######## block 1 ########
Block 1, where the registers sit:
Drawn at 2 px/um. Other sequential cells in the stronger gray, the rest of the logic in the fainter gray.
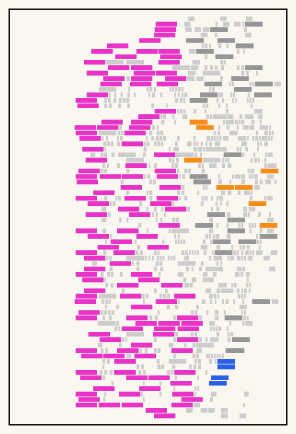
### src/rtl/sap_core_param_pkg.sv
`default_nettype none
// ============================================================================
// Module   : sap_pkg
// Purpose  : Shared opcodes, FSM state type and instruction field helpers
//            for the parametrised SAP accumulator core.
// Revision : 1.0 - initial release
// ============================================================================
package sap_pkg;

  // Instruction opcodes (top four bits of the instruction word)
  localparam logic [3:0] OP_NOP = 4'h0;
  localparam logic [3:0] OP_LDA = 4'h1;
  localparam logic [3:0] OP_ADD = 4'h2;
  localparam logic [3:0] OP_SUB = 4'h3;
  localparam logic [3:0] OP_STA = 4'h4;
  localparam logic [3:0] OP_LDI = 4'h5;
  localparam logic [3:0] OP_JMP = 4'h6;
  localparam logic [3:0] OP_JC  = 4'h7;
  localparam logic [3:0] OP_JZ  = 4'h8;
  localparam logic [3:0] OP_OUT = 4'hE;
  localparam logic [3:0] OP_HLT = 4'hF;

  // Widest instruction word the field helper accepts
  localparam int unsigned OPC_MAX_W = 32;

  typedef enum logic [2:0] {
    ST_LOAD = 3'd0,
    ST_T1   = 3'd1,
    ST_T2   = 3'd2,
    ST_T3   = 3'd3,
    ST_HALT = 3'd4
  } state_e;

  // Opcode sits in the top nibble of a data_w-bit word; callers zero-extend
  // their instruction register to OPC_MAX_W before passing it in.
  function automatic logic [3:0] opcode_of(input logic [OPC_MAX_W-1:0] word,
                                           input int unsigned           data_w);
    return 4'(word >> (data_w - 4));
  endfunction

endpackage
`default_nettype wire

### src/rtl/sap_core_param_if.sv
`default_nettype none
// ============================================================================
// Module   : sap_core_param_if
// Purpose  : Program-load and observation bundle between the Tiny Tapeout
//            wrapper (master) and the SAP core (slave).
// Revision : 1.0 - initial release
// ============================================================================
interface sap_core_param_if #(
  parameter int DATA_W = 8,
  parameter int ADDR_W = 4
);
  logic              prog;
  logic              prog_we;
  logic [ADDR_W-1:0] prog_addr;
  logic [DATA_W-1:0] prog_data;
  logic [DATA_W-1:0] out_data;
  logic              out_valid;
  logic              halted;
  logic [ADDR_W-1:0] pc_o;

  modport master (
    output prog, prog_we, prog_addr, prog_data,
    input  out_data, out_valid, halted, pc_o
  );

  modport slave (
    input  prog, prog_we, prog_addr, prog_data,
    output out_data, out_valid, halted, pc_o
  );
endinterface
`default_nettype wire

### src/rtl/sap_core_param_ram.sv
`default_nettype none
// ============================================================================
// Module   : sap_ram
// Purpose  : 2^ADDR_W x DATA_W unified program/data store, one synchronous
//            write port and one combinational read port (read-old on
//            same-address collision). Contents survive reset.
// Revision : 1.0 - initial release
// ============================================================================
module sap_ram #(
  parameter int DATA_W = 8,
  parameter int ADDR_W = 4
) (
  input  logic              clk,
  input  logic              we_i,
  input  logic [ADDR_W-1:0] waddr_i,
  input  logic [DATA_W-1:0] wdata_i,
  input  logic [ADDR_W-1:0] raddr_i,
  output logic [DATA_W-1:0] rdata_o
);
  localparam int DEPTH = 1 << ADDR_W;

  logic [DATA_W-1:0] mem_q [DEPTH];

  // Write port: no reset so program contents persist across core resets
  always_ff @(posedge clk) begin
    if (we_i) begin
      mem_q[waddr_i] <= wdata_i;
    end
  end

  assign rdata_o = mem_q[raddr_i];
endmodule
`default_nettype wire

### src/rtl/sap_core_param.sv
`default_nettype none
// ============================================================================
// Module   : sap_core_param
// Purpose  : Parametrised SAP-1 style accumulator CPU with carry/zero flags,
//            conditional jumps, immediate load and an output-valid strobe.
//            Fetch (T1), execute (T2), arithmetic write-back (T3).
// Revision : 1.0 - initial release
// ============================================================================
module sap_core_param
  import sap_pkg::*;
#(
  parameter int DATA_W = 8,
  parameter int ADDR_W = 4
) (
  input  logic            clk,
  input  logic            reset,
  sap_core_param_if.slave bus
);
  state_e            state_q, state_d;
  logic [ADDR_W-1:0] pc_q, pc_d;
  logic [DATA_W-1:0] a_q, a_d, b_q, b_d, ir_q, ir_d, out_q, out_d;
  logic              c_q, c_d, z_q, z_d, out_valid_q, out_valid_d;

  logic [3:0]        w_opcode;
  logic [ADDR_W-1:0] w_operand;
  logic [DATA_W-1:0] w_imm, w_b_eff;
  logic              w_is_sub;
  logic [DATA_W:0]   w_sum;

  logic              w_mem_we;
  logic [ADDR_W-1:0] w_mem_waddr, w_mem_raddr;
  logic [DATA_W-1:0] w_mem_wdata, w_mem_rdata;

  sap_ram #(.DATA_W(DATA_W), .ADDR_W(ADDR_W)) u_ram (
    .clk     (clk),
    .we_i    (w_mem_we),
    .waddr_i (w_mem_waddr),
    .wdata_i (w_mem_wdata),
    .raddr_i (w_mem_raddr),
    .rdata_o (w_mem_rdata)
  );

  assign w_opcode  = opcode_of(OPC_MAX_W'(ir_q), DATA_W);
  assign w_operand = ir_q[ADDR_W-1:0];
  assign w_imm     = {{(DATA_W-ADDR_W){1'b0}}, w_operand};

  // SUB is A + ~B + 1 so the carry out doubles as "no borrow"
  assign w_is_sub  = (w_opcode == OP_SUB);
  assign w_b_eff   = w_is_sub ? ~b_q : b_q;
  assign w_sum     = {1'b0, a_q} + {1'b0, w_b_eff} + {{DATA_W{1'b0}}, w_is_sub};

  // State and architectural registers; reset leaves memory untouched
  always_ff @(posedge clk or posedge reset) begin
    if (reset) begin
      state_q     <= ST_T1;
      pc_q        <= '0;
      a_q         <= '0;
      b_q         <= '0;
      ir_q        <= '0;
      c_q         <= 1'b0;
      z_q         <= 1'b0;
      out_q       <= '0;
      out_valid_q <= 1'b0;
    end else begin
      state_q     <= state_d;
      pc_q        <= pc_d;
      a_q         <= a_d;
      b_q         <= b_d;
      ir_q        <= ir_d;
      c_q         <= c_d;
      z_q         <= z_d;
      out_q       <= out_d;
      out_valid_q <= out_valid_d;
    end
  end

  // Next-state, datapath updates and memory port muxing
  always_comb begin
    state_d     = state_q;
    pc_d        = pc_q;
    a_d         = a_q;
    b_d         = b_q;
    ir_d        = ir_q;
    c_d         = c_q;
    z_d         = z_q;
    out_d       = out_q;
    out_valid_d = 1'b0;
    w_mem_we    = 1'b0;
    w_mem_waddr = bus.prog_addr;
    w_mem_wdata = bus.prog_data;
    w_mem_raddr = pc_q;

    if (bus.prog) begin
      // Program mode wins over everything: the in-flight instruction is
      // dropped and only the loader may touch memory.
      state_d  = ST_LOAD;
      w_mem_we = bus.prog_we;
    end else begin
      unique case (state_q)
        ST_LOAD: begin
          state_d = ST_T1;
          pc_d    = '0;
          a_d     = '0;
          b_d     = '0;
          ir_d    = '0;
          c_d     = 1'b0;
          z_d     = 1'b0;
          out_d   = '0;
        end
        ST_T1: begin
          ir_d    = w_mem_rdata;
          pc_d    = pc_q + ADDR_W'(1);
          state_d = ST_T2;
        end
        ST_T2: begin
          w_mem_raddr = w_operand;
          state_d     = ST_T3;
          unique case (w_opcode)
            OP_LDA:         a_d = w_mem_rdata;
            OP_ADD, OP_SUB: b_d = w_mem_rdata;
            OP_STA: begin
              w_mem_we    = 1'b1;
              w_mem_waddr = w_operand;
              w_mem_wdata = a_q;
            end
            OP_LDI:         a_d = w_imm;
            OP_JMP:         pc_d = w_operand;
            OP_JC:          if (c_q) pc_d = w_operand;
            OP_JZ:          if (z_q) pc_d = w_operand;
            OP_OUT: begin
              out_d       = a_q;
              out_valid_d = 1'b1;
            end
            OP_HLT:         state_d = ST_HALT;
            default: ;
          endcase
        end
        ST_T3: begin
          state_d = ST_T1;
          if ((w_opcode == OP_ADD) || (w_opcode == OP_SUB)) begin
            a_d = w_sum[DATA_W-1:0];
            c_d = w_sum[DATA_W];
            z_d = (w_sum[DATA_W-1:0] == '0);
          end
        end
        ST_HALT: state_d = ST_HALT;
        default: state_d = ST_T1;
      endcase
    end
  end

  assign bus.out_data  = out_q;
  assign bus.out_valid = out_valid_q;
  assign bus.halted    = (state_q == ST_HALT);
  assign bus.pc_o      = pc_q;
endmodule
`default_nettype wire

### src/flat_wrapper.sv
// flat-port wrapper written by rule: the top's interface ports become plain ports
module sap_core_param_flat import sap_pkg::*;
#(
  parameter int DATA_W = 8,
  parameter int ADDR_W = 4
)
  (clk, reset, bus_prog, bus_prog_we, bus_prog_addr, bus_prog_data, bus_out_data, bus_out_valid, bus_halted, bus_pc_o);
  sap_core_param_if #(.DATA_W(DATA_W), .ADDR_W(ADDR_W)) bus_i ();
  input  logic clk;
  input  logic reset;
  input wire logic [$bits(bus_i.prog)-1:0] bus_prog;
  input wire logic [$bits(bus_i.prog_we)-1:0] bus_prog_we;
  input wire logic [$bits(bus_i.prog_addr)-1:0] bus_prog_addr;
  input wire logic [$bits(bus_i.prog_data)-1:0] bus_prog_data;
  output wire logic [$bits(bus_i.out_data)-1:0] bus_out_data;
  output wire logic [$bits(bus_i.out_valid)-1:0] bus_out_valid;
  output wire logic [$bits(bus_i.halted)-1:0] bus_halted;
  output wire logic [$bits(bus_i.pc_o)-1:0] bus_pc_o;
  assign bus_i.prog = bus_prog;
  assign bus_i.prog_we = bus_prog_we;
  assign bus_i.prog_addr = bus_prog_addr;
  assign bus_i.prog_data = bus_prog_data;
  assign bus_out_data = bus_i.out_data;
  assign bus_out_valid = bus_i.out_valid;
  assign bus_halted = bus_i.halted;
  assign bus_pc_o = bus_i.pc_o;
  sap_core_param #(.DATA_W(DATA_W), .ADDR_W(ADDR_W)) u_core (.clk(clk), .reset(reset), .bus(bus_i));
endmodule
### config.mk
export PLATFORM = sky130hd
export DESIGN_NAME = sap_core_param_flat
export DESIGN_NICKNAME = d
export VERILOG_FILES = /design/src/rtl/sap_core_param_pkg.sv /design/src/rtl/sap_core_param_if.sv /design/src/rtl/sap_core_param_ram.sv /design/src/rtl/sap_core_param.sv /design/src/flat_wrapper.sv
export SDC_FILE = /design/constraint.sdc
export NUM_CORES = 1
export LEC_CHECK = 0
export ABC_AREA = 1
export CORE_AREA = 2 2 136 205
export DETAILED_ROUTE_END_ITERATION = 16
export DIE_AREA = 0 0 138 207
export PLACE_DENSITY = 0.48
export SYNTH_ARGS = -nofsm -noshare
export SYNTH_HDL_FRONTEND = slang
export SYNTH_SLANG_ARGS = --single-unit
### constraint.sdc
create_clock -name clk -period 5.7 [get_ports clk]
set_input_delay 1.14 -clock clk [delete_from_list [all_inputs] [get_ports clk]]
set_output_delay 1.14 -clock clk [all_outputs]
set_load 0.03 [all_outputs]
==> flow_summary.rst <==
Flow metrics
------------

.. list-table::
   :header-rows: 1

   * - Metric
     - Value
   * - Outcome
     - finished clean
   * - Proportion of total power due to net switching
     - 34.3%
   * - Met1 Wirelength
     - 8460 um
   * - Kind of critical path
     - in2reg
   * - Sequential power
     - 1.48 mW
   * - Layout clock buffer count
     - 24
   * - Combinational group power
     - 971 uW
   * - Cell type with the highest aggregate area in the netlist
     - edfxtp_1
   * - Multi-input gate share of the layout cell area
     - 28.3%
   * - Area growth syn-to-layout
     - 14.7%
   * - Proportion of layout cells with a drive suffix above 1
     - 8.60%
   * - Worst reg2reg startpoint
     - u_core.state_q[2]
   * - Most used cells in the layout excluding fill and tap cells
     - nand3_1, nand2_1, edfxtp_1
   * - Uppermost routed layer
     - met4
   * - Clock network fraction of design power
     - 32.2%
   * - Cell internal power dissipation
     - 2.38 mW
   * - Leakage
     - 3.48 nW
## Picture notes: 'where the registers sit' of block 1
[blue] u_core.bus.pc_o | placed flops: 4 | where: south-east
[orange] u_core.b_q | placed flops: 8 | where: east
[magenta] u_core.u_ram.mem_q | placed flops: 128


######## block 2 ########
<file path="src/rtl/leg_solver_if.sv">
// Request/result bundle for leg_solver: start with two operands in,
// busy/done/err status and the computed leg out.
interface leg_solver_if #(
  parameter int WIDTH = 8
);
  logic             start;
  logic [WIDTH-1:0] r_in;
  logic [WIDTH-1:0] x_in;
  logic             busy;
  logic             done;
  logic             err;
  logic [WIDTH-1:0] y_out;

  modport master (
    output start, r_in, x_in,
    input  busy, done, err, y_out
  );

  modport slave (
    input  start, r_in, x_in,
    output busy, done, err, y_out
  );
endinterface

</file>
<file path="src/rtl/leg_solver.sv">
// Computes y = floor(sqrt(r^2 - x^2)) with shift-add squaring and a restoring
// square root. Define LEG_ROUND_EN to round y to nearest instead of flooring.
module leg_solver #(
  parameter int WIDTH = 8
) (
  input  logic         clk,
  input  logic         rst,
  leg_solver_if.slave  bus
);

  localparam int DW = 2 * WIDTH;
  localparam int RW = WIDTH + 3;
  localparam int CW = (WIDTH > 1) ? $clog2(WIDTH) : 1;

  typedef enum logic [2:0] {
    S_IDLE,
    S_SQ,
    S_SUB,
    S_ROOT,
    S_FIN
  } state_t;

  state_t state, state_nxt;

  logic [DW-1:0]    mcand_r, mcand_x;
  logic [WIDTH-1:0] mplr_r, mplr_x;
  logic [DW-1:0]    acc_r, acc_x;
  logic [WIDTH-1:0] q;
  logic [RW-1:0]    rem;
  logic [CW-1:0]    cnt;
  logic             err_flag;

  logic             last;
  logic [RW-1:0]    rem_sh;
  logic [RW-1:0]    trial;
  logic             fit;
  logic [WIDTH-1:0] q_final;

  assign last = (cnt == CW'(WIDTH - 1));

  // NOTE: state registers use <= so every flop samples pre-edge values.
  always_ff @(posedge clk) begin
    if (rst) state <= S_IDLE;
    else     state <= state_nxt;
  end

  // NOTE: defaults first so no path leaves state_nxt unassigned (no latch).
  always_comb begin
    state_nxt = state;
    case (state)
      S_IDLE: if (bus.start) state_nxt = (bus.x_in > bus.r_in) ? S_FIN : S_SQ;
      S_SQ:   if (last) state_nxt = S_SUB;
      S_SUB:  state_nxt = S_ROOT;
      S_ROOT: if (last) state_nxt = S_FIN;
      S_FIN:  state_nxt = S_IDLE;
      default: state_nxt = S_IDLE;
    endcase
  end

  // Root step: bring down the next two bits of D (held at the top of acc_r).
  always_comb begin
    rem_sh = {rem[RW-3:0], acc_r[DW-1 -: 2]};
    trial  = {1'b0, q, 2'b01};
    fit    = (rem_sh >= trial);
  end

`ifdef LEG_ROUND_EN
  // After the root loop rem holds D - q^2; above q means nearer to q+1.
  always_comb begin
    q_final = q;
    if (rem > {3'b000, q}) q_final = q + 1'b1;
  end
`else
  always_comb begin
    q_final = q;
  end
`endif

  always_ff @(posedge clk) begin
    if (rst) begin
      mcand_r   <= '0;
      mcand_x   <= '0;
      mplr_r    <= '0;
      mplr_x    <= '0;
      acc_r     <= '0;
      acc_x     <= '0;
      q         <= '0;
      rem       <= '0;
      cnt       <= '0;
      err_flag  <= 1'b0;
      bus.busy  <= 1'b0;
      bus.done  <= 1'b0;
      bus.err   <= 1'b0;
      bus.y_out <= '0;
    end else begin
      bus.done <= 1'b0;
      case (state)
        S_IDLE: begin
          if (bus.start) begin
            mcand_r  <= {{WIDTH{1'b0}}, bus.r_in};
            mcand_x  <= {{WIDTH{1'b0}}, bus.x_in};
            mplr_r   <= bus.r_in;
            mplr_x   <= bus.x_in;
            acc_r    <= '0;
            acc_x    <= '0;
            q        <= '0;
            rem      <= '0;
            cnt      <= '0;
            err_flag <= (bus.x_in > bus.r_in);
            bus.busy <= 1'b1;
          end
        end
        S_SQ: begin
          if (mplr_r[0]) acc_r <= acc_r + mcand_r;
          if (mplr_x[0]) acc_x <= acc_x + mcand_x;
          mcand_r <= mcand_r << 1;
          mcand_x <= mcand_x << 1;
          mplr_r  <= mplr_r >> 1;
          mplr_x  <= mplr_x >> 1;
          cnt     <= last ? '0 : cnt + 1'b1;
        end
        S_SUB: begin
          // x <= r was checked at accept, so the difference cannot wrap.
          acc_r <= acc_r - acc_x;
        end
        S_ROOT: begin
          acc_r <= acc_r << 2;
          rem   <= fit ? (rem_sh - trial) : rem_sh;
          q     <= {q[WIDTH-2:0], fit};
          cnt   <= last ? '0 : cnt + 1'b1;
        end
        S_FIN: begin
          bus.busy  <= 1'b0;
          bus.done  <= 1'b1;
          bus.err   <= err_flag;
          bus.y_out <= err_flag ? '0 : q_final;
        end
        default: ;
      endcase
    end
  end

endmodule
</file>
<file path="src/flat_wrapper.sv">
// flat-port wrapper written by rule: the top's interface ports become plain ports
module leg_solver_flat 
#(
  parameter int WIDTH = 8
)
  (clk, rst, bus_start, bus_r_in, bus_x_in, bus_busy, bus_done, bus_err, bus_y_out);
  leg_solver_if #(.WIDTH(WIDTH)) bus_i ();
  input  logic clk;
  input  logic rst;
  input wire logic [$bits(bus_i.start)-1:0] bus_start;
  input wire logic [$bits(bus_i.r_in)-1:0] bus_r_in;
  input wire logic [$bits(bus_i.x_in)-1:0] bus_x_in;
  output wire logic [$bits(bus_i.busy)-1:0] bus_busy;
  output wire logic [$bits(bus_i.done)-1:0] bus_done;
  output wire logic [$bits(bus_i.err)-1:0] bus_err;
  output wire logic [$bits(bus_i.y_out)-1:0] bus_y_out;
  assign bus_i.start = bus_start;
  assign bus_i.r_in = bus_r_in;
  assign bus_i.x_in = bus_x_in;
  assign bus_busy = bus_i.busy;
  assign bus_done = bus_i.done;
  assign bus_err = bus_i.err;
  assign bus_y_out = bus_i.y_out;
  leg_solver #(.WIDTH(WIDTH)) u_core (.clk(clk), .rst(rst), .bus(bus_i));
endmodule
</file>
<file path="config.mk">
export PLATFORM = sky130hd
export DESIGN_NAME = leg_solver_flat
export DESIGN_NICKNAME = d
export VERILOG_FILES = /design/src/rtl/leg_solver_if.sv /design/src/rtl/leg_solver.sv /design/src/flat_wrapper.sv
export SDC_FILE = /design/constraint.sdc
export NUM_CORES = 1
export LEC_CHECK = 0
export CAP_MARGIN = 20
export CORE_MARGIN = 5
export CORE_UTILIZATION = 40
export DETAILED_ROUTE_END_ITERATION = 6
export HOLD_SLACK_MARGIN = 0.05
export PLACE_DENSITY_LB_ADDON = 0.12
export SLEW_MARGIN = 5
export SYNTH_ARGS = -nofsm -noshare
export SYNTH_HDL_FRONTEND = slang
export SYNTH_SLANG_ARGS = --single-unit
</file>
<file path="constraint.sdc">
create_clock -name clk -period 4.45 [get_ports clk]
set_input_delay 0.445 -clock clk [delete_from_list [all_inputs] [get_ports clk]]
set_output_delay 0.445 -clock clk [all_outputs]
set_load 0.02 [all_outputs]
</file>
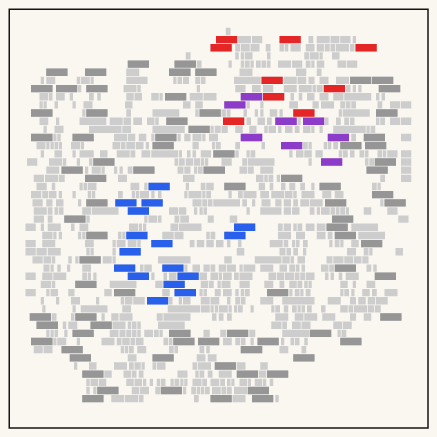
Block 2: where the registers sit
Drawn at 3 px/um. Other sequential cells in the stronger gray, the rest of the logic in the fainter gray.
[red] u_core.rem | placed flops: 9
[blue] u_core.mcand_r | placed flops: 16
[purple] u_core.q | placed flops: 8
sequential power: 1.16 mW
fraction of the core area covered by cells at the end of the flow: 47.6%
Seq/total area: 29.4%
sequential standard cell area: 2300 um2

==> flow_summary.rst <==
Flow metrics
------------

.. list-table::
   :header-rows: 1

   * - Metric
     - Value
   * - Non-clock buffer count in the final layout
     - 39
   * - Post-CTS Resized
     - 0
   * - Number of buffers created by CTS
     - 17
   * - Wire length of the first global-routing pass
     - 28400 um
   * - Met1 Wirelength
     - 8400 um
   * - Weighted congestion at the end of routability-driven global placement
     - 0.867
   * - Antenna violations before repair
     - 0
   * - RSZ-0062 raised after global routing
     - no
   * - Yosys warning tally
     - 0
   * - Combinational share of power
     - 22.7%
   * - Shortest clock period the worst path allows after layout
     - 3.55 ns
   * - Worst reg2reg startpoint
     - u_core.mcand_r[2]
   * - Flip-flops with a built-in enable
     - 0
   * - Syn Nets
     - 908
   * - Critical path capture point
     - u_core.acc_r[11]
   * - Clock network fraction of design power
     - 44.4%
   * - Clock Latency Late Sink
     - 0.42 ns
   * - Critical path capture point type
     - flip-flop
   * - Height of the die
     - 139 um
   * - Largest net degree at the start of global routing
     - 63
   * - Via-per-instance ratio
     - 5.53
   * - Async S/R FF share, synth
     - 0%
   * - Origin of the worst min-delay path
     - u_core.mplr_r[7]
   * - Arrival @ worst endpoint
     - 3.83 ns
   * - Tool warnings
     - 27
   * - Aoi share
     - 23.0%
   * - Unique cell type count in the Yosys netlist
     - 56
   * - Data-path buffer share of cell area in the final layout
     - 4.68%
   * - Outcome
     - finished clean
   * - Power of the clock network
     - 1.56 mW
   * - Yosys top cell area share
     - 34.5%
   * - Router iterations before antenna repair
     - 5
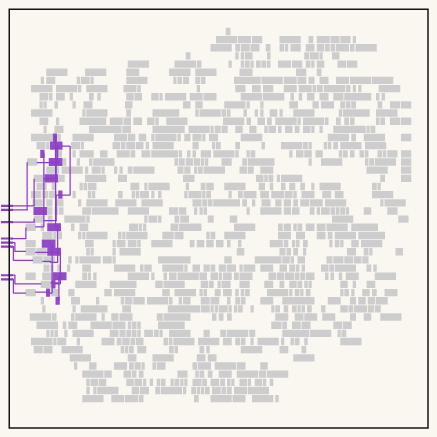
Block 2: I/O nets highlighted
Drawn at 3 px/um.
[purple] bus_x_in | bits: 8 | direction: input | end cells: 16 | wire: 293 um


######## block 3 ########
==> src/rtl/stg_fetchq_pkg.sv <==
`default_nettype none
// ============================================================================
//  Module   : stg_fetchq_pkg
//  Purpose  : Shared sizing constants for the fetch front-end and its queue.
//             SIZE_ADDR  - PC / imem address width
//             SIZE_DATA  - instruction word width
//             SIZE_FETCHQ - default fetch queue depth
//  Revision : 1.0 - initial release
// ============================================================================
package stg_fetchq_pkg;

  localparam int SIZE_ADDR   = 16;
  localparam int SIZE_DATA   = 32;
  localparam int SIZE_FETCHQ = 4;

  // Width needed to hold an occupancy value in the range 0..depth.
  function automatic int cnt_width(input int depth);
    return $clog2(depth + 1);
  endfunction

endpackage : stg_fetchq_pkg
`default_nettype wire

==> src/rtl/stg_fetchq_fifo_sync.sv <==
`default_nettype none
// ============================================================================
//  Module   : fifo_sync
//  Purpose  : Single-clock FIFO with synchronous clear. The head word is a
//             direct read of the storage registers (no write-to-read bypass).
//  Ports    : clk, rst_n       - clock, asynchronous active-low reset
//             push / wdata     - write wdata at the tail
//             pop              - drop the head entry
//             clear            - empty the FIFO (wins over push and pop)
//             rdata            - head entry
//             count            - occupancy, 0..DEPTH
//  Notes    : DEPTH must be a power of two (pointers wrap naturally).
//             The caller never pushes when full nor pops when empty.
//  Revision : 1.0 - initial release
// ============================================================================
module fifo_sync
  import stg_fetchq_pkg::*;
#(
  parameter int WIDTH = 8,
  parameter int DEPTH = 4
) (
  input  logic                       clk,
  input  logic                       rst_n,
  input  logic                       push,
  input  logic                       pop,
  input  logic                       clear,
  input  logic [WIDTH-1:0]           wdata,
  output logic [WIDTH-1:0]           rdata,
  output logic [$clog2(DEPTH+1)-1:0] count
);

  localparam int PTR_W = $clog2(DEPTH);
  localparam int CNT_W = cnt_width(DEPTH);

  logic [WIDTH-1:0] mem_q [DEPTH];
  logic [WIDTH-1:0] mem_d [DEPTH];
  logic [PTR_W-1:0] wr_ptr_q, wr_ptr_d;
  logic [PTR_W-1:0] rd_ptr_q, rd_ptr_d;
  logic [CNT_W-1:0] count_q,  count_d;

  always_comb begin
    mem_d    = mem_q;
    wr_ptr_d = wr_ptr_q;
    rd_ptr_d = rd_ptr_q;
    count_d  = count_q;
    if (clear) begin
      wr_ptr_d = '0;
      rd_ptr_d = '0;
      count_d  = '0;
    end else begin
      if (push) begin
        mem_d[wr_ptr_q] = wdata;
        wr_ptr_d        = wr_ptr_q + 1'b1;
      end
      if (pop) begin
        rd_ptr_d = rd_ptr_q + 1'b1;
      end
      count_d = count_q + {{(CNT_W-1){1'b0}}, push} - {{(CNT_W-1){1'b0}}, pop};
    end
  end

  always_ff @(posedge clk or negedge rst_n) begin
    if (!rst_n) begin
      for (int i = 0; i < DEPTH; i++) mem_q[i] <= '0;
      wr_ptr_q <= '0;
      rd_ptr_q <= '0;
      count_q  <= '0;
    end else begin
      mem_q    <= mem_d;
      wr_ptr_q <= wr_ptr_d;
      rd_ptr_q <= rd_ptr_d;
      count_q  <= count_d;
    end
  end

  assign rdata = mem_q[rd_ptr_q];
  assign count = count_q;

endmodule : fifo_sync
`default_nettype wire

==> src/rtl/stg_fetchq.sv <==
`default_nettype none
// ============================================================================
//  Module   : stg_fetchq
//  Purpose  : Fetch front-end. Owns the fetch PC, issues one imem read per
//             cycle (fixed 1-cycle read latency), buffers returned words with
//             their PCs in a DEPTH-entry queue and hands them to decode via a
//             valid/ready handshake. A flush redirects fetch, empties the
//             queue and drops the response that is in flight.
//  Ports    : iw_clk, iw_rst_n         - clock, asynchronous active-low reset
//             ow_mem_req, ow_mem_addr  - imem read request / address
//             iw_mem_rdata             - imem data, one cycle after request
//             iw_flush, iw_flush_pc    - redirect and its target
//             ow_valid, iw_ready       - decode handshake
//             ow_pc, ow_instr          - head entry
//             ow_count                 - queue occupancy
//  Revision : 1.0 - initial release
// ============================================================================
module stg_fetchq
  import stg_fetchq_pkg::*;
#(
  parameter int                ADDR_W   = SIZE_ADDR,
  parameter int                DATA_W   = SIZE_DATA,
  parameter int                DEPTH    = SIZE_FETCHQ,
  parameter logic [ADDR_W-1:0] RESET_PC = '0
) (
  input  logic                       iw_clk,
  input  logic                       iw_rst_n,
  output logic                       ow_mem_req,
  output logic [ADDR_W-1:0]          ow_mem_addr,
  input  logic [DATA_W-1:0]          iw_mem_rdata,
  input  logic                       iw_flush,
  input  logic [ADDR_W-1:0]          iw_flush_pc,
  output logic                       ow_valid,
  input  logic                       iw_ready,
  output logic [ADDR_W-1:0]          ow_pc,
  output logic [DATA_W-1:0]          ow_instr,
  output logic [$clog2(DEPTH+1)-1:0] ow_count
);

  localparam int              CNT_W   = cnt_width(DEPTH);
  localparam logic [CNT_W:0]  C_DEPTH = (CNT_W+1)'(DEPTH);

  logic [ADDR_W-1:0] pc_q,       pc_d;
  logic [ADDR_W-1:0] req_addr_q, req_addr_d;   // address of the read now returning
  logic              inflight_q, inflight_d;

  logic [CNT_W-1:0]         count;
  logic [ADDR_W+DATA_W-1:0] head;
  logic [CNT_W:0]           occ;
  logic                     valid, deq, enq, issue;
  logic [ADDR_W-1:0]        addr;

  always_comb begin
    valid = (count != '0) & ~iw_flush;
    deq   = valid & iw_ready;
    enq   = inflight_q & ~iw_flush;
    // Slots committed after this cycle if nothing new is issued: the queue
    // plus the response arriving now, minus what decode takes. Issuing only
    // while this is below DEPTH means the next response always has room.
    occ   = {1'b0, count} + {{CNT_W{1'b0}}, inflight_q} - {{CNT_W{1'b0}}, deq};
    issue = iw_flush | (occ < C_DEPTH);
    addr  = iw_flush ? iw_flush_pc : pc_q;

    pc_d       = issue ? addr + 1'b1 : pc_q;
    req_addr_d = issue ? addr : req_addr_q;
    inflight_d = issue;
  end

  always_ff @(posedge iw_clk or negedge iw_rst_n) begin
    if (!iw_rst_n) begin
      pc_q       <= RESET_PC;
      req_addr_q <= '0;
      inflight_q <= 1'b0;
    end else begin
      pc_q       <= pc_d;
      req_addr_q <= req_addr_d;
      inflight_q <= inflight_d;
    end
  end

  fifo_sync #(
    .WIDTH (ADDR_W + DATA_W),
    .DEPTH (DEPTH)
  ) u_fifo (
    .clk   (iw_clk),
    .rst_n (iw_rst_n),
    .push  (enq),
    .pop   (deq),
    .clear (iw_flush),
    .wdata ({req_addr_q, iw_mem_rdata}),
    .rdata (head),
    .count (count)
  );

  // The request is gated by reset so no read is advertised while held in reset.
  assign ow_mem_req  = issue & iw_rst_n;
  assign ow_mem_addr = addr;
  assign ow_valid    = valid;
  assign ow_pc       = head[ADDR_W+DATA_W-1:DATA_W];
  assign ow_instr    = head[DATA_W-1:0];
  assign ow_count    = count;

endmodule : stg_fetchq
`default_nettype wire
==> config.mk <==
export PLATFORM = sky130hd
export DESIGN_NAME = stg_fetchq
export DESIGN_NICKNAME = d
export VERILOG_FILES = /design/src/rtl/stg_fetchq_pkg.sv /design/src/rtl/stg_fetchq_fifo_sync.sv /design/src/rtl/stg_fetchq.sv
export SDC_FILE = /design/constraint.sdc
export NUM_CORES = 1
export LEC_CHECK = 0
export CORE_MARGIN = 2
export CORE_UTILIZATION = 40
export CTS_BUF_LIST = sky130_fd_sc_hd__clkbuf_2 sky130_fd_sc_hd__clkbuf_4 sky130_fd_sc_hd__clkbuf_8
export DETAILED_ROUTE_END_ITERATION = 10
export GPL_ROUTABILITY_DRIVEN = 0
export PLACE_DENSITY = 0.63
export SETUP_SLACK_MARGIN = 0.4
export SLEW_MARGIN = 10
export SYNTH_ARGS = -nofsm -noshare
export SYNTH_HDL_FRONTEND = slang
export SYNTH_HIERARCHICAL = 1
export SYNTH_SLANG_ARGS = --single-unit
export TNS_END_PERCENT = 50
==> constraint.sdc <==
create_clock -name iw_clk -period 7.1 [get_ports iw_clk]
set_input_delay 1.42 -clock iw_clk [delete_from_list [all_inputs] [get_ports iw_clk]]
set_output_delay 1.42 -clock iw_clk [all_outputs]
set_load 0.05 [all_outputs]
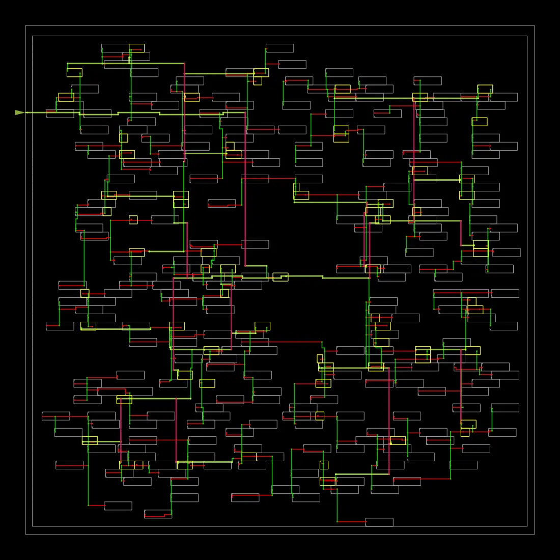
Block 3: clock nets
power of the clock network: 1.26 mW
layout clock buffer count: 68
setup skew after layout: 0.0208 ns

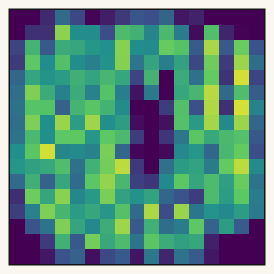
Block 3: placement density heat map
Drawn at 1.5 px/um. 17 x 17 tiles, from dark purple (low) to yellow (high), 0 to 100% covered.
fullest tile: 94%
mean over tiles: 44%
tiles over 75% full: 13%
nearly empty tiles: 11%

==> flow_summary.rst <==
Flow metrics
------------

.. list-table::
   :header-rows: 1

   * - Metric
     - Value
   * - Mean instance size in the synthesized netlist
     - 16.0 um2
   * - Sequential standard cell area
     - 5810 um2
   * - Combinational gate area
     - 4760 um2
   * - Slew of the pin with the lowest slew margin
     - 1.06 ns
   * - Cell kind with the greatest summed area
     - flip-flops and latches
   * - Area fraction in full adders, half adders and majority gates
     - 1.33%
   * - Post-Place Worst Slack
     - 1.08 ns
   * - Final Worst Setup Slack
     - 1.07 ns
   * - Kind of critical path
     - in2out
   * - Number of remaining DRC errors
     - 0
   * - Violation count after the first detailed-route iteration
     - 263
   * - Largest driver fanout on the critical path
     - 45
   * - Post-CTS Resized
     - 0
   * - CP Depth
     - 11
   * - Startpoint of the most critical setup path
     - iw_flush
   * - Largest Pwr Group
     - combinational logic
   * - Aoi share
     - 1.52%
   * - Share of the clock period used by the worst path after layout
     - 85.0%
   * - Proportion of total power due to net switching
     - 37.0%
   * - Clock Latency Late Sink
     - 0.53 ns
   * - Clock transition at path regs
     - 0.06 ns
   * - Power after layout
     - 6.35 mW
   * - Via count
     - 6288
   * - Outcome
     - finished clean
   * - Yosys xor share
     - 1.33%
   * - Starting density of the core
     - 40.7%
   * - H-tree levels
     - 2
   * - Met2 Use GR
     - 29.3%
   * - Router iterations before antenna repair
     - 4
   * - Setup violation total in the final timing report
     - 0
   * - Part of the Yosys area used for sequential elements
     - 53.1%
   * - Combinational group power
     - 2.77 mW
   * - Async S/R FF share, synth
     - 100%
   * - Number of synthesized register bits
     - 232
   * - Flip-flops with a built-in enable
     - 0
   * - Unique cell type count in the Yosys netlist
     - 45
   * - Leakage
     - 6.01 nW
   * - Data-path buffer share of cell area in the final layout
     - 9.49%
   * - Syn Nets
     - 749
   * - Crit path max-delay family
     - simple AND/OR/NAND/NOR gates
   * - Fraction of the core area covered by cells at the end of the flow
     - 49.0%
   * - Met3 layer usage reported by global route
     - 4.41%

######## block 4 ########
Block 4, I/O nets highlighted:
Drawn at 1 px/um.
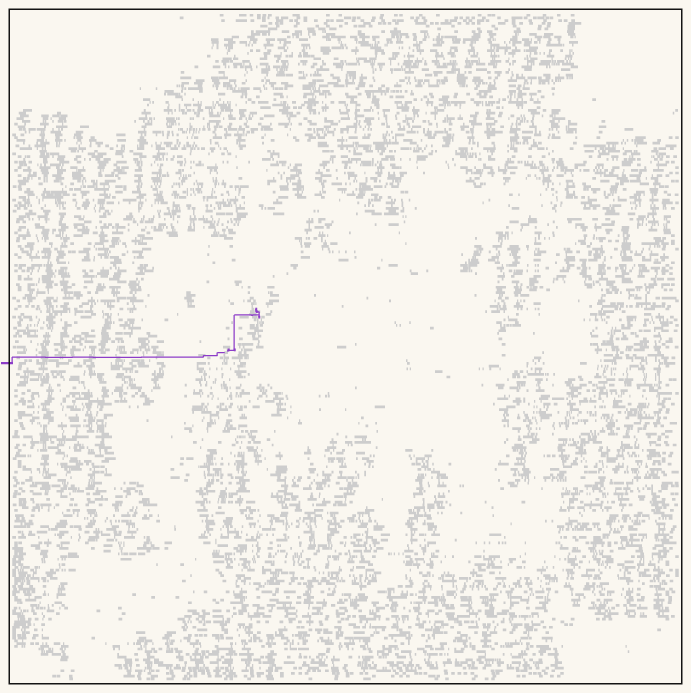
File: src/rtl/gcm_ctrl.sv
// gcm_ctrl: sequencer for one AES-GCM operation over full 128-bit blocks.
//
// Drives a shared GCTR unit and a GHASH unit through AAD hashing, CTR
// encryption/decryption of text blocks, the length block and the final
// tag encryption. The GCTR and GHASH units get one request at a time:
// each request is a one-cycle *_en pulse, and the controller waits for
// the matching *_done.
//
// Parameters:
//   CNT_BITS      width of the AAD / text block counters
//
// Ports:
//   clk, reset                       clock, synchronous active-high reset
//   start, encrypt, j0, subkey_h,    operation request; all operands are
//   aad_blocks, txt_blocks, exp_tag  latched on start while idle
//   in_valid/in_ready/in_blk         input blocks: AAD first, then text
//   out_valid/out_ready/out_blk      text result stream
//   tag_valid, tag, tag_ok           final tag (tag_valid is a 1-cycle pulse)
//   busy                             high whenever not idle
//   gctr_en/gctr_icb/gctr_data       GCTR request
//   gctr_out_blk/gctr_done           GCTR result
//   ghash_en/ghash_prev/ghash_data/  GHASH request (subkey is the latched H)
//   ghash_subkey
//   ghash_result/ghash_done          GHASH result
//
// Configuration macro:
//   GCM_CTRL_TAG_CHECK_EN  when defined, a decrypt compares the computed
//                          tag against exp_tag and reports it on tag_ok.
//                          When undefined, tag_ok is tied low and exp_tag
//                          is ignored.
module gcm_ctrl #(
    parameter int CNT_BITS = 16
) (
    input  logic                clk,
    input  logic                reset,
    input  logic                start,
    input  logic                encrypt,
    input  logic [127:0]        j0,
    input  logic [127:0]        subkey_h,
    input  logic [CNT_BITS-1:0] aad_blocks,
    input  logic [CNT_BITS-1:0] txt_blocks,
    input  logic [127:0]        exp_tag,
    input  logic                in_valid,
    output logic                in_ready,
    input  logic [127:0]        in_blk,
    output logic                out_valid,
    input  logic                out_ready,
    output logic [127:0]        out_blk,
    output logic                tag_valid,
    output logic [127:0]        tag,
    output logic                tag_ok,
    output logic                busy,
    output logic                gctr_en,
    output logic [127:0]        gctr_icb,
    output logic [127:0]        gctr_data,
    input  logic [127:0]        gctr_out_blk,
    input  logic                gctr_done,
    output logic                ghash_en,
    output logic [127:0]        ghash_prev,
    output logic [127:0]        ghash_data,
    output logic [127:0]        ghash_subkey,
    input  logic [127:0]        ghash_result,
    input  logic                ghash_done
);

    typedef enum logic [3:0] {
        IDLE,
        FETCH,
        AAD_H,
        TXT_C,
        TXT_O,
        TXT_H,
        LEN_H,
        TAG_C,
        FIN
    } state_t;

    state_t               state;
    logic                 enc_reg;
    logic [127:0]         j0_reg;
    logic [127:0]         h_reg;
    logic [CNT_BITS-1:0]  aad_total;
    logic [CNT_BITS-1:0]  txt_total;
    logic [CNT_BITS-1:0]  aad_cnt;
    logic [CNT_BITS-1:0]  txt_cnt;
    logic [127:0]         ctr;
    logic [127:0]         s_acc;
    logic [127:0]         blk;
    logic                 has_work;
    logic [63:0]          aad_bits;
    logic [63:0]          txt_bits;

    // Only the low 32-bit word counts; it wraps without carrying into bit 32.
    function automatic logic [127:0] inc32(input logic [127:0] x);
        return {x[127:32], x[31:0] + 32'd1};
    endfunction

    assign has_work     = (aad_cnt != '0) || (txt_cnt != '0);
    assign in_ready     = (state == FETCH) && has_work;
    assign ghash_subkey = h_reg;

    // Bit lengths for the length block: block counts times 128.
    assign aad_bits = 64'(aad_total) << 7;
    assign txt_bits = 64'(txt_total) << 7;

`ifdef GCM_CTRL_TAG_CHECK_EN
    logic [127:0] exp_tag_reg;
    logic         tag_ok_reg;
    assign tag_ok = tag_ok_reg;
`else
    logic unused_exp_tag;
    assign unused_exp_tag = ^exp_tag;
    assign tag_ok = 1'b0;
`endif

    always_ff @(posedge clk) begin
        if (reset) begin
            state      <= IDLE;
            enc_reg    <= 1'b0;
            j0_reg     <= '0;
            h_reg      <= '0;
            aad_total  <= '0;
            txt_total  <= '0;
            aad_cnt    <= '0;
            txt_cnt    <= '0;
            ctr        <= '0;
            s_acc      <= '0;
            blk        <= '0;
            out_valid  <= 1'b0;
            out_blk    <= '0;
            tag_valid  <= 1'b0;
            tag        <= '0;
            busy       <= 1'b0;
            gctr_en    <= 1'b0;
            gctr_icb   <= '0;
            gctr_data  <= '0;
            ghash_en   <= 1'b0;
            ghash_prev <= '0;
            ghash_data <= '0;
`ifdef GCM_CTRL_TAG_CHECK_EN
            exp_tag_reg <= '0;
            tag_ok_reg  <= 1'b0;
`endif
        end else begin
            // Request strobes and the tag strobe are single-cycle pulses.
            gctr_en   <= 1'b0;
            ghash_en  <= 1'b0;
            tag_valid <= 1'b0;

            case (state)
                IDLE: begin
                    if (start) begin
                        enc_reg   <= encrypt;
                        j0_reg    <= j0;
                        h_reg     <= subkey_h;
                        aad_total <= aad_blocks;
                        txt_total <= txt_blocks;
                        aad_cnt   <= aad_blocks;
                        txt_cnt   <= txt_blocks;
                        ctr       <= inc32(j0);
                        s_acc     <= '0;
                        busy      <= 1'b1;
`ifdef GCM_CTRL_TAG_CHECK_EN
                        exp_tag_reg <= exp_tag;
                        tag_ok_reg  <= 1'b0;
`endif
                        state <= FETCH;
                    end
                end

                FETCH: begin
                    if (has_work) begin
                        if (in_valid) begin
                            blk <= in_blk;
                            if (aad_cnt != '0) begin
                                ghash_en   <= 1'b1;
                                ghash_prev <= s_acc;
                                ghash_data <= in_blk;
                                state      <= AAD_H;
                            end else begin
                                gctr_en   <= 1'b1;
                                gctr_icb  <= ctr;
                                gctr_data <= in_blk;
                                state     <= TXT_C;
                            end
                        end
                    end else begin
                        ghash_en   <= 1'b1;
                        ghash_prev <= s_acc;
                        ghash_data <= {aad_bits, txt_bits};
                        state      <= LEN_H;
                    end
                end

                AAD_H: begin
                    if (ghash_done) begin
                        s_acc   <= ghash_result;
                        aad_cnt <= aad_cnt - CNT_BITS'(1);
                        state   <= FETCH;
                    end
                end

                TXT_C: begin
                    if (gctr_done) begin
                        out_blk   <= gctr_out_blk;
                        out_valid <= 1'b1;
                        ctr       <= inc32(ctr);
                        state     <= TXT_O;
                    end
                end

                // GHASH always absorbs ciphertext: the GCTR result when
                // encrypting, the original input block when decrypting.
                TXT_O: begin
                    if (out_ready) begin
                        out_valid  <= 1'b0;
                        ghash_en   <= 1'b1;
                        ghash_prev <= s_acc;
                        ghash_data <= enc_reg ? out_blk : blk;
                        state      <= TXT_H;
                    end
                end

                TXT_H: begin
                    if (ghash_done) begin
                        s_acc   <= ghash_result;
                        txt_cnt <= txt_cnt - CNT_BITS'(1);
                        state   <= FETCH;
                    end
                end

                LEN_H: begin
                    if (ghash_done) begin
                        s_acc     <= ghash_result;
                        gctr_en   <= 1'b1;
                        gctr_icb  <= j0_reg;
                        gctr_data <= ghash_result;
                        state     <= TAG_C;
                    end
                end

                TAG_C: begin
                    if (gctr_done) begin
                        tag       <= gctr_out_blk;
                        tag_valid <= 1'b1;
`ifdef GCM_CTRL_TAG_CHECK_EN
                        tag_ok_reg <= !enc_reg && (gctr_out_blk == exp_tag_reg);
`endif
                        state <= FIN;
                    end
                end

                FIN: begin
                    busy  <= 1'b0;
                    state <= IDLE;
                end

                default: begin
                    state <= IDLE;
                end
            endcase
        end
    end

endmodule

File: config.mk
export PLATFORM = sky130hd
export DESIGN_NAME = gcm_ctrl
export DESIGN_NICKNAME = d
export VERILOG_FILES = /design/src/rtl/gcm_ctrl.sv
export SDC_FILE = /design/constraint.sdc
export NUM_CORES = 2
export LEC_CHECK = 0
export ABC_AREA = 1
export CAP_MARGIN = 20
export CORE_AREA = 2 2 669 671
export CTS_CLUSTER_DIAMETER = 40
export DETAILED_ROUTE_END_ITERATION = 10
export DIE_AREA = 0 0 671 673
export GPL_TIMING_DRIVEN = 0
export HOLD_SLACK_MARGIN = 0.05
export PLACE_DENSITY_LB_ADDON = 0.12
export SLEW_MARGIN = 20
export SYNTH_ARGS = -nofsm -noshare
export SYNTH_HDL_FRONTEND = slang
export SYNTH_SLANG_ARGS = --single-unit
export TNS_END_PERCENT = 5
File: constraint.sdc
create_clock -name clk -period 6.57 [get_ports clk]
set_clock_uncertainty 0.2 [all_clocks]
set_input_delay 0.657 -clock clk [delete_from_list [all_inputs] [get_ports clk]]
set_output_delay 0.657 -clock clk [all_outputs]
set_load 0.1 [all_outputs]
==> flow_summary.rst <==
Flow metrics
------------

.. list-table::
   :header-rows: 1

   * - Metric
     - Value
   * - Seq pwr share
     - 24.4%
   * - TritonCTS clock tree
     - done
   * - Kind of critical path
     - reg2out
   * - Worst hold stages
     - 3
   * - Number of remaining DRC errors
     - 0
   * - Hold path endpoint
     - j0_reg[121]
   * - CP Depth
     - 11
   * - IR Drop Worst-Case VDD
     - 245 uV
   * - Setup violation total in the final timing report
     - 0
   * - Yosys top cell area share
     - 50.2%
   * - Amount of wire on met3 after detailed routing
     - 27600 um
   * - Fillers
     - 49268
   * - Outcome
     - finished clean
   * - Slew of the pin with the lowest slew margin
     - 1.22 ns
   * - Weighted congestion at the end of routability-driven global placement
     - 0.869
   * - Clock transition at path regs
     - 0.05 ns
   * - Largest cells by area after synthesis
     - dfxtp_1, o21ai_0, nand2_1, a21oi_1, nor2_1
   * - Busiest layer in global routing
     - met2
## Picture notes: 'I/O nets highlighted' of block 4
[purple] ghash_done | bits: 1 | direction: input | end cells: 5 | wire: 306 um
count of buffers inserted at the top-level ports: 1578
count of boundary I/O pins: 1711


######## block 5 ########
**src/rtl/dp_ir_reg.sv**
```systemverilog
// -----------------------------------------------------------------------------
// dp_ir_reg
// JTAG instruction register for the debug transport module. It contains the IR
// shift stage (sr_q), the update stage (ir_q) and a registered data-register
// select that steers the DR mux. The TAP controller supplies its state strobes.
// On any edge the first asserted strobe in this list wins:
//   tlr > capture_ir > shift_ir > update_ir > hold.
//
// Ports
//   tck         in   JTAG clock; all logic is rising-edge
//   trst        in   asynchronous active-high reset
//   tlr         in   TAP is in Test-Logic-Reset
//   capture_ir  in   TAP is in Capture-IR
//   shift_ir    in   TAP is in Shift-IR
//   update_ir   in   TAP is in Update-IR
//   tdi         in   serial data in
//   ir_tdo      out  serial data out (sr_q[0])
//   ir_q        out  current instruction (update stage)
//   bsr_sel     out  DR select: 0 BYPASS, 1 IDCODE, 2 DTMCS, 3 DMI
//   ir_upd      out  high for the cycle after each update-stage load
//   ir_err      out  sticky unknown-opcode flag; tlr or trst clears it
// -----------------------------------------------------------------------------
module dp_ir_reg #(
    parameter int unsigned IR_W        = 5,
    parameter int unsigned IDCODE_OP   = 'h01,
    parameter int unsigned DTMCS_OP    = 'h10,
    parameter int unsigned DMI_OP      = 'h11,
    parameter int unsigned RSV_LO      = 'h12,
    parameter int unsigned RSV_HI      = 'h17,
    parameter int unsigned CAPTURE_VAL = 'b00001,
    parameter bit          UNK_BYPASS  = 1'b1
) (
    input  logic            tck,
    input  logic            trst,
    input  logic            tlr,
    input  logic            capture_ir,
    input  logic            shift_ir,
    input  logic            update_ir,
    input  logic            tdi,
    output logic            ir_tdo,
    output logic [IR_W-1:0] ir_q,
    output logic [3:0]      bsr_sel,
    output logic            ir_upd,
    output logic            ir_err
);

    // DR mux select encoding shared with the DR mux
    localparam logic [3:0] SEL_BYPASS = 4'd0;
    localparam logic [3:0] SEL_IDCODE = 4'd1;
    localparam logic [3:0] SEL_DTMCS  = 4'd2;
    localparam logic [3:0] SEL_DMI    = 4'd3;

    localparam logic [IR_W-1:0] IDCODE_V  = IR_W'(IDCODE_OP);
    localparam logic [IR_W-1:0] DTMCS_V   = IR_W'(DTMCS_OP);
    localparam logic [IR_W-1:0] DMI_V     = IR_W'(DMI_OP);
    localparam logic [IR_W-1:0] RSV_LO_V  = IR_W'(RSV_LO);
    localparam logic [IR_W-1:0] RSV_HI_V  = IR_W'(RSV_HI);
    localparam logic [IR_W-1:0] CAPTURE_V = IR_W'(CAPTURE_VAL);

    logic [IR_W-1:0] sr_q, sr_d;
    logic [IR_W-1:0] ir_d;
    logic [3:0]      bsr_sel_q, bsr_sel_d;
    logic            ir_upd_q, ir_upd_d;
    logic            ir_err_q, ir_err_d;

    logic [3:0]      dec_sel;
    logic            dec_unk;

    // Single-level decode of the shift stage. Explicit opcodes are tested
    // first so they override the all-zeros/all-ones/reserved-range rules.
    always_comb begin
        dec_sel = SEL_BYPASS;
        dec_unk = 1'b0;
        if (sr_q == IDCODE_V) begin
            dec_sel = SEL_IDCODE;
        end else if (sr_q == DTMCS_V) begin
            dec_sel = SEL_DTMCS;
        end else if (sr_q == DMI_V) begin
            dec_sel = SEL_DMI;
        end else if ((sr_q == '0) || (sr_q == '1) ||
                     ((sr_q >= RSV_LO_V) && (sr_q <= RSV_HI_V))) begin
            dec_sel = SEL_BYPASS;
        end else begin
            dec_unk = 1'b1;
            dec_sel = UNK_BYPASS ? SEL_BYPASS : SEL_IDCODE;
        end
    end

    always_comb begin
        sr_d      = sr_q;
        ir_d      = ir_q;
        bsr_sel_d = bsr_sel_q;
        ir_err_d  = ir_err_q;
        ir_upd_d  = 1'b0;
        if (tlr) begin
            sr_d      = IDCODE_V;
            ir_d      = IDCODE_V;
            bsr_sel_d = SEL_IDCODE;
            ir_err_d  = 1'b0;
        end else if (capture_ir) begin
            sr_d = CAPTURE_V;
        end else if (shift_ir) begin
            // LSB-first: sr_q[0] leaves on ir_tdo, tdi enters at the top
            sr_d = {tdi, sr_q[IR_W-1:1]};
        end else if (update_ir) begin
            ir_d      = sr_q;
            bsr_sel_d = dec_sel;
            ir_upd_d  = 1'b1;
            if (dec_unk) begin
                ir_err_d = 1'b1;
            end
        end
    end

    always_ff @(posedge tck or posedge trst) begin
        if (trst) begin
            sr_q      <= IDCODE_V;
            ir_q      <= IDCODE_V;
            bsr_sel_q <= SEL_IDCODE;
            ir_upd_q  <= 1'b0;
            ir_err_q  <= 1'b0;
        end else begin
            sr_q      <= sr_d;
            ir_q      <= ir_d;
            bsr_sel_q <= bsr_sel_d;
            ir_upd_q  <= ir_upd_d;
            ir_err_q  <= ir_err_d;
        end
    end

    assign ir_tdo  = sr_q[0];
    assign bsr_sel = bsr_sel_q;
    assign ir_upd  = ir_upd_q;
    assign ir_err  = ir_err_q;

endmodule

```
**config.mk**
```make
export PLATFORM = sky130hd
export DESIGN_NAME = dp_ir_reg
export DESIGN_NICKNAME = d
export VERILOG_FILES = /design/src/rtl/dp_ir_reg.sv
export SDC_FILE = /design/constraint.sdc
export NUM_CORES = 1
export LEC_CHECK = 0
export ABC_CLOCK_PERIOD_IN_PS = 1100
export CAP_MARGIN = 20
export CORE_AREA = 2 2 41 43
export DETAILED_ROUTE_END_ITERATION = 10
export DIE_AREA = 0 0 43 45
export PLACE_DENSITY = 0.8
export SETUP_SLACK_MARGIN = 0.1
export SLEW_MARGIN = 20
export SYNTH_ARGS = -nofsm -noshare
export SYNTH_HDL_FRONTEND = slang
export SYNTH_SLANG_ARGS = --single-unit
```
**constraint.sdc**
```tcl
create_clock -name tck -period 1.1 [get_ports tck]
set_input_delay 0.33 -clock tck [delete_from_list [all_inputs] [get_ports tck]]
set_output_delay 0.33 -clock tck [all_outputs]
set_load 0.03 [all_outputs]
```
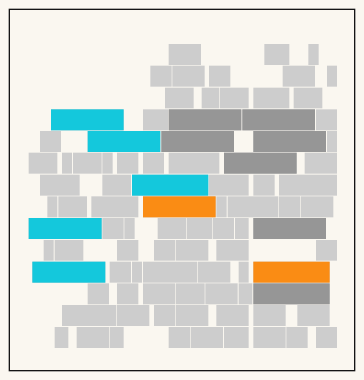
Block 5: where the registers sit
Drawn at 8 px/um. Other sequential cells in the stronger gray, the rest of the logic in the fainter gray.
[orange] bsr_sel | placed flops: 2
[cyan] sr_q | placed flops: 5 | where: west
not colored: 7
Seq/total area: 32.8%
fraction of the core area covered by cells at the end of the flow: 73.3%
sequential standard cell area: 354 um2
sequential power: 529 uW

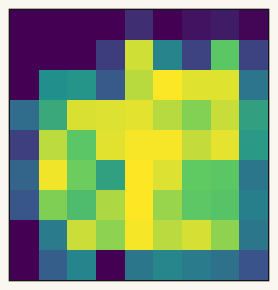
Block 5: placement density heat map
Drawn at 6 px/um. 9 x 9 tiles, from dark purple (low) to yellow (high), 0 to 100% covered.
emptiest ninth of the die: north-west
nearly empty tiles: 16%
tiles over 75% full: 40%
densest ninth of the die: center
mean over tiles: 55%

==> flow_summary.rst <==
Flow metrics
------------

.. list-table::
   :header-rows: 1

   * - Metric
     - Value
   * - Minimum setup slack among reg-to-reg paths
     - -0.10 ns
   * - Met2 Use GR
     - 30.0%
   * - Unique cell type count in the Yosys netlist
     - 22
   * - Arrival @ worst endpoint
     - 0.96 ns
   * - Cell area after placement
     - 843 um2
   * - Final Worst Setup Slack
     - -0.187 ns
   * - Power of the clock network
     - 353 uW
   * - Clock-cell share
     - 3.36%
   * - Cell depth of the worst flop-to-flop path
     - 5
   * - Setup skew after layout
     - 0.00255 ns
   * - Combinational share of power
     - 15.5%
   * - Proportion of layout cells with a drive suffix above 1
     - 65.9%
   * - Worst Path Required
     - 0.77 ns
   * - Clock transition at path regs
     - 0.08 ns
   * - Post-route cell area
     - 1080 um2
   * - Launching element type of the critical path
     - flip-flop
   * - Starting density of the core
     - 42.9%
   * - Most used cells in the layout excluding fill and tap cells
     - buf_6, buf_4, dfrtp_1
   * - Number of max-slew violations in the final report
     - 0
   * - Violated checks
     - setup timing
   * - Setup violation total in the final timing report
     - 11
   * - Root buffer cell
     - clkbuf_4
   * - Number of synthesized register bits
     - 14
   * - Outcome
     - finished, violations left
   * - Synth logic family
     - simple AND/OR/NAND/NOR gates
   * - Placeable Area
     - 1470 um2
   * - Async S/R FF share, synth
     - 100%
   * - Height of the die
     - 45 um
   * - Post-synthesis mux area share
     - 6.35%
   * - Layout sequential cell count
     - 14
   * - Number of inverters outside the clock class in the layout
     - 3
   * - Largest cells by area after synthesis
     - dfrtp_1, dfstp_2, a22o_2, mux2i_1, nor2_1
   * - Cells in synth_stat.txt
     - 53
   * - Via count
     - 555
   * - Hold/Removal Path Class
     - in2async

######## block 6 ########
[src/rtl/spike_packetizer.sv]
// Turns accepted neuron spike bitmaps into one 42-bit spike packet per fired neuron, lowest index first.
// Optional SPIKE_PACKETIZER_TIMESTAMP_EN adds a timestep counter whose latched value fills the payload.
module spike_packetizer #(
  parameter int         NUM_NEURONS = 16,
  parameter logic [6:0] BASE_ADDR   = 7'd0
) (
  input  logic                   i_clk,
  input  logic                   i_rst_n,
  input  logic                   i_spike_valid,
  input  logic [NUM_NEURONS-1:0] i_spike_vec,
  output logic                   o_spike_ready,
  input  logic                   i_tick,
  output logic                   o_valid,
  input  logic                   i_ready,
  output logic [41:0]            o_data,
  output logic                   o_busy
);

  localparam int IW = (NUM_NEURONS > 1) ? $clog2(NUM_NEURONS) : 1;

  typedef enum logic [1:0] {
    IDLE = 2'd0,
    SCAN = 2'd1,
    SEND = 2'd2
  } state_t;

  state_t                 state_r;
  logic [NUM_NEURONS-1:0] pending_r;
  logic [NUM_NEURONS-1:0] pending_clr_s;
  logic [IW-1:0]          low_idx_s;
  logic [6:0]             addr_s;
  logic [31:0]            payload_s;
  logic                   idle_r;
  logic                   accept_s;

  function automatic logic [IW-1:0] lowest_set(input logic [NUM_NEURONS-1:0] vec);
    logic [IW-1:0] idx;
    idx = '0;
    for (int i = NUM_NEURONS - 1; i >= 0; i--) begin
      if (vec[i]) idx = IW'(i);
    end
    return idx;
  endfunction

  // Next packet selection: lowest pending neuron, its wrapped address and the pending set after it is sent
  always_comb begin
    low_idx_s     = lowest_set(pending_r);
    addr_s        = BASE_ADDR + 7'(low_idx_s);
    pending_clr_s = pending_r & ~(NUM_NEURONS'(1) << low_idx_s);
  end

  // Ready is forced low for as long as reset is held, and rises as soon as it is released
  assign o_spike_ready = idle_r & i_rst_n;
  assign accept_s      = (state_r == IDLE) && i_spike_valid && o_spike_ready;

`ifdef SPIKE_PACKETIZER_TIMESTAMP_EN
  logic [31:0] ts_cnt_r;
  logic [31:0] ts_latch_r;

  // Free-running timestep counter; the latch takes the pre-increment value on a coincident tick
  always_ff @(posedge i_clk) begin
    if (!i_rst_n) begin
      ts_cnt_r   <= 32'd0;
      ts_latch_r <= 32'd0;
    end else begin
      if (i_tick) ts_cnt_r <= ts_cnt_r + 32'd1;
      if (accept_s && (|i_spike_vec)) ts_latch_r <= ts_cnt_r;
    end
  end

  assign payload_s = ts_latch_r;
`else
  logic unused_tick_s;
  assign unused_tick_s = i_tick;
  assign payload_s     = 32'd0;
`endif

  // Control FSM with registered packet outputs; reset drops any in-flight packet and all pending bits
  always_ff @(posedge i_clk) begin
    if (!i_rst_n) begin
      state_r   <= IDLE;
      pending_r <= '0;
      o_valid   <= 1'b0;
      o_data    <= 42'd0;
      o_busy    <= 1'b0;
      idle_r    <= 1'b1;
    end else begin
      case (state_r)
        IDLE: begin
          o_valid <= 1'b0;
          if (accept_s && (|i_spike_vec)) begin
            pending_r <= i_spike_vec;
            state_r   <= SCAN;
            o_busy    <= 1'b1;
            idle_r    <= 1'b0;
          end
        end
        SCAN: begin
          o_data  <= {3'b001, addr_s, payload_s};
          o_valid <= 1'b1;
          state_r <= SEND;
        end
        SEND: begin
          if (i_ready) begin
            o_valid   <= 1'b0;
            pending_r <= pending_clr_s;
            if (|pending_clr_s) begin
              state_r <= SCAN;
            end else begin
              state_r <= IDLE;
              o_busy  <= 1'b0;
              idle_r  <= 1'b1;
            end
          end
        end
        default: begin
          state_r   <= IDLE;
          pending_r <= '0;
          o_valid   <= 1'b0;
          o_busy    <= 1'b0;
          idle_r    <= 1'b1;
        end
      endcase
    end
  end

endmodule

[config.mk]
export PLATFORM = sky130hd
export DESIGN_NAME = spike_packetizer
export DESIGN_NICKNAME = d
export VERILOG_FILES = /design/src/rtl/spike_packetizer.sv
export SDC_FILE = /design/constraint.sdc
export NUM_CORES = 1
export LEC_CHECK = 0
export ABC_AREA = 1
export CORE_MARGIN = 5
export CORE_UTILIZATION = 41
export DETAILED_ROUTE_END_ITERATION = 6
export PLACE_DENSITY = 0.86
export SETUP_SLACK_MARGIN = 0.3
export SYNTH_ARGS = -nofsm -noshare
export SYNTH_HDL_FRONTEND = slang
export SYNTH_SLANG_ARGS = --single-unit
[constraint.sdc]
create_clock -name i_clk -period 2.15 [get_ports i_clk]
set_clock_uncertainty 0.15 [all_clocks]
set_input_delay 0.3225 -clock i_clk [delete_from_list [all_inputs] [get_ports i_clk]]
set_output_delay 0.3225 -clock i_clk [all_outputs]
set_load 0.01 [all_outputs]
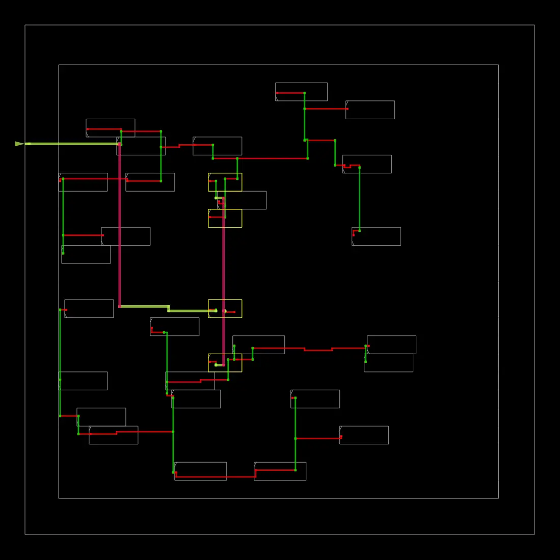
Block 6: clock nets
power of the clock network: 333 uW
count of clock tree sinks: 26

==> flow_summary.rst <==
Flow metrics
------------

.. list-table::
   :header-rows: 1

   * - Metric
     - Value
   * - Outcome
     - finished, violations left
   * - Violated checks
     - setup timing
   * - Simple-Gate Area Share
     - 28.7%
   * - Most frequent cell on the critical path
     - nand2_1
   * - Cell kind with the greatest summed area
     - multi-input combinational cells
   * - Layout clock buffer count
     - 4
   * - Async S/R FF share, synth
     - 0%
   * - Root buffer cell
     - clkbuf_8
   * - Clock transition at path regs
     - 0.10 ns
   * - Power after layout
     - 4.53 mW
   * - PD cells
     - 1620 nW/um2
   * - Origin of the worst min-delay path
     - idle_r
   * - Wire length on met2
     - 3410 um
   * - Combinational group power
     - 3.41 mW
   * - Met1 Track Usage GR
     - 21.9%
   * - Combinational share of power
     - 75.2%
   * - Number of max-slew violations in the final report
     - 0
   * - Busiest layer in global routing
     - met2
   * - Count of max-cap constraint violations
     - 0
   * - Cell area after placement
     - 2440 um2
   * - Die Outline Area
     - 5880 um2
   * - Mean instance size in the synthesized netlist
     - 7.02 um2
   * - TritonCTS clock tree
     - done
   * - Hold/Removal Path Class
     - reg2reg
   * - Most popular library cell in the synthesized design by count
     - buf_4
   * - Reg2reg end
     - o_busy
   * - Arrival @ worst endpoint
     - 2.71 ns
   * - Post-synthesis mux area share
     - 0%
   * - Number of remaining DRC errors
     - 0
   * - Setup violation total in the final timing report
     - 13
   * - Most common library cells after synthesis
     - buf_4, nand2_1, inv_1
   * - Proportion of total power due to net switching
     - 47.0%
   * - Worst reg2reg startpoint
     - pending_r[13]
   * - Final routed wire length divided by cell count
     - 16.2 um
   * - Chip area from the yosys synthesis statistics
     - 1820 um2
   * - Final Worst Setup Slack
     - -0.535 ns

######## block 7 ########
Block 7, gate families picked out:
Drawn at 4 px/um.
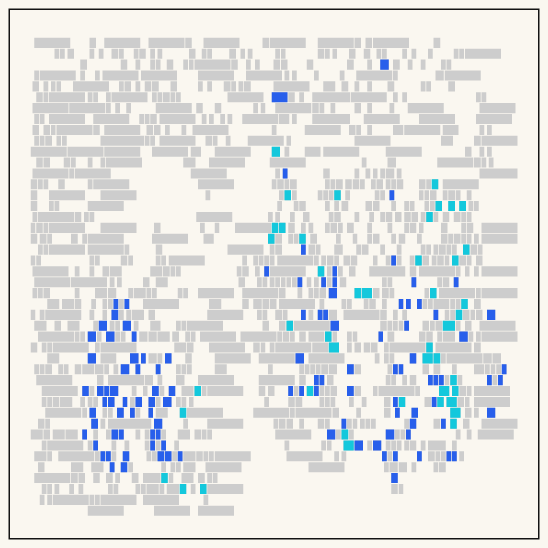
Block 7, where the registers sit:
Drawn at 3 px/um. Other sequential cells in the stronger gray, the rest of the logic in the fainter gray.
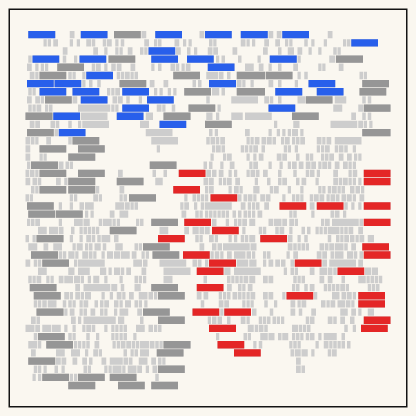
`config.mk`:
```
export PLATFORM = sky130hd
export DESIGN_NAME = decode_issue_ctrl_flat
export DESIGN_NICKNAME = d
export VERILOG_FILES = /design/src/rtl/decode_issue_ctrl_if.sv /design/src/rtl/decode_issue_ctrl.sv /design/src/flat_wrapper.sv
export SDC_FILE = /design/constraint.sdc
export NUM_CORES = 1
export LEC_CHECK = 0
export ABC_AREA = 1
export CORE_MARGIN = 5
export CORE_UTILIZATION = 50
export DETAILED_ROUTE_END_ITERATION = 12
export DONT_BUFFER_PORTS = 1
export PLACE_DENSITY = 0.73
export RECOVER_POWER = 50
export SYNTH_ARGS = -nofsm -noshare
export SYNTH_HDL_FRONTEND = slang
export SYNTH_SLANG_ARGS = --single-unit
```
`constraint.sdc`:
```
create_clock -name clk -period 7.1 [get_ports clk]
set_input_delay 1.42 -clock clk [delete_from_list [all_inputs] [get_ports clk]]
set_output_delay 1.42 -clock clk [all_outputs]
set_load 0.005 [all_outputs]
```
`src/rtl/decode_issue_ctrl_if.sv`:
```
// Handshake bundle between fetch, the decode register, decode, execute and writeback.
// The slave modport is the issue controller's view; master is the surrounding pipeline's.
interface decode_issue_ctrl_if #(
    parameter int unsigned DWIDTH = 32,
    parameter int unsigned AWIDTH = 32,
    parameter int unsigned CNTW   = 32
);
    logic              f_valid_i;
    logic [DWIDTH-1:0] f_insn_i;
    logic [AWIDTH-1:0] f_pc_i;
    logic              f_ready_o;
    logic [DWIDTH-1:0] dec_insn_o;
    logic [AWIDTH-1:0] dec_pc_o;
    logic [6:0]        opcode_i;
    logic [4:0]        rd_i;
    logic [4:0]        rs1_i;
    logic [4:0]        rs2_i;
    logic              x_valid_o;
    logic              x_ready_i;
    logic              wb_valid_i;
    logic [4:0]        wb_rd_i;
    logic              flush_i;
    logic              stall_o;
    logic              sb_busy_o;
    logic [CNTW-1:0]   stall_cnt_o;

    modport slave (
        input  f_valid_i, f_insn_i, f_pc_i, opcode_i, rd_i, rs1_i, rs2_i,
        input  x_ready_i, wb_valid_i, wb_rd_i, flush_i,
        output f_ready_o, dec_insn_o, dec_pc_o, x_valid_o, stall_o, sb_busy_o, stall_cnt_o
    );

    modport master (
        output f_valid_i, f_insn_i, f_pc_i, opcode_i, rd_i, rs1_i, rs2_i,
        output x_ready_i, wb_valid_i, wb_rd_i, flush_i,
        input  f_ready_o, dec_insn_o, dec_pc_o, x_valid_o, stall_o, sb_busy_o, stall_cnt_o
    );
endinterface

```
`src/rtl/decode_issue_ctrl.sv`:
```
// Decode-stage sequencer: one-entry decode register, scoreboard-based RAW/WAW stall,
// SYSTEM serialization against pending writes, and a saturating stall counter.
module decode_issue_ctrl #(
    parameter int unsigned DWIDTH = 32,
    parameter int unsigned AWIDTH = 32,
    parameter int unsigned NREGS  = 32,
    parameter int unsigned CNTW   = 32
) (
    input logic               clk,
    input logic               rst,
    decode_issue_ctrl_if.slave bus
);

    localparam logic [6:0]        SystemOpcode = 7'b1110011;
    localparam logic [DWIDTH-1:0] NopInsn      = DWIDTH'(32'h0000_0013);

    typedef enum logic [0:0] {StEmpty = 1'b0, StFull = 1'b1} state_e;

    state_e            state_q, state_d;
    logic [DWIDTH-1:0] dec_insn_q, dec_insn_d;
    logic [AWIDTH-1:0] dec_pc_q, dec_pc_d;
    logic [NREGS-1:0]  sb_q, sb_d;
    logic [NREGS-1:0]  sb_eff, clr_mask, set_mask;
    logic [CNTW-1:0]   stall_cnt_q, stall_cnt_d;

    logic d_valid, hazard, x_valid, issue, stall, f_ready, accept;

    // Writeback in the same cycle is bypassed so a retiring register no longer blocks issue.
    always_comb begin
        clr_mask = '0;
        if (bus.wb_valid_i && (bus.wb_rd_i != 5'd0)) clr_mask[bus.wb_rd_i] = 1'b1;
        sb_eff    = sb_q & ~clr_mask;
        sb_eff[0] = 1'b0;
        hazard = sb_eff[bus.rs1_i] | sb_eff[bus.rs2_i] | sb_eff[bus.rd_i]
               | ((bus.opcode_i == SystemOpcode) && (|sb_eff));
    end

    // FSM state register
    always_ff @(posedge clk or negedge rst) begin
        if (!rst) state_q <= StEmpty;
        else      state_q <= state_d;
    end

    // FSM next-state
    always_comb begin
        state_d = state_q;
        unique case (state_q)
            StEmpty: if (accept) state_d = StFull;
            StFull: begin
                if (bus.flush_i)          state_d = StEmpty;
                else if (issue && !accept) state_d = StEmpty;
            end
            default: state_d = StEmpty;
        endcase
    end

    // FSM outputs; x_valid deliberately ignores f_valid_i to avoid a fetch->execute comb path.
    always_comb begin
        d_valid = (state_q == StFull);
        x_valid = d_valid && !hazard && !bus.flush_i;
        issue   = x_valid && bus.x_ready_i;
        stall   = d_valid && hazard && !bus.flush_i;
        f_ready = !d_valid || issue;
        accept  = bus.f_valid_i && f_ready && !bus.flush_i;
    end

    // Set wins over clear on the same bit: a WAW insn released by writeback re-marks its rd.
    always_comb begin
        set_mask = '0;
        if (issue && (bus.rd_i != 5'd0)) set_mask[bus.rd_i] = 1'b1;
        sb_d    = (sb_q & ~clr_mask) | set_mask;
        sb_d[0] = 1'b0;

        dec_insn_d = dec_insn_q;
        dec_pc_d   = dec_pc_q;
        if (accept) begin
            dec_insn_d = bus.f_insn_i;
            dec_pc_d   = bus.f_pc_i;
        end

        stall_cnt_d = stall_cnt_q;
        if (stall && (stall_cnt_q != {CNTW{1'b1}})) stall_cnt_d = stall_cnt_q + 1'b1;
    end

    always_ff @(posedge clk or negedge rst) begin
        if (!rst) begin
            dec_insn_q  <= NopInsn;
            dec_pc_q    <= '0;
            sb_q        <= '0;
            stall_cnt_q <= '0;
        end else begin
            dec_insn_q  <= dec_insn_d;
            dec_pc_q    <= dec_pc_d;
            sb_q        <= sb_d;
            stall_cnt_q <= stall_cnt_d;
        end
    end

    assign bus.f_ready_o   = f_ready;
    assign bus.x_valid_o   = x_valid;
    assign bus.stall_o     = stall;
    assign bus.dec_insn_o  = dec_insn_q;
    assign bus.dec_pc_o    = dec_pc_q;
    assign bus.sb_busy_o   = |sb_q;
    assign bus.stall_cnt_o = stall_cnt_q;

endmodule

```
`src/flat_wrapper.sv`:
```
// flat-port wrapper written by rule: the top's interface ports become plain ports
module decode_issue_ctrl_flat 
#(
    parameter int unsigned DWIDTH = 32,
    parameter int unsigned AWIDTH = 32,
    parameter int unsigned NREGS  = 32,
    parameter int unsigned CNTW   = 32
)
  (clk, rst, bus_f_valid_i, bus_f_insn_i, bus_f_pc_i, bus_opcode_i, bus_rd_i, bus_rs1_i, bus_rs2_i, bus_x_ready_i, bus_wb_valid_i, bus_wb_rd_i, bus_flush_i, bus_f_ready_o, bus_dec_insn_o, bus_dec_pc_o, bus_x_valid_o, bus_stall_o, bus_sb_busy_o, bus_stall_cnt_o);
  decode_issue_ctrl_if #(.DWIDTH(DWIDTH), .AWIDTH(AWIDTH), .CNTW(CNTW)) bus_i ();
  input logic clk;
  input logic rst;
  input wire logic [$bits(bus_i.f_valid_i)-1:0] bus_f_valid_i;
  input wire logic [$bits(bus_i.f_insn_i)-1:0] bus_f_insn_i;
  input wire logic [$bits(bus_i.f_pc_i)-1:0] bus_f_pc_i;
  input wire logic [$bits(bus_i.opcode_i)-1:0] bus_opcode_i;
  input wire logic [$bits(bus_i.rd_i)-1:0] bus_rd_i;
  input wire logic [$bits(bus_i.rs1_i)-1:0] bus_rs1_i;
  input wire logic [$bits(bus_i.rs2_i)-1:0] bus_rs2_i;
  input wire logic [$bits(bus_i.x_ready_i)-1:0] bus_x_ready_i;
  input wire logic [$bits(bus_i.wb_valid_i)-1:0] bus_wb_valid_i;
  input wire logic [$bits(bus_i.wb_rd_i)-1:0] bus_wb_rd_i;
  input wire logic [$bits(bus_i.flush_i)-1:0] bus_flush_i;
  output wire logic [$bits(bus_i.f_ready_o)-1:0] bus_f_ready_o;
  output wire logic [$bits(bus_i.dec_insn_o)-1:0] bus_dec_insn_o;
  output wire logic [$bits(bus_i.dec_pc_o)-1:0] bus_dec_pc_o;
  output wire logic [$bits(bus_i.x_valid_o)-1:0] bus_x_valid_o;
  output wire logic [$bits(bus_i.stall_o)-1:0] bus_stall_o;
  output wire logic [$bits(bus_i.sb_busy_o)-1:0] bus_sb_busy_o;
  output wire logic [$bits(bus_i.stall_cnt_o)-1:0] bus_stall_cnt_o;
  assign bus_i.f_valid_i = bus_f_valid_i;
  assign bus_i.f_insn_i = bus_f_insn_i;
  assign bus_i.f_pc_i = bus_f_pc_i;
  assign bus_i.opcode_i = bus_opcode_i;
  assign bus_i.rd_i = bus_rd_i;
  assign bus_i.rs1_i = bus_rs1_i;
  assign bus_i.rs2_i = bus_rs2_i;
  assign bus_i.x_ready_i = bus_x_ready_i;
  assign bus_i.wb_valid_i = bus_wb_valid_i;
  assign bus_i.wb_rd_i = bus_wb_rd_i;
  assign bus_i.flush_i = bus_flush_i;
  assign bus_f_ready_o = bus_i.f_ready_o;
  assign bus_dec_insn_o = bus_i.dec_insn_o;
  assign bus_dec_pc_o = bus_i.dec_pc_o;
  assign bus_x_valid_o = bus_i.x_valid_o;
  assign bus_stall_o = bus_i.stall_o;
  assign bus_sb_busy_o = bus_i.sb_busy_o;
  assign bus_stall_cnt_o = bus_i.stall_cnt_o;
  decode_issue_ctrl #(.DWIDTH(DWIDTH), .AWIDTH(AWIDTH), .NREGS(NREGS), .CNTW(CNTW)) u_core (.clk(clk), .rst(rst), .bus(bus_i));
endmodule
```
==> flow_summary.rst <==
Flow metrics
------------

.. list-table::
   :header-rows: 1

   * - Metric
     - Value
   * - Count of buffer and inverter cells on the critical path
     - 5
   * - Worst-case hold slack
     - 0.471 ns
   * - Maximum frequency from static timing analysis
     - 200 MHz
   * - Leakage
     - 4.24 nW
   * - Post-CTS Resized
     - 0
   * - Area growth syn-to-layout
     - 8.51%
   * - Seq pwr share
     - 43.8%
   * - Die boundary width
     - 132 um
   * - Starting density of the core
     - 51.0%
   * - Met1 Wirelength
     - 8920 um
   * - Chip area from the yosys synthesis statistics
     - 7440 um2
   * - Combinational group power
     - 257 uW
   * - Arrival @ worst endpoint
     - 3.59 ns
   * - Reg2reg end
     - u_core.bus.stall_cnt_o[2]
   * - Fillers
     - 1402
   * - Sequential power
     - 912 uW
   * - Slowest stage delay, CP
     - 0.69 ns
   * - Wire length of the first global-routing pass
     - 36300 um
   * - Cell type with the highest aggregate area in the netlist
     - dfrtp_1
   * - Largest driver fanout on the critical path
     - 30
   * - Overflow left after global routing
     - 0
   * - Hold/Removal Path Class
     - reg2reg
   * - Violation count after the first detailed-route iteration
     - 580
   * - Slew of the pin with the lowest slew margin
     - 1.18 ns
   * - Yosys xor share
     - 3.41%
   * - Inserted Diodes
     - 0
   * - Buffer levels on the longest clock path
     - 2
   * - Outcome
     - finished clean
   * - Relative slew slack
     - 21.3%
   * - Count of boundary I/O pins
     - 197
   * - TritonCTS clock tree
     - done
   * - Count of max-cap constraint violations
     - 0
   * - Sw power
     - 633 uW
   * - Worst hold stages
     - 2
   * - Amount of wire on met3 after detailed routing
     - 1970 um
   * - Most popular library cell in the synthesized design by count
     - nand2_1
   * - Library cell contributing the largest single delay on the critical path
     - nor2_1
   * - Crit path max-delay family
     - simple AND/OR/NAND/NOR gates
   * - IR Drop Worst-Case VDD
     - 222 uV
   * - Largest Pwr Group
     - sequential cells
About 'gate families picked out' of block 7:
[cyan] aoi and oai cells | cells: 44 | most used: a21oi_1
[blue] nor cells | cells: 111 | most used: nor2_1

About 'where the registers sit' of block 7:
[blue] u_core.bus.dec_pc_o | placed flops: 32 | where: a band across the top
[red] u_core.sb_q | placed flops: 31


######## block 8 ########
Block 8, where the registers sit:
Drawn at 4 px/um. Other sequential cells in the stronger gray, the rest of the logic in the fainter gray.
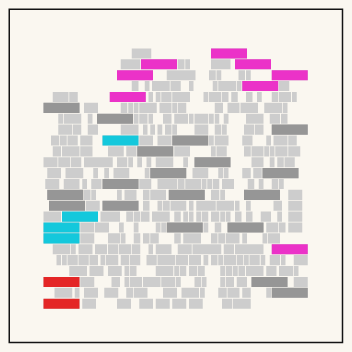
Block 8, placement density heat map:
Drawn at 3 px/um. 8 x 8 tiles, from dark purple (low) to yellow (high), 0 to 100% covered.
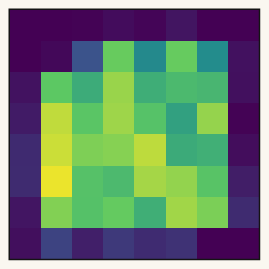
### src/rtl/mini_alu.sv
// Multi-cycle 4-bit ALU: single-cycle add/sub, 4-iteration shift-add multiply and restoring divide.
// Optional div0_o sticky divide-by-zero flag is enabled with MINI_ALU_DIV0_FLAG_EN.
module mini_alu (
    input  logic       clk,
    input  logic       rst,
    input  logic [3:0] op_i,
    input  logic [3:0] a_i,
    input  logic [3:0] b_i,
    output logic [7:0] result_o,
    output logic       busy_o
`ifdef MINI_ALU_DIV0_FLAG_EN
    ,
    output logic       div0_o
`endif
);
    localparam int ITER = 4;

    typedef enum logic [1:0] {
        S_IDLE = 2'd0,
        S_MUL  = 2'd1,
        S_DIV  = 2'd2,
        S_DONE = 2'd3
    } state_t;

    state_t     state_q, state_d;
    logic [3:0] a_q, a_d;
    logic [3:0] b_q, b_d;
    logic [7:0] acc_q, acc_d;
    logic [3:0] rem_q, rem_d;
    logic [1:0] cnt_q, cnt_d;
    logic [7:0] result_q, result_d;
    logic       div0_q, div0_d;

    logic [7:0] mul_sum;
    logic [4:0] trial;
    logic       qbit;

    always_ff @(posedge clk or posedge rst) begin
        if (rst) begin
            state_q  <= S_IDLE;
            a_q      <= '0;
            b_q      <= '0;
            acc_q    <= '0;
            rem_q    <= '0;
            cnt_q    <= '0;
            result_q <= '0;
            div0_q   <= 1'b0;
        end else begin
            state_q  <= state_d;
            a_q      <= a_d;
            b_q      <= b_d;
            acc_q    <= acc_d;
            rem_q    <= rem_d;
            cnt_q    <= cnt_d;
            result_q <= result_d;
            div0_q   <= div0_d;
        end
    end

    always_comb begin
        state_d  = state_q;
        a_d      = a_q;
        b_d      = b_q;
        acc_d    = acc_q;
        rem_d    = rem_q;
        cnt_d    = cnt_q;
        result_d = result_q;
        div0_d   = div0_q;
        mul_sum  = '0;
        trial    = '0;
        qbit     = 1'b0;

        case (state_q)
            S_IDLE: begin
                // Any accepted request clears the sticky flag; divide-by-zero re-sets it below.
                if (op_i != 4'b0000) begin
                    div0_d = 1'b0;
                end
                if (op_i[3]) begin
                    result_d = {3'b000, {1'b0, a_i} + {1'b0, b_i}};
                    state_d  = S_DONE;
                end else if (op_i[2]) begin
                    result_d = {4'h0, a_i} - {4'h0, b_i};
                    state_d  = S_DONE;
                end else if (op_i[1]) begin
                    a_d     = a_i;
                    b_d     = b_i;
                    acc_d   = '0;
                    cnt_d   = '0;
                    state_d = S_MUL;
                end else if (op_i[0]) begin
                    if (b_i == 4'h0) begin
                        result_d = {4'hF, a_i};
                        div0_d   = 1'b1;
                        state_d  = S_DONE;
                    end else begin
                        a_d     = a_i;
                        b_d     = b_i;
                        rem_d   = '0;
                        cnt_d   = '0;
                        state_d = S_DIV;
                    end
                end
            end
            S_MUL: begin
                mul_sum = acc_q + (b_q[0] ? ({4'h0, a_q} << cnt_q) : 8'h00);
                acc_d   = mul_sum;
                b_d     = b_q >> 1;
                cnt_d   = cnt_q + 2'd1;
                if (cnt_q == 2'(ITER - 1)) begin
                    result_d = mul_sum;
                    state_d  = S_DONE;
                end
            end
            S_DIV: begin
                // a_q shifts the dividend out MSB-first while quotient bits shift in at the LSB.
                trial = {rem_q, a_q[3]};
                if (trial >= {1'b0, b_q}) begin
                    rem_d = 4'(trial - {1'b0, b_q});
                    qbit  = 1'b1;
                end else begin
                    rem_d = trial[3:0];
                    qbit  = 1'b0;
                end
                a_d   = {a_q[2:0], qbit};
                cnt_d = cnt_q + 2'd1;
                if (cnt_q == 2'(ITER - 1)) begin
                    result_d = {a_q[2:0], qbit, rem_d};
                    state_d  = S_DONE;
                end
            end
            S_DONE: begin
                if (op_i == 4'b0000) begin
                    state_d = S_IDLE;
                end
            end
            default: begin
                state_d = S_IDLE;
            end
        endcase
    end

    assign result_o = result_q;
    assign busy_o   = (op_i != 4'b0000) && (state_q != S_DONE);

`ifdef MINI_ALU_DIV0_FLAG_EN
    assign div0_o = div0_q;
`else
    logic unused_div0;
    assign unused_div0 = div0_q;
`endif

endmodule

### config.mk
export PLATFORM = sky130hd
export DESIGN_NAME = mini_alu
export DESIGN_NICKNAME = d
export VERILOG_FILES = /design/src/rtl/mini_alu.sv
export SDC_FILE = /design/constraint.sdc
export NUM_CORES = 1
export LEC_CHECK = 0
export CORE_MARGIN = 8
export CORE_UTILIZATION = 59
export DETAILED_ROUTE_END_ITERATION = 10
export PLACE_DENSITY = 0.81
export SLEW_MARGIN = 20
export SYNTH_ARGS = -nofsm -noshare
export SYNTH_HDL_FRONTEND = slang
export SYNTH_SLANG_ARGS = --single-unit
### constraint.sdc
create_clock -name clk -period 5.1 [get_ports clk]
set_input_delay 1.275 -clock clk [delete_from_list [all_inputs] [get_ports clk]]
set_output_delay 1.275 -clock clk [all_outputs]
set_load 0.01 [all_outputs]
==> flow_summary.rst <==
Flow metrics
------------

.. list-table::
   :header-rows: 1

   * - Metric
     - Value
   * - Outcome
     - finished clean
   * - Area growth syn-to-layout
     - 13.3%
   * - Reg2reg end
     - result_o[4]
   * - HPWL after DPL
     - 4940 um
   * - Count of buffers inserted at the top-level ports
     - 22
   * - Number of standard-cell rows in the floorplan
     - 24
   * - Relative slew slack
     - 38.1%
   * - TritonCTS clock tree
     - done
   * - Post-route cell area
     - 3000 um2
   * - Busiest layer in global routing
     - met2
   * - Number of remaining DRC errors
     - 0
   * - Part of the Yosys area used for sequential elements
     - 30.3%
   * - Largest cells by area after synthesis
     - dfrtp_1, ha_1, nand2_1, mux2i_1, o21ai_0
   * - Yosys top cell area share
     - 30.3%
   * - Cells in synth_stat.txt
     - 307
   * - Post-synth design cell area
     - 2640 um2
   * - Root buffer cell
     - clkbuf_8
   * - Async S/R FF share, synth
     - 100%
   * - Accumulated negative setup slack
     - 0 ns
   * - RSZ-0062 raised after global routing
     - no
   * - Clock transition at path regs
     - 0.07 ns
   * - Combinational group power
     - 1.16 mW
   * - Met1 Track Usage GR
     - 24.4%
   * - Layout clock buffer count
     - 8
   * - Count of buffer and inverter cells on the critical path
     - 2
   * - IR Drop Worst-Case VDD
     - 402 uV
   * - Aoi share
     - 19.1%
   * - Startpoint of the most critical setup path
     - op_i[3]
   * - Syn Nets
     - 349
   * - Cell depth of the worst flop-to-flop path
     - 9
   * - Final routed wire length divided by cell count
     - 16.6 um
   * - Post-Place Worst Slack
     - 0.891 ns
   * - Met2 Use GR
     - 29.5%
   * - Launching element type of the critical path
     - primary input
## Picture notes: 'where the registers sit' of block 8
[red] state_q | placed flops: 2
[cyan] b_q | placed flops: 4
[magenta] acc_q | placed flops: 8
not colored: 18
sequential power: 473 uW
Seq/total area: 26.7%
sequential standard cell area: 801 um2
fraction of the core area covered by cells at the end of the flow: 69.3%

## Picture notes: 'placement density heat map' of block 8
densest ninth of the die: center
emptiest ninth of the die: north-west
mean over tiles: 43%
tiles over 75% full: 27%
fullest tile: 97%


######## block 9 ########
Block 9, where the registers sit:
Drawn at 3 px/um. Other sequential cells in the stronger gray, the rest of the logic in the fainter gray.
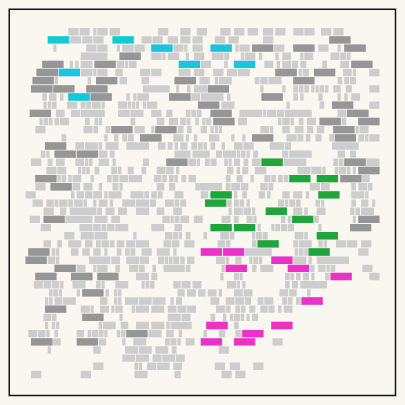
Block 9, I/O nets highlighted:
Drawn at 3 px/um.
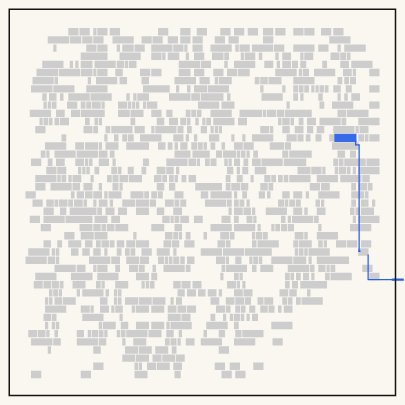
[config.mk]
export PLATFORM = sky130hd
export DESIGN_NAME = vga_text_console
export DESIGN_NICKNAME = d
export VERILOG_FILES = /design/src/rtl/vga_text_pkg.sv /design/src/rtl/vga_fb_copier.sv /design/src/rtl/vga_text_console.sv
export SDC_FILE = /design/constraint.sdc
export NUM_CORES = 1
export LEC_CHECK = 0
export CAP_MARGIN = 20
export CORE_MARGIN = 5
export CORE_UTILIZATION = 45
export DETAILED_ROUTE_END_ITERATION = 6
export MAX_ROUTING_LAYER = met4
export PLACE_DENSITY_LB_ADDON = 0.15
export RECOVER_POWER = 100
export SYNTH_ARGS = -nofsm -noshare
export SYNTH_HDL_FRONTEND = slang
export SYNTH_SLANG_ARGS = --single-unit
[constraint.sdc]
create_clock -name clk -period 7.4 [get_ports clk]
set_input_delay 1.48 -clock clk [delete_from_list [all_inputs] [get_ports clk]]
set_output_delay 1.48 -clock clk [all_outputs]
set_load 0.02 [all_outputs]
[src/rtl/vga_text_pkg.sv]
// Shared geometry, control codes and state encodings for the VGA text console.
package vga_text_pkg;

   localparam int COLS       = 98;
   localparam int ROWS       = 35;
   localparam int RD_LATENCY = 2;

   localparam logic [7:0] BLANK_CHAR = 8'h20;
   localparam logic [7:0] CC_BS      = 8'h08;
   localparam logic [7:0] CC_LF      = 8'h0A;
   localparam logic [7:0] CC_CR      = 8'h0D;

   typedef enum logic [2:0] {
      IDLE, PUT, SCROLL, CLR_LINE, CLEAR_ALL
   } con_state_t;

   typedef enum logic [2:0] {
      CP_IDLE, SCR_RD, SCR_WAIT, SCR_CAP, SCR_WR, CP_FILL
   } cp_state_t;

   function automatic logic [11:0] cell_addr(input logic [5:0] row, input logic [6:0] col);
      return 12'(row) * 12'(COLS) + 12'(col);
   endfunction

endpackage

[src/rtl/vga_fb_copier.sv]
// Port-B sequencer: cell-by-cell copy (read, wait, capture, write) or constant fill.
// done_o is high during the final write, so the caller can chain the next job without a gap.
module vga_fb_copier
   import vga_text_pkg::*;
(
   input  logic        clk,
   input  logic        rst,
   input  logic        start_i,
   input  logic        fill_i,
   input  logic [11:0] src_i,
   input  logic [11:0] dst_i,
   input  logic [12:0] cnt_i,
   input  logic [7:0]  fill_dat_i,
   output logic        done_o,
   output logic [11:0] fb_addr_o,
   output logic [7:0]  fb_data_o,
   output logic        fb_we_o,
   output logic [11:0] fb_addr_rd_o,
   output logic        fb_rd_en_o,
   input  logic [7:0]  fb_data_rd_i
);

   cp_state_t   state_q, state_d;
   logic [11:0] src_q, src_d, dst_q, dst_d;
   logic [12:0] rem_q, rem_d;
   logic [7:0]  fill_q, fill_d, dat_q, dat_d;
   logic [3:0]  wait_q, wait_d;
   logic        we_q, rd_en_q;
   logic        last;

   always_comb begin
      state_d = state_q;
      src_d   = src_q;
      dst_d   = dst_q;
      rem_d   = rem_q;
      fill_d  = fill_q;
      wait_d  = wait_q;
      dat_d   = dat_q;
      done_o  = 1'b0;
      last    = (rem_q == 13'd1);
      case (state_q)
         SCR_RD: begin
            state_d = (RD_LATENCY > 1) ? SCR_WAIT : SCR_CAP;
            wait_d  = 4'd1;
         end
         SCR_WAIT: begin
            if (wait_q >= 4'(RD_LATENCY - 1)) state_d = SCR_CAP;
            else                              wait_d  = wait_q + 4'd1;
         end
         SCR_CAP: begin
            state_d = SCR_WR;
            dat_d   = fb_data_rd_i;
         end
         SCR_WR, CP_FILL: begin
            done_o = last;
            if (last) begin
               state_d = CP_IDLE;
            end else begin
               rem_d = rem_q - 13'd1;
               dst_d = dst_q + 12'd1;
               if (state_q == SCR_WR) begin
                  src_d   = src_q + 12'd1;
                  state_d = SCR_RD;
               end
            end
         end
         default: ;
      endcase
      if (start_i) begin
         state_d = fill_i ? CP_FILL : SCR_RD;
         src_d   = src_i;
         dst_d   = dst_i;
         rem_d   = cnt_i;
         fill_d  = fill_dat_i;
      end
      if (state_d == CP_FILL) dat_d = fill_d;
   end

   // Strobes are decoded from the next state so they line up with the registered address.
   always_ff @(posedge clk) begin
      if (rst) begin
         state_q <= CP_IDLE;
         src_q   <= '0;
         dst_q   <= '0;
         rem_q   <= '0;
         fill_q  <= '0;
         wait_q  <= '0;
         dat_q   <= '0;
         we_q    <= 1'b0;
         rd_en_q <= 1'b0;
      end else begin
         state_q <= state_d;
         src_q   <= src_d;
         dst_q   <= dst_d;
         rem_q   <= rem_d;
         fill_q  <= fill_d;
         wait_q  <= wait_d;
         dat_q   <= dat_d;
         we_q    <= (state_d == CP_FILL) || (state_d == SCR_WR);
         rd_en_q <= (state_d == SCR_RD) || (state_d == SCR_WAIT);
      end
   end

   assign fb_addr_o    = dst_q;
   assign fb_data_o    = dat_q;
   assign fb_we_o      = we_q;
   assign fb_addr_rd_o = src_q;
   assign fb_rd_en_o   = rd_en_q;

endmodule

[src/rtl/vga_text_console.sv]
// Byte-stream text console: cursor tracking, CR/LF/BS handling, wrap, scroll and clear,
// driving framebuffer port B through vga_fb_copier.
module vga_text_console
   import vga_text_pkg::*;
(
   input  logic        clk,
   input  logic        rst,
   input  logic [7:0]  char_in,
   input  logic        char_valid,
   output logic        char_ready,
   input  logic        clear_req,
   output logic        busy,
   output logic [6:0]  cursor_col,
   output logic [5:0]  cursor_row,
   output logic [11:0] fb_addr,
   output logic [7:0]  fb_data,
   output logic        fb_we,
   output logic [11:0] fb_addr_rd,
   output logic        fb_rd_en,
   input  logic [7:0]  fb_data_rd
);

   if (COLS * ROWS > 4096) begin : g_size_chk
      $error("COLS*ROWS does not fit the 12-bit framebuffer address");
   end

   localparam logic [6:0]  LAST_COL   = 7'(COLS - 1);
   localparam logic [5:0]  LAST_ROW   = 6'(ROWS - 1);
   localparam logic [12:0] SCREEN_CNT = 13'(COLS * ROWS);
   localparam logic [12:0] COPY_CNT   = 13'(COLS * (ROWS - 1));
   localparam logic [12:0] LINE_CNT   = 13'(COLS);
   localparam logic [11:0] LINE_ADDR  = 12'(COLS * (ROWS - 1));

   con_state_t  state_q, state_d;
   logic [6:0]  col_q, col_d, pcol_q, pcol_d;
   logic [5:0]  row_q, row_d, prow_q, prow_d;
   logic        pscr_q, pscr_d, clr_go_q, clr_go_d;

   logic        cp_start, cp_fill, cp_done;
   logic [11:0] cp_src, cp_dst;
   logic [12:0] cp_cnt;
   logic [7:0]  cp_dat;

   always_comb begin
      state_d  = state_q;
      col_d    = col_q;
      row_d    = row_q;
      pcol_d   = pcol_q;
      prow_d   = prow_q;
      pscr_d   = pscr_q;
      clr_go_d = clr_go_q;
      cp_start = 1'b0;
      cp_fill  = 1'b1;
      cp_src   = '0;
      cp_dst   = '0;
      cp_cnt   = '0;
      cp_dat   = BLANK_CHAR;
      case (state_q)
         IDLE: begin
            if (clear_req) begin
               state_d  = CLEAR_ALL;
               cp_start = 1'b1;
               cp_cnt   = SCREEN_CNT;
            end else if (char_valid) begin
               case (char_in)
                  CC_CR: col_d = '0;
                  CC_LF: begin
                     if (row_q != LAST_ROW) begin
                        col_d = '0;
                        row_d = row_q + 6'd1;
                     end else begin
                        pcol_d   = '0;
                        prow_d   = row_q;
                        state_d  = SCROLL;
                        cp_start = 1'b1;
                        cp_fill  = 1'b0;
                        cp_src   = 12'(COLS);
                        cp_cnt   = COPY_CNT;
                     end
                  end
                  CC_BS: begin
                     if (col_q != '0) begin
                        state_d  = PUT;
                        cp_start = 1'b1;
                        cp_cnt   = 13'd1;
                        cp_dst   = cell_addr(row_q, col_q - 7'd1);
                        pcol_d   = col_q - 7'd1;
                        prow_d   = row_q;
                        pscr_d   = 1'b0;
                     end
                  end
                  default: begin
                     state_d  = PUT;
                     cp_start = 1'b1;
                     cp_cnt   = 13'd1;
                     cp_dst   = cell_addr(row_q, col_q);
                     cp_dat   = char_in;
                     pscr_d   = 1'b0;
                     prow_d   = row_q;
                     pcol_d   = col_q + 7'd1;
                     if (col_q == LAST_COL) begin
                        pcol_d = '0;
                        if (row_q == LAST_ROW) pscr_d = 1'b1;
                        else                   prow_d = row_q + 6'd1;
                     end
                  end
               endcase
            end
         end
         PUT: begin
            if (cp_done) begin
               if (pscr_q) begin
                  state_d  = SCROLL;
                  cp_start = 1'b1;
                  cp_fill  = 1'b0;
                  cp_src   = 12'(COLS);
                  cp_cnt   = COPY_CNT;
               end else begin
                  state_d = IDLE;
                  col_d   = pcol_q;
                  row_d   = prow_q;
               end
            end
         end
         SCROLL: begin
            if (cp_done) begin
               state_d  = CLR_LINE;
               cp_start = 1'b1;
               cp_dst   = LINE_ADDR;
               cp_cnt   = LINE_CNT;
            end
         end
         CLR_LINE: begin
            if (cp_done) begin
               state_d = IDLE;
               col_d   = pcol_q;
               row_d   = prow_q;
            end
         end
         CLEAR_ALL: begin
            // Entry from reset has no accepting cycle to launch the fill, so kick it here once.
            if (clr_go_q) begin
               cp_start = 1'b1;
               cp_cnt   = SCREEN_CNT;
               clr_go_d = 1'b0;
            end
            if (cp_done) begin
               state_d = IDLE;
               col_d   = '0;
               row_d   = '0;
            end
         end
         default: state_d = IDLE;
      endcase
   end

   always_ff @(posedge clk) begin
      if (rst) begin
         state_q  <= CLEAR_ALL;
         col_q    <= '0;
         row_q    <= '0;
         pcol_q   <= '0;
         prow_q   <= '0;
         pscr_q   <= 1'b0;
         clr_go_q <= 1'b1;
      end else begin
         state_q  <= state_d;
         col_q    <= col_d;
         row_q    <= row_d;
         pcol_q   <= pcol_d;
         prow_q   <= prow_d;
         pscr_q   <= pscr_d;
         clr_go_q <= clr_go_d;
      end
   end

   vga_fb_copier u_copier (
      .clk          (clk),
      .rst          (rst),
      .start_i      (cp_start),
      .fill_i       (cp_fill),
      .src_i        (cp_src),
      .dst_i        (cp_dst),
      .cnt_i        (cp_cnt),
      .fill_dat_i   (cp_dat),
      .done_o       (cp_done),
      .fb_addr_o    (fb_addr),
      .fb_data_o    (fb_data),
      .fb_we_o      (fb_we),
      .fb_addr_rd_o (fb_addr_rd),
      .fb_rd_en_o   (fb_rd_en),
      .fb_data_rd_i (fb_data_rd)
   );

   assign char_ready = (state_q == IDLE) && !clear_req;
   assign busy       = (state_q != IDLE);
   assign cursor_col = col_q;
   assign cursor_row = row_q;

endmodule

==> flow_summary.rst <==
Flow metrics
------------

.. list-table::
   :header-rows: 1

   * - Metric
     - Value
   * - Outcome
     - finished, violations left
   * - Violated checks
     - capacitance limit, slew limit
   * - Power after layout
     - 1.13 mW
   * - Busiest layer in global routing
     - met2
   * - Starting density of the core
     - 45.5%
   * - Via-per-instance ratio
     - 5.76
   * - Met2 Use GR
     - 35.4%
   * - Met1 Wirelength
     - 7750 um
   * - Number of buffers created by CTS
     - 9
   * - Setup skew after layout
     - 0.00913 ns
   * - Count of buffer and inverter cells on the critical path
     - 3
   * - Mean instance size in the synthesized netlist
     - 8.24 um2
   * - Clock network fraction of design power
     - 41.8%
   * - Sequential standard cell area
     - 1860 um2
   * - Most popular library cell in the synthesized design by count
     - nor2_1
   * - Launching element type of the critical path
     - primary input
   * - HPWL after DPL
     - 12300 um
   * - Layout sequential cell count
     - 93
   * - Yosys xor share
     - 6.54%
   * - Met3 layer usage reported by global route
     - 3.71%
   * - Buffer levels on the longest clock path
     - 2
   * - Post-CTS Resized
     - 0
   * - Count of max-cap constraint violations
     - 1
   * - Largest net degree at the start of global routing
     - 78
   * - Number of max-slew violations in the final report
     - 78
   * - Worst hold stages
     - 2
   * - Async S/R FF share, synth
     - 0%
   * - Combinational share of power
     - 11.4%
   * - Met1 Track Usage GR
     - 27.3%
   * - Cell kind with the greatest summed area
     - multi-input combinational cells
   * - Part of the Yosys area used for sequential elements
     - 29.6%
   * - Count of clock tree sinks
     - 93
   * - Largest Pwr Group
     - sequential cells
   * - Wire length of the first global-routing pass
     - 28100 um
   * - Data-path buffer share of cell area in the final layout
     - 9.40%
   * - Post-synthesis mux area share
     - 4.01%
   * - Critical path capture point type
     - flip-flop
   * - Primary flip-flop cell chosen by synthesis mapping
     - dfxtp_1
## Picture notes: 'where the registers sit' of block 9
[magenta] u_copier.fb_addr_o | placed flops: 12
[green] u_copier.rem_q | placed flops: 13
[cyan] u_copier.fb_data_o | placed flops: 8
not colored: 60

## Picture notes: 'I/O nets highlighted' of block 9
[blue] fb_rd_en | bits: 1 | direction: output | end cells: 1 | wire: 55.3 um
count of buffers inserted at the top-level ports: 68
count of boundary I/O pins: 69


######## block 10 ########
<file path="config.mk">
export PLATFORM = sky130hd
export DESIGN_NAME = sync_barrier_controller
export DESIGN_NICKNAME = d
export VERILOG_FILES = /design/src/rtl/sync_barrier_controller_pkg.sv /design/src/rtl/sync_arrival_tracker.sv /design/src/rtl/sync_barrier_controller.sv
export SDC_FILE = /design/constraint.sdc
export NUM_CORES = 1
export LEC_CHECK = 0
export ABC_CLOCK_PERIOD_IN_PS = 2620
export CELL_PAD_IN_SITES_DETAIL_PLACEMENT = 2
export CELL_PAD_IN_SITES_GLOBAL_PLACEMENT = 2
export CORE_MARGIN = 4
export CORE_UTILIZATION = 30
export CTS_CLUSTER_DIAMETER = 60
export DETAILED_ROUTE_END_ITERATION = 10
export GPL_TIMING_DRIVEN = 0
export HOLD_SLACK_MARGIN = 0.12
export PLACE_DENSITY_LB_ADDON = 0.1
export SETUP_SLACK_MARGIN = 0.05
export SLEW_MARGIN = 20
export SYNTH_ARGS = -nofsm -noshare
export SYNTH_HDL_FRONTEND = slang
export SYNTH_SLANG_ARGS = --single-unit
export TNS_END_PERCENT = 1
</file>
<file path="constraint.sdc">
create_clock -name clk -period 2.62 [get_ports clk]
set_input_delay 0.393 -clock clk [delete_from_list [all_inputs] [get_ports clk]]
set_output_delay 0.393 -clock clk [all_outputs]
set_load 0.02 [all_outputs]
</file>
<file path="src/rtl/sync_barrier_controller_pkg.sv">
// Shared state encodings, error codes, default widths and error-update helper for the barrier controller.
package sync_barrier_controller_pkg;

  localparam int unsigned STATE_W = 2;
  localparam logic [1:0] ST_IDLE    = 2'd0;
  localparam logic [1:0] ST_COLLECT = 2'd1;
  localparam logic [1:0] ST_RELEASE = 2'd2;

  localparam int unsigned ERR_W = 2;
  localparam logic [1:0] ERR_NONE      = 2'd0;
  localparam logic [1:0] ERR_NONMEMBER = 2'd1;
  localparam logic [1:0] ERR_TIMEOUT   = 2'd2;

  localparam int unsigned DEF_NUM_TILES = 4;
  localparam int unsigned DEF_CNT_W     = 16;
  localparam int unsigned DEF_TIMEOUT_W = 16;

  // Sticky first-error code: a new error only lands on an empty (or just-cleared) code.
  function automatic logic [ERR_W-1:0] err_code_next(input logic [ERR_W-1:0] cur,
                                                     input logic             set,
                                                     input logic             clr,
                                                     input logic [ERR_W-1:0] code_new);
    logic [ERR_W-1:0] res;
    res = cur;
    if (set) begin
      if (clr || (cur == ERR_NONE)) res = code_new;
    end else if (clr) begin
      res = ERR_NONE;
    end
    return res;
  endfunction

endpackage

</file>
<file path="src/rtl/sync_arrival_tracker.sv">
// Per-tile armed/arrived bookkeeping; a held request counts once and re-arms only after it drops.
module sync_arrival_tracker
  import sync_barrier_controller_pkg::*;
(
  input  logic clk,
  input  logic rst,
  input  logic request,
  input  logic mask,
  input  logic arm_en,
  input  logic rel,
  output logic arrived,
  output logic new_arrival_c
);

  logic armed_q, armed_d;
  logic arrived_q, arrived_d;

  always_comb begin
    armed_d       = armed_q;
    arrived_d     = arrived_q;
    new_arrival_c = request & armed_q & mask & arm_en & ~arrived_q;
    if (rel) begin
      armed_d   = 1'b0;
      arrived_d = 1'b0;
    end else begin
      if (!request) armed_d = 1'b1;
      if (new_arrival_c) arrived_d = 1'b1;
    end
  end

  always_ff @(posedge clk) begin
    if (rst) begin
      armed_q   <= 1'b1;
      arrived_q <= 1'b0;
    end else begin
      armed_q   <= armed_d;
      arrived_q <= arrived_d;
    end
  end

  assign arrived = arrived_q;

endmodule

</file>
<file path="src/rtl/sync_barrier_controller.sv">
// Global barrier arbiter: collects per-tile sync requests and releases all participants together.
// Optional SYNC_BARRIER_TIMEOUT_EN adds cfg_timeout and a forced partial release from COLLECT.
module sync_barrier_controller
  import sync_barrier_controller_pkg::*;
#(
  parameter int unsigned NUM_TILES = DEF_NUM_TILES,
  parameter int unsigned CNT_W     = DEF_CNT_W
`ifdef SYNC_BARRIER_TIMEOUT_EN
  , parameter int unsigned TIMEOUT_W = DEF_TIMEOUT_W
`endif
) (
  input  logic                 clk,
  input  logic                 rst,
  input  logic [NUM_TILES-1:0] cfg_mask,
  input  logic                 cfg_mask_we,
`ifdef SYNC_BARRIER_TIMEOUT_EN
  input  logic [TIMEOUT_W-1:0] cfg_timeout,
`endif
  input  logic                 err_clr,
  input  logic [NUM_TILES-1:0] sync_request,
  output logic [NUM_TILES-1:0] sync_grant,
  output logic                 global_sync,
  output logic [NUM_TILES-1:0] arrived,
  output logic                 busy,
  output logic [CNT_W-1:0]     barrier_count,
  output logic                 error,
  output logic [ERR_W-1:0]     err_code
);

  logic [STATE_W-1:0]   state_q, state_d;
  logic [NUM_TILES-1:0] mask_q, mask_d;
  logic [NUM_TILES-1:0] pend_q, pend_d;
  logic                 pend_v_q, pend_v_d;
  logic [NUM_TILES-1:0] sync_grant_q, sync_grant_d;
  logic                 global_sync_q, global_sync_d;
  logic                 busy_q, busy_d;
  logic [CNT_W-1:0]     barrier_count_q, barrier_count_d;
  logic                 error_q, error_d;
  logic [ERR_W-1:0]     err_code_q, err_code_d;

  logic [NUM_TILES-1:0] arrived_w, new_arr_c, rel_c, gathered_c;
  logic                 arm_en_c, complete_c, viol_c, tmo_fire_c, err_set_c;
  logic [ERR_W-1:0]     err_new_c;

`ifdef SYNC_BARRIER_TIMEOUT_EN
  logic [TIMEOUT_W-1:0] tmo_cnt_q, tmo_cnt_d;
  logic                 tmo_hit_c;

  // Counts cycles spent in COLLECT; zero everywhere else so each entry starts fresh.
  always_comb begin
    tmo_cnt_d = '0;
    if (state_q == ST_COLLECT) tmo_cnt_d = tmo_cnt_q + TIMEOUT_W'(1);
    tmo_hit_c = (cfg_timeout != '0) && (tmo_cnt_q == cfg_timeout);
  end

  always_ff @(posedge clk) begin
    if (rst) tmo_cnt_q <= '0;
    else     tmo_cnt_q <= tmo_cnt_d;
  end
`endif

  // Arrivals are blocked during the release cycle so the next barrier starts from IDLE.
  assign arm_en_c = (state_q != ST_RELEASE);

  for (genvar i = 0; i < NUM_TILES; i++) begin : g_tile
    sync_arrival_tracker u_trk (
      .clk           (clk),
      .rst           (rst),
      .request       (sync_request[i]),
      .mask          (mask_q[i]),
      .arm_en        (arm_en_c),
      .rel           (rel_c[i]),
      .arrived       (arrived_w[i]),
      .new_arrival_c (new_arr_c[i])
    );
  end

  always_comb begin
    state_d         = state_q;
    mask_d          = mask_q;
    pend_d          = pend_q;
    pend_v_d        = pend_v_q;
    sync_grant_d    = '0;
    global_sync_d   = 1'b0;
    barrier_count_d = barrier_count_q;
    rel_c           = '0;
    tmo_fire_c      = 1'b0;

    gathered_c = arrived_w | new_arr_c;
    complete_c = (mask_q != '0) && (gathered_c == mask_q);
    viol_c     = |(sync_request & ~mask_q);

    case (state_q)
      ST_IDLE, ST_COLLECT: begin
        if (complete_c) begin
          state_d         = ST_RELEASE;
          sync_grant_d    = gathered_c;
          rel_c           = gathered_c;
          global_sync_d   = 1'b1;
          barrier_count_d = barrier_count_q + CNT_W'(1);
        end else if ((state_q == ST_IDLE) && (new_arr_c != '0)) begin
          state_d = ST_COLLECT;
`ifdef SYNC_BARRIER_TIMEOUT_EN
        end else if ((state_q == ST_COLLECT) && tmo_hit_c) begin
          state_d       = ST_RELEASE;
          sync_grant_d  = gathered_c;
          rel_c         = gathered_c;
          global_sync_d = 1'b1;
          tmo_fire_c    = 1'b1;
`endif
        end
      end
      ST_RELEASE: state_d = ST_IDLE;
      default:    state_d = ST_IDLE;
    endcase

    // Mask loads immediately only when no barrier is forming; otherwise it waits for IDLE.
    if (state_q == ST_RELEASE) begin
      if (cfg_mask_we)   mask_d = cfg_mask;
      else if (pend_v_q) mask_d = pend_q;
      pend_v_d = 1'b0;
    end else if (cfg_mask_we) begin
      if ((state_q == ST_IDLE) && (new_arr_c == '0)) begin
        mask_d = cfg_mask;
      end else begin
        pend_d   = cfg_mask;
        pend_v_d = 1'b1;
      end
    end

    busy_d     = (state_d != ST_IDLE);
    err_set_c  = viol_c | tmo_fire_c;
    err_new_c  = tmo_fire_c ? ERR_TIMEOUT : ERR_NONMEMBER;
    error_d    = err_set_c ? 1'b1 : (err_clr ? 1'b0 : error_q);
    err_code_d = err_code_next(err_code_q, err_set_c, err_clr, err_new_c);
  end

  always_ff @(posedge clk) begin
    if (rst) begin
      state_q         <= ST_IDLE;
      mask_q          <= '0;
      pend_q          <= '0;
      pend_v_q        <= 1'b0;
      sync_grant_q    <= '0;
      global_sync_q   <= 1'b0;
      busy_q          <= 1'b0;
      barrier_count_q <= '0;
      error_q         <= 1'b0;
      err_code_q      <= ERR_NONE;
    end else begin
      state_q         <= state_d;
      mask_q          <= mask_d;
      pend_q          <= pend_d;
      pend_v_q        <= pend_v_d;
      sync_grant_q    <= sync_grant_d;
      global_sync_q   <= global_sync_d;
      busy_q          <= busy_d;
      barrier_count_q <= barrier_count_d;
      error_q         <= error_d;
      err_code_q      <= err_code_d;
    end
  end

  assign sync_grant    = sync_grant_q;
  assign global_sync   = global_sync_q;
  assign arrived       = arrived_w;
  assign busy          = busy_q;
  assign barrier_count = barrier_count_q;
  assign error         = error_q;
  assign err_code      = err_code_q;

endmodule

</file>
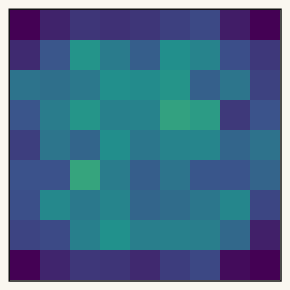
Block 10: placement density heat map
Drawn at 3 px/um. 9 x 9 tiles, from dark purple (low) to yellow (high), 0 to 100% covered.
densest ninth of the die: center
nearly empty tiles: 4.9%
fullest tile: 59%
mean over tiles: 31%
starting density of the core: 31.3%
Placeable Area: 6460 um2
fraction of the core area covered by cells at the end of the flow: 40.3%

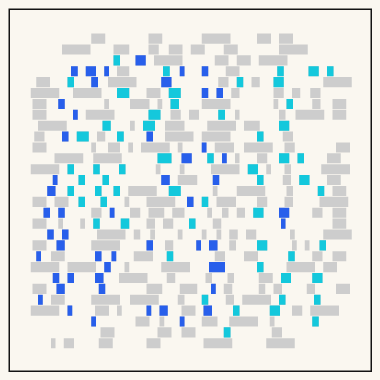
Block 10: gate families picked out
Drawn at 4 px/um.
[cyan] aoi and oai cells | cells: 58 | most used: a21oi_1 | where: spread over the die
[blue] nor cells | cells: 51 | most used: nor3_1
most used logic cell in the final layout: dfxtp_1
multi-input gate share of the layout cell area: 40.4%
tally of non-filler cells in the final layout: 364

==> flow_summary.rst <==
Flow metrics
------------

.. list-table::
   :header-rows: 1

   * - Metric
     - Value
   * - Cell area after placement
     - 2510 um2
   * - Arrival @ worst endpoint
     - 2.57 ns
   * - Clock-cell share
     - 3.27%
   * - Number of standard-cell rows in the floorplan
     - 29
   * - Yosys top cell area share
     - 42.5%
   * - Origin of the worst min-delay path
     - error
   * - Cell count after synthesis
     - 240
   * - Minimum setup slack among reg-to-reg paths
     - 0.25 ns
   * - Area fraction in full adders, half adders and majority gates
     - 0.618%
   * - Antenna violations before repair
     - 0
   * - Area growth syn-to-layout
     - 28.5%
   * - Flip-flops with a built-in enable
     - 0
   * - Largest Pwr Group
     - combinational logic
   * - Multi-input combinational cell count
     - 175
   * - Outcome
     - finished clean
   * - Power of the clock network
     - 431 uW
   * - Via-per-instance ratio
     - 5.46
   * - Combinational group power
     - 1.35 mW
   * - Count of boundary I/O pins
     - 41
   * - Primary flip-flop cell chosen by synthesis mapping
     - dfxtp_1
   * - Combinational gate area
     - 1050 um2
   * - Final Worst Setup Slack
     - 0.221 ns

######## block 11 ########
Block 11, I/O nets highlighted:
Drawn at 2 px/um.
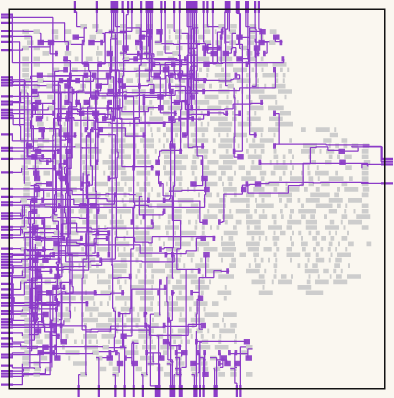
Block 11, where the registers sit:
Drawn at 2 px/um. Other sequential cells in the stronger gray, the rest of the logic in the fainter gray.
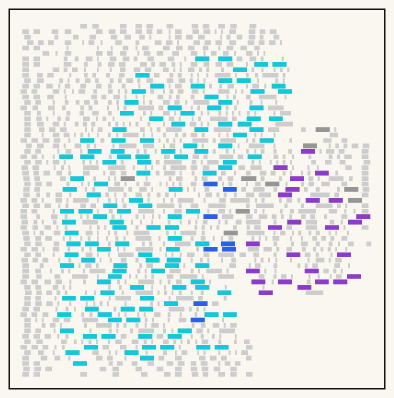
Block 11, placement density heat map:
Drawn at 1.5 px/um. 19 x 19 tiles, from dark purple (low) to yellow (high), 0 to 100% covered.
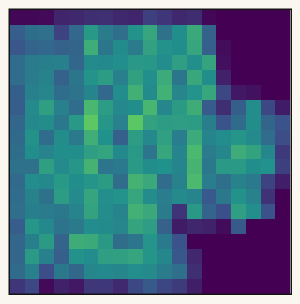
--- config.mk ---
export PLATFORM = sky130hd
export DESIGN_NAME = aes_result_sequencer
export DESIGN_NICKNAME = d
export VERILOG_FILES = /design/src/rtl/aes_result_sequencer.sv
export SDC_FILE = /design/constraint.sdc
export NUM_CORES = 1
export LEC_CHECK = 0
export ABC_AREA = 0
export CELL_PAD_IN_SITES_DETAIL_PLACEMENT = 2
export CELL_PAD_IN_SITES_GLOBAL_PLACEMENT = 2
export CORE_AREA = 5 5 182 184
export DETAILED_ROUTE_END_ITERATION = 7
export DIE_AREA = 0 0 187 189
export GPL_ROUTABILITY_DRIVEN = 0
export GPL_TIMING_DRIVEN = 1
export PLACE_DENSITY = 0.86
export SLEW_MARGIN = 20
export SYNTH_ARGS = -nofsm -noshare
export SYNTH_HDL_FRONTEND = slang
export SYNTH_SLANG_ARGS = --single-unit
--- constraint.sdc ---
create_clock -name clk -period 5.2 [get_ports clk]
set_clock_uncertainty 0.15 [all_clocks]
set_input_delay 1.56 -clock clk [delete_from_list [all_inputs] [get_ports clk]]
set_output_delay 1.56 -clock clk [all_outputs]
set_load 0.01 [all_outputs]
--- src/rtl/aes_result_sequencer.sv ---
// aes_result_sequencer
// Captures one 128-bit cipher result through a valid/ready handshake and
// presents it one byte per dwell period (byte 0 = block_in[0:7] first) so the
// BCD encoder and seven-segment drivers can show all 16 bytes. A match flag
// records whether the captured block equalled the expected block.
//
// Optional build macro: AES_SEQ_AUTO_REPEAT_EN
//   undefined : single pass over the 16 bytes, then park in DONE showing byte 15.
//   defined   : the block repeats forever (DONE is never entered) and a new
//               block may be accepted while bytes are being shown.
module aes_result_sequencer #(
  parameter int DWELL_CYCLES = 25000000,
  parameter int CNT_W        = 25
) (
  input  logic         clk,
  input  logic         reset,
  input  logic         in_valid,
  output logic         in_ready,
  input  logic [0:127] block_in,
  input  logic [0:127] expected_in,
  input  logic         hold,
  output logic [7:0]   byte_out,
  output logic [3:0]   byte_idx,
  output logic         byte_valid,
  output logic         done,
  output logic         match_flag
);

  typedef enum logic [1:0] {
    IDLE = 2'd0,
    SHOW = 2'd1,
    DONE = 2'd2
  } state_t;

  // Last counter value of a dwell period; the counter never goes past it.
  localparam logic [CNT_W-1:0] DWELL_LAST = CNT_W'(DWELL_CYCLES - 1);
  localparam logic [CNT_W-1:0] CNT_ZERO   = {CNT_W{1'b0}};
  localparam logic [CNT_W-1:0] CNT_ONE    = CNT_W'(1);
  localparam logic [3:0]       IDX_LAST   = 4'd15;

  // Byte k of a block is bits [8k:8k+7]; bit 8k lands on the MSB of the byte.
  function automatic logic [7:0] byteOf(input logic [0:127] blk, input logic [3:0] idx);
    byteOf = blk[{idx, 3'b000} +: 8];
  endfunction

  state_t           state_r;
  state_t           stateNext_s;
  logic [0:127]     blk_r;
  logic [0:127]     blkNext_s;
  logic [CNT_W-1:0] dwellCnt_r;
  logic [CNT_W-1:0] dwellCntNext_s;
  logic [3:0]       byteIdx_r;
  logic [3:0]       byteIdxNext_s;
  logic [7:0]       byteOut_r;
  logic [7:0]       byteOutNext_s;
  logic             byteValid_r;
  logic             byteValidNext_s;
  logic             done_r;
  logic             doneNext_s;
  logic             match_r;
  logic             matchNext_s;
  logic             ready_s;
  logic             accept_s;

  // Handshake readiness: free in IDLE/DONE; during SHOW only when repeating is enabled.
  always_comb begin
    ready_s = 1'b0;
    case (state_r)
      IDLE:    ready_s = 1'b1;
      DONE:    ready_s = 1'b1;
`ifdef AES_SEQ_AUTO_REPEAT_EN
      SHOW:    ready_s = 1'b1;
`else
      SHOW:    ready_s = 1'b0;
`endif
      default: ready_s = 1'b0;
    endcase
  end

  assign accept_s = in_valid & ready_s;
  assign in_ready = ready_s;

  // Next-state and next-datapath decode; acceptance wins over hold and dwell stepping.
  always_comb begin
    stateNext_s     = state_r;
    blkNext_s       = blk_r;
    dwellCntNext_s  = dwellCnt_r;
    byteIdxNext_s   = byteIdx_r;
    byteOutNext_s   = byteOut_r;
    byteValidNext_s = byteValid_r;
    doneNext_s      = 1'b0;
    matchNext_s     = match_r;

    if (accept_s) begin
      // A fresh block always restarts at byte 0 with a cleared dwell counter.
      blkNext_s       = block_in;
      matchNext_s     = (block_in == expected_in);
      byteIdxNext_s   = 4'd0;
      byteOutNext_s   = byteOf(block_in, 4'd0);
      byteValidNext_s = 1'b1;
      dwellCntNext_s  = CNT_ZERO;
      stateNext_s     = SHOW;
    end else begin
      case (state_r)
        IDLE: begin
          stateNext_s = IDLE;
        end
        DONE: begin
          // Byte 15 and its index stay on the display until a new block arrives.
          stateNext_s = DONE;
        end
        SHOW: begin
          if (hold) begin
            dwellCntNext_s = dwellCnt_r;
          end else if (dwellCnt_r != DWELL_LAST) begin
            dwellCntNext_s = dwellCnt_r + CNT_ONE;
          end else if (byteIdx_r != IDX_LAST) begin
            dwellCntNext_s = CNT_ZERO;
            byteIdxNext_s  = byteIdx_r + 4'd1;
            byteOutNext_s  = byteOf(blk_r, byteIdx_r + 4'd1);
          end else begin
            doneNext_s = 1'b1;
`ifdef AES_SEQ_AUTO_REPEAT_EN
            // Wrap straight back to byte 0 of the same block.
            dwellCntNext_s  = CNT_ZERO;
            byteIdxNext_s   = 4'd0;
            byteOutNext_s   = byteOf(blk_r, 4'd0);
            byteValidNext_s = 1'b1;
            stateNext_s     = SHOW;
`else
            byteValidNext_s = 1'b0;
            stateNext_s     = DONE;
`endif
          end
        end
        default: begin
          stateNext_s = IDLE;
        end
      endcase
    end
  end

  // State register.
  always_ff @(posedge clk) begin
    if (reset) begin
      state_r <= IDLE;
    end else begin
      state_r <= stateNext_s;
    end
  end

  // Datapath and output registers.
  always_ff @(posedge clk) begin
    if (reset) begin
      blk_r       <= 128'd0;
      dwellCnt_r  <= CNT_ZERO;
      byteIdx_r   <= 4'd0;
      byteOut_r   <= 8'h00;
      byteValid_r <= 1'b0;
      done_r      <= 1'b0;
      match_r     <= 1'b0;
    end else begin
      blk_r       <= blkNext_s;
      dwellCnt_r  <= dwellCntNext_s;
      byteIdx_r   <= byteIdxNext_s;
      byteOut_r   <= byteOutNext_s;
      byteValid_r <= byteValidNext_s;
      done_r      <= doneNext_s;
      match_r     <= matchNext_s;
    end
  end

  assign byte_out   = byteOut_r;
  assign byte_idx   = byteIdx_r;
  assign byte_valid = byteValid_r;
  assign done       = done_r;
  assign match_flag = match_r;

endmodule

==> flow_summary.rst <==
Flow metrics
------------

.. list-table::
   :header-rows: 1

   * - Metric
     - Value
   * - Area fraction in full adders, half adders and majority gates
     - 0.699%
   * - Minimum setup slack among reg-to-reg paths
     - 2.32 ns
   * - Height of the die
     - 189 um
   * - Worst Path Required
     - 5.45 ns
   * - Post-CTS Resized
     - 0
   * - Die Outline Area
     - 35300 um2
   * - Yosys top cell area share
     - 38.0%
   * - Uppermost routed layer
     - met5
   * - Root buffer cell
     - clkbuf_16
   * - Post-route cell area
     - 12700 um2
   * - Combinational share of power
     - 20.7%
   * - Buffer levels on the longest clock path
     - 2
   * - H-tree levels
     - 4
   * - Yosys xor share
     - 9.98%
   * - Area growth syn-to-layout
     - 42.1%
   * - IR Drop Worst-Case VDD
     - 282 uV
   * - Cell internal power dissipation
     - 2.38 mW
   * - Inserted Diodes
     - 0
   * - Count of nets after finishing
     - 1590
   * - Cell area after placement
     - 12100 um2
   * - Syn Nets
     - 1344
   * - Post-synthesis mux area share
     - 10.2%
   * - Library cell contributing the largest single delay on the critical path
     - nor4_1
   * - Combinational gate area
     - 5160 um2
   * - Accumulated negative setup slack
     - 0 ns
   * - Outcome
     - finished clean
   * - Launching element type of the critical path
     - primary input
   * - Flip-flops with a built-in enable
     - 0
   * - Cell depth of the worst flop-to-flop path
     - 8
   * - Data-path buffer share of cell area in the final layout
     - 22.4%
## Picture notes: 'I/O nets highlighted' of block 11
[purple] block_in | bits: 128 | direction: input | end cells: 286 | wire: 9960 um
count of boundary I/O pins: 276
count of buffers inserted at the top-level ports: 275

## Picture notes: 'where the registers sit' of block 11
[cyan] blk_r | placed flops: 128
[purple] dwellCnt_r | placed flops: 25 | where: east
[blue] byte_out | placed flops: 8
not colored: 9
Seq/total area: 26.8%
sequential standard cell area: 3400 um2
fraction of the core area covered by cells at the end of the flow: 40.7%

## Picture notes: 'placement density heat map' of block 11
fullest tile: 74%
mean over tiles: 35%
emptiest ninth of the die: south-east
nearly empty tiles: 16%
Placeable Area: 31200 um2
starting density of the core: 28.7%


######## block 12 ########
Block 12, gate families picked out:
Drawn at 3 px/um.
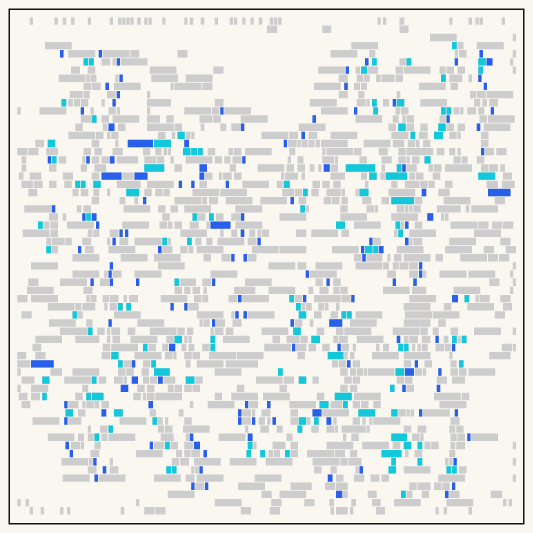
===== src/rtl/calc_tag_tracker_if.sv =====
// Snooped request/response lanes of the calculator DUT bus.
// master drives the lanes, slave observes them.
interface calc_tag_tracker_if #(
    parameter int NUM_PORTS = 4,
    parameter int CMD_W     = 4,
    parameter int TAG_W     = 2
) ();
    logic [NUM_PORTS*CMD_W-1:0] req_cmd_in;
    logic [NUM_PORTS*TAG_W-1:0] req_tag_in;
    logic [NUM_PORTS*2-1:0]     out_resp;
    logic [NUM_PORTS*TAG_W-1:0] out_tag;

    modport master (
        output req_cmd_in,
        output req_tag_in,
        output out_resp,
        output out_tag
    );

    modport slave (
        input req_cmd_in,
        input req_tag_in,
        input out_resp,
        input out_tag
    );
endinterface


===== src/rtl/calc_tag_tracker.sv =====
// calc_tag_tracker: per-port outstanding-tag tracker with error pulses.
// Completion counters built only with CALC_TAG_TRACKER_STATS_EN.
module calc_tag_tracker #(
    parameter int NUM_PORTS = 4,
    parameter int CMD_W     = 4,
    parameter int TAG_W     = 2,
    parameter int TIMEOUT   = 64,
    parameter int AGE_W     = $clog2(TIMEOUT + 1)
) (
    input  logic                           c_clk,
    input  logic                           reset_n,
    calc_tag_tracker_if.slave              bus,
    input  logic                           clr_err,
    output logic [NUM_PORTS*(TAG_W+1)-1:0] outstanding,
    output logic [NUM_PORTS-1:0]           err_dup_tag,
    output logic [NUM_PORTS-1:0]           err_unexp_resp,
    output logic [NUM_PORTS-1:0]           err_timeout,
    output logic [2:0]                     err_sticky,
    output logic [NUM_PORTS*16-1:0]        cpl_cnt
);
    localparam int ENTRIES = 2 ** TAG_W;
    localparam int CNT_W   = TAG_W + 1;
    localparam logic [AGE_W-1:0] AGE_LAST = AGE_W'(TIMEOUT - 1);

    logic [NUM_PORTS-1:0] dup_d;
    logic [NUM_PORTS-1:0] unexp_d;
    logic [NUM_PORTS-1:0] to_pend;

    for (genvar p = 0; p < NUM_PORTS; p++) begin : g_port
        logic               req_v;
        logic               rsp_v;
        logic [TAG_W-1:0]   req_tag;
        logic [TAG_W-1:0]   rsp_tag;
        logic [ENTRIES-1:0] valid_q;
        logic [ENTRIES-1:0] valid_d;
        logic [AGE_W-1:0]   age_q [ENTRIES];
        logic [AGE_W-1:0]   age_d [ENTRIES];
        logic               to_hit;
        logic               to_pend_q;
        logic               dup_n;
        logic               unexp_n;
        logic [CNT_W-1:0]   cnt_d;
        logic [CNT_W-1:0]   cnt_q;
        logic               dup_q;
        logic               unexp_q;
        logic               to_q;

        assign req_v   = |bus.req_cmd_in[p*CMD_W +: CMD_W];
        assign rsp_v   = |bus.out_resp[p*2 +: 2];
        assign req_tag = bus.req_tag_in[p*TAG_W +: TAG_W];
        assign rsp_tag = bus.out_tag[p*TAG_W +: TAG_W];

        // Age entries, then retire on response, then arm on request
        always_comb begin
            valid_d = valid_q;
            to_hit  = 1'b0;
            dup_n   = 1'b0;
            unexp_n = 1'b0;
            for (int t = 0; t < ENTRIES; t++) begin
                age_d[t] = age_q[t];
                if (valid_q[t]) begin
                    if (age_q[t] == AGE_LAST &&
                        !(rsp_v && rsp_tag == TAG_W'(t))) begin
                        valid_d[t] = 1'b0;
                        age_d[t]   = '0;
                        to_hit     = 1'b1;
                    end else begin
                        age_d[t] = age_q[t] + AGE_W'(1);
                    end
                end
            end
            if (rsp_v) begin
                if (valid_d[rsp_tag]) begin
                    valid_d[rsp_tag] = 1'b0;
                end else begin
                    unexp_n = 1'b1;
                end
            end
            if (req_v) begin
                dup_n            = valid_d[req_tag];
                valid_d[req_tag] = 1'b1;
                age_d[req_tag]   = '0;
            end
            cnt_d = '0;
            for (int t = 0; t < ENTRIES; t++) begin
                cnt_d = cnt_d + CNT_W'(valid_d[t]);
            end
        end

        // Entry state and registered per-port outputs
        always_ff @(posedge c_clk or negedge reset_n) begin
            if (!reset_n) begin
                valid_q   <= '0;
                for (int t = 0; t < ENTRIES; t++) begin
                    age_q[t] <= '0;
                end
                to_pend_q <= 1'b0;
                cnt_q     <= '0;
                dup_q     <= 1'b0;
                unexp_q   <= 1'b0;
                to_q      <= 1'b0;
            end else begin
                valid_q   <= valid_d;
                for (int t = 0; t < ENTRIES; t++) begin
                    age_q[t] <= age_d[t];
                end
                to_pend_q <= to_hit;
                cnt_q     <= cnt_d;
                dup_q     <= dup_n;
                unexp_q   <= unexp_n;
                to_q      <= to_pend_q;
            end
        end

        assign dup_d[p]   = dup_n;
        assign unexp_d[p] = unexp_n;
        assign to_pend[p] = to_pend_q;

        assign outstanding[p*CNT_W +: CNT_W] = cnt_q;
        assign err_dup_tag[p]    = dup_q;
        assign err_unexp_resp[p] = unexp_q;
        assign err_timeout[p]    = to_q;

`ifdef CALC_TAG_TRACKER_STATS_EN
        logic [15:0] cpl_q;
        logic        cpl_hit;

        // A response retires an entry only if it was valid before aging
        assign cpl_hit = rsp_v & valid_q[rsp_tag];

        // Saturating completion counter
        always_ff @(posedge c_clk or negedge reset_n) begin
            if (!reset_n) begin
                cpl_q <= '0;
            end else if (cpl_hit && cpl_q != 16'hFFFF) begin
                cpl_q <= cpl_q + 16'd1;
            end
        end

        assign cpl_cnt[p*16 +: 16] = cpl_q;
`endif
    end

`ifndef CALC_TAG_TRACKER_STATS_EN
    assign cpl_cnt = '0;
`endif

    // Sticky flags track the pulses; a new pulse beats clr_err
    always_ff @(posedge c_clk or negedge reset_n) begin
        if (!reset_n) begin
            err_sticky <= '0;
        end else begin
            err_sticky[0] <= (|dup_d) | (err_sticky[0] & ~clr_err);
            err_sticky[1] <= (|unexp_d) | (err_sticky[1] & ~clr_err);
            err_sticky[2] <= (|to_pend) | (err_sticky[2] & ~clr_err);
        end
    end
endmodule

===== src/flat_wrapper.sv =====
// flat-port wrapper written by rule: the top's interface ports become plain ports
module calc_tag_tracker_flat 
#(
    parameter int NUM_PORTS = 4,
    parameter int CMD_W     = 4,
    parameter int TAG_W     = 2,
    parameter int TIMEOUT   = 64,
    parameter int AGE_W     = $clog2(TIMEOUT + 1)
)
  (c_clk, reset_n, clr_err, outstanding, err_dup_tag, err_unexp_resp, err_timeout, err_sticky, cpl_cnt, bus_req_cmd_in, bus_req_tag_in, bus_out_resp, bus_out_tag);
  calc_tag_tracker_if #(.NUM_PORTS(NUM_PORTS), .CMD_W(CMD_W), .TAG_W(TAG_W)) bus_i ();
  input  logic c_clk;
  input  logic reset_n;
  input  logic clr_err;
  output logic [NUM_PORTS*(TAG_W+1)-1:0] outstanding;
  output logic [NUM_PORTS-1:0] err_dup_tag;
  output logic [NUM_PORTS-1:0] err_unexp_resp;
  output logic [NUM_PORTS-1:0] err_timeout;
  output logic [2:0] err_sticky;
  output logic [NUM_PORTS*16-1:0] cpl_cnt;
  input wire logic [$bits(bus_i.req_cmd_in)-1:0] bus_req_cmd_in;
  input wire logic [$bits(bus_i.req_tag_in)-1:0] bus_req_tag_in;
  input wire logic [$bits(bus_i.out_resp)-1:0] bus_out_resp;
  input wire logic [$bits(bus_i.out_tag)-1:0] bus_out_tag;
  assign bus_i.req_cmd_in = bus_req_cmd_in;
  assign bus_i.req_tag_in = bus_req_tag_in;
  assign bus_i.out_resp = bus_out_resp;
  assign bus_i.out_tag = bus_out_tag;
  calc_tag_tracker #(.NUM_PORTS(NUM_PORTS), .CMD_W(CMD_W), .TAG_W(TAG_W), .TIMEOUT(TIMEOUT), .AGE_W(AGE_W)) u_core (.c_clk(c_clk), .reset_n(reset_n), .bus(bus_i), .clr_err(clr_err), .outstanding(outstanding), .err_dup_tag(err_dup_tag), .err_unexp_resp(err_unexp_resp), .err_timeout(err_timeout), .err_sticky(err_sticky), .cpl_cnt(cpl_cnt));
endmodule

===== config.mk =====
export PLATFORM = sky130hd
export DESIGN_NAME = calc_tag_tracker_flat
export DESIGN_NICKNAME = d
export VERILOG_FILES = /design/src/rtl/calc_tag_tracker_if.sv /design/src/rtl/calc_tag_tracker.sv /design/src/flat_wrapper.sv
export SDC_FILE = /design/constraint.sdc
export NUM_CORES = 1
export LEC_CHECK = 0
export CAP_MARGIN = 5
export CORE_MARGIN = 2
export CORE_UTILIZATION = 31
export CTS_CLUSTER_DIAMETER = 200
export DETAILED_ROUTE_END_ITERATION = 10
export GPL_ROUTABILITY_DRIVEN = 1
export GPL_TIMING_DRIVEN = 1
export PLACE_DENSITY_LB_ADDON = 0.08
export SYNTH_ARGS = -nofsm -noshare
export SYNTH_HDL_FRONTEND = slang
export SYNTH_SLANG_ARGS = --single-unit

===== constraint.sdc =====
create_clock -name c_clk -period 2.2 [get_ports c_clk]
set_clock_uncertainty 0.05 [all_clocks]
set_input_delay 0.66 -clock c_clk [delete_from_list [all_inputs] [get_ports c_clk]]
set_output_delay 0.66 -clock c_clk [all_outputs]
set_load 0.02 [all_outputs]

==> flow_summary.rst <==
Flow metrics
------------

.. list-table::
   :header-rows: 1

   * - Metric
     - Value
   * - Largest cells by area after synthesis
     - dfrtp_1, buf_4, nor2_1, xor2_1, nand2_1
   * - Post-route cell area
     - 11800 um2
   * - Most common library cells after synthesis
     - dfrtp_1, nor2_1, nand2_1
   * - Library cell contributing the largest single delay on the critical path
     - or4_4
   * - Violated checks
     - setup timing
   * - Final Worst Setup Slack
     - -0.204 ns
   * - Worst-case hold slack
     - 0.128 ns
   * - Combinational group power
     - 2.91 mW
   * - Cell count after synthesis
     - 917
   * - Setup violation total in the final timing report
     - 5
   * - Part of the Yosys area used for sequential elements
     - 46.0%
   * - H-tree levels
     - 4
   * - Reg2reg end
     - u_core.err_sticky[0]
   * - Largest Pwr Group
     - sequential cells
   * - Amount of wire on met3 after detailed routing
     - 540 um
   * - Outcome
     - finished, violations left
   * - Minimum setup slack among reg-to-reg paths
     - -0.10 ns
   * - Routed Antenna Nets
     - 0
   * - Sequential standard cell area
     - 3980 um2
   * - Number of setup buffers added after CTS
     - 14
   * - Inserted Diodes
     - 0
   * - Sw power
     - 3.13 mW
   * - Most used logic cell in the final layout
     - buf_4
   * - Count of boundary I/O pins
     - 134
## Picture notes: 'gate families picked out' of block 12
[cyan] aoi and oai cells | cells: 122 | most used: a21oi_1 | where: spread over the die
[blue] nor cells | cells: 144 | most used: nor2_1 | where: spread over the die


######## block 13 ########
Block 13, clock nets:
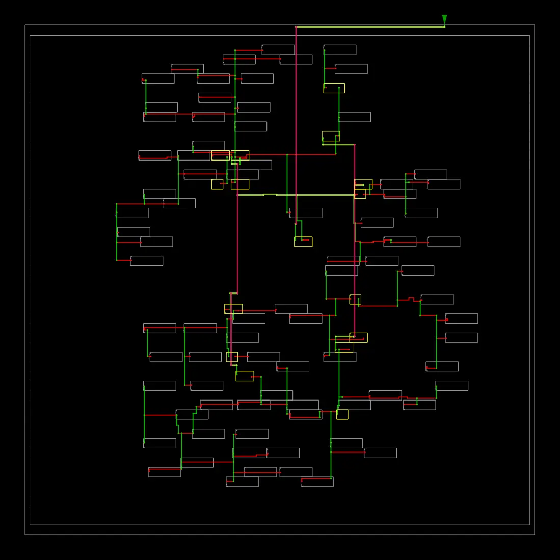
Block 13, where the registers sit:
Drawn at 2 px/um. Other sequential cells in the stronger gray, the rest of the logic in the fainter gray.
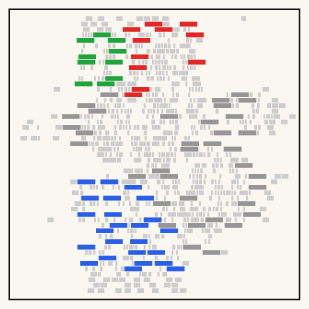
Block 13, gate families picked out:
Drawn at 3 px/um.
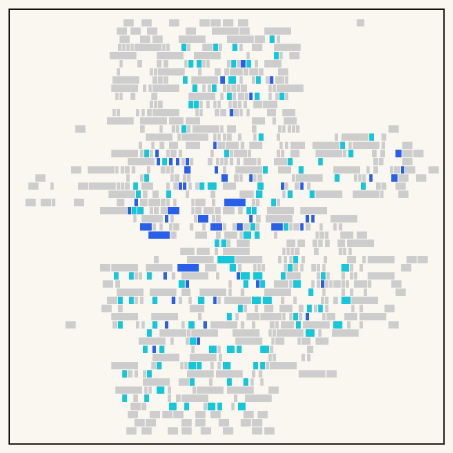
### src/rtl/result_drain_ctrl.sv
// Drains the result BRAM as a framed byte stream: header, 16-bit word count,
// payload words LSB-first, then a mod-256 checksum over count and payload bytes.
module result_drain_ctrl #(
    parameter int          ADDR_W   = 10,
    parameter int          DATA_W   = 32,
    parameter logic [7:0]  HDR_BYTE = 8'hA5
) (
    input  logic              clk,
    input  logic              rst_n,
    input  logic              start,
    input  logic              abort,
    input  logic [ADDR_W:0]   cfg_word_count,
    output logic              bram_rd_en,
    output logic [ADDR_W-1:0] bram_rd_addr,
    input  logic [DATA_W-1:0] bram_rd_data,
    output logic [7:0]        tx_data,
    output logic              tx_valid,
    input  logic              tx_ready,
    output logic              busy,
    output logic              done_pulse,
    output logic [ADDR_W:0]   words_sent
);

    localparam logic [ADDR_W:0] MAX_CNT = {1'b1, {ADDR_W{1'b0}}};

    typedef enum logic [2:0] {
        S_IDLE, S_HDR, S_RD, S_WAIT, S_SEND, S_CSUM, S_DONE
    } state_t;

    state_t              state_q;
    logic [ADDR_W:0]     cnt_q;
    logic [ADDR_W:0]     words_sent_q;
    logic [1:0]          idx_q;
    logic [DATA_W-1:0]   shift_q;
    logic [7:0]          csum_q;
    logic [7:0]          tx_data_q;
    logic                tx_valid_q;
    logic                rd_en_q;
    logic [ADDR_W-1:0]   rd_addr_q;
    logic                busy_q;
    logic                done_q;

    logic [ADDR_W:0]     cnt_clamp_d;
    logic [15:0]         cnt16_d;
    logic [7:0]          csum_d;
    logic [ADDR_W:0]     words_d;
    logic                hs;

    assign cnt_clamp_d = (cfg_word_count > MAX_CNT) ? MAX_CNT : cfg_word_count;
    assign cnt16_d     = 16'(cnt_q);
    // Running sum including the byte currently being handed off.
    assign csum_d      = csum_q + tx_data_q;
    assign words_d     = words_sent_q + 1'b1;
    assign hs          = tx_valid_q && tx_ready;

    always_ff @(posedge clk or negedge rst_n) begin
        if (!rst_n) begin
            state_q      <= S_IDLE;
            cnt_q        <= '0;
            words_sent_q <= '0;
            idx_q        <= '0;
            shift_q      <= '0;
            csum_q       <= '0;
            tx_data_q    <= '0;
            tx_valid_q   <= 1'b0;
            rd_en_q      <= 1'b0;
            rd_addr_q    <= '0;
            busy_q       <= 1'b0;
            done_q       <= 1'b0;
        end else if (abort && state_q != S_IDLE) begin
            state_q    <= S_IDLE;
            tx_valid_q <= 1'b0;
            rd_en_q    <= 1'b0;
            busy_q     <= 1'b0;
            done_q     <= 1'b0;
        end else begin
            case (state_q)
                S_IDLE: begin
                    done_q <= 1'b0;
                    if (start) begin
                        cnt_q        <= cnt_clamp_d;
                        words_sent_q <= '0;
                        csum_q       <= '0;
                        rd_addr_q    <= '0;
                        idx_q        <= '0;
                        tx_data_q    <= HDR_BYTE;
                        tx_valid_q   <= 1'b1;
                        busy_q       <= 1'b1;
                        state_q      <= S_HDR;
                    end
                end
                S_HDR: begin
                    if (hs) begin
                        idx_q <= idx_q + 1'b1;
                        case (idx_q)
                            2'd0: tx_data_q <= cnt16_d[7:0];
                            2'd1: begin
                                csum_q    <= csum_d;
                                tx_data_q <= cnt16_d[15:8];
                            end
                            default: begin
                                csum_q <= csum_d;
                                if (cnt_q != '0) begin
                                    tx_valid_q <= 1'b0;
                                    rd_en_q    <= 1'b1;
                                    rd_addr_q  <= words_sent_q[ADDR_W-1:0];
                                    state_q    <= S_RD;
                                end else begin
                                    tx_data_q <= csum_d;
                                    state_q   <= S_CSUM;
                                end
                            end
                        endcase
                    end
                end
                S_RD: begin
                    rd_en_q <= 1'b0;
                    state_q <= S_WAIT;
                end
                S_WAIT: begin
                    shift_q    <= bram_rd_data;
                    tx_data_q  <= bram_rd_data[7:0];
                    tx_valid_q <= 1'b1;
                    idx_q      <= '0;
                    state_q    <= S_SEND;
                end
                S_SEND: begin
                    if (hs) begin
                        csum_q <= csum_d;
                        idx_q  <= idx_q + 1'b1;
                        if (idx_q == 2'd3) begin
                            words_sent_q <= words_d;
                            if (words_d < cnt_q) begin
                                tx_valid_q <= 1'b0;
                                rd_en_q    <= 1'b1;
                                rd_addr_q  <= words_d[ADDR_W-1:0];
                                state_q    <= S_RD;
                            end else begin
                                tx_data_q <= csum_d;
                                state_q   <= S_CSUM;
                            end
                        end else begin
                            tx_data_q <= shift_q[15:8];
                            shift_q   <= shift_q >> 8;
                        end
                    end
                end
                S_CSUM: begin
                    if (hs) begin
                        tx_valid_q <= 1'b0;
                        done_q     <= 1'b1;
                        state_q    <= S_DONE;
                    end
                end
                S_DONE: begin
                    done_q  <= 1'b0;
                    busy_q  <= 1'b0;
                    state_q <= S_IDLE;
                end
                default: state_q <= S_IDLE;
            endcase
        end
    end

    assign bram_rd_en   = rd_en_q;
    assign bram_rd_addr = rd_addr_q;
    assign tx_data      = tx_data_q;
    assign tx_valid     = tx_valid_q;
    assign busy         = busy_q;
    assign done_pulse   = done_q;
    assign words_sent   = words_sent_q;

endmodule

### config.mk
export PLATFORM = sky130hd
export DESIGN_NAME = result_drain_ctrl
export DESIGN_NICKNAME = d
export VERILOG_FILES = /design/src/rtl/result_drain_ctrl.sv
export SDC_FILE = /design/constraint.sdc
export NUM_CORES = 1
export LEC_CHECK = 0
export ABC_AREA = 1
export CORE_UTILIZATION = 25
export CTS_BUF_LIST = sky130_fd_sc_hd__clkbuf_8
export CTS_CLUSTER_DIAMETER = 150
export DETAILED_ROUTE_END_ITERATION = 10
export SYNTH_ARGS = -nofsm -noshare
export SYNTH_HDL_FRONTEND = slang
export SYNTH_SLANG_ARGS = --single-unit
export TNS_END_PERCENT = 10
### constraint.sdc
create_clock -name clk -period 6.3 [get_ports clk]
set_input_delay 0.63 -clock clk [delete_from_list [all_inputs] [get_ports clk]]
set_output_delay 0.63 -clock clk [all_outputs]
set_load 0.05 [all_outputs]
==> flow_summary.rst <==
Flow metrics
------------

.. list-table::
   :header-rows: 1

   * - Metric
     - Value
   * - Multi-input gate share of the layout cell area
     - 40.9%
   * - Leakage
     - 2.98 nW
   * - Number of standard-cell rows in the floorplan
     - 51
   * - Cell type with the highest aggregate area in the netlist
     - dfrtp_1
   * - Clock network fraction of design power
     - 15.8%
   * - Critical path capture point type
     - flip-flop
   * - Cell area after placement
     - 6090 um2
   * - Combinational group power
     - 1.28 mW
   * - Outcome
     - finished clean
   * - Cell internal power dissipation
     - 1.26 mW
   * - Met1 Track Usage GR
     - 19.4%
   * - Via count
     - 4504
   * - Cell count after synthesis
     - 672
   * - Kind of critical path
     - reg2reg
   * - Die Outline Area
     - 20800 um2
   * - Area fraction in full adders, half adders and majority gates
     - 5.58%
## Picture notes: 'clock nets' of block 13
layout clock buffer count: 10
count of clock tree sinks: 81
layout sequential cell count: 81
setup skew after layout: 0.0160 ns
Clock Latency Late Sink: 0.38 ns

## Picture notes: 'where the registers sit' of block 13
[red] words_sent | placed flops: 11 | where: north
[green] bram_rd_addr | placed flops: 10
[blue] shift_q | placed flops: 24 | where: south
not colored: 36
Seq/total area: 32.2%
sequential standard cell area: 2030 um2
fraction of the core area covered by cells at the end of the flow: 32.0%
sequential power: 786 uW

## Picture notes: 'gate families picked out' of block 13
[blue] nor cells | cells: 51 | most used: nor2_1 | where: center
[cyan] aoi and oai cells | cells: 116 | most used: o21ai_0


######## block 14 ########
Block 14, clock nets:
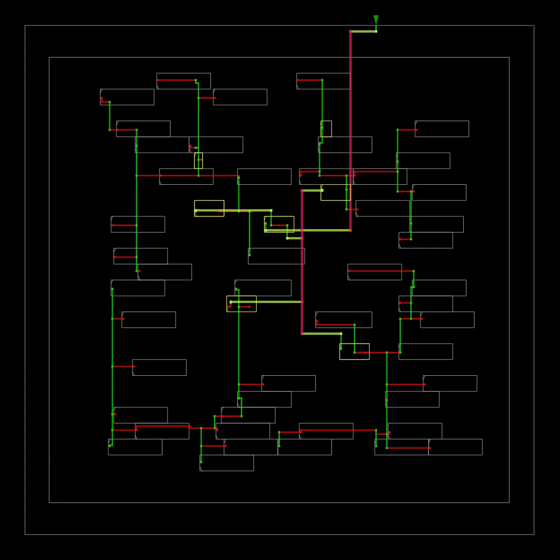
Block 14, where the registers sit:
Drawn at 4 px/um. Other sequential cells in the stronger gray, the rest of the logic in the fainter gray.
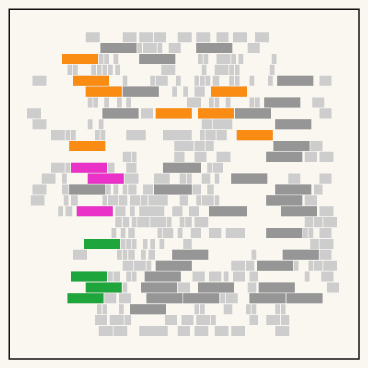
===== src/rtl/sm83_alu_seq_if.sv =====
// sm83_alu_seq_if: request/response handshake between the flag stage and the ALU sequencer
interface sm83_alu_seq_if #(parameter int WORD_SIZE = 8);
  logic start;
  logic [2:0] op;
  logic [WORD_SIZE-1:0] opnd_a, opnd_b;
  logic [3:0] flags_in;
  logic busy, done, result_we, flags_we;
  logic [WORD_SIZE-1:0] result;
  logic [3:0] flags_out;
  modport master (output start, op, opnd_a, opnd_b, flags_in,
                  input busy, done, result, flags_out, result_we, flags_we);
  modport slave (input start, op, opnd_a, opnd_b, flags_in,
                 output busy, done, result, flags_out, result_we, flags_we);
endinterface


===== src/rtl/sm83_alu_seq.sv =====
// sm83_alu_seq: drives the SM83 nibble ALU through low/high passes for one 8-bit arithmetic op
module sm83_alu_seq #(parameter int WORD_SIZE = 8) (
  input  logic clk,
  input  logic reset_n,
  sm83_alu_seq_if.slave req,
  output logic [WORD_SIZE-1:0] alu_din,
  output logic alu_load_a,
  output logic alu_load_b,
  output logic alu_load_b_zero,
  output logic alu_shift_oe,
  output logic alu_result_oe,
  output logic alu_op_low,
  output logic alu_op_b_high,
  output logic alu_negate,
  output logic alu_carry_in,
  input  logic alu_carry,
  input  logic alu_zero,
  input  logic [WORD_SIZE-1:0] alu_dout
);
  typedef enum logic [2:0] {IDLE, LOAD_A, LOAD_B, LO, HI, DONE} state_t;
  state_t state, state_nx;
  logic [2:0] op_q;
  logic [WORD_SIZE-1:0] b_q;
  logic c_q, hc, accept, incdec, neg, cin0, wr_res, wr_flg;
  assign accept = req.start && (state == IDLE || state == DONE);
  assign incdec = op_q == 3'd5 || op_q == 3'd6;
  assign neg = op_q inside {3'd2, 3'd3, 3'd4, 3'd6};
  assign cin0 = op_q == 3'd1 ? c_q : op_q == 3'd3 ? !c_q : op_q inside {3'd2, 3'd4, 3'd5};
  assign wr_res = state == HI && op_q != 3'd4 && op_q != 3'd7;
  assign wr_flg = state == HI && op_q != 3'd7;
  always_comb begin
    state_nx = IDLE;
    case (state)
      IDLE, DONE: state_nx = accept ? LOAD_A : IDLE;
      LOAD_A:     state_nx = LOAD_B;
      LOAD_B:     state_nx = LO;
      LO:         state_nx = HI;
      HI:         state_nx = DONE;
      default:    state_nx = IDLE;
    endcase
  end
  always_ff @(posedge clk or negedge reset_n) begin
    if (!reset_n) begin
      state <= IDLE;
      op_q <= '0;
      b_q <= '0;
      c_q <= 1'b0;
      hc <= 1'b0;
      alu_din <= '0;
      alu_load_a <= 1'b0;
      alu_load_b <= 1'b0;
      alu_load_b_zero <= 1'b0;
      alu_shift_oe <= 1'b0;
      alu_result_oe <= 1'b0;
      alu_op_low <= 1'b0;
      alu_op_b_high <= 1'b0;
      alu_negate <= 1'b0;
      alu_carry_in <= 1'b0;
      req.busy <= 1'b0;
      req.done <= 1'b0;
      req.result_we <= 1'b0;
      req.flags_we <= 1'b0;
      req.result <= '0;
      req.flags_out <= '0;
    end else begin
      state <= state_nx;
      if (accept) begin
        op_q <= req.op;
        b_q <= req.opnd_b;
        c_q <= req.flags_in[0];
      end
      if (state == LO) hc <= alu_carry;
      // operand A goes out the same edge it is accepted, so it comes straight from the port
      alu_din <= state_nx == LOAD_A ? req.opnd_a : (state_nx == LOAD_B && !incdec) ? b_q : '0;
      alu_load_a <= state_nx == LOAD_A;
      alu_load_b <= state_nx == LOAD_B && !incdec;
      alu_load_b_zero <= state_nx == LOAD_B && incdec;
      alu_shift_oe <= state_nx == LOAD_A || (state_nx == LOAD_B && !incdec);
      alu_op_low <= state_nx == LO;
      alu_op_b_high <= state_nx == HI;
      alu_result_oe <= state_nx == HI;
      alu_negate <= (state_nx == LO || state_nx == HI) && neg;
      alu_carry_in <= state_nx == LO ? cin0 : state_nx == HI ? alu_carry : 1'b0;
      req.busy <= state_nx inside {LOAD_A, LOAD_B, LO, HI};
      req.done <= state_nx == DONE;
      req.result_we <= wr_res;
      req.flags_we <= wr_flg;
      if (wr_res) req.result <= alu_dout;
      if (wr_flg) req.flags_out <= {alu_zero, neg, neg ? !hc : hc, incdec ? c_q : neg ? !alu_carry : alu_carry};
    end
  end
endmodule


===== src/flat_wrapper.sv =====
// flat-port wrapper written by rule: the top's interface ports become plain ports
module sm83_alu_seq_flat 
#(parameter int WORD_SIZE = 8)
  (clk, reset_n, alu_din, alu_load_a, alu_load_b, alu_load_b_zero, alu_shift_oe, alu_result_oe, alu_op_low, alu_op_b_high, alu_negate, alu_carry_in, alu_carry, alu_zero, alu_dout, req_start, req_op, req_opnd_a, req_opnd_b, req_flags_in, req_busy, req_done, req_result, req_flags_out, req_result_we, req_flags_we);
  sm83_alu_seq_if #(.WORD_SIZE(WORD_SIZE)) req_i ();
  input  logic clk;
  input  logic reset_n;
  output logic [WORD_SIZE-1:0] alu_din;
  output logic alu_load_a;
  output logic alu_load_b;
  output logic alu_load_b_zero;
  output logic alu_shift_oe;
  output logic alu_result_oe;
  output logic alu_op_low;
  output logic alu_op_b_high;
  output logic alu_negate;
  output logic alu_carry_in;
  input  logic alu_carry;
  input  logic alu_zero;
  input  logic [WORD_SIZE-1:0] alu_dout;
  input wire logic [$bits(req_i.start)-1:0] req_start;
  input wire logic [$bits(req_i.op)-1:0] req_op;
  input wire logic [$bits(req_i.opnd_a)-1:0] req_opnd_a;
  input wire logic [$bits(req_i.opnd_b)-1:0] req_opnd_b;
  input wire logic [$bits(req_i.flags_in)-1:0] req_flags_in;
  output wire logic [$bits(req_i.busy)-1:0] req_busy;
  output wire logic [$bits(req_i.done)-1:0] req_done;
  output wire logic [$bits(req_i.result)-1:0] req_result;
  output wire logic [$bits(req_i.flags_out)-1:0] req_flags_out;
  output wire logic [$bits(req_i.result_we)-1:0] req_result_we;
  output wire logic [$bits(req_i.flags_we)-1:0] req_flags_we;
  assign req_i.start = req_start;
  assign req_i.op = req_op;
  assign req_i.opnd_a = req_opnd_a;
  assign req_i.opnd_b = req_opnd_b;
  assign req_i.flags_in = req_flags_in;
  assign req_busy = req_i.busy;
  assign req_done = req_i.done;
  assign req_result = req_i.result;
  assign req_flags_out = req_i.flags_out;
  assign req_result_we = req_i.result_we;
  assign req_flags_we = req_i.flags_we;
  sm83_alu_seq #(.WORD_SIZE(WORD_SIZE)) u_core (.clk(clk), .reset_n(reset_n), .req(req_i), .alu_din(alu_din), .alu_load_a(alu_load_a), .alu_load_b(alu_load_b), .alu_load_b_zero(alu_load_b_zero), .alu_shift_oe(alu_shift_oe), .alu_result_oe(alu_result_oe), .alu_op_low(alu_op_low), .alu_op_b_high(alu_op_b_high), .alu_negate(alu_negate), .alu_carry_in(alu_carry_in), .alu_carry(alu_carry), .alu_zero(alu_zero), .alu_dout(alu_dout));
endmodule

===== config.mk =====
export PLATFORM = sky130hd
export DESIGN_NAME = sm83_alu_seq_flat
export DESIGN_NICKNAME = d
export VERILOG_FILES = /design/src/rtl/sm83_alu_seq_if.sv /design/src/rtl/sm83_alu_seq.sv /design/src/flat_wrapper.sv
export SDC_FILE = /design/constraint.sdc
export NUM_CORES = 1
export LEC_CHECK = 0
export ABC_AREA = 1
export CAP_MARGIN = 15
export CORE_MARGIN = 4
export CORE_UTILIZATION = 30
export CTS_CLUSTER_DIAMETER = 80
export DETAILED_ROUTE_END_ITERATION = 6
export PLACE_DENSITY = 0.67
export SLEW_MARGIN = 40
export SYNTH_ARGS = -nofsm -noshare
export SYNTH_HDL_FRONTEND = slang
export SYNTH_SLANG_ARGS = --single-unit

===== constraint.sdc =====
create_clock -name clk -period 1.3 [get_ports clk]
set_input_delay 0.26 -clock clk [delete_from_list [all_inputs] [get_ports clk]]
set_output_delay 0.26 -clock clk [all_outputs]
set_load 0.02 [all_outputs]

==> flow_summary.rst <==
Flow metrics
------------

.. list-table::
   :header-rows: 1

   * - Metric
     - Value
   * - Yosys warning tally
     - 0
   * - Number of setup buffers added after CTS
     - 0
   * - Unique cell type count in the Yosys netlist
     - 23
   * - Worst Path Required
     - 1.53 ns
   * - Routed Antenna Nets
     - 0
   * - Clock-cell share
     - 2.72%
   * - Proportion of layout cells with a drive suffix above 1
     - 19.5%
   * - Largest driver fanout on the critical path
     - 6
   * - Flip-flops with a built-in enable
     - 0
   * - Reg2reg end
     - u_core.req.result[7]
   * - Die Outline Area
     - 7580 um2
   * - Number of buffers inserted for hold repair after clock tree synthesis
     - 1
   * - Root buffer cell
     - clkbuf_8
   * - Violation count after the first detailed-route iteration
     - 56
   * - Area fraction in full adders, half adders and majority gates
     - 0%
   * - Outcome
     - finished clean
   * - Fillers
     - 581
   * - Post-CTS Resized
     - 35
   * - Chip area from the yosys synthesis statistics
     - 1870 um2
Notes on 'clock nets' of block 14 above:
count of clock tree sinks: 48
layout sequential cell count: 48
power of the clock network: 800 uW

Notes on 'where the registers sit' of block 14 above:
[green] u_core.req.flags_out | placed flops: 4 | where: south-west
[magenta] u_core.op_q | placed flops: 3
[orange] u_core.b_q | placed flops: 8
not colored: 33
sequential standard cell area: 1200 um2
sequential power: 2.49 mW


######## block 15 ########
===== config.mk =====
export PLATFORM = sky130hd
export DESIGN_NAME = vga_timing_generator
export DESIGN_NICKNAME = d
export VERILOG_FILES = /design/src/rtl/vga_timing_pkg.sv /design/src/rtl/vga_axis_counter.sv /design/src/rtl/vga_timing_generator.sv
export SDC_FILE = /design/constraint.sdc
export NUM_CORES = 1
export LEC_CHECK = 0
export ABC_AREA = 1
export CAP_MARGIN = 40
export CELL_PAD_IN_SITES_DETAIL_PLACEMENT = 1
export CELL_PAD_IN_SITES_GLOBAL_PLACEMENT = 1
export CORE_UTILIZATION = 40
export CTS_CLUSTER_SIZE = 25
export DETAILED_ROUTE_END_ITERATION = 12
export PLACE_DENSITY_LB_ADDON = 0.3
export SETUP_SLACK_MARGIN = 0.1
export SLEW_MARGIN = 20
export SYNTH_ARGS = -nofsm -noshare
export SYNTH_HDL_FRONTEND = slang
export SYNTH_HIERARCHICAL = 1
export SYNTH_SLANG_ARGS = --single-unit

===== constraint.sdc =====
create_clock -name pixel_clk -period 2.1 [get_ports pixel_clk]
set_input_delay 0.315 -clock pixel_clk [delete_from_list [all_inputs] [get_ports pixel_clk]]
set_output_delay 0.315 -clock pixel_clk [all_outputs]
set_load 0.1 [all_outputs]

===== src/rtl/vga_timing_pkg.sv =====
// Shared raster geometry types, standard presets and total-length helper.
package vga_timing_pkg;

  typedef struct packed {
    logic [15:0] active;
    logic [15:0] front;
    logic [15:0] sync;
    logic [15:0] back;
  } axis_geom_t;

  typedef struct packed {
    axis_geom_t h;
    axis_geom_t v;
  } timing_geom_t;

  localparam timing_geom_t VGA_640x480_60 = '{
    h: '{active: 16'd640, front: 16'd16, sync: 16'd96, back: 16'd48},
    v: '{active: 16'd480, front: 16'd10, sync: 16'd2,  back: 16'd33}
  };

  localparam timing_geom_t SYS86_288x224 = '{
    h: '{active: 16'd288, front: 16'd24, sync: 16'd32, back: 16'd40},
    v: '{active: 16'd224, front: 16'd16, sync: 16'd8,  back: 16'd16}
  };

  function automatic int axis_total(axis_geom_t g);
    return int'(g.active) + int'(g.front) + int'(g.sync) + int'(g.back);
  endfunction

endpackage


===== src/rtl/vga_axis_counter.sv =====
// One raster axis: wrap counter with active-region and sync-window decode.
module vga_axis_counter
  import vga_timing_pkg::*;
#(
  parameter axis_geom_t GEOM = VGA_640x480_60.h,
  parameter int         W    = 11
) (
  input  logic         gclk,
  input  logic         grst_n,
  input  logic         adv,
  output logic [W-1:0] cnt,
  output logic         wrap,
  output logic         active,
  output logic         sync_on
);

  localparam int TOTAL      = axis_total(GEOM);
  localparam int SYNC_START = int'(GEOM.active) + int'(GEOM.front);

  localparam logic [W-1:0] LAST    = W'(TOTAL - 1);
  localparam logic [W-1:0] ACT_END = W'(int'(GEOM.active));
  localparam logic [W-1:0] SYNC_LO = W'(SYNC_START);
  localparam logic [W-1:0] SYNC_HI = W'(SYNC_START + int'(GEOM.sync));

  logic [W-1:0] cnt_q, cnt_d;

  // wrap is qualified by adv so it can directly enable the next axis
  assign wrap    = adv && (cnt_q == LAST);
  assign active  = cnt_q < ACT_END;
  assign sync_on = (cnt_q >= SYNC_LO) && (cnt_q < SYNC_HI);
  assign cnt     = cnt_q;

  always_comb begin
    cnt_d = cnt_q;
    if (wrap)     cnt_d = '0;
    else if (adv) cnt_d = cnt_q + W'(1);
  end

  always_ff @(posedge gclk or negedge grst_n) begin
    if (!grst_n) cnt_q <= '0;
    else         cnt_q <= cnt_d;
  end

endmodule


===== src/rtl/vga_timing_generator.sv =====
// Raster timing source: sync, output enable, coordinates and frame_start.
// Define VGA_TIMING_LINE_REQ_EN to add the early line-request strobe.
module vga_timing_generator
  import vga_timing_pkg::*;
#(
  parameter int C_H_ACTIVE       = 640,
  parameter int C_H_FRONT        = 16,
  parameter int C_H_SYNC         = 96,
  parameter int C_H_BACK         = 48,
  parameter int C_V_ACTIVE       = 480,
  parameter int C_V_FRONT        = 10,
  parameter int C_V_SYNC         = 2,
  parameter int C_V_BACK         = 33,
  parameter bit C_HSYNC_POLARITY = 1'b0,
  parameter bit C_VSYNC_POLARITY = 1'b0,
  parameter int C_COORD_WIDTH    = 11,
  parameter int C_LINE_REQ_LEAD  = 32
) (
  input  logic                     pixel_clk,
  input  logic                     reset_n,
  input  logic                     pixel_en,
  output logic                     hsync,
  output logic                     vsync,
  output logic                     output_enable,
  output logic [C_COORD_WIDTH-1:0] x,
  output logic [C_COORD_WIDTH-1:0] y,
  output logic                     frame_start,
  output logic                     line_req,
  output logic [C_COORD_WIDTH-1:0] line_req_y
);

  localparam int W = C_COORD_WIDTH;

  localparam axis_geom_t H_GEOM = '{active: 16'(C_H_ACTIVE), front: 16'(C_H_FRONT),
                                    sync: 16'(C_H_SYNC), back: 16'(C_H_BACK)};
  localparam axis_geom_t V_GEOM = '{active: 16'(C_V_ACTIVE), front: 16'(C_V_FRONT),
                                    sync: 16'(C_V_SYNC), back: 16'(C_V_BACK)};
  localparam int H_TOTAL = axis_total(H_GEOM);
  localparam int V_TOTAL = axis_total(V_GEOM);

  if (H_TOTAL >= (1 << W) || V_TOTAL >= (1 << W)) begin : g_geom_err
    $error("vga_timing_generator: raster totals do not fit in C_COORD_WIDTH");
  end
  if (C_LINE_REQ_LEAD < 1 || C_LINE_REQ_LEAD > H_TOTAL - 1) begin : g_lead_err
    $error("vga_timing_generator: C_LINE_REQ_LEAD out of range 1..H_TOTAL-1");
  end

  logic [W-1:0] h_cnt, v_cnt;
  logic         h_wrap, h_act, h_sync, v_act, v_sync, unused_v_wrap;

  vga_axis_counter #(.GEOM(H_GEOM), .W(W)) u_h_axis (
    .gclk(pixel_clk), .grst_n(reset_n), .adv(pixel_en),
    .cnt(h_cnt), .wrap(h_wrap), .active(h_act), .sync_on(h_sync)
  );

  vga_axis_counter #(.GEOM(V_GEOM), .W(W)) u_v_axis (
    .gclk(pixel_clk), .grst_n(reset_n), .adv(h_wrap),
    .cnt(v_cnt), .wrap(unused_v_wrap), .active(v_act), .sync_on(v_sync)
  );

  logic         hsync_q, hsync_d, vsync_q, vsync_d, oe_q, oe_d, fs_q, fs_d;
  logic [W-1:0] x_q, x_d, y_q, y_d;

  // Everything holds while pixel_en is low, including the frame_start pulse.
  always_comb begin
    hsync_d = hsync_q;
    vsync_d = vsync_q;
    oe_d    = oe_q;
    x_d     = x_q;
    y_d     = y_q;
    fs_d    = fs_q;
    if (pixel_en) begin
      hsync_d = h_sync ? C_HSYNC_POLARITY : ~C_HSYNC_POLARITY;
      vsync_d = v_sync ? C_VSYNC_POLARITY : ~C_VSYNC_POLARITY;
      oe_d    = h_act && v_act;
      x_d     = oe_d ? h_cnt : '0;
      y_d     = oe_d ? v_cnt : '0;
      fs_d    = (h_cnt == '0) && (v_cnt == '0);
    end
  end

  always_ff @(posedge pixel_clk or negedge reset_n) begin
    if (!reset_n) begin
      hsync_q <= ~C_HSYNC_POLARITY;
      vsync_q <= ~C_VSYNC_POLARITY;
      oe_q    <= 1'b0;
      x_q     <= '0;
      y_q     <= '0;
      fs_q    <= 1'b0;
    end else begin
      hsync_q <= hsync_d;
      vsync_q <= vsync_d;
      oe_q    <= oe_d;
      x_q     <= x_d;
      y_q     <= y_d;
      fs_q    <= fs_d;
    end
  end

  assign hsync         = hsync_q;
  assign vsync         = vsync_q;
  assign output_enable = oe_q;
  assign x             = x_q;
  assign y             = y_q;
  assign frame_start   = fs_q;

`ifdef VGA_TIMING_LINE_REQ_EN
  localparam logic [W-1:0] REQ_H  = W'(H_TOTAL - C_LINE_REQ_LEAD);
  localparam logic [W-1:0] V_LAST = W'(V_TOTAL - 1);
  localparam logic [W-1:0] V_ACT  = W'(C_V_ACTIVE);

  logic         lr_q, lr_d;
  logic [W-1:0] lry_q, lry_d, next_v;

  // Request the line that follows the current one, skipping blanking lines.
  always_comb begin
    next_v = (v_cnt == V_LAST) ? '0 : v_cnt + W'(1);
    lr_d   = lr_q;
    lry_d  = lry_q;
    if (pixel_en) begin
      lr_d = (h_cnt == REQ_H) && (next_v < V_ACT);
      if (lr_d) lry_d = next_v;
    end
  end

  always_ff @(posedge pixel_clk or negedge reset_n) begin
    if (!reset_n) begin
      lr_q  <= 1'b0;
      lry_q <= '0;
    end else begin
      lr_q  <= lr_d;
      lry_q <= lry_d;
    end
  end

  assign line_req   = lr_q;
  assign line_req_y = lry_q;
`else
  assign line_req   = 1'b0;
  assign line_req_y = '0;
`endif

endmodule


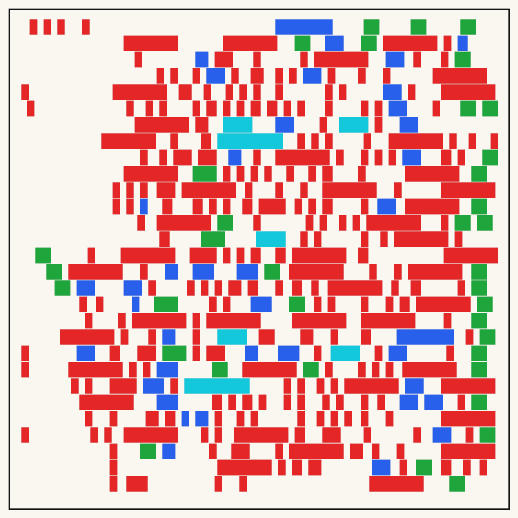
Block 15: drive-strength map
Drawn at 6 px/um.
[cyan] x6 and larger | cells: 7 | most used: clkbuf_8
[blue] x2 | cells: 39 | most used: o21ai_2
[red] x1 and smaller | cells: 276 | most used: nand2_1
[green] x3 and x4 | cells: 37 | most used: buf_4
Area growth syn-to-layout: 14.5%
post-route cell area: 3010 um2
non-clock buffer count in the final layout: 35
Final Worst Setup Slack: 0.327 ns

==> flow_summary.rst <==
Flow metrics
------------

.. list-table::
   :header-rows: 1

   * - Metric
     - Value
   * - Outcome
     - finished clean
   * - Sequential standard cell area
     - 1200 um2
   * - Slew of the pin with the lowest slew margin
     - 0.620 ns
   * - Combinational gate area
     - 1110 um2
   * - Die Outline Area
     - 6900 um2
   * - Most common library cells after synthesis
     - nand2_1, inv_1, dfrtp_1
   * - Crit-path cells
     - or2_1 -> nor2_1 -> nand3_2 -> clkinv_1 -> nand2_1 -> nor2_1 -> nand3_2 -> nand2_1 -> nor2_1
   * - Minimum setup slack among reg-to-reg paths
     - 0.33 ns
   * - Number of synthesized register bits
     - 48
   * - Primary flip-flop cell chosen by synthesis mapping
     - dfrtp_1
   * - Tally of non-filler cells in the final layout
     - 436
   * - Met2 Use GR
     - 31.9%
   * - Largest Pwr Group
     - sequential cells
   * - Number of remaining DRC errors
     - 0
   * - Routed Antenna Nets
     - 0
   * - Router iterations before antenna repair
     - 4
   * - Combinational share of power
     - 16.7%
   * - Proportion of total power due to net switching
     - 30.8%
   * - Tap cell count
     - 77
   * - Fillers
     - 806
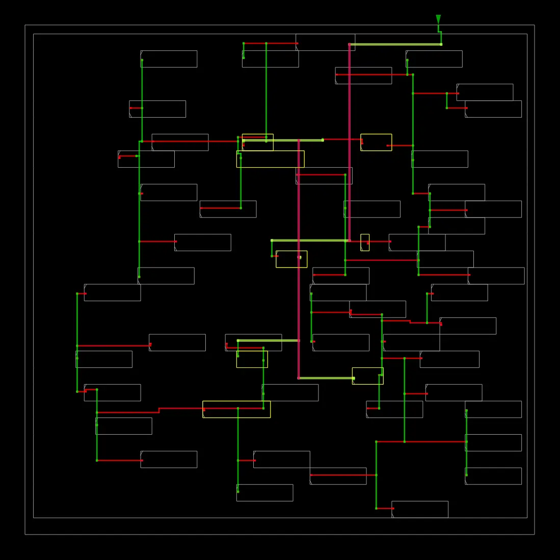
Block 15: clock nets
setup skew after layout: 0.00933 ns
power of the clock network: 790 uW


######## block 16 ########
Block 16, I/O nets highlighted:
Drawn at 4 px/um.
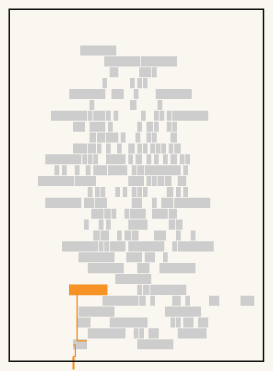
File: src/rtl/flap_if.sv
// Button / v_sync / control-pulse bundle between the input-conditioning stage
// and the game logic that consumes its frame-aligned pulses.
interface flap_if;
    logic button_raw;
    logic v_sync;
    logic button_level;
    logic frame_tick;
    logic flap;
    logic flap_pending;

    modport master (
        output button_raw,
        output v_sync,
        input  button_level,
        input  frame_tick,
        input  flap,
        input  flap_pending
    );

    modport slave (
        input  button_raw,
        input  v_sync,
        output button_level,
        output frame_tick,
        output flap,
        output flap_pending
    );
endinterface

File: src/rtl/flap_input_cond.sv
// Input conditioning for the flappy-bird controller: synchronises and debounces
// the button, detects v_sync falling edges and issues frame-aligned flap pulses.
module flap_input_cond #(
    parameter int unsigned SYNC_STAGES     = 2,
    parameter int unsigned DEBOUNCE_CYCLES = 250000,
    parameter int unsigned CNT_W           = 18
) (
    input  logic   clk,
    input  logic   rst_n,
    flap_if.slave  bus
);

    localparam logic [CNT_W-1:0] CNT_LAST = CNT_W'(DEBOUNCE_CYCLES - 1);
    localparam logic [CNT_W-1:0] CNT_ZERO = {CNT_W{1'b0}};
    localparam logic [CNT_W-1:0] CNT_ONE  = CNT_W'(1);

    // A counter too narrow for the debounce span would wrap and never accept a level.
    if ((64'd1 << CNT_W) <= 64'(DEBOUNCE_CYCLES)) begin : g_bad_cnt_w
        $fatal(1, "flap_input_cond: CNT_W too small for DEBOUNCE_CYCLES");
    end
    if (SYNC_STAGES < 2) begin : g_bad_sync
        $fatal(1, "flap_input_cond: SYNC_STAGES must be at least 2");
    end

    logic [SYNC_STAGES-1:0] btn_sync_q, btn_sync_d;
    logic [SYNC_STAGES-1:0] vs_sync_q, vs_sync_d;
    logic                   btn_s;
    logic                   vs_s;
    logic                   vs_dly_q, vs_dly_d;
    logic [CNT_W-1:0]       cnt_q, cnt_d;
    logic                   level_q, level_d;
    logic                   press_q, press_d;
    logic                   frame_tick_q, frame_tick_d;
    logic                   pending_q, pending_d;
    logic                   flap_s;

    assign btn_s = btn_sync_q[SYNC_STAGES-1];
    assign vs_s  = vs_sync_q[SYNC_STAGES-1];

    // Synchroniser shift and v_sync falling-edge detection.
    always_comb begin
        btn_sync_d   = {btn_sync_q[SYNC_STAGES-2:0], bus.button_raw};
        vs_sync_d    = {vs_sync_q[SYNC_STAGES-2:0], bus.v_sync};
        vs_dly_d     = vs_s;
        frame_tick_d = vs_dly_q & ~vs_s;
    end

    // Debounce: a new level must survive DEBOUNCE_CYCLES consecutive cycles.
    always_comb begin
        cnt_d   = cnt_q;
        level_d = level_q;
        if (btn_s == level_q) begin
            cnt_d = CNT_ZERO;
        end else if (cnt_q == CNT_LAST) begin
            level_d = btn_s;
            cnt_d   = CNT_ZERO;
        end else begin
            cnt_d = cnt_q + CNT_ONE;
        end
        press_d = level_d & ~level_q;
    end

    // Pending latch: a tick consumes any captured press, otherwise a press is held.
    always_comb begin
        flap_s    = 1'b0;
        pending_d = pending_q;
        if (frame_tick_q && (pending_q || press_q)) begin
            flap_s    = 1'b1;
            pending_d = 1'b0;
        end else if (press_q) begin
            pending_d = 1'b1;
        end else begin
            pending_d = pending_q;
        end
    end

    // State registers; v_sync path resets to its idle-high level.
    always_ff @(posedge clk or negedge rst_n) begin
        if (!rst_n) begin
            btn_sync_q   <= {SYNC_STAGES{1'b0}};
            vs_sync_q    <= {SYNC_STAGES{1'b1}};
            vs_dly_q     <= 1'b1;
            cnt_q        <= CNT_ZERO;
            level_q      <= 1'b0;
            press_q      <= 1'b0;
            frame_tick_q <= 1'b0;
            pending_q    <= 1'b0;
        end else begin
            btn_sync_q   <= btn_sync_d;
            vs_sync_q    <= vs_sync_d;
            vs_dly_q     <= vs_dly_d;
            cnt_q        <= cnt_d;
            level_q      <= level_d;
            press_q      <= press_d;
            frame_tick_q <= frame_tick_d;
            pending_q    <= pending_d;
        end
    end

    assign bus.button_level = level_q;
    assign bus.frame_tick   = frame_tick_q;
    assign bus.flap         = flap_s;
    assign bus.flap_pending = pending_q;

endmodule

File: src/flat_wrapper.sv
// flat-port wrapper written by rule: the top's interface ports become plain ports
module flap_input_cond_flat 
#(
    parameter int unsigned SYNC_STAGES     = 2,
    parameter int unsigned DEBOUNCE_CYCLES = 250000,
    parameter int unsigned CNT_W           = 18
)
  (clk, rst_n, bus_button_raw, bus_v_sync, bus_button_level, bus_frame_tick, bus_flap, bus_flap_pending);
  flap_if bus_i ();
  input  logic clk;
  input  logic rst_n;
  input wire logic [$bits(bus_i.button_raw)-1:0] bus_button_raw;
  input wire logic [$bits(bus_i.v_sync)-1:0] bus_v_sync;
  output wire logic [$bits(bus_i.button_level)-1:0] bus_button_level;
  output wire logic [$bits(bus_i.frame_tick)-1:0] bus_frame_tick;
  output wire logic [$bits(bus_i.flap)-1:0] bus_flap;
  output wire logic [$bits(bus_i.flap_pending)-1:0] bus_flap_pending;
  assign bus_i.button_raw = bus_button_raw;
  assign bus_i.v_sync = bus_v_sync;
  assign bus_button_level = bus_i.button_level;
  assign bus_frame_tick = bus_i.frame_tick;
  assign bus_flap = bus_i.flap;
  assign bus_flap_pending = bus_i.flap_pending;
  flap_input_cond #(.SYNC_STAGES(SYNC_STAGES), .DEBOUNCE_CYCLES(DEBOUNCE_CYCLES), .CNT_W(CNT_W)) u_core (.clk(clk), .rst_n(rst_n), .bus(bus_i));
endmodule
File: config.mk
export PLATFORM = sky130hd
export DESIGN_NAME = flap_input_cond_flat
export DESIGN_NICKNAME = d
export VERILOG_FILES = /design/src/rtl/flap_if.sv /design/src/rtl/flap_input_cond.sv /design/src/flat_wrapper.sv
export SDC_FILE = /design/constraint.sdc
export NUM_CORES = 1
export LEC_CHECK = 0
export ABC_AREA = 1
export CAP_MARGIN = 5
export CORE_ASPECT_RATIO = 1.4
export CORE_UTILIZATION = 25
export DETAILED_ROUTE_END_ITERATION = 10
export GPL_ROUTABILITY_DRIVEN = 1
export SLEW_MARGIN = 20
export SYNTH_ARGS = -nofsm -noshare
export SYNTH_HDL_FRONTEND = slang
export SYNTH_SLANG_ARGS = --single-unit
File: constraint.sdc
create_clock -name clk -period 1.5 [get_ports clk]
set_input_delay 0.15 -clock clk [delete_from_list [all_inputs] [get_ports clk]]
set_output_delay 0.15 -clock clk [all_outputs]
set_load 0.05 [all_outputs]
==> flow_summary.rst <==
Flow metrics
------------

.. list-table::
   :header-rows: 1

   * - Metric
     - Value
   * - Outcome
     - finished clean
   * - Setup violation total in the final timing report
     - 0
   * - PD cells
     - 818 nW/um2
   * - Leakage
     - 0.668 nW
   * - Violation count after the first detailed-route iteration
     - 12
   * - Tool warnings
     - 26
   * - Data-path buffer share of cell area in the final layout
     - 5.70%
   * - Antenna violations before repair
     - 0
   * - Combinational gate area
     - 562 um2
   * - Crit-path cells
     - ha_2 -> nand3_2 -> inv_2 -> nand2_4 -> nor2_4 -> nand3_1 -> nand2_1 -> nor2_2
   * - Endpoints failing hold
     - 0
   * - Worst Path Required
     - 1.67 ns
   * - Layout clock buffer count
     - 3
   * - Count of buffer and inverter cells on the critical path
     - 1
   * - Most popular library cell in the synthesized design by count
     - nor2_1
   * - Cell kind with the greatest summed area
     - flip-flops and latches
   * - Number of max-slew violations in the final report
     - 0
   * - Sequential power
     - 756 uW
   * - Met1 Track Usage GR
     - 10.8%
Notes on 'I/O nets highlighted' of block 16 above:
[orange] bus_v_sync | bits: 1 | direction: input | end cells: 1 | wire: 19.4 um
count of buffers inserted at the top-level ports: 7
count of boundary I/O pins: 8


######## block 17 ########
Block 17, where the registers sit:
Drawn at 1.5 px/um. Other sequential cells in the stronger gray, the rest of the logic in the fainter gray.
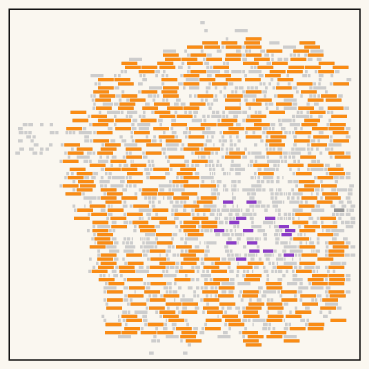
$ cat src/rtl/mem_responder.sv
// Single-port word memory behind a two-state valid/ready responder.
// Optional build macro MEM_ERR_EN adds the registered address-range error output err.
module mem_responder #(
    parameter int WIDTH      = 16,
    parameter int ADDR_WIDTH = 5,
    parameter int DEPTH      = 24
) (
    input  logic                  clk,
    input  logic                  rst,
    input  logic [ADDR_WIDTH-1:0] addr,
    input  logic [WIDTH-1:0]      wdata,
    input  logic                  wr_rd,
    input  logic                  valid,
    output logic [WIDTH-1:0]      rdata,
    output logic                  ready,
`ifdef MEM_ERR_EN
    output logic                  err,
`endif
    output logic                  dbg_state
);

    // Handshake: a transfer happens at every posedge where valid=1 and ready=1.
    // ready is the state register itself, so it is 1 exactly one cycle after valid=1.
    typedef enum logic {
        IDLE   = 1'b0,
        ACCESS = 1'b1
    } state_t;

    localparam logic [ADDR_WIDTH:0] DEPTH_W = (ADDR_WIDTH + 1)'(DEPTH);

    state_t           state_q, state_d;
    logic [WIDTH-1:0] mem_q [DEPTH];
    logic [WIDTH-1:0] rdata_q, rdata_d;
    logic             xfer;
    logic             in_range;
    logic             we;
`ifdef MEM_ERR_EN
    logic             err_q, err_d;
`endif

    always_comb begin
        xfer     = valid && (state_q == ACCESS);
        in_range = ({1'b0, addr} < DEPTH_W);
        state_d  = valid ? ACCESS : IDLE;
        we       = xfer && wr_rd && in_range;
        rdata_d  = rdata_q;
        // Out-of-range reads return zero rather than aliasing into storage.
        if (xfer && !wr_rd) begin
            if (in_range) begin
                rdata_d = mem_q[addr];
            end else begin
                rdata_d = '0;
            end
        end
`ifdef MEM_ERR_EN
        err_d = xfer && !in_range;
`endif
    end

    always_ff @(posedge clk) begin
        if (rst) begin
            state_q <= IDLE;
            rdata_q <= '0;
`ifdef MEM_ERR_EN
            err_q   <= 1'b0;
`endif
            for (int i = 0; i < DEPTH; i++) begin
                mem_q[i] <= '0;
            end
        end else begin
            state_q <= state_d;
            rdata_q <= rdata_d;
`ifdef MEM_ERR_EN
            err_q   <= err_d;
`endif
            if (we) begin
                mem_q[addr] <= wdata;
            end
        end
    end

    assign ready     = (state_q == ACCESS);
    assign rdata     = rdata_q;
    assign dbg_state = state_q;
`ifdef MEM_ERR_EN
    assign err       = err_q;
`endif

endmodule

$ cat config.mk
export PLATFORM = sky130hd
export DESIGN_NAME = mem_responder
export DESIGN_NICKNAME = d
export VERILOG_FILES = /design/src/rtl/mem_responder.sv
export SDC_FILE = /design/constraint.sdc
export NUM_CORES = 1
export LEC_CHECK = 0
export ABC_CLOCK_PERIOD_IN_PS = 3000
export CORE_MARGIN = 2
export CORE_UTILIZATION = 35
export CTS_CLUSTER_DIAMETER = 60
export CTS_CLUSTER_SIZE = 8
export DETAILED_ROUTE_END_ITERATION = 7
export GPL_ROUTABILITY_DRIVEN = 0
export PLACE_DENSITY = 0.61
export SYNTH_ARGS = -nofsm -noshare
export SYNTH_HDL_FRONTEND = slang
export SYNTH_SLANG_ARGS = --single-unit
$ cat constraint.sdc
create_clock -name clk -period 3 [get_ports clk]
set_clock_uncertainty 0.2 [all_clocks]
set_input_delay 0.75 -clock clk [delete_from_list [all_inputs] [get_ports clk]]
set_output_delay 0.75 -clock clk [all_outputs]
set_load 0.005 [all_outputs]
==> flow_summary.rst <==
Flow metrics
------------

.. list-table::
   :header-rows: 1

   * - Metric
     - Value
   * - Slew of the pin with the lowest slew margin
     - 1.03 ns
   * - Count of clock tree sinks
     - 401
   * - Worst Path Required
     - 3.21 ns
   * - Number of synthesized register bits
     - 401
   * - Chip area from the yosys synthesis statistics
     - 18300 um2
   * - Maximum frequency from static timing analysis
     - 344 MHz
   * - Accumulated negative setup slack
     - 0 ns
   * - Number of buffers created by CTS
     - 56
   * - Violation count after the first detailed-route iteration
     - 1310
   * - Number of max-slew violations in the final report
     - 0
   * - Wire length on met2
     - 22900 um
   * - Overflow left after global routing
     - 0
   * - Area growth syn-to-layout
     - 22.6%
   * - Buffer levels on the longest clock path
     - 3
   * - Tally of non-filler cells in the final layout
     - 2203
   * - RSZ-0062 raised after global routing
     - no
   * - Placeable Area
     - 51500 um2
   * - Synth logic family
     - simple AND/OR/NAND/NOR gates
   * - Multi-input gate share of the layout cell area
     - 26.5%
   * - Layout clock buffer count
     - 81
   * - Power of the clock network
     - 5.67 mW
   * - Count of max-cap constraint violations
     - 0
   * - Flip-flops with a built-in enable
     - 384
   * - Number of buffers inserted for hold repair after clock tree synthesis
     - 0
   * - Multi-input combinational cell count
     - 827
   * - Cell depth of the worst flop-to-flop path
     - 7
   * - Largest net degree at the start of global routing
     - 42
   * - Outcome
     - finished clean
   * - Yosys warning tally
     - 0
   * - Part of the Yosys area used for sequential elements
     - 64.8%
   * - Busiest layer in global routing
     - met2
   * - Crit-path cells
     - clkdlybuf4s50_1 -> buf_4 -> nand4bb_1 -> buf_4 -> buf_4 -> o22ai_1 -> nor4_1 -> a221oi_2
## Picture notes: 'where the registers sit' of block 17
[purple] rdata | placed flops: 16
[orange] mem_q | placed flops: 384 | where: spread over the die
not colored: 1
sequential standard cell area: 11900 um2
Seq/total area: 52.8%
sequential power: 6.29 mW


######## block 18 ########
Block 18, placement density heat map:
Drawn at 2 px/um. 13 x 10 tiles, from dark purple (low) to yellow (high), 0 to 100% covered.
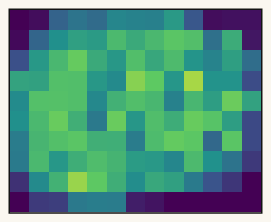
--- src/rtl/raster_pkg.sv ---
// Shared rasterizer definitions: fixed-point coordinate type, walker states and
// the floor/clamp helpers used on the bounding-box accept path.
package raster_pkg;

    localparam int unsigned DefFracBits = 6;
    localparam int unsigned DefScreenW  = 640;
    localparam int unsigned DefScreenH  = 480;
    localparam int unsigned CoordW      = 16;

    typedef logic [CoordW-1:0] coord_t;

    typedef enum logic [0:0] {StIdle, StWalk} walk_state_e;

    // Drop the fractional part so the coordinate lands on a pixel corner.
    function automatic coord_t floor_fix(input coord_t v, input int unsigned frac_bits);
        coord_t mask;
        mask = '1;
        mask = mask << frac_bits;
        return v & mask;
    endfunction

    function automatic coord_t clamp_fix(input coord_t v, input coord_t max_v);
        return (v > max_v) ? max_v : v;
    endfunction

endpackage

--- src/rtl/bbox_sample_walker.sv ---
// Accepts one pixel-aligned bounding box, clips it to the screen and emits the
// centre of every covered pixel in raster order, one per handshake.
module bbox_sample_walker
    import raster_pkg::*;
#(
    parameter int unsigned FRAC_BITS = DefFracBits,
    parameter int unsigned SCREEN_W  = DefScreenW,
    parameter int unsigned SCREEN_H  = DefScreenH
) (
    input  logic         CLK,
    input  logic         RST_N,
    input  logic [15:0]  XMIN,
    input  logic [15:0]  XMAX,
    input  logic [15:0]  YMIN,
    input  logic [15:0]  YMAX,
    input  logic         bbox_valid,
    output logic         bbox_ready,
    output logic [15:0]  sample_x,
    output logic [15:0]  sample_y,
    output logic         sample_valid,
    input  logic         sample_ready,
    output logic         sample_last,
    output logic         busy
);

    localparam coord_t Step      = coord_t'(1 << FRAC_BITS);
    localparam coord_t Half      = coord_t'(1 << (FRAC_BITS - 1));
    localparam coord_t XMaxClamp = coord_t'((SCREEN_W - 1) << FRAC_BITS);
    localparam coord_t YMaxClamp = coord_t'((SCREEN_H - 1) << FRAC_BITS);

    walk_state_e state_q;
    coord_t      cur_x_q, cur_y_q, xmin_q, xmax_q, ymax_q;
    coord_t      sample_x_q, sample_y_q;
    logic        sample_valid_q, sample_last_q;

    coord_t acc_xmin, acc_xmax, acc_ymin, acc_ymax;
    logic   acc_degenerate;
    coord_t nxt_x, nxt_y;
    logic   row_end;

    always_comb begin
        acc_xmin       = floor_fix(XMIN, FRAC_BITS);
        acc_ymin       = floor_fix(YMIN, FRAC_BITS);
        acc_xmax       = clamp_fix(floor_fix(XMAX, FRAC_BITS), XMaxClamp);
        acc_ymax       = clamp_fix(floor_fix(YMAX, FRAC_BITS), YMaxClamp);
        acc_degenerate = (acc_xmin > acc_xmax) || (acc_ymin > acc_ymax);
        row_end        = (cur_x_q == xmax_q);
        nxt_x          = row_end ? xmin_q : cur_x_q + Step;
        nxt_y          = row_end ? cur_y_q + Step : cur_y_q;
    end

    // Sample outputs are registered alongside the cursor so they hold across stalls.
    always_ff @(posedge CLK or negedge RST_N) begin
        if (!RST_N) begin
            state_q        <= StIdle;
            cur_x_q        <= '0;
            cur_y_q        <= '0;
            xmin_q         <= '0;
            xmax_q         <= '0;
            ymax_q         <= '0;
            sample_x_q     <= '0;
            sample_y_q     <= '0;
            sample_valid_q <= 1'b0;
            sample_last_q  <= 1'b0;
        end else begin
            unique case (state_q)
                StIdle: begin
                    if (bbox_valid) begin
                        xmin_q <= acc_xmin;
                        xmax_q <= acc_xmax;
                        ymax_q <= acc_ymax;
                        if (!acc_degenerate) begin
                            state_q        <= StWalk;
                            cur_x_q        <= acc_xmin;
                            cur_y_q        <= acc_ymin;
                            sample_x_q     <= acc_xmin + Half;
                            sample_y_q     <= acc_ymin + Half;
                            sample_valid_q <= 1'b1;
                            sample_last_q  <= (acc_xmin == acc_xmax) && (acc_ymin == acc_ymax);
                        end
                    end
                end
                StWalk: begin
                    if (sample_ready) begin
                        if (sample_last_q) begin
                            state_q        <= StIdle;
                            sample_valid_q <= 1'b0;
                            sample_last_q  <= 1'b0;
                        end else begin
                            cur_x_q       <= nxt_x;
                            cur_y_q       <= nxt_y;
                            sample_x_q    <= nxt_x + Half;
                            sample_y_q    <= nxt_y + Half;
                            sample_last_q <= (nxt_x == xmax_q) && (nxt_y == ymax_q);
                        end
                    end
                end
                default: state_q <= StIdle;
            endcase
        end
    end

    assign bbox_ready   = (state_q == StIdle);
    assign busy         = (state_q == StWalk);
    assign sample_x     = sample_x_q;
    assign sample_y     = sample_y_q;
    assign sample_valid = sample_valid_q;
    assign sample_last  = sample_last_q;

endmodule

--- config.mk ---
export PLATFORM = sky130hd
export DESIGN_NAME = bbox_sample_walker
export DESIGN_NICKNAME = d
export VERILOG_FILES = /design/src/rtl/raster_pkg.sv /design/src/rtl/bbox_sample_walker.sv
export SDC_FILE = /design/constraint.sdc
export NUM_CORES = 1
export LEC_CHECK = 0
export CORE_ASPECT_RATIO = 0.8
export CORE_MARGIN = 2
export CORE_UTILIZATION = 45
export CTS_BUF_LIST = sky130_fd_sc_hd__clkbuf_4
export CTS_CLUSTER_SIZE = 10
export DETAILED_ROUTE_END_ITERATION = 8
export PLACE_DENSITY = 0.7
export SYNTH_ARGS = -nofsm -noshare
export SYNTH_HDL_FRONTEND = slang
export SYNTH_SLANG_ARGS = --single-unit
--- constraint.sdc ---
create_clock -name CLK -period 4.5 [get_ports CLK]
set_input_delay 1.125 -clock CLK [delete_from_list [all_inputs] [get_ports CLK]]
set_output_delay 1.125 -clock CLK [all_outputs]
set_load 0.005 [all_outputs]
==> flow_summary.rst <==
Flow metrics
------------

.. list-table::
   :header-rows: 1

   * - Metric
     - Value
   * - Outcome
     - finished clean
   * - Register ranked first by flip-flop count
     - cur_x_q
   * - Uppermost routed layer
     - met4
   * - Height of the die
     - 101 um
   * - Worst-case hold slack
     - 0.479 ns
   * - Primary flip-flop cell chosen by synthesis mapping
     - dfrtp_1
   * - Count of clock tree sinks
     - 80
   * - Multi-input gate share of the layout cell area
     - 48.1%
   * - Antenna violations before repair
     - 0
   * - Vias in the first global route
     - 4493
   * - Post-synthesis mux area share
     - 5.40%
   * - Combinational gate area
     - 3040 um2
   * - Post-CTS Resized
     - 0
   * - Non-clock buffer count in the final layout
     - 91
   * - Cell count after synthesis
     - 622
   * - Cell depth of the worst flop-to-flop path
     - 10
   * - Aggregate routed wire length
     - 15000 um
   * - Final routed wire length divided by cell count
     - 18.0 um
   * - Amount of wire on met3 after detailed routing
     - 1370 um
   * - Slew of the pin with the lowest slew margin
     - 1.02 ns
   * - Largest cells by area after synthesis
     - dfrtp_1, nand2_1, ha_1, o21ai_0, mux2i_1
   * - Yosys xor share
     - 8.39%
   * - Number of buffers created by CTS
     - 9
   * - Endpoints failing hold
     - 0
   * - Setup violation total in the final timing report
     - 0
   * - Post-route cell area
     - 6320 um2
   * - Largest driver fanout on the critical path
     - 8
   * - Combinational group power
     - 1.91 mW
   * - Via-per-instance ratio
     - 5.71
   * - Clock transition at path regs
     - 0.13 ns
   * - Area fraction in full adders, half adders and majority gates
     - 5.42%
   * - PD cells
     - 597 nW/um2
## Picture notes: 'placement density heat map' of block 18
emptiest ninth of the die: south-east
mean over tiles: 48%
fullest tile: 87%
nearly empty tiles: 6.2%
tiles over 75% full: 6.9%
starting density of the core: 46.1%
Placeable Area: 11500 um2
fraction of the core area covered by cells at the end of the flow: 54.8%


######## block 19 ########
Block 19, gate families picked out:
Drawn at 6 px/um.
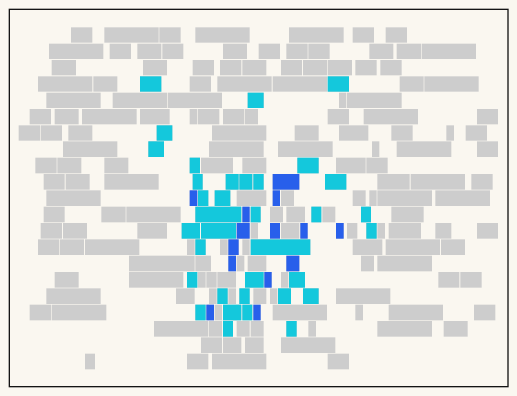
File: config.mk
export PLATFORM = sky130hd
export DESIGN_NAME = fill_fsm
export DESIGN_NICKNAME = d
export VERILOG_FILES = /design/src/rtl/fill_fsm.sv
export SDC_FILE = /design/constraint.sdc
export NUM_CORES = 1
export LEC_CHECK = 0
export CORE_ASPECT_RATIO = 0.75
export CORE_UTILIZATION = 40
export DETAILED_ROUTE_END_ITERATION = 16
export HOLD_SLACK_MARGIN = 0.08
export SYNTH_ARGS = -nofsm -noshare
export SYNTH_HDL_FRONTEND = slang
export SYNTH_SLANG_ARGS = --single-unit
File: constraint.sdc
create_clock -name clk -period 3.7 [get_ports clk]
set_input_delay 0.37 -clock clk [delete_from_list [all_inputs] [get_ports clk]]
set_output_delay 0.37 -clock clk [all_outputs]
set_load 0.05 [all_outputs]
File: src/rtl/fill_fsm.sv
// Streams the six-byte fill-screen command (7C 46 r g b 0A) to a byte-wide
// transmitter, one load strobe per byte, pacing on the transmitter's empty flag.
//
// state      | meaning
// -----------+---------------------------------------------------------------
// init       | idle, waiting for start; done holds the last completion
// loadk      | byte k presented, ldtxdata strobed for one cycle
// waitloadk  | byte k held, gives the transmitter time to drop txempty
// waitsendk  | byte k held until txempty reports the byte has gone
// finish     | transfer complete, done set on the way back to init
module fill_fsm (
    input  logic       clk,
    input  logic       reset_n,
    input  logic       start,
    input  logic [7:0] r,
    input  logic [7:0] g,
    input  logic [7:0] b,
    input  logic       txempty,
    output logic       done,
    output logic [7:0] txdata,
    output logic       ldtxdata
);

    typedef enum logic [4:0] {
        init,
        load0, waitload0, waitsend0,
        load1, waitload1, waitsend1,
        load2, waitload2, waitsend2,
        load3, waitload3, waitsend3,
        load4, waitload4, waitsend4,
        load5, waitload5, waitsend5,
        finish
    } state_t;

    localparam logic [7:0] byte_prefix = 8'h7C;
    localparam logic [7:0] byte_fill   = 8'h46;
    localparam logic [7:0] byte_term   = 8'h0A;

    state_t     state;
    logic [7:0] r_q;
    logic [7:0] g_q;
    logic [7:0] b_q;

    // Outputs are registered alongside the state: each transition loads the
    // values belonging to the state being entered.
    always_ff @(posedge clk or negedge reset_n) begin
        if (!reset_n) begin
            state    <= init;
            done     <= 1'b0;
            txdata   <= 8'h00;
            ldtxdata <= 1'b0;
            r_q      <= 8'h00;
            g_q      <= 8'h00;
            b_q      <= 8'h00;
        end else begin
            ldtxdata <= 1'b0;
            case (state)
                init: begin
                    if (start) begin
                        state    <= load0;
                        ldtxdata <= 1'b1;
                        txdata   <= byte_prefix;
                        done     <= 1'b0;
                        r_q      <= r;
                        g_q      <= g;
                        b_q      <= b;
                    end
                end

                load0:     state <= waitload0;
                waitload0: state <= waitsend0;
                waitsend0: begin
                    if (txempty) begin
                        state    <= load1;
                        ldtxdata <= 1'b1;
                        txdata   <= byte_fill;
                    end
                end

                load1:     state <= waitload1;
                waitload1: state <= waitsend1;
                waitsend1: begin
                    if (txempty) begin
                        state    <= load2;
                        ldtxdata <= 1'b1;
                        txdata   <= r_q;
                    end
                end

                load2:     state <= waitload2;
                waitload2: state <= waitsend2;
                waitsend2: begin
                    if (txempty) begin
                        state    <= load3;
                        ldtxdata <= 1'b1;
                        txdata   <= g_q;
                    end
                end

                load3:     state <= waitload3;
                waitload3: state <= waitsend3;
                waitsend3: begin
                    if (txempty) begin
                        state    <= load4;
                        ldtxdata <= 1'b1;
                        txdata   <= b_q;
                    end
                end

                load4:     state <= waitload4;
                waitload4: state <= waitsend4;
                waitsend4: begin
                    if (txempty) begin
                        state    <= load5;
                        ldtxdata <= 1'b1;
                        txdata   <= byte_term;
                    end
                end

                load5:     state <= waitload5;
                waitload5: state <= waitsend5;
                waitsend5: begin
                    if (txempty) begin
                        state  <= finish;
                        txdata <= 8'h00;
                    end
                end

                finish: begin
                    state <= init;
                    done  <= 1'b1;
                end

                default: begin
                    state  <= init;
                    txdata <= 8'h00;
                end
            endcase
        end
    end

endmodule

==> flow_summary.rst <==
Flow metrics
------------

.. list-table::
   :header-rows: 1

   * - Metric
     - Value
   * - Accumulated negative setup slack
     - 0 ns
   * - Yosys xor share
     - 1.79%
   * - CP Depth
     - 5
   * - Sequential standard cell area
     - 976 um2
   * - Minimum setup slack among reg-to-reg paths
     - 1.44 ns
   * - Count of buffers inserted at the top-level ports
     - 37
   * - Shortest clock period the worst path allows after layout
     - 2.26 ns
   * - Proportion of total power due to net switching
     - 39.5%
   * - Outcome
     - finished clean
   * - Combinational gate area
     - 903 um2
   * - Clock network fraction of design power
     - 16.9%
   * - Reg2reg end
     - txdata[5]
   * - Sequential power
     - 824 uW
   * - Most common library cells after synthesis
     - dfrtp_1, mux2_2, nand2_1
   * - Number of setup buffers added after CTS
     - 0
   * - Busiest layer in global routing
     - met2
   * - Fraction of the core area covered by cells at the end of the flow
     - 53.8%
   * - Placeable Area
     - 4570 um2
   * - Gr usage total
     - 18.1%
   * - Most used cells in the layout excluding fill and tap cells
     - dfrtp_1, clkdlybuf4s50_1, mux2_2
   * - Met1 Track Usage GR
     - 26.1%
   * - Overflow left after global routing
     - 0
## Picture notes: 'gate families picked out' of block 19
[blue] nor cells | cells: 14 | most used: nor2_1 | where: center
[cyan] aoi and oai cells | cells: 35 | most used: o21ai_0
multi-input gate share of the layout cell area: 36.7%
tally of non-filler cells in the final layout: 261
most used logic cell in the final layout: dfrtp_1


######## block 20 ########
**config.mk**
```make
export PLATFORM = sky130hd
export DESIGN_NAME = dmem_wait_responder
export DESIGN_NICKNAME = d
export VERILOG_FILES = /design/src/rtl/dmem_wait_responder.sv
export SDC_FILE = /design/constraint.sdc
export NUM_CORES = 2
export LEC_CHECK = 0
export CORE_ASPECT_RATIO = 0.6
export CORE_MARGIN = 2
export CORE_UTILIZATION = 45
export CTS_CLUSTER_SIZE = 14
export DETAILED_ROUTE_END_ITERATION = 16
export MAX_ROUTING_LAYER = met4
export PLACE_DENSITY = 0.68
export SETUP_SLACK_MARGIN = 0.05
export SLEW_MARGIN = 20
export SYNTH_ARGS = -nofsm -noshare
export SYNTH_HDL_FRONTEND = slang
export SYNTH_SLANG_ARGS = --single-unit
```
**constraint.sdc**
```tcl
create_clock -name CLK -period 157.3 [get_ports CLK]
set_input_delay 31.46 -clock CLK [delete_from_list [all_inputs] [get_ports CLK]]
set_output_delay 31.46 -clock CLK [all_outputs]
set_load 0.05 [all_outputs]
```
**src/rtl/dmem_wait_responder.sv**
```systemverilog
// Data-memory responder with a req/ready handshake and LATENCY programmable wait states.
// Optional misaligned-access checking (err port) is enabled by defining DMEM_MISALIGN_CHK_EN.
module dmem_wait_responder #(
    parameter int unsigned DEPTH   = 64,
    parameter int unsigned ADDR_W  = 6,
    parameter int unsigned LATENCY = 2
) (
    input  logic        CLK,
    input  logic        rst,
    input  logic        req,
    input  logic        WE,
    input  logic [31:0] A,
    input  logic [31:0] WD,
    output logic [31:0] RD,
    output logic        ready,
    output logic        busy,
    output logic [15:0] test_value
`ifdef DMEM_MISALIGN_CHK_EN
    ,
    output logic        err
`endif
);

    localparam int unsigned CNT_W  = 4;
    localparam int unsigned DATA_W = 32;

    localparam logic [1:0] S_IDLE = 2'd0;
    localparam logic [1:0] S_WAIT = 2'd1;
    localparam logic [1:0] S_RESP = 2'd2;

    logic [1:0]        state_q, state_d;
    logic [CNT_W-1:0]  cnt_q, cnt_d;
    logic [ADDR_W-1:0] idx_q, idx_d;
    logic              we_q, we_d;
    logic [DATA_W-1:0] wd_q, wd_d;
    logic [DATA_W-1:0] rd_q, rd_d;
    logic              ready_q, ready_d;
    logic              busy_q, busy_d;
    logic              mem_wr_c;
    logic              bad_c;
    logic [DATA_W-1:0] mem_q [DEPTH];

`ifdef DMEM_MISALIGN_CHK_EN
    logic mis_q, mis_d;
    logic err_q, err_d;
    logic unused_addr;

    assign bad_c       = mis_q;
    assign unused_addr = ^A[31:ADDR_W+2];
`else
    logic unused_addr;

    assign bad_c       = 1'b0;
    assign unused_addr = ^{A[31:ADDR_W+2], A[1:0]};
`endif

    // Next-state, latched request fields and access decode
    always_comb begin
        state_d  = state_q;
        cnt_d    = cnt_q;
        idx_d    = idx_q;
        we_d     = we_q;
        wd_d     = wd_q;
        rd_d     = rd_q;
        mem_wr_c = 1'b0;
`ifdef DMEM_MISALIGN_CHK_EN
        mis_d    = mis_q;
`endif
        case (state_q)
            S_IDLE: begin
                if (req) begin
                    state_d = S_WAIT;
                    cnt_d   = CNT_W'(LATENCY - 1);
                    idx_d   = A[ADDR_W+1:2];
                    we_d    = WE;
                    wd_d    = WD;
`ifdef DMEM_MISALIGN_CHK_EN
                    mis_d   = |A[1:0];
`endif
                end
            end
            S_WAIT: begin
                if (cnt_q != '0) begin
                    cnt_d = CNT_W'(cnt_q - 1'b1);
                end else begin
                    state_d = S_RESP;
                    if (we_q) begin
                        mem_wr_c = ~bad_c;
                    end else begin
                        rd_d = bad_c ? '0 : mem_q[idx_q];
                    end
                end
            end
            S_RESP:  state_d = S_IDLE;
            default: state_d = S_IDLE;
        endcase
        ready_d = (state_d == S_RESP);
        busy_d  = (state_d != S_IDLE);
`ifdef DMEM_MISALIGN_CHK_EN
        err_d   = (state_d == S_RESP) && mis_q;
`endif
    end

    always_ff @(posedge CLK or posedge rst) begin
        if (rst) begin
            state_q <= S_IDLE;
            cnt_q   <= '0;
            idx_q   <= '0;
            we_q    <= 1'b0;
            wd_q    <= '0;
            rd_q    <= '0;
            ready_q <= 1'b0;
            busy_q  <= 1'b0;
`ifdef DMEM_MISALIGN_CHK_EN
            mis_q   <= 1'b0;
            err_q   <= 1'b0;
`endif
        end else begin
            state_q <= state_d;
            cnt_q   <= cnt_d;
            idx_q   <= idx_d;
            we_q    <= we_d;
            wd_q    <= wd_d;
            rd_q    <= rd_d;
            ready_q <= ready_d;
            busy_q  <= busy_d;
`ifdef DMEM_MISALIGN_CHK_EN
            mis_q   <= mis_d;
            err_q   <= err_d;
`endif
        end
    end

    // Reset clears the whole array so an aborted store can never leave a trace
    always_ff @(posedge CLK or posedge rst) begin
        if (rst) begin
            for (int i = 0; i < DEPTH; i++) begin
                mem_q[i] <= '0;
            end
        end else if (mem_wr_c) begin
            mem_q[idx_q] <= wd_q;
        end
    end

    assign RD         = rd_q;
    assign ready      = ready_q;
    assign busy       = busy_q;
    assign test_value = mem_q[0][15:0];
`ifdef DMEM_MISALIGN_CHK_EN
    assign err        = err_q;
`endif

endmodule

```
==> flow_summary.rst <==
Flow metrics
------------

.. list-table::
   :header-rows: 1

   * - Metric
     - Value
   * - Outcome
     - finished clean
   * - Wire length on met2
     - 134000 um
   * - TritonCTS clock tree
     - done
   * - Proportion of total power due to net switching
     - 38.4%
   * - Routed Antenna Nets
     - 0
   * - Sw power
     - 695 uW
   * - Placeable Area
     - 217000 um2
   * - Largest Pwr Group
     - sequential cells
   * - Reg2reg end
     - RD[15]
   * - Final Worst Setup Slack
     - 121.35 ns
   * - Sequential standard cell area
     - 53300 um2
   * - Simple-Gate Area Share
     - 2.75%
   * - Count of buffer and inverter cells on the critical path
     - 7
   * - Overflow left after global routing
     - 0
   * - Count of clock tree sinks
     - 2127
   * - Cell count after synthesis
     - 6678
   * - Cell kind with the greatest summed area
     - flip-flops and latches
   * - Yosys xor share
     - 0.0178%
   * - Arrival @ worst endpoint
     - 36.85 ns
   * - Unique cell type count in the Yosys netlist
     - 75
   * - Number of inverters outside the clock class in the layout
     - 8
   * - Vias in the first global route
     - 62297
   * - Maximum frequency from static timing analysis
     - 27.8 MHz
   * - H-tree levels
     - 4
   * - Multi-input gate share of the layout cell area
     - 38.4%
   * - Number of buffers inserted for hold repair after clock tree synthesis
     - 0
   * - Launching element type of the critical path
     - primary input
   * - Crit-path cells
     - clkdlybuf4s50_1 -> inv_8 -> buf_4 -> buf_4 -> buf_12 -> buf_4 -> buf_6
   * - Number of buffers created by CTS
     - 198
   * - Proportion of layout cells with a drive suffix above 1
     - 42.4%
   * - Share of the clock period used by the worst path after layout
     - 22.9%
   * - Starting density of the core
     - 45.4%
   * - Flip-flops with a built-in enable
     - 0
   * - Fraction of the core area covered by cells at the end of the flow
     - 49.3%
   * - Minimum setup slack among reg-to-reg paths
     - 151.76 ns
   * - Most popular library cell in the synthesized design by count
     - dfrtp_1
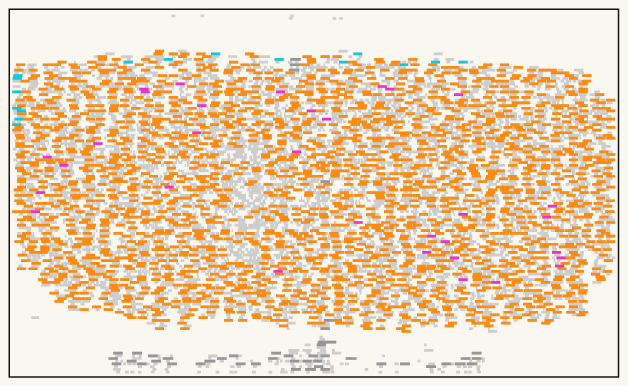
Block 20: where the registers sit
Drawn at 1 px/um. Other sequential cells in the stronger gray, the rest of the logic in the fainter gray.
[cyan] test_value | placed flops: 16
[orange] mem_q | placed flops: 2032
[magenta] RD | placed flops: 32
not colored: 47


######## block 21 ########
File: src/rtl/pwm_deadtime_pkg.sv
// Shared definitions for the complementary dead-time gate-drive stage.
//   dt_state_e   : one-hot per-channel drive state; the HS_ON and LS_ON bits
//                  are used directly as the high-side / low-side outputs.
//   CFG_EN_BIT   : config word bit holding the channel enable.
//   CFG_FCLR_BIT : config word bit requesting a fault-latch clear (not stored).
package pwm_deadtime_pkg;

  typedef enum logic [4:0] {
    OFF     = 5'b00001,
    DT_RISE = 5'b00010,
    HS_ON   = 5'b00100,
    DT_FALL = 5'b01000,
    LS_ON   = 5'b10000
  } dt_state_e;

  localparam int unsigned ST_HS_BIT    = 2;
  localparam int unsigned ST_LS_BIT    = 4;
  localparam int unsigned CFG_EN_BIT   = 16;
  localparam int unsigned CFG_FCLR_BIT = 17;

endpackage

File: src/rtl/dt_channel.sv
// One complementary output pair with programmable dead time.
//   clk, rst   : system clock, asynchronous active-high reset
//   pwm_in     : raw PWM waveform for this channel
//   cfg_wen    : one-cycle write strobe for this channel's config register
//   w_data     : shared write data (dt in [DT_WIDTH-1:0], enable in bit 16)
//   force_off  : fault shutdown, drives the channel to OFF at the next edge
//   hs_out     : high-side drive (HS_ON state flop)
//   ls_out     : low-side drive (LS_ON state flop)
module dt_channel
  import pwm_deadtime_pkg::*;
#(
  parameter int unsigned DT_WIDTH = 8
) (
  input  logic        clk,
  input  logic        rst,
  input  logic        pwm_in,
  input  logic        cfg_wen,
  input  logic [31:0] w_data,
  input  logic        force_off,
  output logic        hs_out,
  output logic        ls_out
);

  logic                r_pwm_q;
  logic                r_en;
  logic [DT_WIDTH-1:0] r_dt;
  logic [DT_WIDTH-1:0] r_cnt;
  dt_state_e           r_state;

  logic [DT_WIDTH-1:0] w_load;
  logic                w_dt_zero;
  logic                w_unused_bits;

  assign w_load        = r_dt - DT_WIDTH'(1);
  assign w_dt_zero     = (r_dt == '0);
  assign w_unused_bits = &{1'b0, w_data};

  always_ff @(posedge clk or posedge rst) begin
    if (rst) begin
      r_pwm_q <= 1'b0;
      r_en    <= 1'b0;
      r_dt    <= '0;
      r_cnt   <= '0;
      r_state <= OFF;
    end else begin
      r_pwm_q <= pwm_in;
      if (cfg_wen) begin
        r_dt <= w_data[DT_WIDTH-1:0];
        r_en <= w_data[CFG_EN_BIT];
      end
      if (force_off || !r_en) begin
        r_state <= OFF;
      end else begin
        case (r_state)
          OFF: begin
            if (w_dt_zero) begin
              r_state <= r_pwm_q ? HS_ON : LS_ON;
            end else begin
              r_state <= r_pwm_q ? DT_RISE : DT_FALL;
              r_cnt   <= w_load;
            end
          end
          LS_ON: begin
            if (r_pwm_q) begin
              if (w_dt_zero) begin
                r_state <= HS_ON;
              end else begin
                r_state <= DT_RISE;
                r_cnt   <= w_load;
              end
            end
          end
          HS_ON: begin
            if (!r_pwm_q) begin
              if (w_dt_zero) begin
                r_state <= LS_ON;
              end else begin
                r_state <= DT_FALL;
                r_cnt   <= w_load;
              end
            end
          end
          // A pulse shorter than the band falls back to the side just released.
          DT_RISE: begin
            if (!r_pwm_q)          r_state <= LS_ON;
            else if (r_cnt == '0)  r_state <= HS_ON;
            else                   r_cnt   <= r_cnt - DT_WIDTH'(1);
          end
          DT_FALL: begin
            if (r_pwm_q)           r_state <= HS_ON;
            else if (r_cnt == '0)  r_state <= LS_ON;
            else                   r_cnt   <= r_cnt - DT_WIDTH'(1);
          end
          default: r_state <= OFF;
        endcase
      end
    end
  end

  assign hs_out = r_state[ST_HS_BIT];
  assign ls_out = r_state[ST_LS_BIT];

endmodule

File: src/rtl/pwm_deadtime.sv
// Complementary gate-drive stage with programmable dead time and fault latch.
//   clk, rst      : system clock, asynchronous active-high reset
//   pwm_in        : raw PWM waveform per channel
//   cfg_wen       : per-channel config write strobe
//   w_data        : shared write data (dt, enable bit 16, fault-clear bit 17)
//   fault         : synchronous active-high shutdown request
//   hs_out/ls_out : high-side / low-side drive per channel
//   fault_latched : sticky fault status
module pwm_deadtime
  import pwm_deadtime_pkg::*;
#(
  parameter int unsigned NUM_CHANNELS = 2,
  parameter int unsigned DT_WIDTH     = 8
) (
  input  logic                    clk,
  input  logic                    rst,
  input  logic [NUM_CHANNELS-1:0] pwm_in,
  input  logic [NUM_CHANNELS-1:0] cfg_wen,
  input  logic [31:0]             w_data,
  input  logic                    fault,
  output logic [NUM_CHANNELS-1:0] hs_out,
  output logic [NUM_CHANNELS-1:0] ls_out,
  output logic                    fault_latched
);

  logic r_fault_latched;
  logic w_force_off;
  logic w_clear;

  // Live fault is included so shutdown lands on the same edge that latches it.
  assign w_force_off = fault | r_fault_latched;
  assign w_clear     = (|cfg_wen) & w_data[CFG_FCLR_BIT];

  always_ff @(posedge clk or posedge rst) begin
    if (rst)          r_fault_latched <= 1'b0;
    else if (fault)   r_fault_latched <= 1'b1;
    else if (w_clear) r_fault_latched <= 1'b0;
  end

  assign fault_latched = r_fault_latched;

  for (genvar gi = 0; gi < NUM_CHANNELS; gi++) begin : g_ch
    dt_channel #(
      .DT_WIDTH (DT_WIDTH)
    ) u_ch (
      .clk       (clk),
      .rst       (rst),
      .pwm_in    (pwm_in[gi]),
      .cfg_wen   (cfg_wen[gi]),
      .w_data    (w_data),
      .force_off (w_force_off),
      .hs_out    (hs_out[gi]),
      .ls_out    (ls_out[gi])
    );
  end

endmodule

File: config.mk
export PLATFORM = sky130hd
export DESIGN_NAME = pwm_deadtime
export DESIGN_NICKNAME = d
export VERILOG_FILES = /design/src/rtl/pwm_deadtime_pkg.sv /design/src/rtl/dt_channel.sv /design/src/rtl/pwm_deadtime.sv
export SDC_FILE = /design/constraint.sdc
export NUM_CORES = 1
export LEC_CHECK = 0
export CORE_UTILIZATION = 30
export CTS_CLUSTER_SIZE = 8
export DETAILED_ROUTE_END_ITERATION = 6
export HOLD_SLACK_MARGIN = 0.02
export MAX_ROUTING_LAYER = met4
export PLACE_DENSITY = 0.48
export SYNTH_ARGS = -nofsm -noshare
export SYNTH_HDL_FRONTEND = slang
export SYNTH_HIERARCHICAL = 1
export SYNTH_SLANG_ARGS = --single-unit
export TNS_END_PERCENT = 5
File: constraint.sdc
create_clock -name clk -period 2.7 [get_ports clk]
set_input_delay 0.54 -clock clk [delete_from_list [all_inputs] [get_ports clk]]
set_output_delay 0.54 -clock clk [all_outputs]
set_load 0.005 [all_outputs]
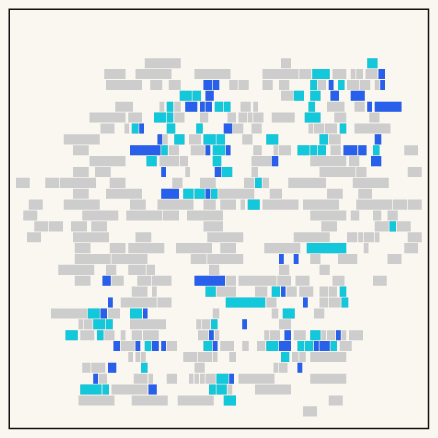
Block 21: gate families picked out
Drawn at 4 px/um.
[cyan] aoi and oai cells | cells: 68 | most used: o21ai_0
[blue] nor cells | cells: 54 | most used: nor2_1

==> flow_summary.rst <==
Flow metrics
------------

.. list-table::
   :header-rows: 1

   * - Metric
     - Value
   * - Cell kind with the greatest summed area
     - multi-input combinational cells
   * - Count of max-cap constraint violations
     - 0
   * - Post-synthesis mux area share
     - 10.8%
   * - Area fraction in full adders, half adders and majority gates
     - 0.795%
   * - CP Depth
     - 10
   * - Aoi share
     - 20.2%
   * - Async S/R FF share, synth
     - 100%
   * - Multi-input gate share of the layout cell area
     - 48.7%
   * - Shortest clock period the worst path allows after layout
     - 2.53 ns
   * - Yosys warning tally
     - 6
   * - Sequential power
     - 980 uW
   * - Cell depth of the worst flop-to-flop path
     - 6
   * - Combinational share of power
     - 23.2%
   * - Seq/total area
     - 31.7%
   * - Slowest stage delay, CP
     - 0.42 ns
   * - Leakage
     - 1.51 nW
   * - Layout clock buffer count
     - 6
   * - Non-clock buffer count in the final layout
     - 51
   * - Clock Latency Late Sink
     - 0.30 ns
   * - Final Worst Setup Slack
     - 0.170 ns
   * - Slew of the pin with the lowest slew margin
     - 0.612 ns
   * - Tap cell count
     - 136
   * - Post-CTS Resized
     - 0
   * - Count of nets after finishing
     - 401
   * - Tally of non-filler cells in the final layout
     - 497
   * - Largest net degree at the start of global routing
     - 24
   * - Share of the clock period used by the worst path after layout
     - 93.7%
   * - Number of max-slew violations in the final report
     - 0
   * - Proportion of layout cells with a drive suffix above 1
     - 23.3%
   * - Outcome
     - finished clean
   * - Part of the Yosys area used for sequential elements
     - 37.5%

######## block 22 ########
Block 22, gate families picked out:
Drawn at 3 px/um.
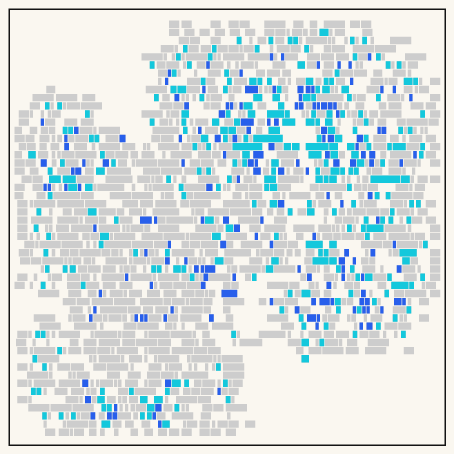
## config.mk

```make
export PLATFORM = sky130hd
export DESIGN_NAME = pool_engine
export DESIGN_NICKNAME = d
export VERILOG_FILES = /design/src/rtl/pool_engine.sv
export SDC_FILE = /design/constraint.sdc
export NUM_CORES = 1
export LEC_CHECK = 0
export CAP_MARGIN = 10
export CORE_UTILIZATION = 50
export CTS_BUF_LIST = sky130_fd_sc_hd__clkbuf_4 sky130_fd_sc_hd__clkbuf_8 sky130_fd_sc_hd__clkbuf_16
export CTS_CLUSTER_DIAMETER = 50
export DETAILED_ROUTE_END_ITERATION = 7
export HOLD_SLACK_MARGIN = 0.08
export PLACE_DENSITY = 0.8
export SYNTH_ARGS = -nofsm -noshare
export SYNTH_HDL_FRONTEND = slang
export SYNTH_SLANG_ARGS = --single-unit
export TNS_END_PERCENT = 20
```

## constraint.sdc

```tcl
create_clock -name Clk -period 6.1 [get_ports Clk]
set_clock_uncertainty 0.05 [all_clocks]
set_input_delay 1.22 -clock Clk [delete_from_list [all_inputs] [get_ports Clk]]
set_output_delay 1.22 -clock Clk [all_outputs]
set_load 0.03 [all_outputs]
```

## src/rtl/pool_engine.sv

```systemverilog
// pool_engine: KxK max/average pooling of a CH-channel plane held in external memory
module pool_engine #(
  parameter int DW     = 32,
  parameter int AW     = 14,
  parameter int CH     = 10,
  parameter int IN_H   = 10,
  parameter int IN_W   = 10,
  parameter int K      = 2,
  parameter int STRIDE = 2,
  parameter int RD_LAT = 1
) (
  input  logic                 Clk,
  input  logic                 Reset,
  input  logic                 start,
  input  logic                 mode,
  input  logic [AW-1:0]        in_base,
  input  logic [AW-1:0]        out_base,
  output logic [AW-1:0]        rd_addr,
  output logic                 rd_en,
  input  logic signed [DW-1:0] rd_data,
  output logic [AW-1:0]        wr_addr,
  output logic signed [DW-1:0] wr_data,
  output logic                 wr_en,
  output logic                 busy,
  output logic                 done
);
  localparam int OUT_H = (IN_H - K) / STRIDE + 1;
  localparam int OUT_W = (IN_W - K) / STRIDE + 1;
  localparam int KK    = K * K;
  localparam int SH    = $clog2(KK);
  localparam int ACC_W = DW + 4;
  localparam int KW    = $clog2(K) + 1;
  localparam int SW    = $clog2(KK) + 1;
  localparam int LW    = $clog2(RD_LAT) + 1;
  localparam int CW    = $clog2(CH) + 1;
  localparam int YW    = $clog2(OUT_H) + 1;
  localparam int XW    = $clog2(OUT_W) + 1;
  localparam logic [KW-1:0] K_MAX = KW'(K - 1);
  localparam logic [SW-1:0] S_MAX = SW'(KK - 1);
  localparam logic [LW-1:0] L_MAX = LW'(RD_LAT - 1);
  localparam logic [CW-1:0] C_MAX = CW'(CH - 1);
  localparam logic [YW-1:0] Y_MAX = YW'(OUT_H - 1);
  localparam logic [XW-1:0] X_MAX = XW'(OUT_W - 1);

  typedef enum logic [2:0] {IDLE, READ, DRAIN, WRITE, DONE} state_t;

  state_t                  state, state_nx;
  logic [KW-1:0]           kx, ky;
  logic [LW-1:0]           lat;
  logic [SW-1:0]           smp;
  logic [CW-1:0]           c;
  logic [YW-1:0]           oy;
  logic [XW-1:0]           ox;
  logic [RD_LAT-1:0]       vld;
  logic signed [ACC_W-1:0] acc, smp_x;
  logic                    mode_q;
  logic [AW-1:0]           in_q, out_q;
  logic                    k_last, x_last, y_last, c_last, last, valid;

  assign k_last  = kx == K_MAX && ky == K_MAX;
  assign x_last  = ox == X_MAX;
  assign y_last  = oy == Y_MAX;
  assign c_last  = c == C_MAX;
  assign last    = x_last && y_last && c_last;
  assign valid   = vld[RD_LAT-1];
  assign smp_x   = {{4{rd_data[DW-1]}}, rd_data};
  assign rd_addr = in_q + AW'(32'(c) * (IN_H * IN_W) + (32'(oy) * STRIDE + 32'(ky)) * IN_W
                              + 32'(ox) * STRIDE + 32'(kx));
  assign wr_addr = out_q + AW'(32'(c) * (OUT_H * OUT_W) + 32'(oy) * OUT_W + 32'(ox));
  assign wr_data = mode_q ? DW'(acc >>> SH) : DW'(acc);

  // state register
  always_ff @(posedge Clk) state <= Reset ? IDLE : state_nx;

  // next-state: read the window, wait out the memory latency, write, repeat
  always_comb begin
    state_nx = state;
    case (state)
      IDLE:    state_nx = start ? READ : IDLE;
      READ:    state_nx = k_last ? DRAIN : READ;
      DRAIN:   state_nx = lat == L_MAX ? WRITE : DRAIN;
      WRITE:   state_nx = last ? DONE : READ;
      default: state_nx = IDLE;
    endcase
  end

  // outputs decoded from the current state
  always_comb begin
    rd_en = state == READ;
    wr_en = state == WRITE;
    busy  = state == READ || state == DRAIN || state == WRITE;
    done  = state == DONE;
  end

  // window offsets, output position and configuration latched at start
  always_ff @(posedge Clk)
    if (Reset) begin
      kx     <= '0;
      ky     <= '0;
      lat    <= '0;
      c      <= '0;
      oy     <= '0;
      ox     <= '0;
      mode_q <= 1'b0;
      in_q   <= '0;
      out_q  <= '0;
    end else begin
      if (state == IDLE && start) begin
        mode_q <= mode;
        in_q   <= in_base;
        out_q  <= out_base;
      end
      if (state == READ) begin
        kx <= kx == K_MAX ? '0 : kx + 1'b1;
        ky <= kx == K_MAX ? (ky == K_MAX ? '0 : ky + 1'b1) : ky;
      end
      lat <= state == DRAIN && lat != L_MAX ? lat + 1'b1 : '0;
      if (state == WRITE) begin
        ox <= x_last ? '0 : ox + 1'b1;
        oy <= x_last ? (y_last ? '0 : oy + 1'b1) : oy;
        c  <= x_last && y_last ? (c_last ? '0 : c + 1'b1) : c;
      end
    end

  // track returning samples and fold them into the running max or sum
  always_ff @(posedge Clk)
    if (Reset) begin
      vld <= '0;
      smp <= '0;
      acc <= '0;
    end else begin
      vld <= RD_LAT'({vld, rd_en});
      if (valid) begin
        smp <= smp == S_MAX ? '0 : smp + 1'b1;
        acc <= smp == '0 ? smp_x : mode_q ? acc + smp_x : (smp_x > acc ? smp_x : acc);
      end
    end
endmodule

```

==> flow_summary.rst <==
Flow metrics
------------

.. list-table::
   :header-rows: 1

   * - Metric
     - Value
   * - Outcome
     - finished, violations left
   * - Violated checks
     - setup timing
   * - Synth logic family
     - adder cells
   * - Layout sequential cell count
     - 90
   * - Cells in synth_stat.txt
     - 1282
   * - Proportion of total power due to net switching
     - 35.7%
   * - Proportion of layout cells with a drive suffix above 1
     - 8.09%
   * - Number of buffers created by CTS
     - 9
   * - Most common library cells after synthesis
     - ha_1, nand2_1, inv_1
   * - Largest net degree at the start of global routing
     - 69
   * - Minimum setup slack among reg-to-reg paths
     - 2.31 ns
   * - Cell kind with the greatest summed area
     - multi-input combinational cells
   * - Yosys top cell area share
     - 20.6%
   * - Critical path capture point
     - rd_addr[12]
   * - Via count
     - 9215
   * - Number of synthesized register bits
     - 90
   * - Arrival @ worst endpoint
     - 4.85 ns
   * - Slowest stage delay, CP
     - 0.59 ns
   * - Buffer levels on the longest clock path
     - 2
   * - Final Worst Setup Slack
     - -0.0176 ns
   * - Unique cell type count in the Yosys netlist
     - 85
   * - Overflow left after global routing
     - 0
   * - Clock transition at path regs
     - 0.08 ns
   * - Endpoints failing hold
     - 0
   * - Most used cells in the layout excluding fill and tap cells
     - nand2_1, ha_1, inv_1
   * - Met1 Wirelength
     - 11200 um
   * - Fillers
     - 1692
   * - Met1 Track Usage GR
     - 30.7%
   * - Number of max-slew violations in the final report
     - 0
   * - Number of setup buffers added after CTS
     - 0
   * - Shortest clock period the worst path allows after layout
     - 6.12 ns
   * - Yosys warning tally
     - 0
   * - Multi-input combinational cell count
     - 1001
   * - Clock Latency Late Sink
     - 0.36 ns
   * - Most frequent cell on the critical path
     - ha_1
   * - Cell count after synthesis
     - 1282
   * - Data-path buffer share of cell area in the final layout
     - 11.2%
   * - Violation count after the first detailed-route iteration
     - 477
   * - Height of the die
     - 145 um
   * - Worst hold stages
     - 2
   * - Cell internal power dissipation
     - 1.12 mW
   * - Setup violation total in the final timing report
     - 1
   * - Gr usage total
     - 24.3%
## Picture notes: 'gate families picked out' of block 22
[cyan] aoi and oai cells | cells: 262 | most used: a21oi_1 | where: spread over the die
[blue] nor cells | cells: 164 | most used: nor2_1
most used logic cell in the final layout: nand2_1
tally of non-filler cells in the final layout: 1651


######## block 23 ########
Block 23, where the registers sit:
Drawn at 4 px/um. Other sequential cells in the stronger gray, the rest of the logic in the fainter gray.
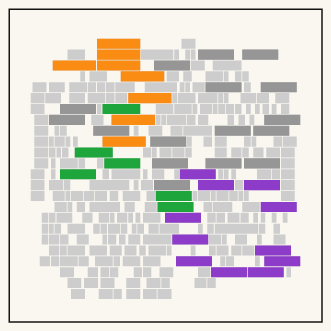
Block 23, I/O nets highlighted:
Drawn at 4 px/um.
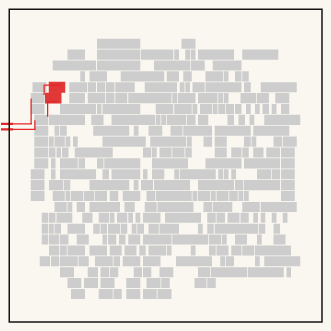
`src/rtl/vend_pkg.sv`:
```
// Shared coin codes, price and FSM state encoding for the vending front-end.
package vend_pkg;
    localparam logic [1:0] COIN_NONE = 2'b00;
    localparam logic [1:0] COIN_5    = 2'b01;
    localparam logic [1:0] COIN_10   = 2'b10;

    // Price expressed in 5 rs units; a coin code's numeric value is its unit count.
    localparam int PRICE_UNITS = 3;

    typedef logic [1:0] state_t;
    localparam state_t ST_IDLE     = 2'd0;
    localparam state_t ST_FEED     = 2'd1;
    localparam state_t ST_DISPENSE = 2'd2;
    localparam state_t ST_CHANGE   = 2'd3;
endpackage

```
`src/rtl/vend_coin_fifo.sv`:
```
// Small synchronous coin FIFO; push while full is accepted only alongside a pop.
module vend_coin_fifo #(
    parameter int DEPTH = 4,
    parameter int W     = 2
) (
    input  logic                       clk,
    input  logic                       rst,
    input  logic                       i_push,
    input  logic [W-1:0]               i_wr_data,
    input  logic                       i_pop,
    output logic [W-1:0]               o_rd_data,
    output logic                       o_full,
    output logic                       o_empty,
    output logic [$clog2(DEPTH):0]     o_count
);
    localparam int AW = $clog2(DEPTH);
    localparam logic [AW:0] FULL_CNT = DEPTH[AW:0];

    logic [W-1:0]  r_mem [DEPTH];
    logic [AW-1:0] r_wr_ptr;
    logic [AW-1:0] r_rd_ptr;
    logic [AW:0]   r_count;
    logic          w_do_push;
    logic          w_do_pop;

    assign w_do_pop  = i_pop && (r_count != '0);
    assign w_do_push = i_push && ((r_count != FULL_CNT) || w_do_pop);

    always_ff @(posedge clk) begin
        if (w_do_push) r_mem[r_wr_ptr] <= i_wr_data;
    end

    always_ff @(posedge clk or posedge rst) begin
        if (rst) begin
            r_wr_ptr <= '0;
            r_rd_ptr <= '0;
            r_count  <= '0;
        end else begin
            if (w_do_push) r_wr_ptr <= r_wr_ptr + 1'b1;
            if (w_do_pop)  r_rd_ptr <= r_rd_ptr + 1'b1;
            case ({w_do_push, w_do_pop})
                2'b10:   r_count <= r_count + 1'b1;
                2'b01:   r_count <= r_count - 1'b1;
                default: r_count <= r_count;
            endcase
        end
    end

    assign o_rd_data = r_mem[r_rd_ptr];
    assign o_full    = (r_count == FULL_CNT);
    assign o_empty   = (r_count == '0);
    assign o_count   = r_count;
endmodule

```
`src/rtl/vend_coin_scheduler.sv`:
```
// Coin arbitration, credit tracking, timeout refund and dispense/change sequencing
// in front of the single-product vending core.
module vend_coin_scheduler
    import vend_pkg::*;
#(
    parameter int FIFO_DEPTH  = 4,
    parameter int TIMEOUT_CYC = 1000,
    parameter int STOCK_W     = 6,
    parameter int INIT_STOCK  = 10
) (
    input  logic               clk,
    input  logic               rst,
    input  logic               req_a,
    input  logic [1:0]         coin_a,
    output logic               ack_a,
    input  logic               req_b,
    input  logic [1:0]         coin_b,
    output logic               ack_b,
    output logic               coin_reject,
    output logic               core_en,
    output logic [1:0]         core_in,
    output logic               motor_start,
    input  logic               motor_done,
    output logic               change_req,
    output logic [1:0]         change_amt,
    input  logic               change_done,
    input  logic               restock,
    input  logic [STOCK_W-1:0] restock_qty,
    output logic [STOCK_W-1:0] stock,
    output logic               sold_out,
    output logic               busy
);
    localparam int CNTW = $clog2(FIFO_DEPTH) + 1;
    localparam int TW   = $clog2(TIMEOUT_CYC) + 1;
    localparam logic [TW-1:0] TMO_LAST = TW'(TIMEOUT_CYC - 1);
    localparam logic [2:0]    PRICE    = 3'(PRICE_UNITS);

    state_t             r_state;
    state_t             w_state_nxt;
    logic [1:0]         r_credit;
    logic               r_rr;          // 1: slot B has priority on a tie
    logic               r_owed;
    logic [1:0]         r_change_amt;
    logic               r_motor_start;
    logic [STOCK_W-1:0] r_stock;
    logic [TW-1:0]      r_tmo_cnt;

    logic               w_open;
    logic               w_pop;
    logic               w_push;
    logic               w_full;
    logic               w_empty;
    logic [CNTW-1:0]    w_count;
    logic [CNTW-1:0]    w_cnt_nxt;
    logic [1:0]         w_head;
    logic [1:0]         w_push_coin;
    logic               w_can_grant;
    logic               w_gnt_a;
    logic               w_gnt_b;
    logic               w_sold_out;
    logic [2:0]         w_sum;
    logic               w_vend;
    logic               w_tmo_arm;
    logic               w_cancel;
    logic [STOCK_W:0]   w_stock_sum;
    logic [STOCK_W:0]   w_stock_adj;
    logic               w_dec;
    logic [STOCK_W-1:0] w_stock_nxt;

    assign w_open      = (r_state == ST_IDLE) || (r_state == ST_FEED);
    assign w_sold_out  = (r_stock == '0);
    assign w_pop       = w_open && !w_empty;
    assign w_can_grant = w_open && !w_full;
    assign w_gnt_a     = w_can_grant && req_a && (!req_b || !r_rr);
    assign w_gnt_b     = w_can_grant && req_b && (!req_a || r_rr);
    assign w_push      = (w_gnt_a || w_gnt_b) && !w_sold_out;
    assign w_push_coin = w_gnt_a ? coin_a : coin_b;
    assign w_cnt_nxt   = w_count + CNTW'(w_push) - CNTW'(w_pop);

    vend_coin_fifo #(.DEPTH(FIFO_DEPTH), .W(2)) u_fifo (
        .clk       (clk),
        .rst       (rst),
        .i_push    (w_push),
        .i_wr_data (w_push_coin),
        .i_pop     (w_pop),
        .o_rd_data (w_head),
        .o_full    (w_full),
        .o_empty   (w_empty),
        .o_count   (w_count)
    );

    // Coin code value doubles as its 5 rs unit count, so credit math is plain addition.
    assign w_sum     = {1'b0, r_credit} + {1'b0, w_head};
    assign w_vend    = w_pop && (w_sum >= PRICE);
    assign w_tmo_arm = (r_state == ST_IDLE) && (r_credit != 2'd0) && w_empty;
    assign w_cancel  = w_tmo_arm && (r_tmo_cnt == TMO_LAST);

    always_comb begin
        w_state_nxt = r_state;
        case (r_state)
            ST_IDLE, ST_FEED: begin
                if (w_vend)                 w_state_nxt = ST_DISPENSE;
                else if (w_cancel)          w_state_nxt = ST_CHANGE;
                else if (w_cnt_nxt != '0)   w_state_nxt = ST_FEED;
                else                        w_state_nxt = ST_IDLE;
            end
            ST_DISPENSE: if (motor_done)  w_state_nxt = r_owed ? ST_CHANGE : ST_IDLE;
            ST_CHANGE:   if (change_done) w_state_nxt = ST_IDLE;
            default:     w_state_nxt = ST_IDLE;
        endcase
    end

    // Restock and dispense in one cycle: add first, then take one, then clamp.
    assign w_stock_sum = {1'b0, r_stock} + ({1'b0, restock_qty} & {(STOCK_W+1){restock}});
    assign w_dec       = (r_state == ST_DISPENSE) && motor_done && (w_stock_sum != '0);
    assign w_stock_adj = w_stock_sum - {{STOCK_W{1'b0}}, w_dec};
    assign w_stock_nxt = w_stock_adj[STOCK_W] ? '1 : w_stock_adj[STOCK_W-1:0];

    always_ff @(posedge clk or posedge rst) begin
        if (rst) begin
            r_state       <= ST_IDLE;
            r_credit      <= 2'd0;
            r_rr          <= 1'b0;
            r_owed        <= 1'b0;
            r_change_amt  <= COIN_NONE;
            r_motor_start <= 1'b0;
            r_stock       <= STOCK_W'(INIT_STOCK);
            r_tmo_cnt     <= '0;
        end else begin
            r_state       <= w_state_nxt;
            r_motor_start <= (w_state_nxt == ST_DISPENSE) && (r_state != ST_DISPENSE);
            r_stock       <= w_stock_nxt;
            if (w_gnt_a || w_gnt_b) r_rr <= w_gnt_a;
            if (w_pop) begin
                if (w_vend) begin
                    r_credit <= 2'd0;
                    r_owed   <= (w_sum != PRICE);
                    if (w_sum != PRICE) r_change_amt <= COIN_5;
                end else begin
                    r_credit <= w_sum[1:0];
                end
            end else if (w_cancel) begin
                r_change_amt <= r_credit;
                r_credit     <= 2'd0;
            end
            if (w_tmo_arm && !w_cancel) r_tmo_cnt <= r_tmo_cnt + 1'b1;
            else                        r_tmo_cnt <= '0;
        end
    end

    assign ack_a       = w_gnt_a;
    assign ack_b       = w_gnt_b;
    assign coin_reject = (w_gnt_a || w_gnt_b) && w_sold_out;
    assign core_en     = w_pop || w_cancel;
    assign core_in     = w_pop ? w_head : COIN_NONE;
    assign motor_start = r_motor_start;
    assign change_req  = (r_state == ST_CHANGE);
    assign change_amt  = change_req ? r_change_amt : COIN_NONE;
    assign stock       = r_stock;
    assign sold_out    = w_sold_out;
    assign busy        = (r_state != ST_IDLE) || (r_credit != 2'd0);
endmodule
```
`config.mk`:
```
export PLATFORM = sky130hd
export DESIGN_NAME = vend_coin_scheduler
export DESIGN_NICKNAME = d
export VERILOG_FILES = /design/src/rtl/vend_pkg.sv /design/src/rtl/vend_coin_fifo.sv /design/src/rtl/vend_coin_scheduler.sv
export SDC_FILE = /design/constraint.sdc
export NUM_CORES = 1
export LEC_CHECK = 0
export CAP_MARGIN = 5
export CORE_MARGIN = 5
export CORE_UTILIZATION = 55
export DETAILED_ROUTE_END_ITERATION = 10
export GPL_TIMING_DRIVEN = 1
export HOLD_SLACK_MARGIN = 0.05
export PLACE_DENSITY = 0.8
export RECOVER_POWER = 50
export SKIP_LAST_GASP = 1
export SLEW_MARGIN = 20
export SYNTH_ARGS = -nofsm -noshare
export SYNTH_HDL_FRONTEND = slang
export SYNTH_SLANG_ARGS = --single-unit
```
`constraint.sdc`:
```
create_clock -name clk -period 3.8 [get_ports clk]
set_input_delay 0.76 -clock clk [delete_from_list [all_inputs] [get_ports clk]]
set_output_delay 0.76 -clock clk [all_outputs]
set_load 0.01 [all_outputs]
```
==> flow_summary.rst <==
Flow metrics
------------

.. list-table::
   :header-rows: 1

   * - Metric
     - Value
   * - Outcome
     - finished, violations left
   * - Violated checks
     - capacitance limit, slew limit
   * - Uppermost routed layer
     - met4
   * - Flip-flops with a built-in enable
     - 8
   * - Busiest layer in global routing
     - met2
   * - Multi-input combinational cell count
     - 179
   * - Maximum frequency from static timing analysis
     - 282 MHz
   * - Arrival @ worst endpoint
     - 3.76 ns
   * - H-tree levels
     - 2
   * - Yosys warning tally
     - 0
   * - Layout clock buffer count
     - 5
   * - Tool warnings
     - 29
   * - Power after layout
     - 2.37 mW
   * - Library cell contributing the largest single delay on the critical path
     - clkdlybuf4s50_1
   * - Aoi share
     - 12.6%
   * - Data-path buffer share of cell area in the final layout
     - 12.6%
   * - Accumulated negative setup slack
     - 0 ns
   * - Setup skew after layout
     - 0.00710 ns
   * - Die Outline Area
     - 6050 um2
   * - Tally of non-filler cells in the final layout
     - 344
   * - HPWL after DPL
     - 3860 um
   * - Final routed wire length divided by cell count
     - 14.6 um
   * - Clock-cell share
     - 3.73%
   * - Met2 Use GR
     - 28.1%
   * - TritonCTS clock tree
     - done
   * - Count of max-cap constraint violations
     - 1
   * - Crit-path cells
     - clkdlybuf4s50_1 -> and2_1 -> ha_1 -> fa_1 -> nand3_1 -> and2_1 -> xnor2_1 -> nor3_1 -> a211oi_1 -> ha_1 -> ha_1 -> nand2_1 -> o311a_4 -> o21ai_1
   * - Mean instance size in the synthesized netlist
     - 10.3 um2
   * - Clock network fraction of design power
     - 14.9%
   * - Number of synthesized register bits
     - 41
   * - Cell count after synthesis
     - 246
   * - Register ranked first by flip-flop count
     - r_tmo_cnt
   * - Largest driver fanout on the critical path
     - 6
   * - Router iterations before antenna repair
     - 4
   * - Number of max-slew violations in the final report
     - 34
   * - Antenna violations before repair
     - 0
   * - Count of clock tree sinks
     - 41
   * - Via-per-instance ratio
     - 5.54
About 'where the registers sit' of block 23:
[orange] u_fifo.r_mem | placed flops: 8
[purple] r_tmo_cnt | placed flops: 11
[green] stock | placed flops: 6
not colored: 16

About 'I/O nets highlighted' of block 23:
[red] coin_a | bits: 2 | direction: input | end cells: 2 | wire: 31.6 um


######## block 24 ########
`src/rtl/color_classifier.sv`:
```
//------------------------------------------------------------------------------
// color_classifier
// Per-frame dominant-colour vote over a 12-bit RGB444 pixel stream.
// Revision: 1.0
//------------------------------------------------------------------------------
`default_nettype none

module color_classifier #(
    parameter logic [3:0] CHAN_MIN  = 4'd8,
    parameter logic [3:0] MARGIN    = 4'd3,
    parameter int         MIN_COUNT = 1024,
    parameter int         CNT_W     = 20
) (
    input  logic        clk,
    input  logic        rst,
    input  logic [11:0] pixel_in,
    input  logic        in_ready,
    input  logic        frame_start,
    input  logic        frame_end,
    output logic [2:0]  parcel_color,
    output logic        color_valid
);

    localparam logic [1:0]       S_IDLE    = 2'd0;
    localparam logic [1:0]       S_ACCUM   = 2'd1;
    localparam logic [1:0]       S_DECIDE  = 2'd2;
    localparam logic [CNT_W-1:0] C_CNT_MAX = {CNT_W{1'b1}};
    localparam logic [31:0]      C_MIN     = 32'(MIN_COUNT);

    logic [1:0]            r_state;
    logic [1:0]            w_state_next;
    logic [2:0][CNT_W-1:0] r_cnt;
    logic [4:0]            w_red, w_grn, w_blu, w_margin, w_min;
    logic [2:0]            w_match;
    logic                  w_clear;
    logic                  w_count;
    logic                  w_decide;
    logic [2:0]            w_min_ok;
    logic [2:0]            w_result;

    // Five-bit sums: a channel plus MARGIN above 15 can never be met.
    assign w_red    = {1'b0, pixel_in[11:8]};
    assign w_grn    = {1'b0, pixel_in[7:4]};
    assign w_blu    = {1'b0, pixel_in[3:0]};
    assign w_margin = {1'b0, MARGIN};
    assign w_min    = {1'b0, CHAN_MIN};

    always_comb begin
        w_match    = 3'b000;
        w_match[0] = (w_red >= w_min) && (w_red >= w_grn + w_margin) && (w_red >= w_blu + w_margin);
        w_match[1] = !w_match[0] &&
                     (w_grn >= w_min) && (w_grn >= w_red + w_margin) && (w_grn >= w_blu + w_margin);
        w_match[2] = !w_match[0] && !w_match[1] &&
                     (w_blu >= w_min) && (w_blu >= w_red + w_margin) && (w_blu >= w_grn + w_margin);
    end

    assign w_clear = ((r_state == S_IDLE) && frame_start) ||
                     ((r_state == S_ACCUM) && frame_start && !frame_end);
    assign w_count = (r_state == S_ACCUM) && in_ready;

    always_ff @(posedge clk or negedge rst) begin
        if (!rst) begin
            r_state <= S_IDLE;
        end else begin
            r_state <= w_state_next;
        end
    end

    always_comb begin
        w_state_next = r_state;
        case (r_state)
            S_IDLE:   if (frame_start) w_state_next = S_ACCUM;
            S_ACCUM:  if (frame_end)   w_state_next = S_DECIDE;
            S_DECIDE: w_state_next = S_IDLE;
            default:  w_state_next = S_IDLE;
        endcase
    end

    // A restart cycle clears the counters but still counts its own pixel.
    always_ff @(posedge clk or negedge rst) begin
        if (!rst) begin
            r_cnt <= '0;
        end else begin
            for (int i = 0; i < 3; i++) begin
                if (w_clear) begin
                    r_cnt[i] <= (w_count && w_match[i]) ? CNT_W'(1) : '0;
                end else if (w_count && w_match[i] && (r_cnt[i] != C_CNT_MAX)) begin
                    r_cnt[i] <= r_cnt[i] + CNT_W'(1);
                end
            end
        end
    end

    always_comb begin
        w_decide = (r_state == S_DECIDE);
        w_result = 3'd0;
        for (int i = 0; i < 3; i++) begin
            w_min_ok[i] = (32'(r_cnt[i]) >= C_MIN);
        end
        // Strict comparisons make any tie for the maximum fall through to 0.
        if (w_min_ok[0] && (r_cnt[0] > r_cnt[1]) && (r_cnt[0] > r_cnt[2])) begin
            w_result = 3'd1;
        end else if (w_min_ok[1] && (r_cnt[1] > r_cnt[0]) && (r_cnt[1] > r_cnt[2])) begin
            w_result = 3'd2;
        end else if (w_min_ok[2] && (r_cnt[2] > r_cnt[0]) && (r_cnt[2] > r_cnt[1])) begin
            w_result = 3'd3;
        end
    end

    always_ff @(posedge clk or negedge rst) begin
        if (!rst) begin
            parcel_color <= 3'd0;
            color_valid  <= 1'b0;
        end else begin
            color_valid <= w_decide;
            if (w_decide) begin
                parcel_color <= w_result;
            end
        end
    end

endmodule

`default_nettype wire
```
`config.mk`:
```
export PLATFORM = sky130hd
export DESIGN_NAME = color_classifier
export DESIGN_NICKNAME = d
export VERILOG_FILES = /design/src/rtl/color_classifier.sv
export SDC_FILE = /design/constraint.sdc
export NUM_CORES = 1
export LEC_CHECK = 0
export ABC_AREA = 1
export ABC_CLOCK_PERIOD_IN_PS = 1950
export CAP_MARGIN = 20
export CORE_MARGIN = 10
export CORE_UTILIZATION = 35
export CTS_CLUSTER_SIZE = 24
export DETAILED_ROUTE_END_ITERATION = 6
export HOLD_SLACK_MARGIN = 0.03
export PLACE_DENSITY = 0.51
export SYNTH_ARGS = -nofsm -noshare
export SYNTH_HDL_FRONTEND = slang
export SYNTH_SLANG_ARGS = --single-unit
```
`constraint.sdc`:
```
create_clock -name clk -period 1.95 [get_ports clk]
set_input_delay 0.195 -clock clk [delete_from_list [all_inputs] [get_ports clk]]
set_output_delay 0.195 -clock clk [all_outputs]
set_load 0.1 [all_outputs]
```
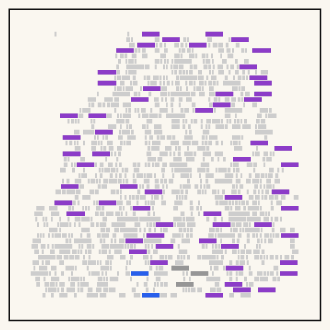
Block 24: where the registers sit
Drawn at 2 px/um. Other sequential cells in the stronger gray, the rest of the logic in the fainter gray.
[purple] r_cnt | placed flops: 60 | where: spread over the die
[blue] r_state | placed flops: 2
not colored: 3
sequential standard cell area: 1630 um2
sequential power: 1.53 mW
fraction of the core area covered by cells at the end of the flow: 47.6%
Seq/total area: 19.1%

==> flow_summary.rst <==
Flow metrics
------------

.. list-table::
   :header-rows: 1

   * - Metric
     - Value
   * - Outcome
     - finished clean
   * - Hold/Removal Path Class
     - in2async
   * - Aoi share
     - 6.97%
   * - Starting density of the core
     - 35.6%
   * - Number of remaining DRC errors
     - 0
   * - Most used logic cell in the final layout
     - nand2_1
   * - CP Depth
     - 12
   * - Yosys warning tally
     - 0
   * - Proportion of total power due to net switching
     - 36.6%
   * - Area growth syn-to-layout
     - 33.9%
   * - Number of buffers inserted for hold repair after clock tree synthesis
     - 1
   * - Gr usage total
     - 17.6%
   * - Cell depth of the worst flop-to-flop path
     - 12
   * - Syn Nets
     - 1015
   * - Met2 Use GR
     - 29.5%
   * - Number of synthesized register bits
     - 65
   * - Routed Antenna Nets
     - 0
   * - Endpoints failing hold
     - 0
   * - Post-synth design cell area
     - 6370 um2
   * - Sw power
     - 1.97 mW
   * - Most frequent cell on the critical path
     - nand2_1
   * - Final routed wire length divided by cell count
     - 16.7 um
   * - Antenna violations before repair
     - 0
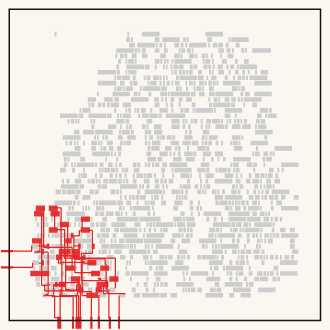
Block 24: I/O nets highlighted
Drawn at 2 px/um.
[red] pixel_in | bits: 12 | direction: input | end cells: 38 | wire: 760 um
count of buffers inserted at the top-level ports: 19
count of boundary I/O pins: 21


######## block 25 ########
## config.mk

```make
export PLATFORM = sky130hd
export DESIGN_NAME = closest_hit_ctrl
export DESIGN_NICKNAME = d
export VERILOG_FILES = /design/src/rtl/closest_hit_ctrl.sv
export SDC_FILE = /design/constraint.sdc
export NUM_CORES = 1
export LEC_CHECK = 0
export ABC_AREA = 1
export CAP_MARGIN = 20
export CORE_AREA = 2 2 498 500
export CTS_CLUSTER_DIAMETER = 150
export DETAILED_ROUTE_END_ITERATION = 8
export DIE_AREA = 0 0 500 502
export PLACE_DENSITY = 0.43
export SLEW_MARGIN = 10
export SYNTH_ARGS = -nofsm -noshare
export SYNTH_HDL_FRONTEND = slang
export SYNTH_SLANG_ARGS = --single-unit
```

## constraint.sdc

```tcl
create_clock -name i_clk -period 2.9 [get_ports i_clk]
set_clock_uncertainty 0.05 [all_clocks]
set_input_delay 0.58 -clock i_clk [delete_from_list [all_inputs] [get_ports i_clk]]
set_output_delay 0.58 -clock i_clk [all_outputs]
set_load 0.01 [all_outputs]
```

## src/rtl/closest_hit_ctrl.sv

```systemverilog
// closest_hit_ctrl: walks a triangle list through the combinational ray/triangle
// intersection datapath, one triangle at a time, and keeps the nearest valid hit.
module closest_hit_ctrl #(
    parameter int IDX_W     = 16,
    parameter int ISECT_LAT = 1
) (
    input  logic                  i_clk,
    input  logic                  i_rst_n,
    input  logic                  i_start,
    input  logic                  i_abort,
    input  logic [0:1][0:2][31:0] i_ray,
    input  logic [IDX_W-1:0]      i_num_tri,
    output logic                  o_busy,
    output logic                  o_tri_rd,
    output logic [IDX_W-1:0]      o_tri_addr,
    input  logic                  i_tri_valid,
    input  logic [0:2][0:2][31:0] i_tri_data,
    output logic [0:2][0:2][31:0] o_isect_triangle,
    output logic [0:1][0:2][31:0] o_isect_ray,
    input  logic                  i_isect_result,
    input  logic                  i_isect_invalid,
    input  logic [31:0]           i_isect_t,
    input  logic [0:2][31:0]      i_isect_normal,
    output logic                  o_done,
    output logic                  o_hit,
    output logic [IDX_W-1:0]      o_hit_idx,
    output logic [31:0]           o_hit_t,
    output logic [0:2][31:0]      o_hit_normal,
    output logic [IDX_W-1:0]      o_invalid_cnt
);

    localparam int CNT_W = (ISECT_LAT < 2) ? 1 : $clog2(ISECT_LAT + 1);
    localparam logic [CNT_W-1:0] LAT_LOAD = CNT_W'(ISECT_LAT);

    localparam logic [2:0] IDLE     = 3'd0;
    localparam logic [2:0] FETCH    = 3'd1;
    localparam logic [2:0] WAIT_MEM = 3'd2;
    localparam logic [2:0] EVAL     = 3'd3;
    localparam logic [2:0] DONE     = 3'd4;
    localparam logic [2:0] DRAIN    = 3'd5;

    logic [2:0]       state;
    logic [2:0]       state_nxt;
    logic [IDX_W-1:0] num_tri;
    logic [CNT_W-1:0] eval_cnt;
    logic             accept;
    logic             capture;
    logic             sample;
    logic             last_eval;
    logic             last_tri;
    logic             closer;

    // o_tri_addr doubles as the running triangle index.
    assign accept    = (state == IDLE) && i_start && !i_abort;
    assign capture   = (state == WAIT_MEM) && i_tri_valid && !i_abort;
    assign last_eval = (eval_cnt == CNT_W'(1));
    assign sample    = (state == EVAL) && last_eval && !i_abort;
    assign last_tri  = (o_tri_addr == num_tri - IDX_W'(1));
    assign closer    = !o_hit || ($signed(i_isect_t) < $signed(o_hit_t));

    assign o_busy   = (state != IDLE);
    assign o_tri_rd = (state == FETCH) && !i_abort;
    assign o_done   = (state == DONE) && !i_abort;

    always_comb begin
        state_nxt = state;
        case (state)
            IDLE:     if (i_start) state_nxt = (i_num_tri == '0) ? DONE : FETCH;
            FETCH:    state_nxt = WAIT_MEM;
            WAIT_MEM: if (i_tri_valid) state_nxt = EVAL;
            EVAL:     if (last_eval) state_nxt = last_tri ? DONE : FETCH;
            DONE:     state_nxt = IDLE;
            DRAIN:    if (i_tri_valid) state_nxt = IDLE;
            default:  state_nxt = IDLE;
        endcase
        // An abort in WAIT_MEM must still swallow the one outstanding response.
        if (i_abort) begin
            if (state == WAIT_MEM) begin
                state_nxt = i_tri_valid ? IDLE : DRAIN;
            end else if (state != DRAIN) begin
                state_nxt = IDLE;
            end
        end
    end

    always_ff @(posedge i_clk or negedge i_rst_n) begin
        if (!i_rst_n) begin
            state    <= IDLE;
            num_tri  <= '0;
            eval_cnt <= '0;
        end else begin
            state <= state_nxt;
            if (accept) begin
                num_tri <= i_num_tri;
            end
            if (capture) begin
                eval_cnt <= LAT_LOAD;
            end else if ((state == EVAL) && !last_eval) begin
                eval_cnt <= eval_cnt - CNT_W'(1);
            end
        end
    end

    always_ff @(posedge i_clk or negedge i_rst_n) begin
        if (!i_rst_n) begin
            o_isect_ray      <= '0;
            o_isect_triangle <= '0;
        end else begin
            if (accept) begin
                o_isect_ray <= i_ray;
            end
            if (capture) begin
                o_isect_triangle <= i_tri_data;
            end
        end
    end

    // Strict less-than keeps the earlier index on equal distances.
    always_ff @(posedge i_clk or negedge i_rst_n) begin
        if (!i_rst_n) begin
            o_tri_addr    <= '0;
            o_hit         <= 1'b0;
            o_hit_idx     <= '0;
            o_hit_t       <= '0;
            o_hit_normal  <= '0;
            o_invalid_cnt <= '0;
        end else if (accept) begin
            o_tri_addr    <= '0;
            o_hit         <= 1'b0;
            o_hit_idx     <= '0;
            o_hit_t       <= '0;
            o_hit_normal  <= '0;
            o_invalid_cnt <= '0;
        end else if (sample) begin
            if (i_isect_invalid) begin
                if (o_invalid_cnt != '1) begin
                    o_invalid_cnt <= o_invalid_cnt + IDX_W'(1);
                end
            end else if (i_isect_result && closer) begin
                o_hit        <= 1'b1;
                o_hit_idx    <= o_tri_addr;
                o_hit_t      <= i_isect_t;
                o_hit_normal <= i_isect_normal;
            end
            if (!last_tri) begin
                o_tri_addr <= o_tri_addr + IDX_W'(1);
            end
        end
    end

endmodule

```

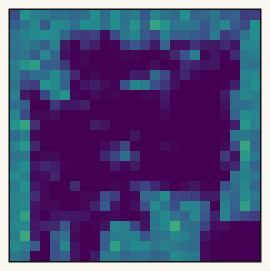
Block 25: placement density heat map
Drawn at 0.5 px/um. 25 x 25 tiles, from dark purple (low) to yellow (high), 0 to 100% covered.
fullest tile: 61%
emptiest ninth of the die: center
densest ninth of the die: north-west
nearly empty tiles: 36%

==> flow_summary.rst <==
Flow metrics
------------

.. list-table::
   :header-rows: 1

   * - Metric
     - Value
   * - Library cell contributing the largest single delay on the critical path
     - clkdlybuf4s50_1
   * - Via count
     - 25870
   * - Routed Antenna Nets
     - 0
   * - Slew of the pin with the lowest slew margin
     - 0.652 ns
   * - Relative slew slack
     - 56.4%
   * - Maximum frequency from static timing analysis
     - 363 MHz
   * - Clock-cell share
     - 6.21%
   * - Count of max-cap constraint violations
     - 0
   * - Most common library cells after synthesis
     - nand2_1, dfrtp_1, mux2_2
   * - Number of flip-flops in the largest register
     - 288
   * - Root buffer cell
     - clkbuf_16
   * - Cell kind with the greatest summed area
     - flip-flops and latches
   * - Met1 Wirelength
     - 69900 um
   * - Yosys top cell area share
     - 59.9%
   * - Combinational share of power
     - 39.9%
   * - Multi-input combinational cell count
     - 1747
   * - Primary flip-flop cell chosen by synthesis mapping
     - dfrtp_1
   * - Wire length on met2
     - 83600 um
   * - Origin of the worst min-delay path
     - i_ray[149]
   * - Number of buffers created by CTS
     - 92
   * - Tool warnings
     - 30
   * - Post-synthesis mux area share
     - 11.5%
   * - Buffer levels on the longest clock path
     - 3
   * - Outcome
     - finished clean
   * - Simple-Gate Area Share
     - 20.5%

######## block 26 ########
File: config.mk
export PLATFORM = sky130hd
export DESIGN_NAME = serial_addsub
export DESIGN_NICKNAME = d
export VERILOG_FILES = /design/src/rtl/serial_addsub.sv
export SDC_FILE = /design/constraint.sdc
export NUM_CORES = 1
export LEC_CHECK = 0
export CAP_MARGIN = 15
export CELL_PAD_IN_SITES_DETAIL_PLACEMENT = 1
export CELL_PAD_IN_SITES_GLOBAL_PLACEMENT = 2
export CORE_MARGIN = 2
export CORE_UTILIZATION = 30
export DETAILED_ROUTE_END_ITERATION = 7
export HOLD_SLACK_MARGIN = 0.03
export PLACE_DENSITY_LB_ADDON = 0.08
export SLEW_MARGIN = 20
export SYNTH_ARGS = -nofsm -noshare
export SYNTH_HDL_FRONTEND = slang
export SYNTH_SLANG_ARGS = --single-unit
File: constraint.sdc
create_clock -name CLK -period 2.1 [get_ports CLK]
set_input_delay 0.42 -clock CLK [delete_from_list [all_inputs] [get_ports CLK]]
set_output_delay 0.42 -clock CLK [all_outputs]
set_load 0.05 [all_outputs]
File: src/rtl/serial_addsub.sv
// rtl/serial_addsub.sv - bit-serial adder/subtractor, LSB first, one bit per clock
// Operands are latched on START; S/C/V update only when the last bit has been produced.
module serial_addsub #(
  parameter int WIDTH = 8
) (
  input  logic             CLK,
  input  logic             RST,
  input  logic             START,
  input  logic             MODE,
  input  logic [WIDTH-1:0] A,
  input  logic [WIDTH-1:0] B,
  output logic             BUSY,
  output logic             DONE,
  output logic [WIDTH-1:0] S,
  output logic             C,
  output logic             V
);

  localparam int CNT_W = $clog2(WIDTH) + 1;
  localparam logic [CNT_W-1:0] LAST_BIT = CNT_W'(WIDTH - 1);

  localparam logic [1:0] ST_IDLE = 2'd0;
  localparam logic [1:0] ST_RUN  = 2'd1;
  localparam logic [1:0] ST_FIN  = 2'd2;

  logic [1:0]       state;
  logic [WIDTH-1:0] op_a;
  logic [WIDTH-1:0] op_b;
  logic [WIDTH-1:0] res;
  logic [WIDTH-1:0] res_next;
  logic [CNT_W-1:0] cnt;
  logic             carry;
  logic             bit_s;
  logic             bit_c;

  assign bit_s = op_a[0] ^ op_b[0] ^ carry;
  assign bit_c = (op_a[0] & op_b[0]) | (op_a[0] & carry) | (op_b[0] & carry);

  // Result bits enter from the MSB side so that after WIDTH shifts bit 0 sits at the LSB.
  generate
    if (WIDTH == 1) begin : g_res_w1
      assign res_next = bit_s;
    end else begin : g_res_wn
      assign res_next = {bit_s, res[WIDTH-1:1]};
    end
  endgenerate

  always_ff @(posedge CLK or posedge RST) begin
    if (RST) begin
      state <= ST_IDLE;
      op_a  <= '0;
      op_b  <= '0;
      res   <= '0;
      cnt   <= '0;
      carry <= 1'b0;
      S     <= '0;
      C     <= 1'b0;
      V     <= 1'b0;
    end else begin
      case (state)
        ST_IDLE: begin
          if (START) begin
            // Subtraction is A + ~B + 1: the +1 rides in as the initial carry.
            op_a  <= A;
            op_b  <= MODE ? ~B : B;
            carry <= MODE;
            cnt   <= '0;
            state <= ST_RUN;
          end
        end
        ST_RUN: begin
          carry <= bit_c;
          res   <= res_next;
          op_a  <= op_a >> 1;
          op_b  <= op_b >> 1;
          cnt   <= cnt + CNT_W'(1);
          if (cnt == LAST_BIT) begin
            S     <= res_next;
            C     <= bit_c;
            V     <= carry ^ bit_c;
            state <= ST_FIN;
          end
        end
        ST_FIN: begin
          state <= ST_IDLE;
        end
        default: begin
          state <= ST_IDLE;
        end
      endcase
    end
  end

  assign BUSY = (state == ST_RUN) || (state == ST_FIN);
  assign DONE = (state == ST_FIN);

endmodule

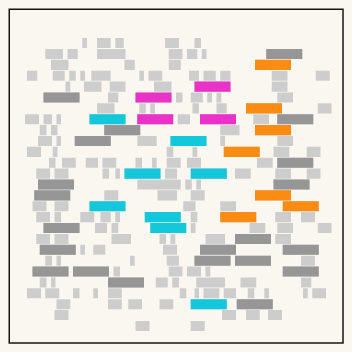
Block 26: where the registers sit
Drawn at 4 px/um. Other sequential cells in the stronger gray, the rest of the logic in the fainter gray.
[magenta] cnt | placed flops: 4
[cyan] op_b | placed flops: 8 | where: center
[orange] res | placed flops: 7
not colored: 21
Seq/total area: 42.2%
sequential power: 1.26 mW

==> flow_summary.rst <==
Flow metrics
------------

.. list-table::
   :header-rows: 1

   * - Metric
     - Value
   * - Accumulated negative setup slack
     - 0 ns
   * - Outcome
     - finished clean
   * - Part of the Yosys area used for sequential elements
     - 53.4%
   * - TritonCTS clock tree
     - done
   * - Slew of the pin with the lowest slew margin
     - 0.518 ns
   * - Most popular library cell in the synthesized design by count
     - dfrtp_1
   * - Number of buffers created by CTS
     - 5
   * - Most common library cells after synthesis
     - dfrtp_1, nand2_1, o21ai_0
   * - Number of inverters outside the clock class in the layout
     - 4
   * - Sw power
     - 1.20 mW
   * - Overflow left after global routing
     - 0
   * - Cell type with the highest aggregate area in the netlist
     - dfrtp_1
   * - Hold path endpoint
     - op_b[5]
   * - IR Drop Worst-Case VDD
     - 634 uV
   * - Root buffer cell
     - clkbuf_8
   * - Post-route cell area
     - 2370 um2

######## block 27 ########
Block 27, placement density heat map:
Drawn at 6 px/um. 9 x 9 tiles, from dark purple (low) to yellow (high), 0 to 100% covered.
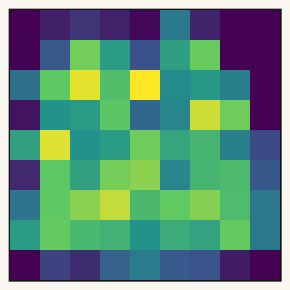
Block 27, gate families picked out:
Drawn at 10 px/um.
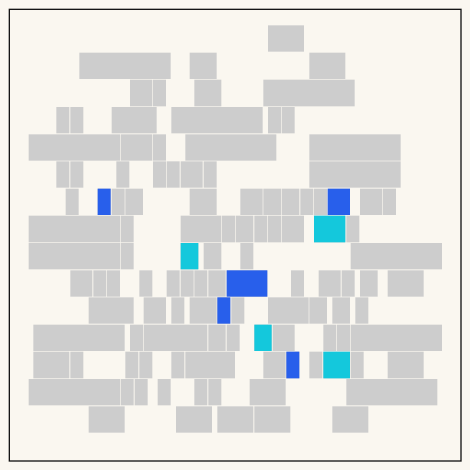
[src/rtl/multi_arrival_tracker.sv]
// rtl/multi_arrival_tracker.sv - N-channel arrival tracker with first-arrival capture and timeout
//
// Ports:
//   clk          rising-edge clock
//   rst          asynchronous active-high reset
//   req[N]       per-channel arrival requests
//   clear        synchronous return to IDLE; first_idx is kept
//   seen[N]      sticky record of channels that have arrived
//   first_idx    index of the first-arriving channel (lowest index on a tie)
//   first_valid  first_idx holds a captured value
//   all_seen     every channel has arrived (DONE)
//   timeout      COLLECT ran too long (TIMED_OUT)
//   idle_quiet   the tracker was in IDLE with req==0 at the last edge
module multi_arrival_tracker #(
    parameter  int N              = 2,
    parameter  int TIMEOUT_CYCLES = 16,
    localparam int IDX_RAW        = $clog2(N),
    localparam int IDX_W          = (IDX_RAW < 1) ? 1 : IDX_RAW,
    localparam int CNT_RAW        = $clog2(TIMEOUT_CYCLES + 1),
    localparam int CNT_W          = (CNT_RAW < 1) ? 1 : CNT_RAW
) (
    input  logic             clk,
    input  logic             rst,
    input  logic [N-1:0]     req,
    input  logic             clear,
    output logic [N-1:0]     seen,
    output logic [IDX_W-1:0] first_idx,
    output logic             first_valid,
    output logic             all_seen,
    output logic             timeout,
    output logic             idle_quiet
);

    typedef enum logic [1:0] {
        S_IDLE      = 2'd0,
        S_COLLECT   = 2'd1,
        S_DONE      = 2'd2,
        S_TIMED_OUT = 2'd3
    } state_t;

    localparam logic [N-1:0]     ALL_ONES   = '1;
    localparam bit               TIMEOUT_EN = (TIMEOUT_CYCLES != 0);
    // Last counter value spent in COLLECT; only meaningful when TIMEOUT_EN.
    localparam logic [CNT_W-1:0] CNT_LAST   = CNT_W'(TIMEOUT_CYCLES - 1);

    state_t           state;
    logic [CNT_W-1:0] counter;
    logic [IDX_W-1:0] low_idx;
    logic [N-1:0]     merged;

    // Scan from the top down so the lowest set bit is the last one written.
    always_comb begin
        low_idx = '0;
        for (int i = N - 1; i >= 0; i--) begin
            if (req[i]) begin
                low_idx = IDX_W'(i);
            end
        end
    end

    assign merged = seen | req;

    always_ff @(posedge clk or posedge rst) begin
        if (rst) begin
            state       <= S_IDLE;
            seen        <= '0;
            first_idx   <= '0;
            first_valid <= 1'b0;
            all_seen    <= 1'b0;
            timeout     <= 1'b0;
            idle_quiet  <= 1'b0;
            counter     <= '0;
        end else if (clear) begin
            state       <= S_IDLE;
            seen        <= '0;
            first_valid <= 1'b0;
            all_seen    <= 1'b0;
            timeout     <= 1'b0;
            idle_quiet  <= 1'b0;
            counter     <= '0;
        end else begin
            case (state)
                S_IDLE: begin
                    if (req == '0) begin
                        idle_quiet <= 1'b1;
                    end else begin
                        seen        <= req;
                        first_idx   <= low_idx;
                        first_valid <= 1'b1;
                        idle_quiet  <= 1'b0;
                        counter     <= '0;
                        if (req == ALL_ONES) begin
                            state    <= S_DONE;
                            all_seen <= 1'b1;
                        end else begin
                            state <= S_COLLECT;
                        end
                    end
                end
                S_COLLECT: begin
                    seen <= merged;
                    // Completion is tested first so it beats a timeout on the same edge.
                    if (merged == ALL_ONES) begin
                        state    <= S_DONE;
                        all_seen <= 1'b1;
                    end else if (TIMEOUT_EN && (counter == CNT_LAST)) begin
                        state   <= S_TIMED_OUT;
                        timeout <= 1'b1;
                    end else begin
                        counter <= counter + 1'b1;
                    end
                end
                S_DONE, S_TIMED_OUT: begin
                end
                default: begin
                    state <= S_IDLE;
                end
            endcase
        end
    end

endmodule

[config.mk]
export PLATFORM = sky130hd
export DESIGN_NAME = multi_arrival_tracker
export DESIGN_NICKNAME = d
export VERILOG_FILES = /design/src/rtl/multi_arrival_tracker.sv
export SDC_FILE = /design/constraint.sdc
export NUM_CORES = 1
export LEC_CHECK = 0
export ABC_AREA = 1
export CAP_MARGIN = 30
export CORE_MARGIN = 1.5
export CORE_UTILIZATION = 45
export CTS_CLUSTER_SIZE = 12
export DETAILED_ROUTE_END_ITERATION = 7
export HOLD_SLACK_MARGIN = 0.03
export PLACE_DENSITY = 0.69
export SLEW_MARGIN = 40
export SYNTH_ARGS = -nofsm -noshare
export SYNTH_HDL_FRONTEND = slang
export SYNTH_SLANG_ARGS = --single-unit
[constraint.sdc]
create_clock -name clk -period 3.6 [get_ports clk]
set_input_delay 0.72 -clock clk [delete_from_list [all_inputs] [get_ports clk]]
set_output_delay 0.72 -clock clk [all_outputs]
set_load 0.02 [all_outputs]
==> flow_summary.rst <==
Flow metrics
------------

.. list-table::
   :header-rows: 1

   * - Metric
     - Value
   * - Outcome
     - finished, violations left
   * - Violated checks
     - DRC
   * - Met1 Track Usage GR
     - 23.7%
   * - Final routed wire length divided by cell count
     - 10.9 um
   * - Most used cells in the layout excluding fill and tap cells
     - nand2_1, dfrtp_1, clkdlybuf4s50_1
   * - IR Drop Worst-Case VDD
     - 325 uV
   * - Count of buffers inserted at the top-level ports
     - 11
   * - Origin of the worst min-delay path
     - all_seen
   * - Number of remaining DRC errors
     - 2
   * - Crit path max-delay family
     - buffers and inverters
   * - Clock network fraction of design power
     - 17.6%
   * - Post-synthesis mux area share
     - 0%
   * - Worst-case hold slack
     - 0.475 ns
   * - Endpoints failing hold
     - 0
   * - Cell count after synthesis
     - 101
   * - Layout sequential cell count
     - 14
   * - Startpoint of the most critical setup path
     - seen[1]
   * - Wire length on met2
     - 715 um
   * - Post-route cell area
     - 955 um2
   * - Critical path capture point type
     - output port
   * - Simple-Gate Area Share
     - 41.7%
   * - Cell internal power dissipation
     - 373 uW
## Picture notes: 'placement density heat map' of block 27
tiles over 75% full: 20%
emptiest ninth of the die: north-east
nearly empty tiles: 12%
Placeable Area: 1690 um2
fraction of the core area covered by cells at the end of the flow: 56.5%
starting density of the core: 47.0%

## Picture notes: 'gate families picked out' of block 27
[blue] nor cells | cells: 5 | most used: nor2_1
[cyan] aoi and oai cells | cells: 4



## Gallery

Placement density heat map.
(a)
Drawn at 2 px/um. 15 x 15 tiles, from dark purple (low) to yellow (high), 0 to 100% covered.
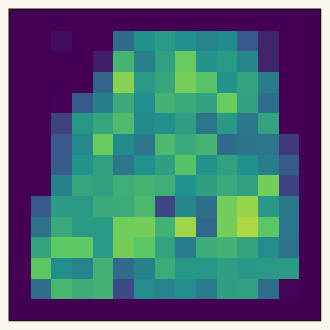
(b)
Drawn at 3 px/um. 8 x 8 tiles, from dark purple (low) to yellow (high), 0 to 100% covered.
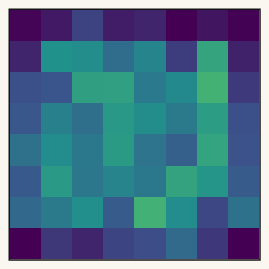
(c)
Drawn at 0.5 px/um. 30 x 18 tiles, from dark purple (low) to yellow (high), 0 to 100% covered.
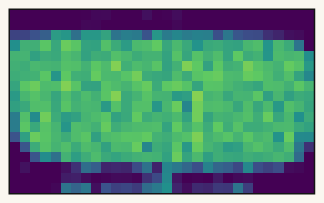
(d)
Drawn at 3 px/um. 8 x 6 tiles, from dark purple (low) to yellow (high), 0 to 100% covered.
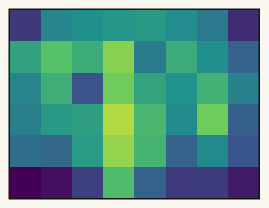
(e)
Drawn at 4 px/um. 8 x 8 tiles, from dark purple (low) to yellow (high), 0 to 100% covered.
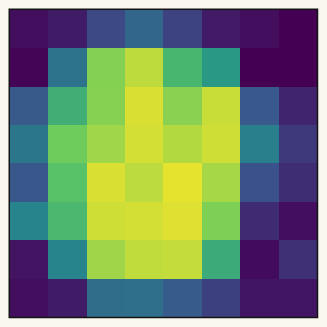
(f)
Drawn at 4 px/um. 8 x 8 tiles, from dark purple (low) to yellow (high), 0 to 100% covered.
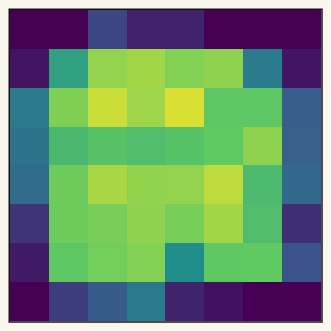
| picture | from |
|---|---|
| (f) | block 23 |
| (b) | block 26 |
| (e) | block 6 |
| (d) | block 19 |
| (c) | block 20 |
| (a) | block 24 |
Of these, lowest utilization: (b)
Of these, largest die: (c)


## Gallery

I/O nets highlighted.
panel A
Drawn at 2 px/um.
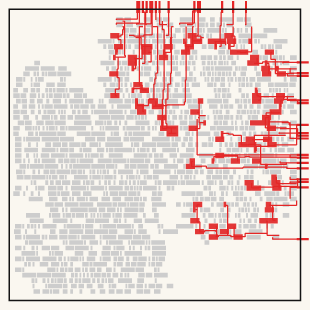
panel B
Drawn at 2 px/um.
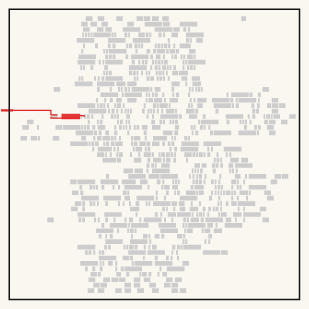
panel C
Drawn at 4 px/um.
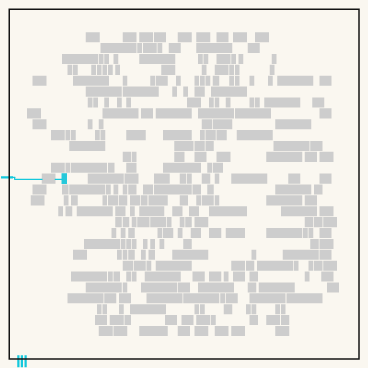
panel D
Drawn at 2 px/um.
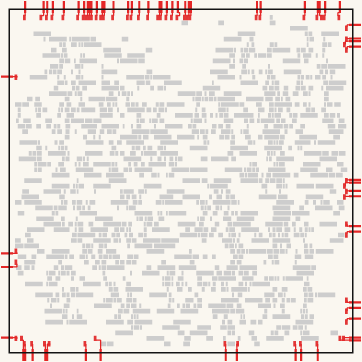
panel E
Drawn at 2 px/um.
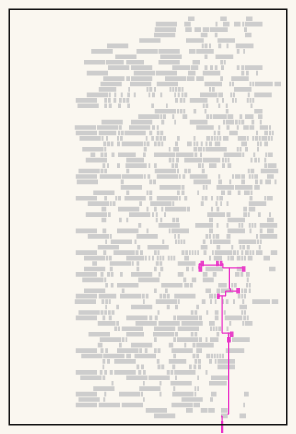
panel F
Drawn at 1 px/um.
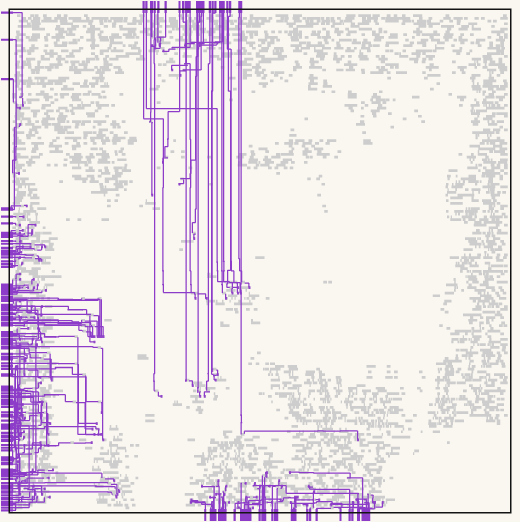
The one with the most cells is panel F.
block 14 -> panel C
block 12 -> panel D
block 25 -> panel F
block 13 -> panel B
block 22 -> panel A
block 1 -> panel E

Key to panel C:
[cyan] req_flags_in | bits: 4 | direction: input | end cells: 1 | wire: 9.90 um

Power figures rest on the tool's default switching activity, not on a simulated workload.
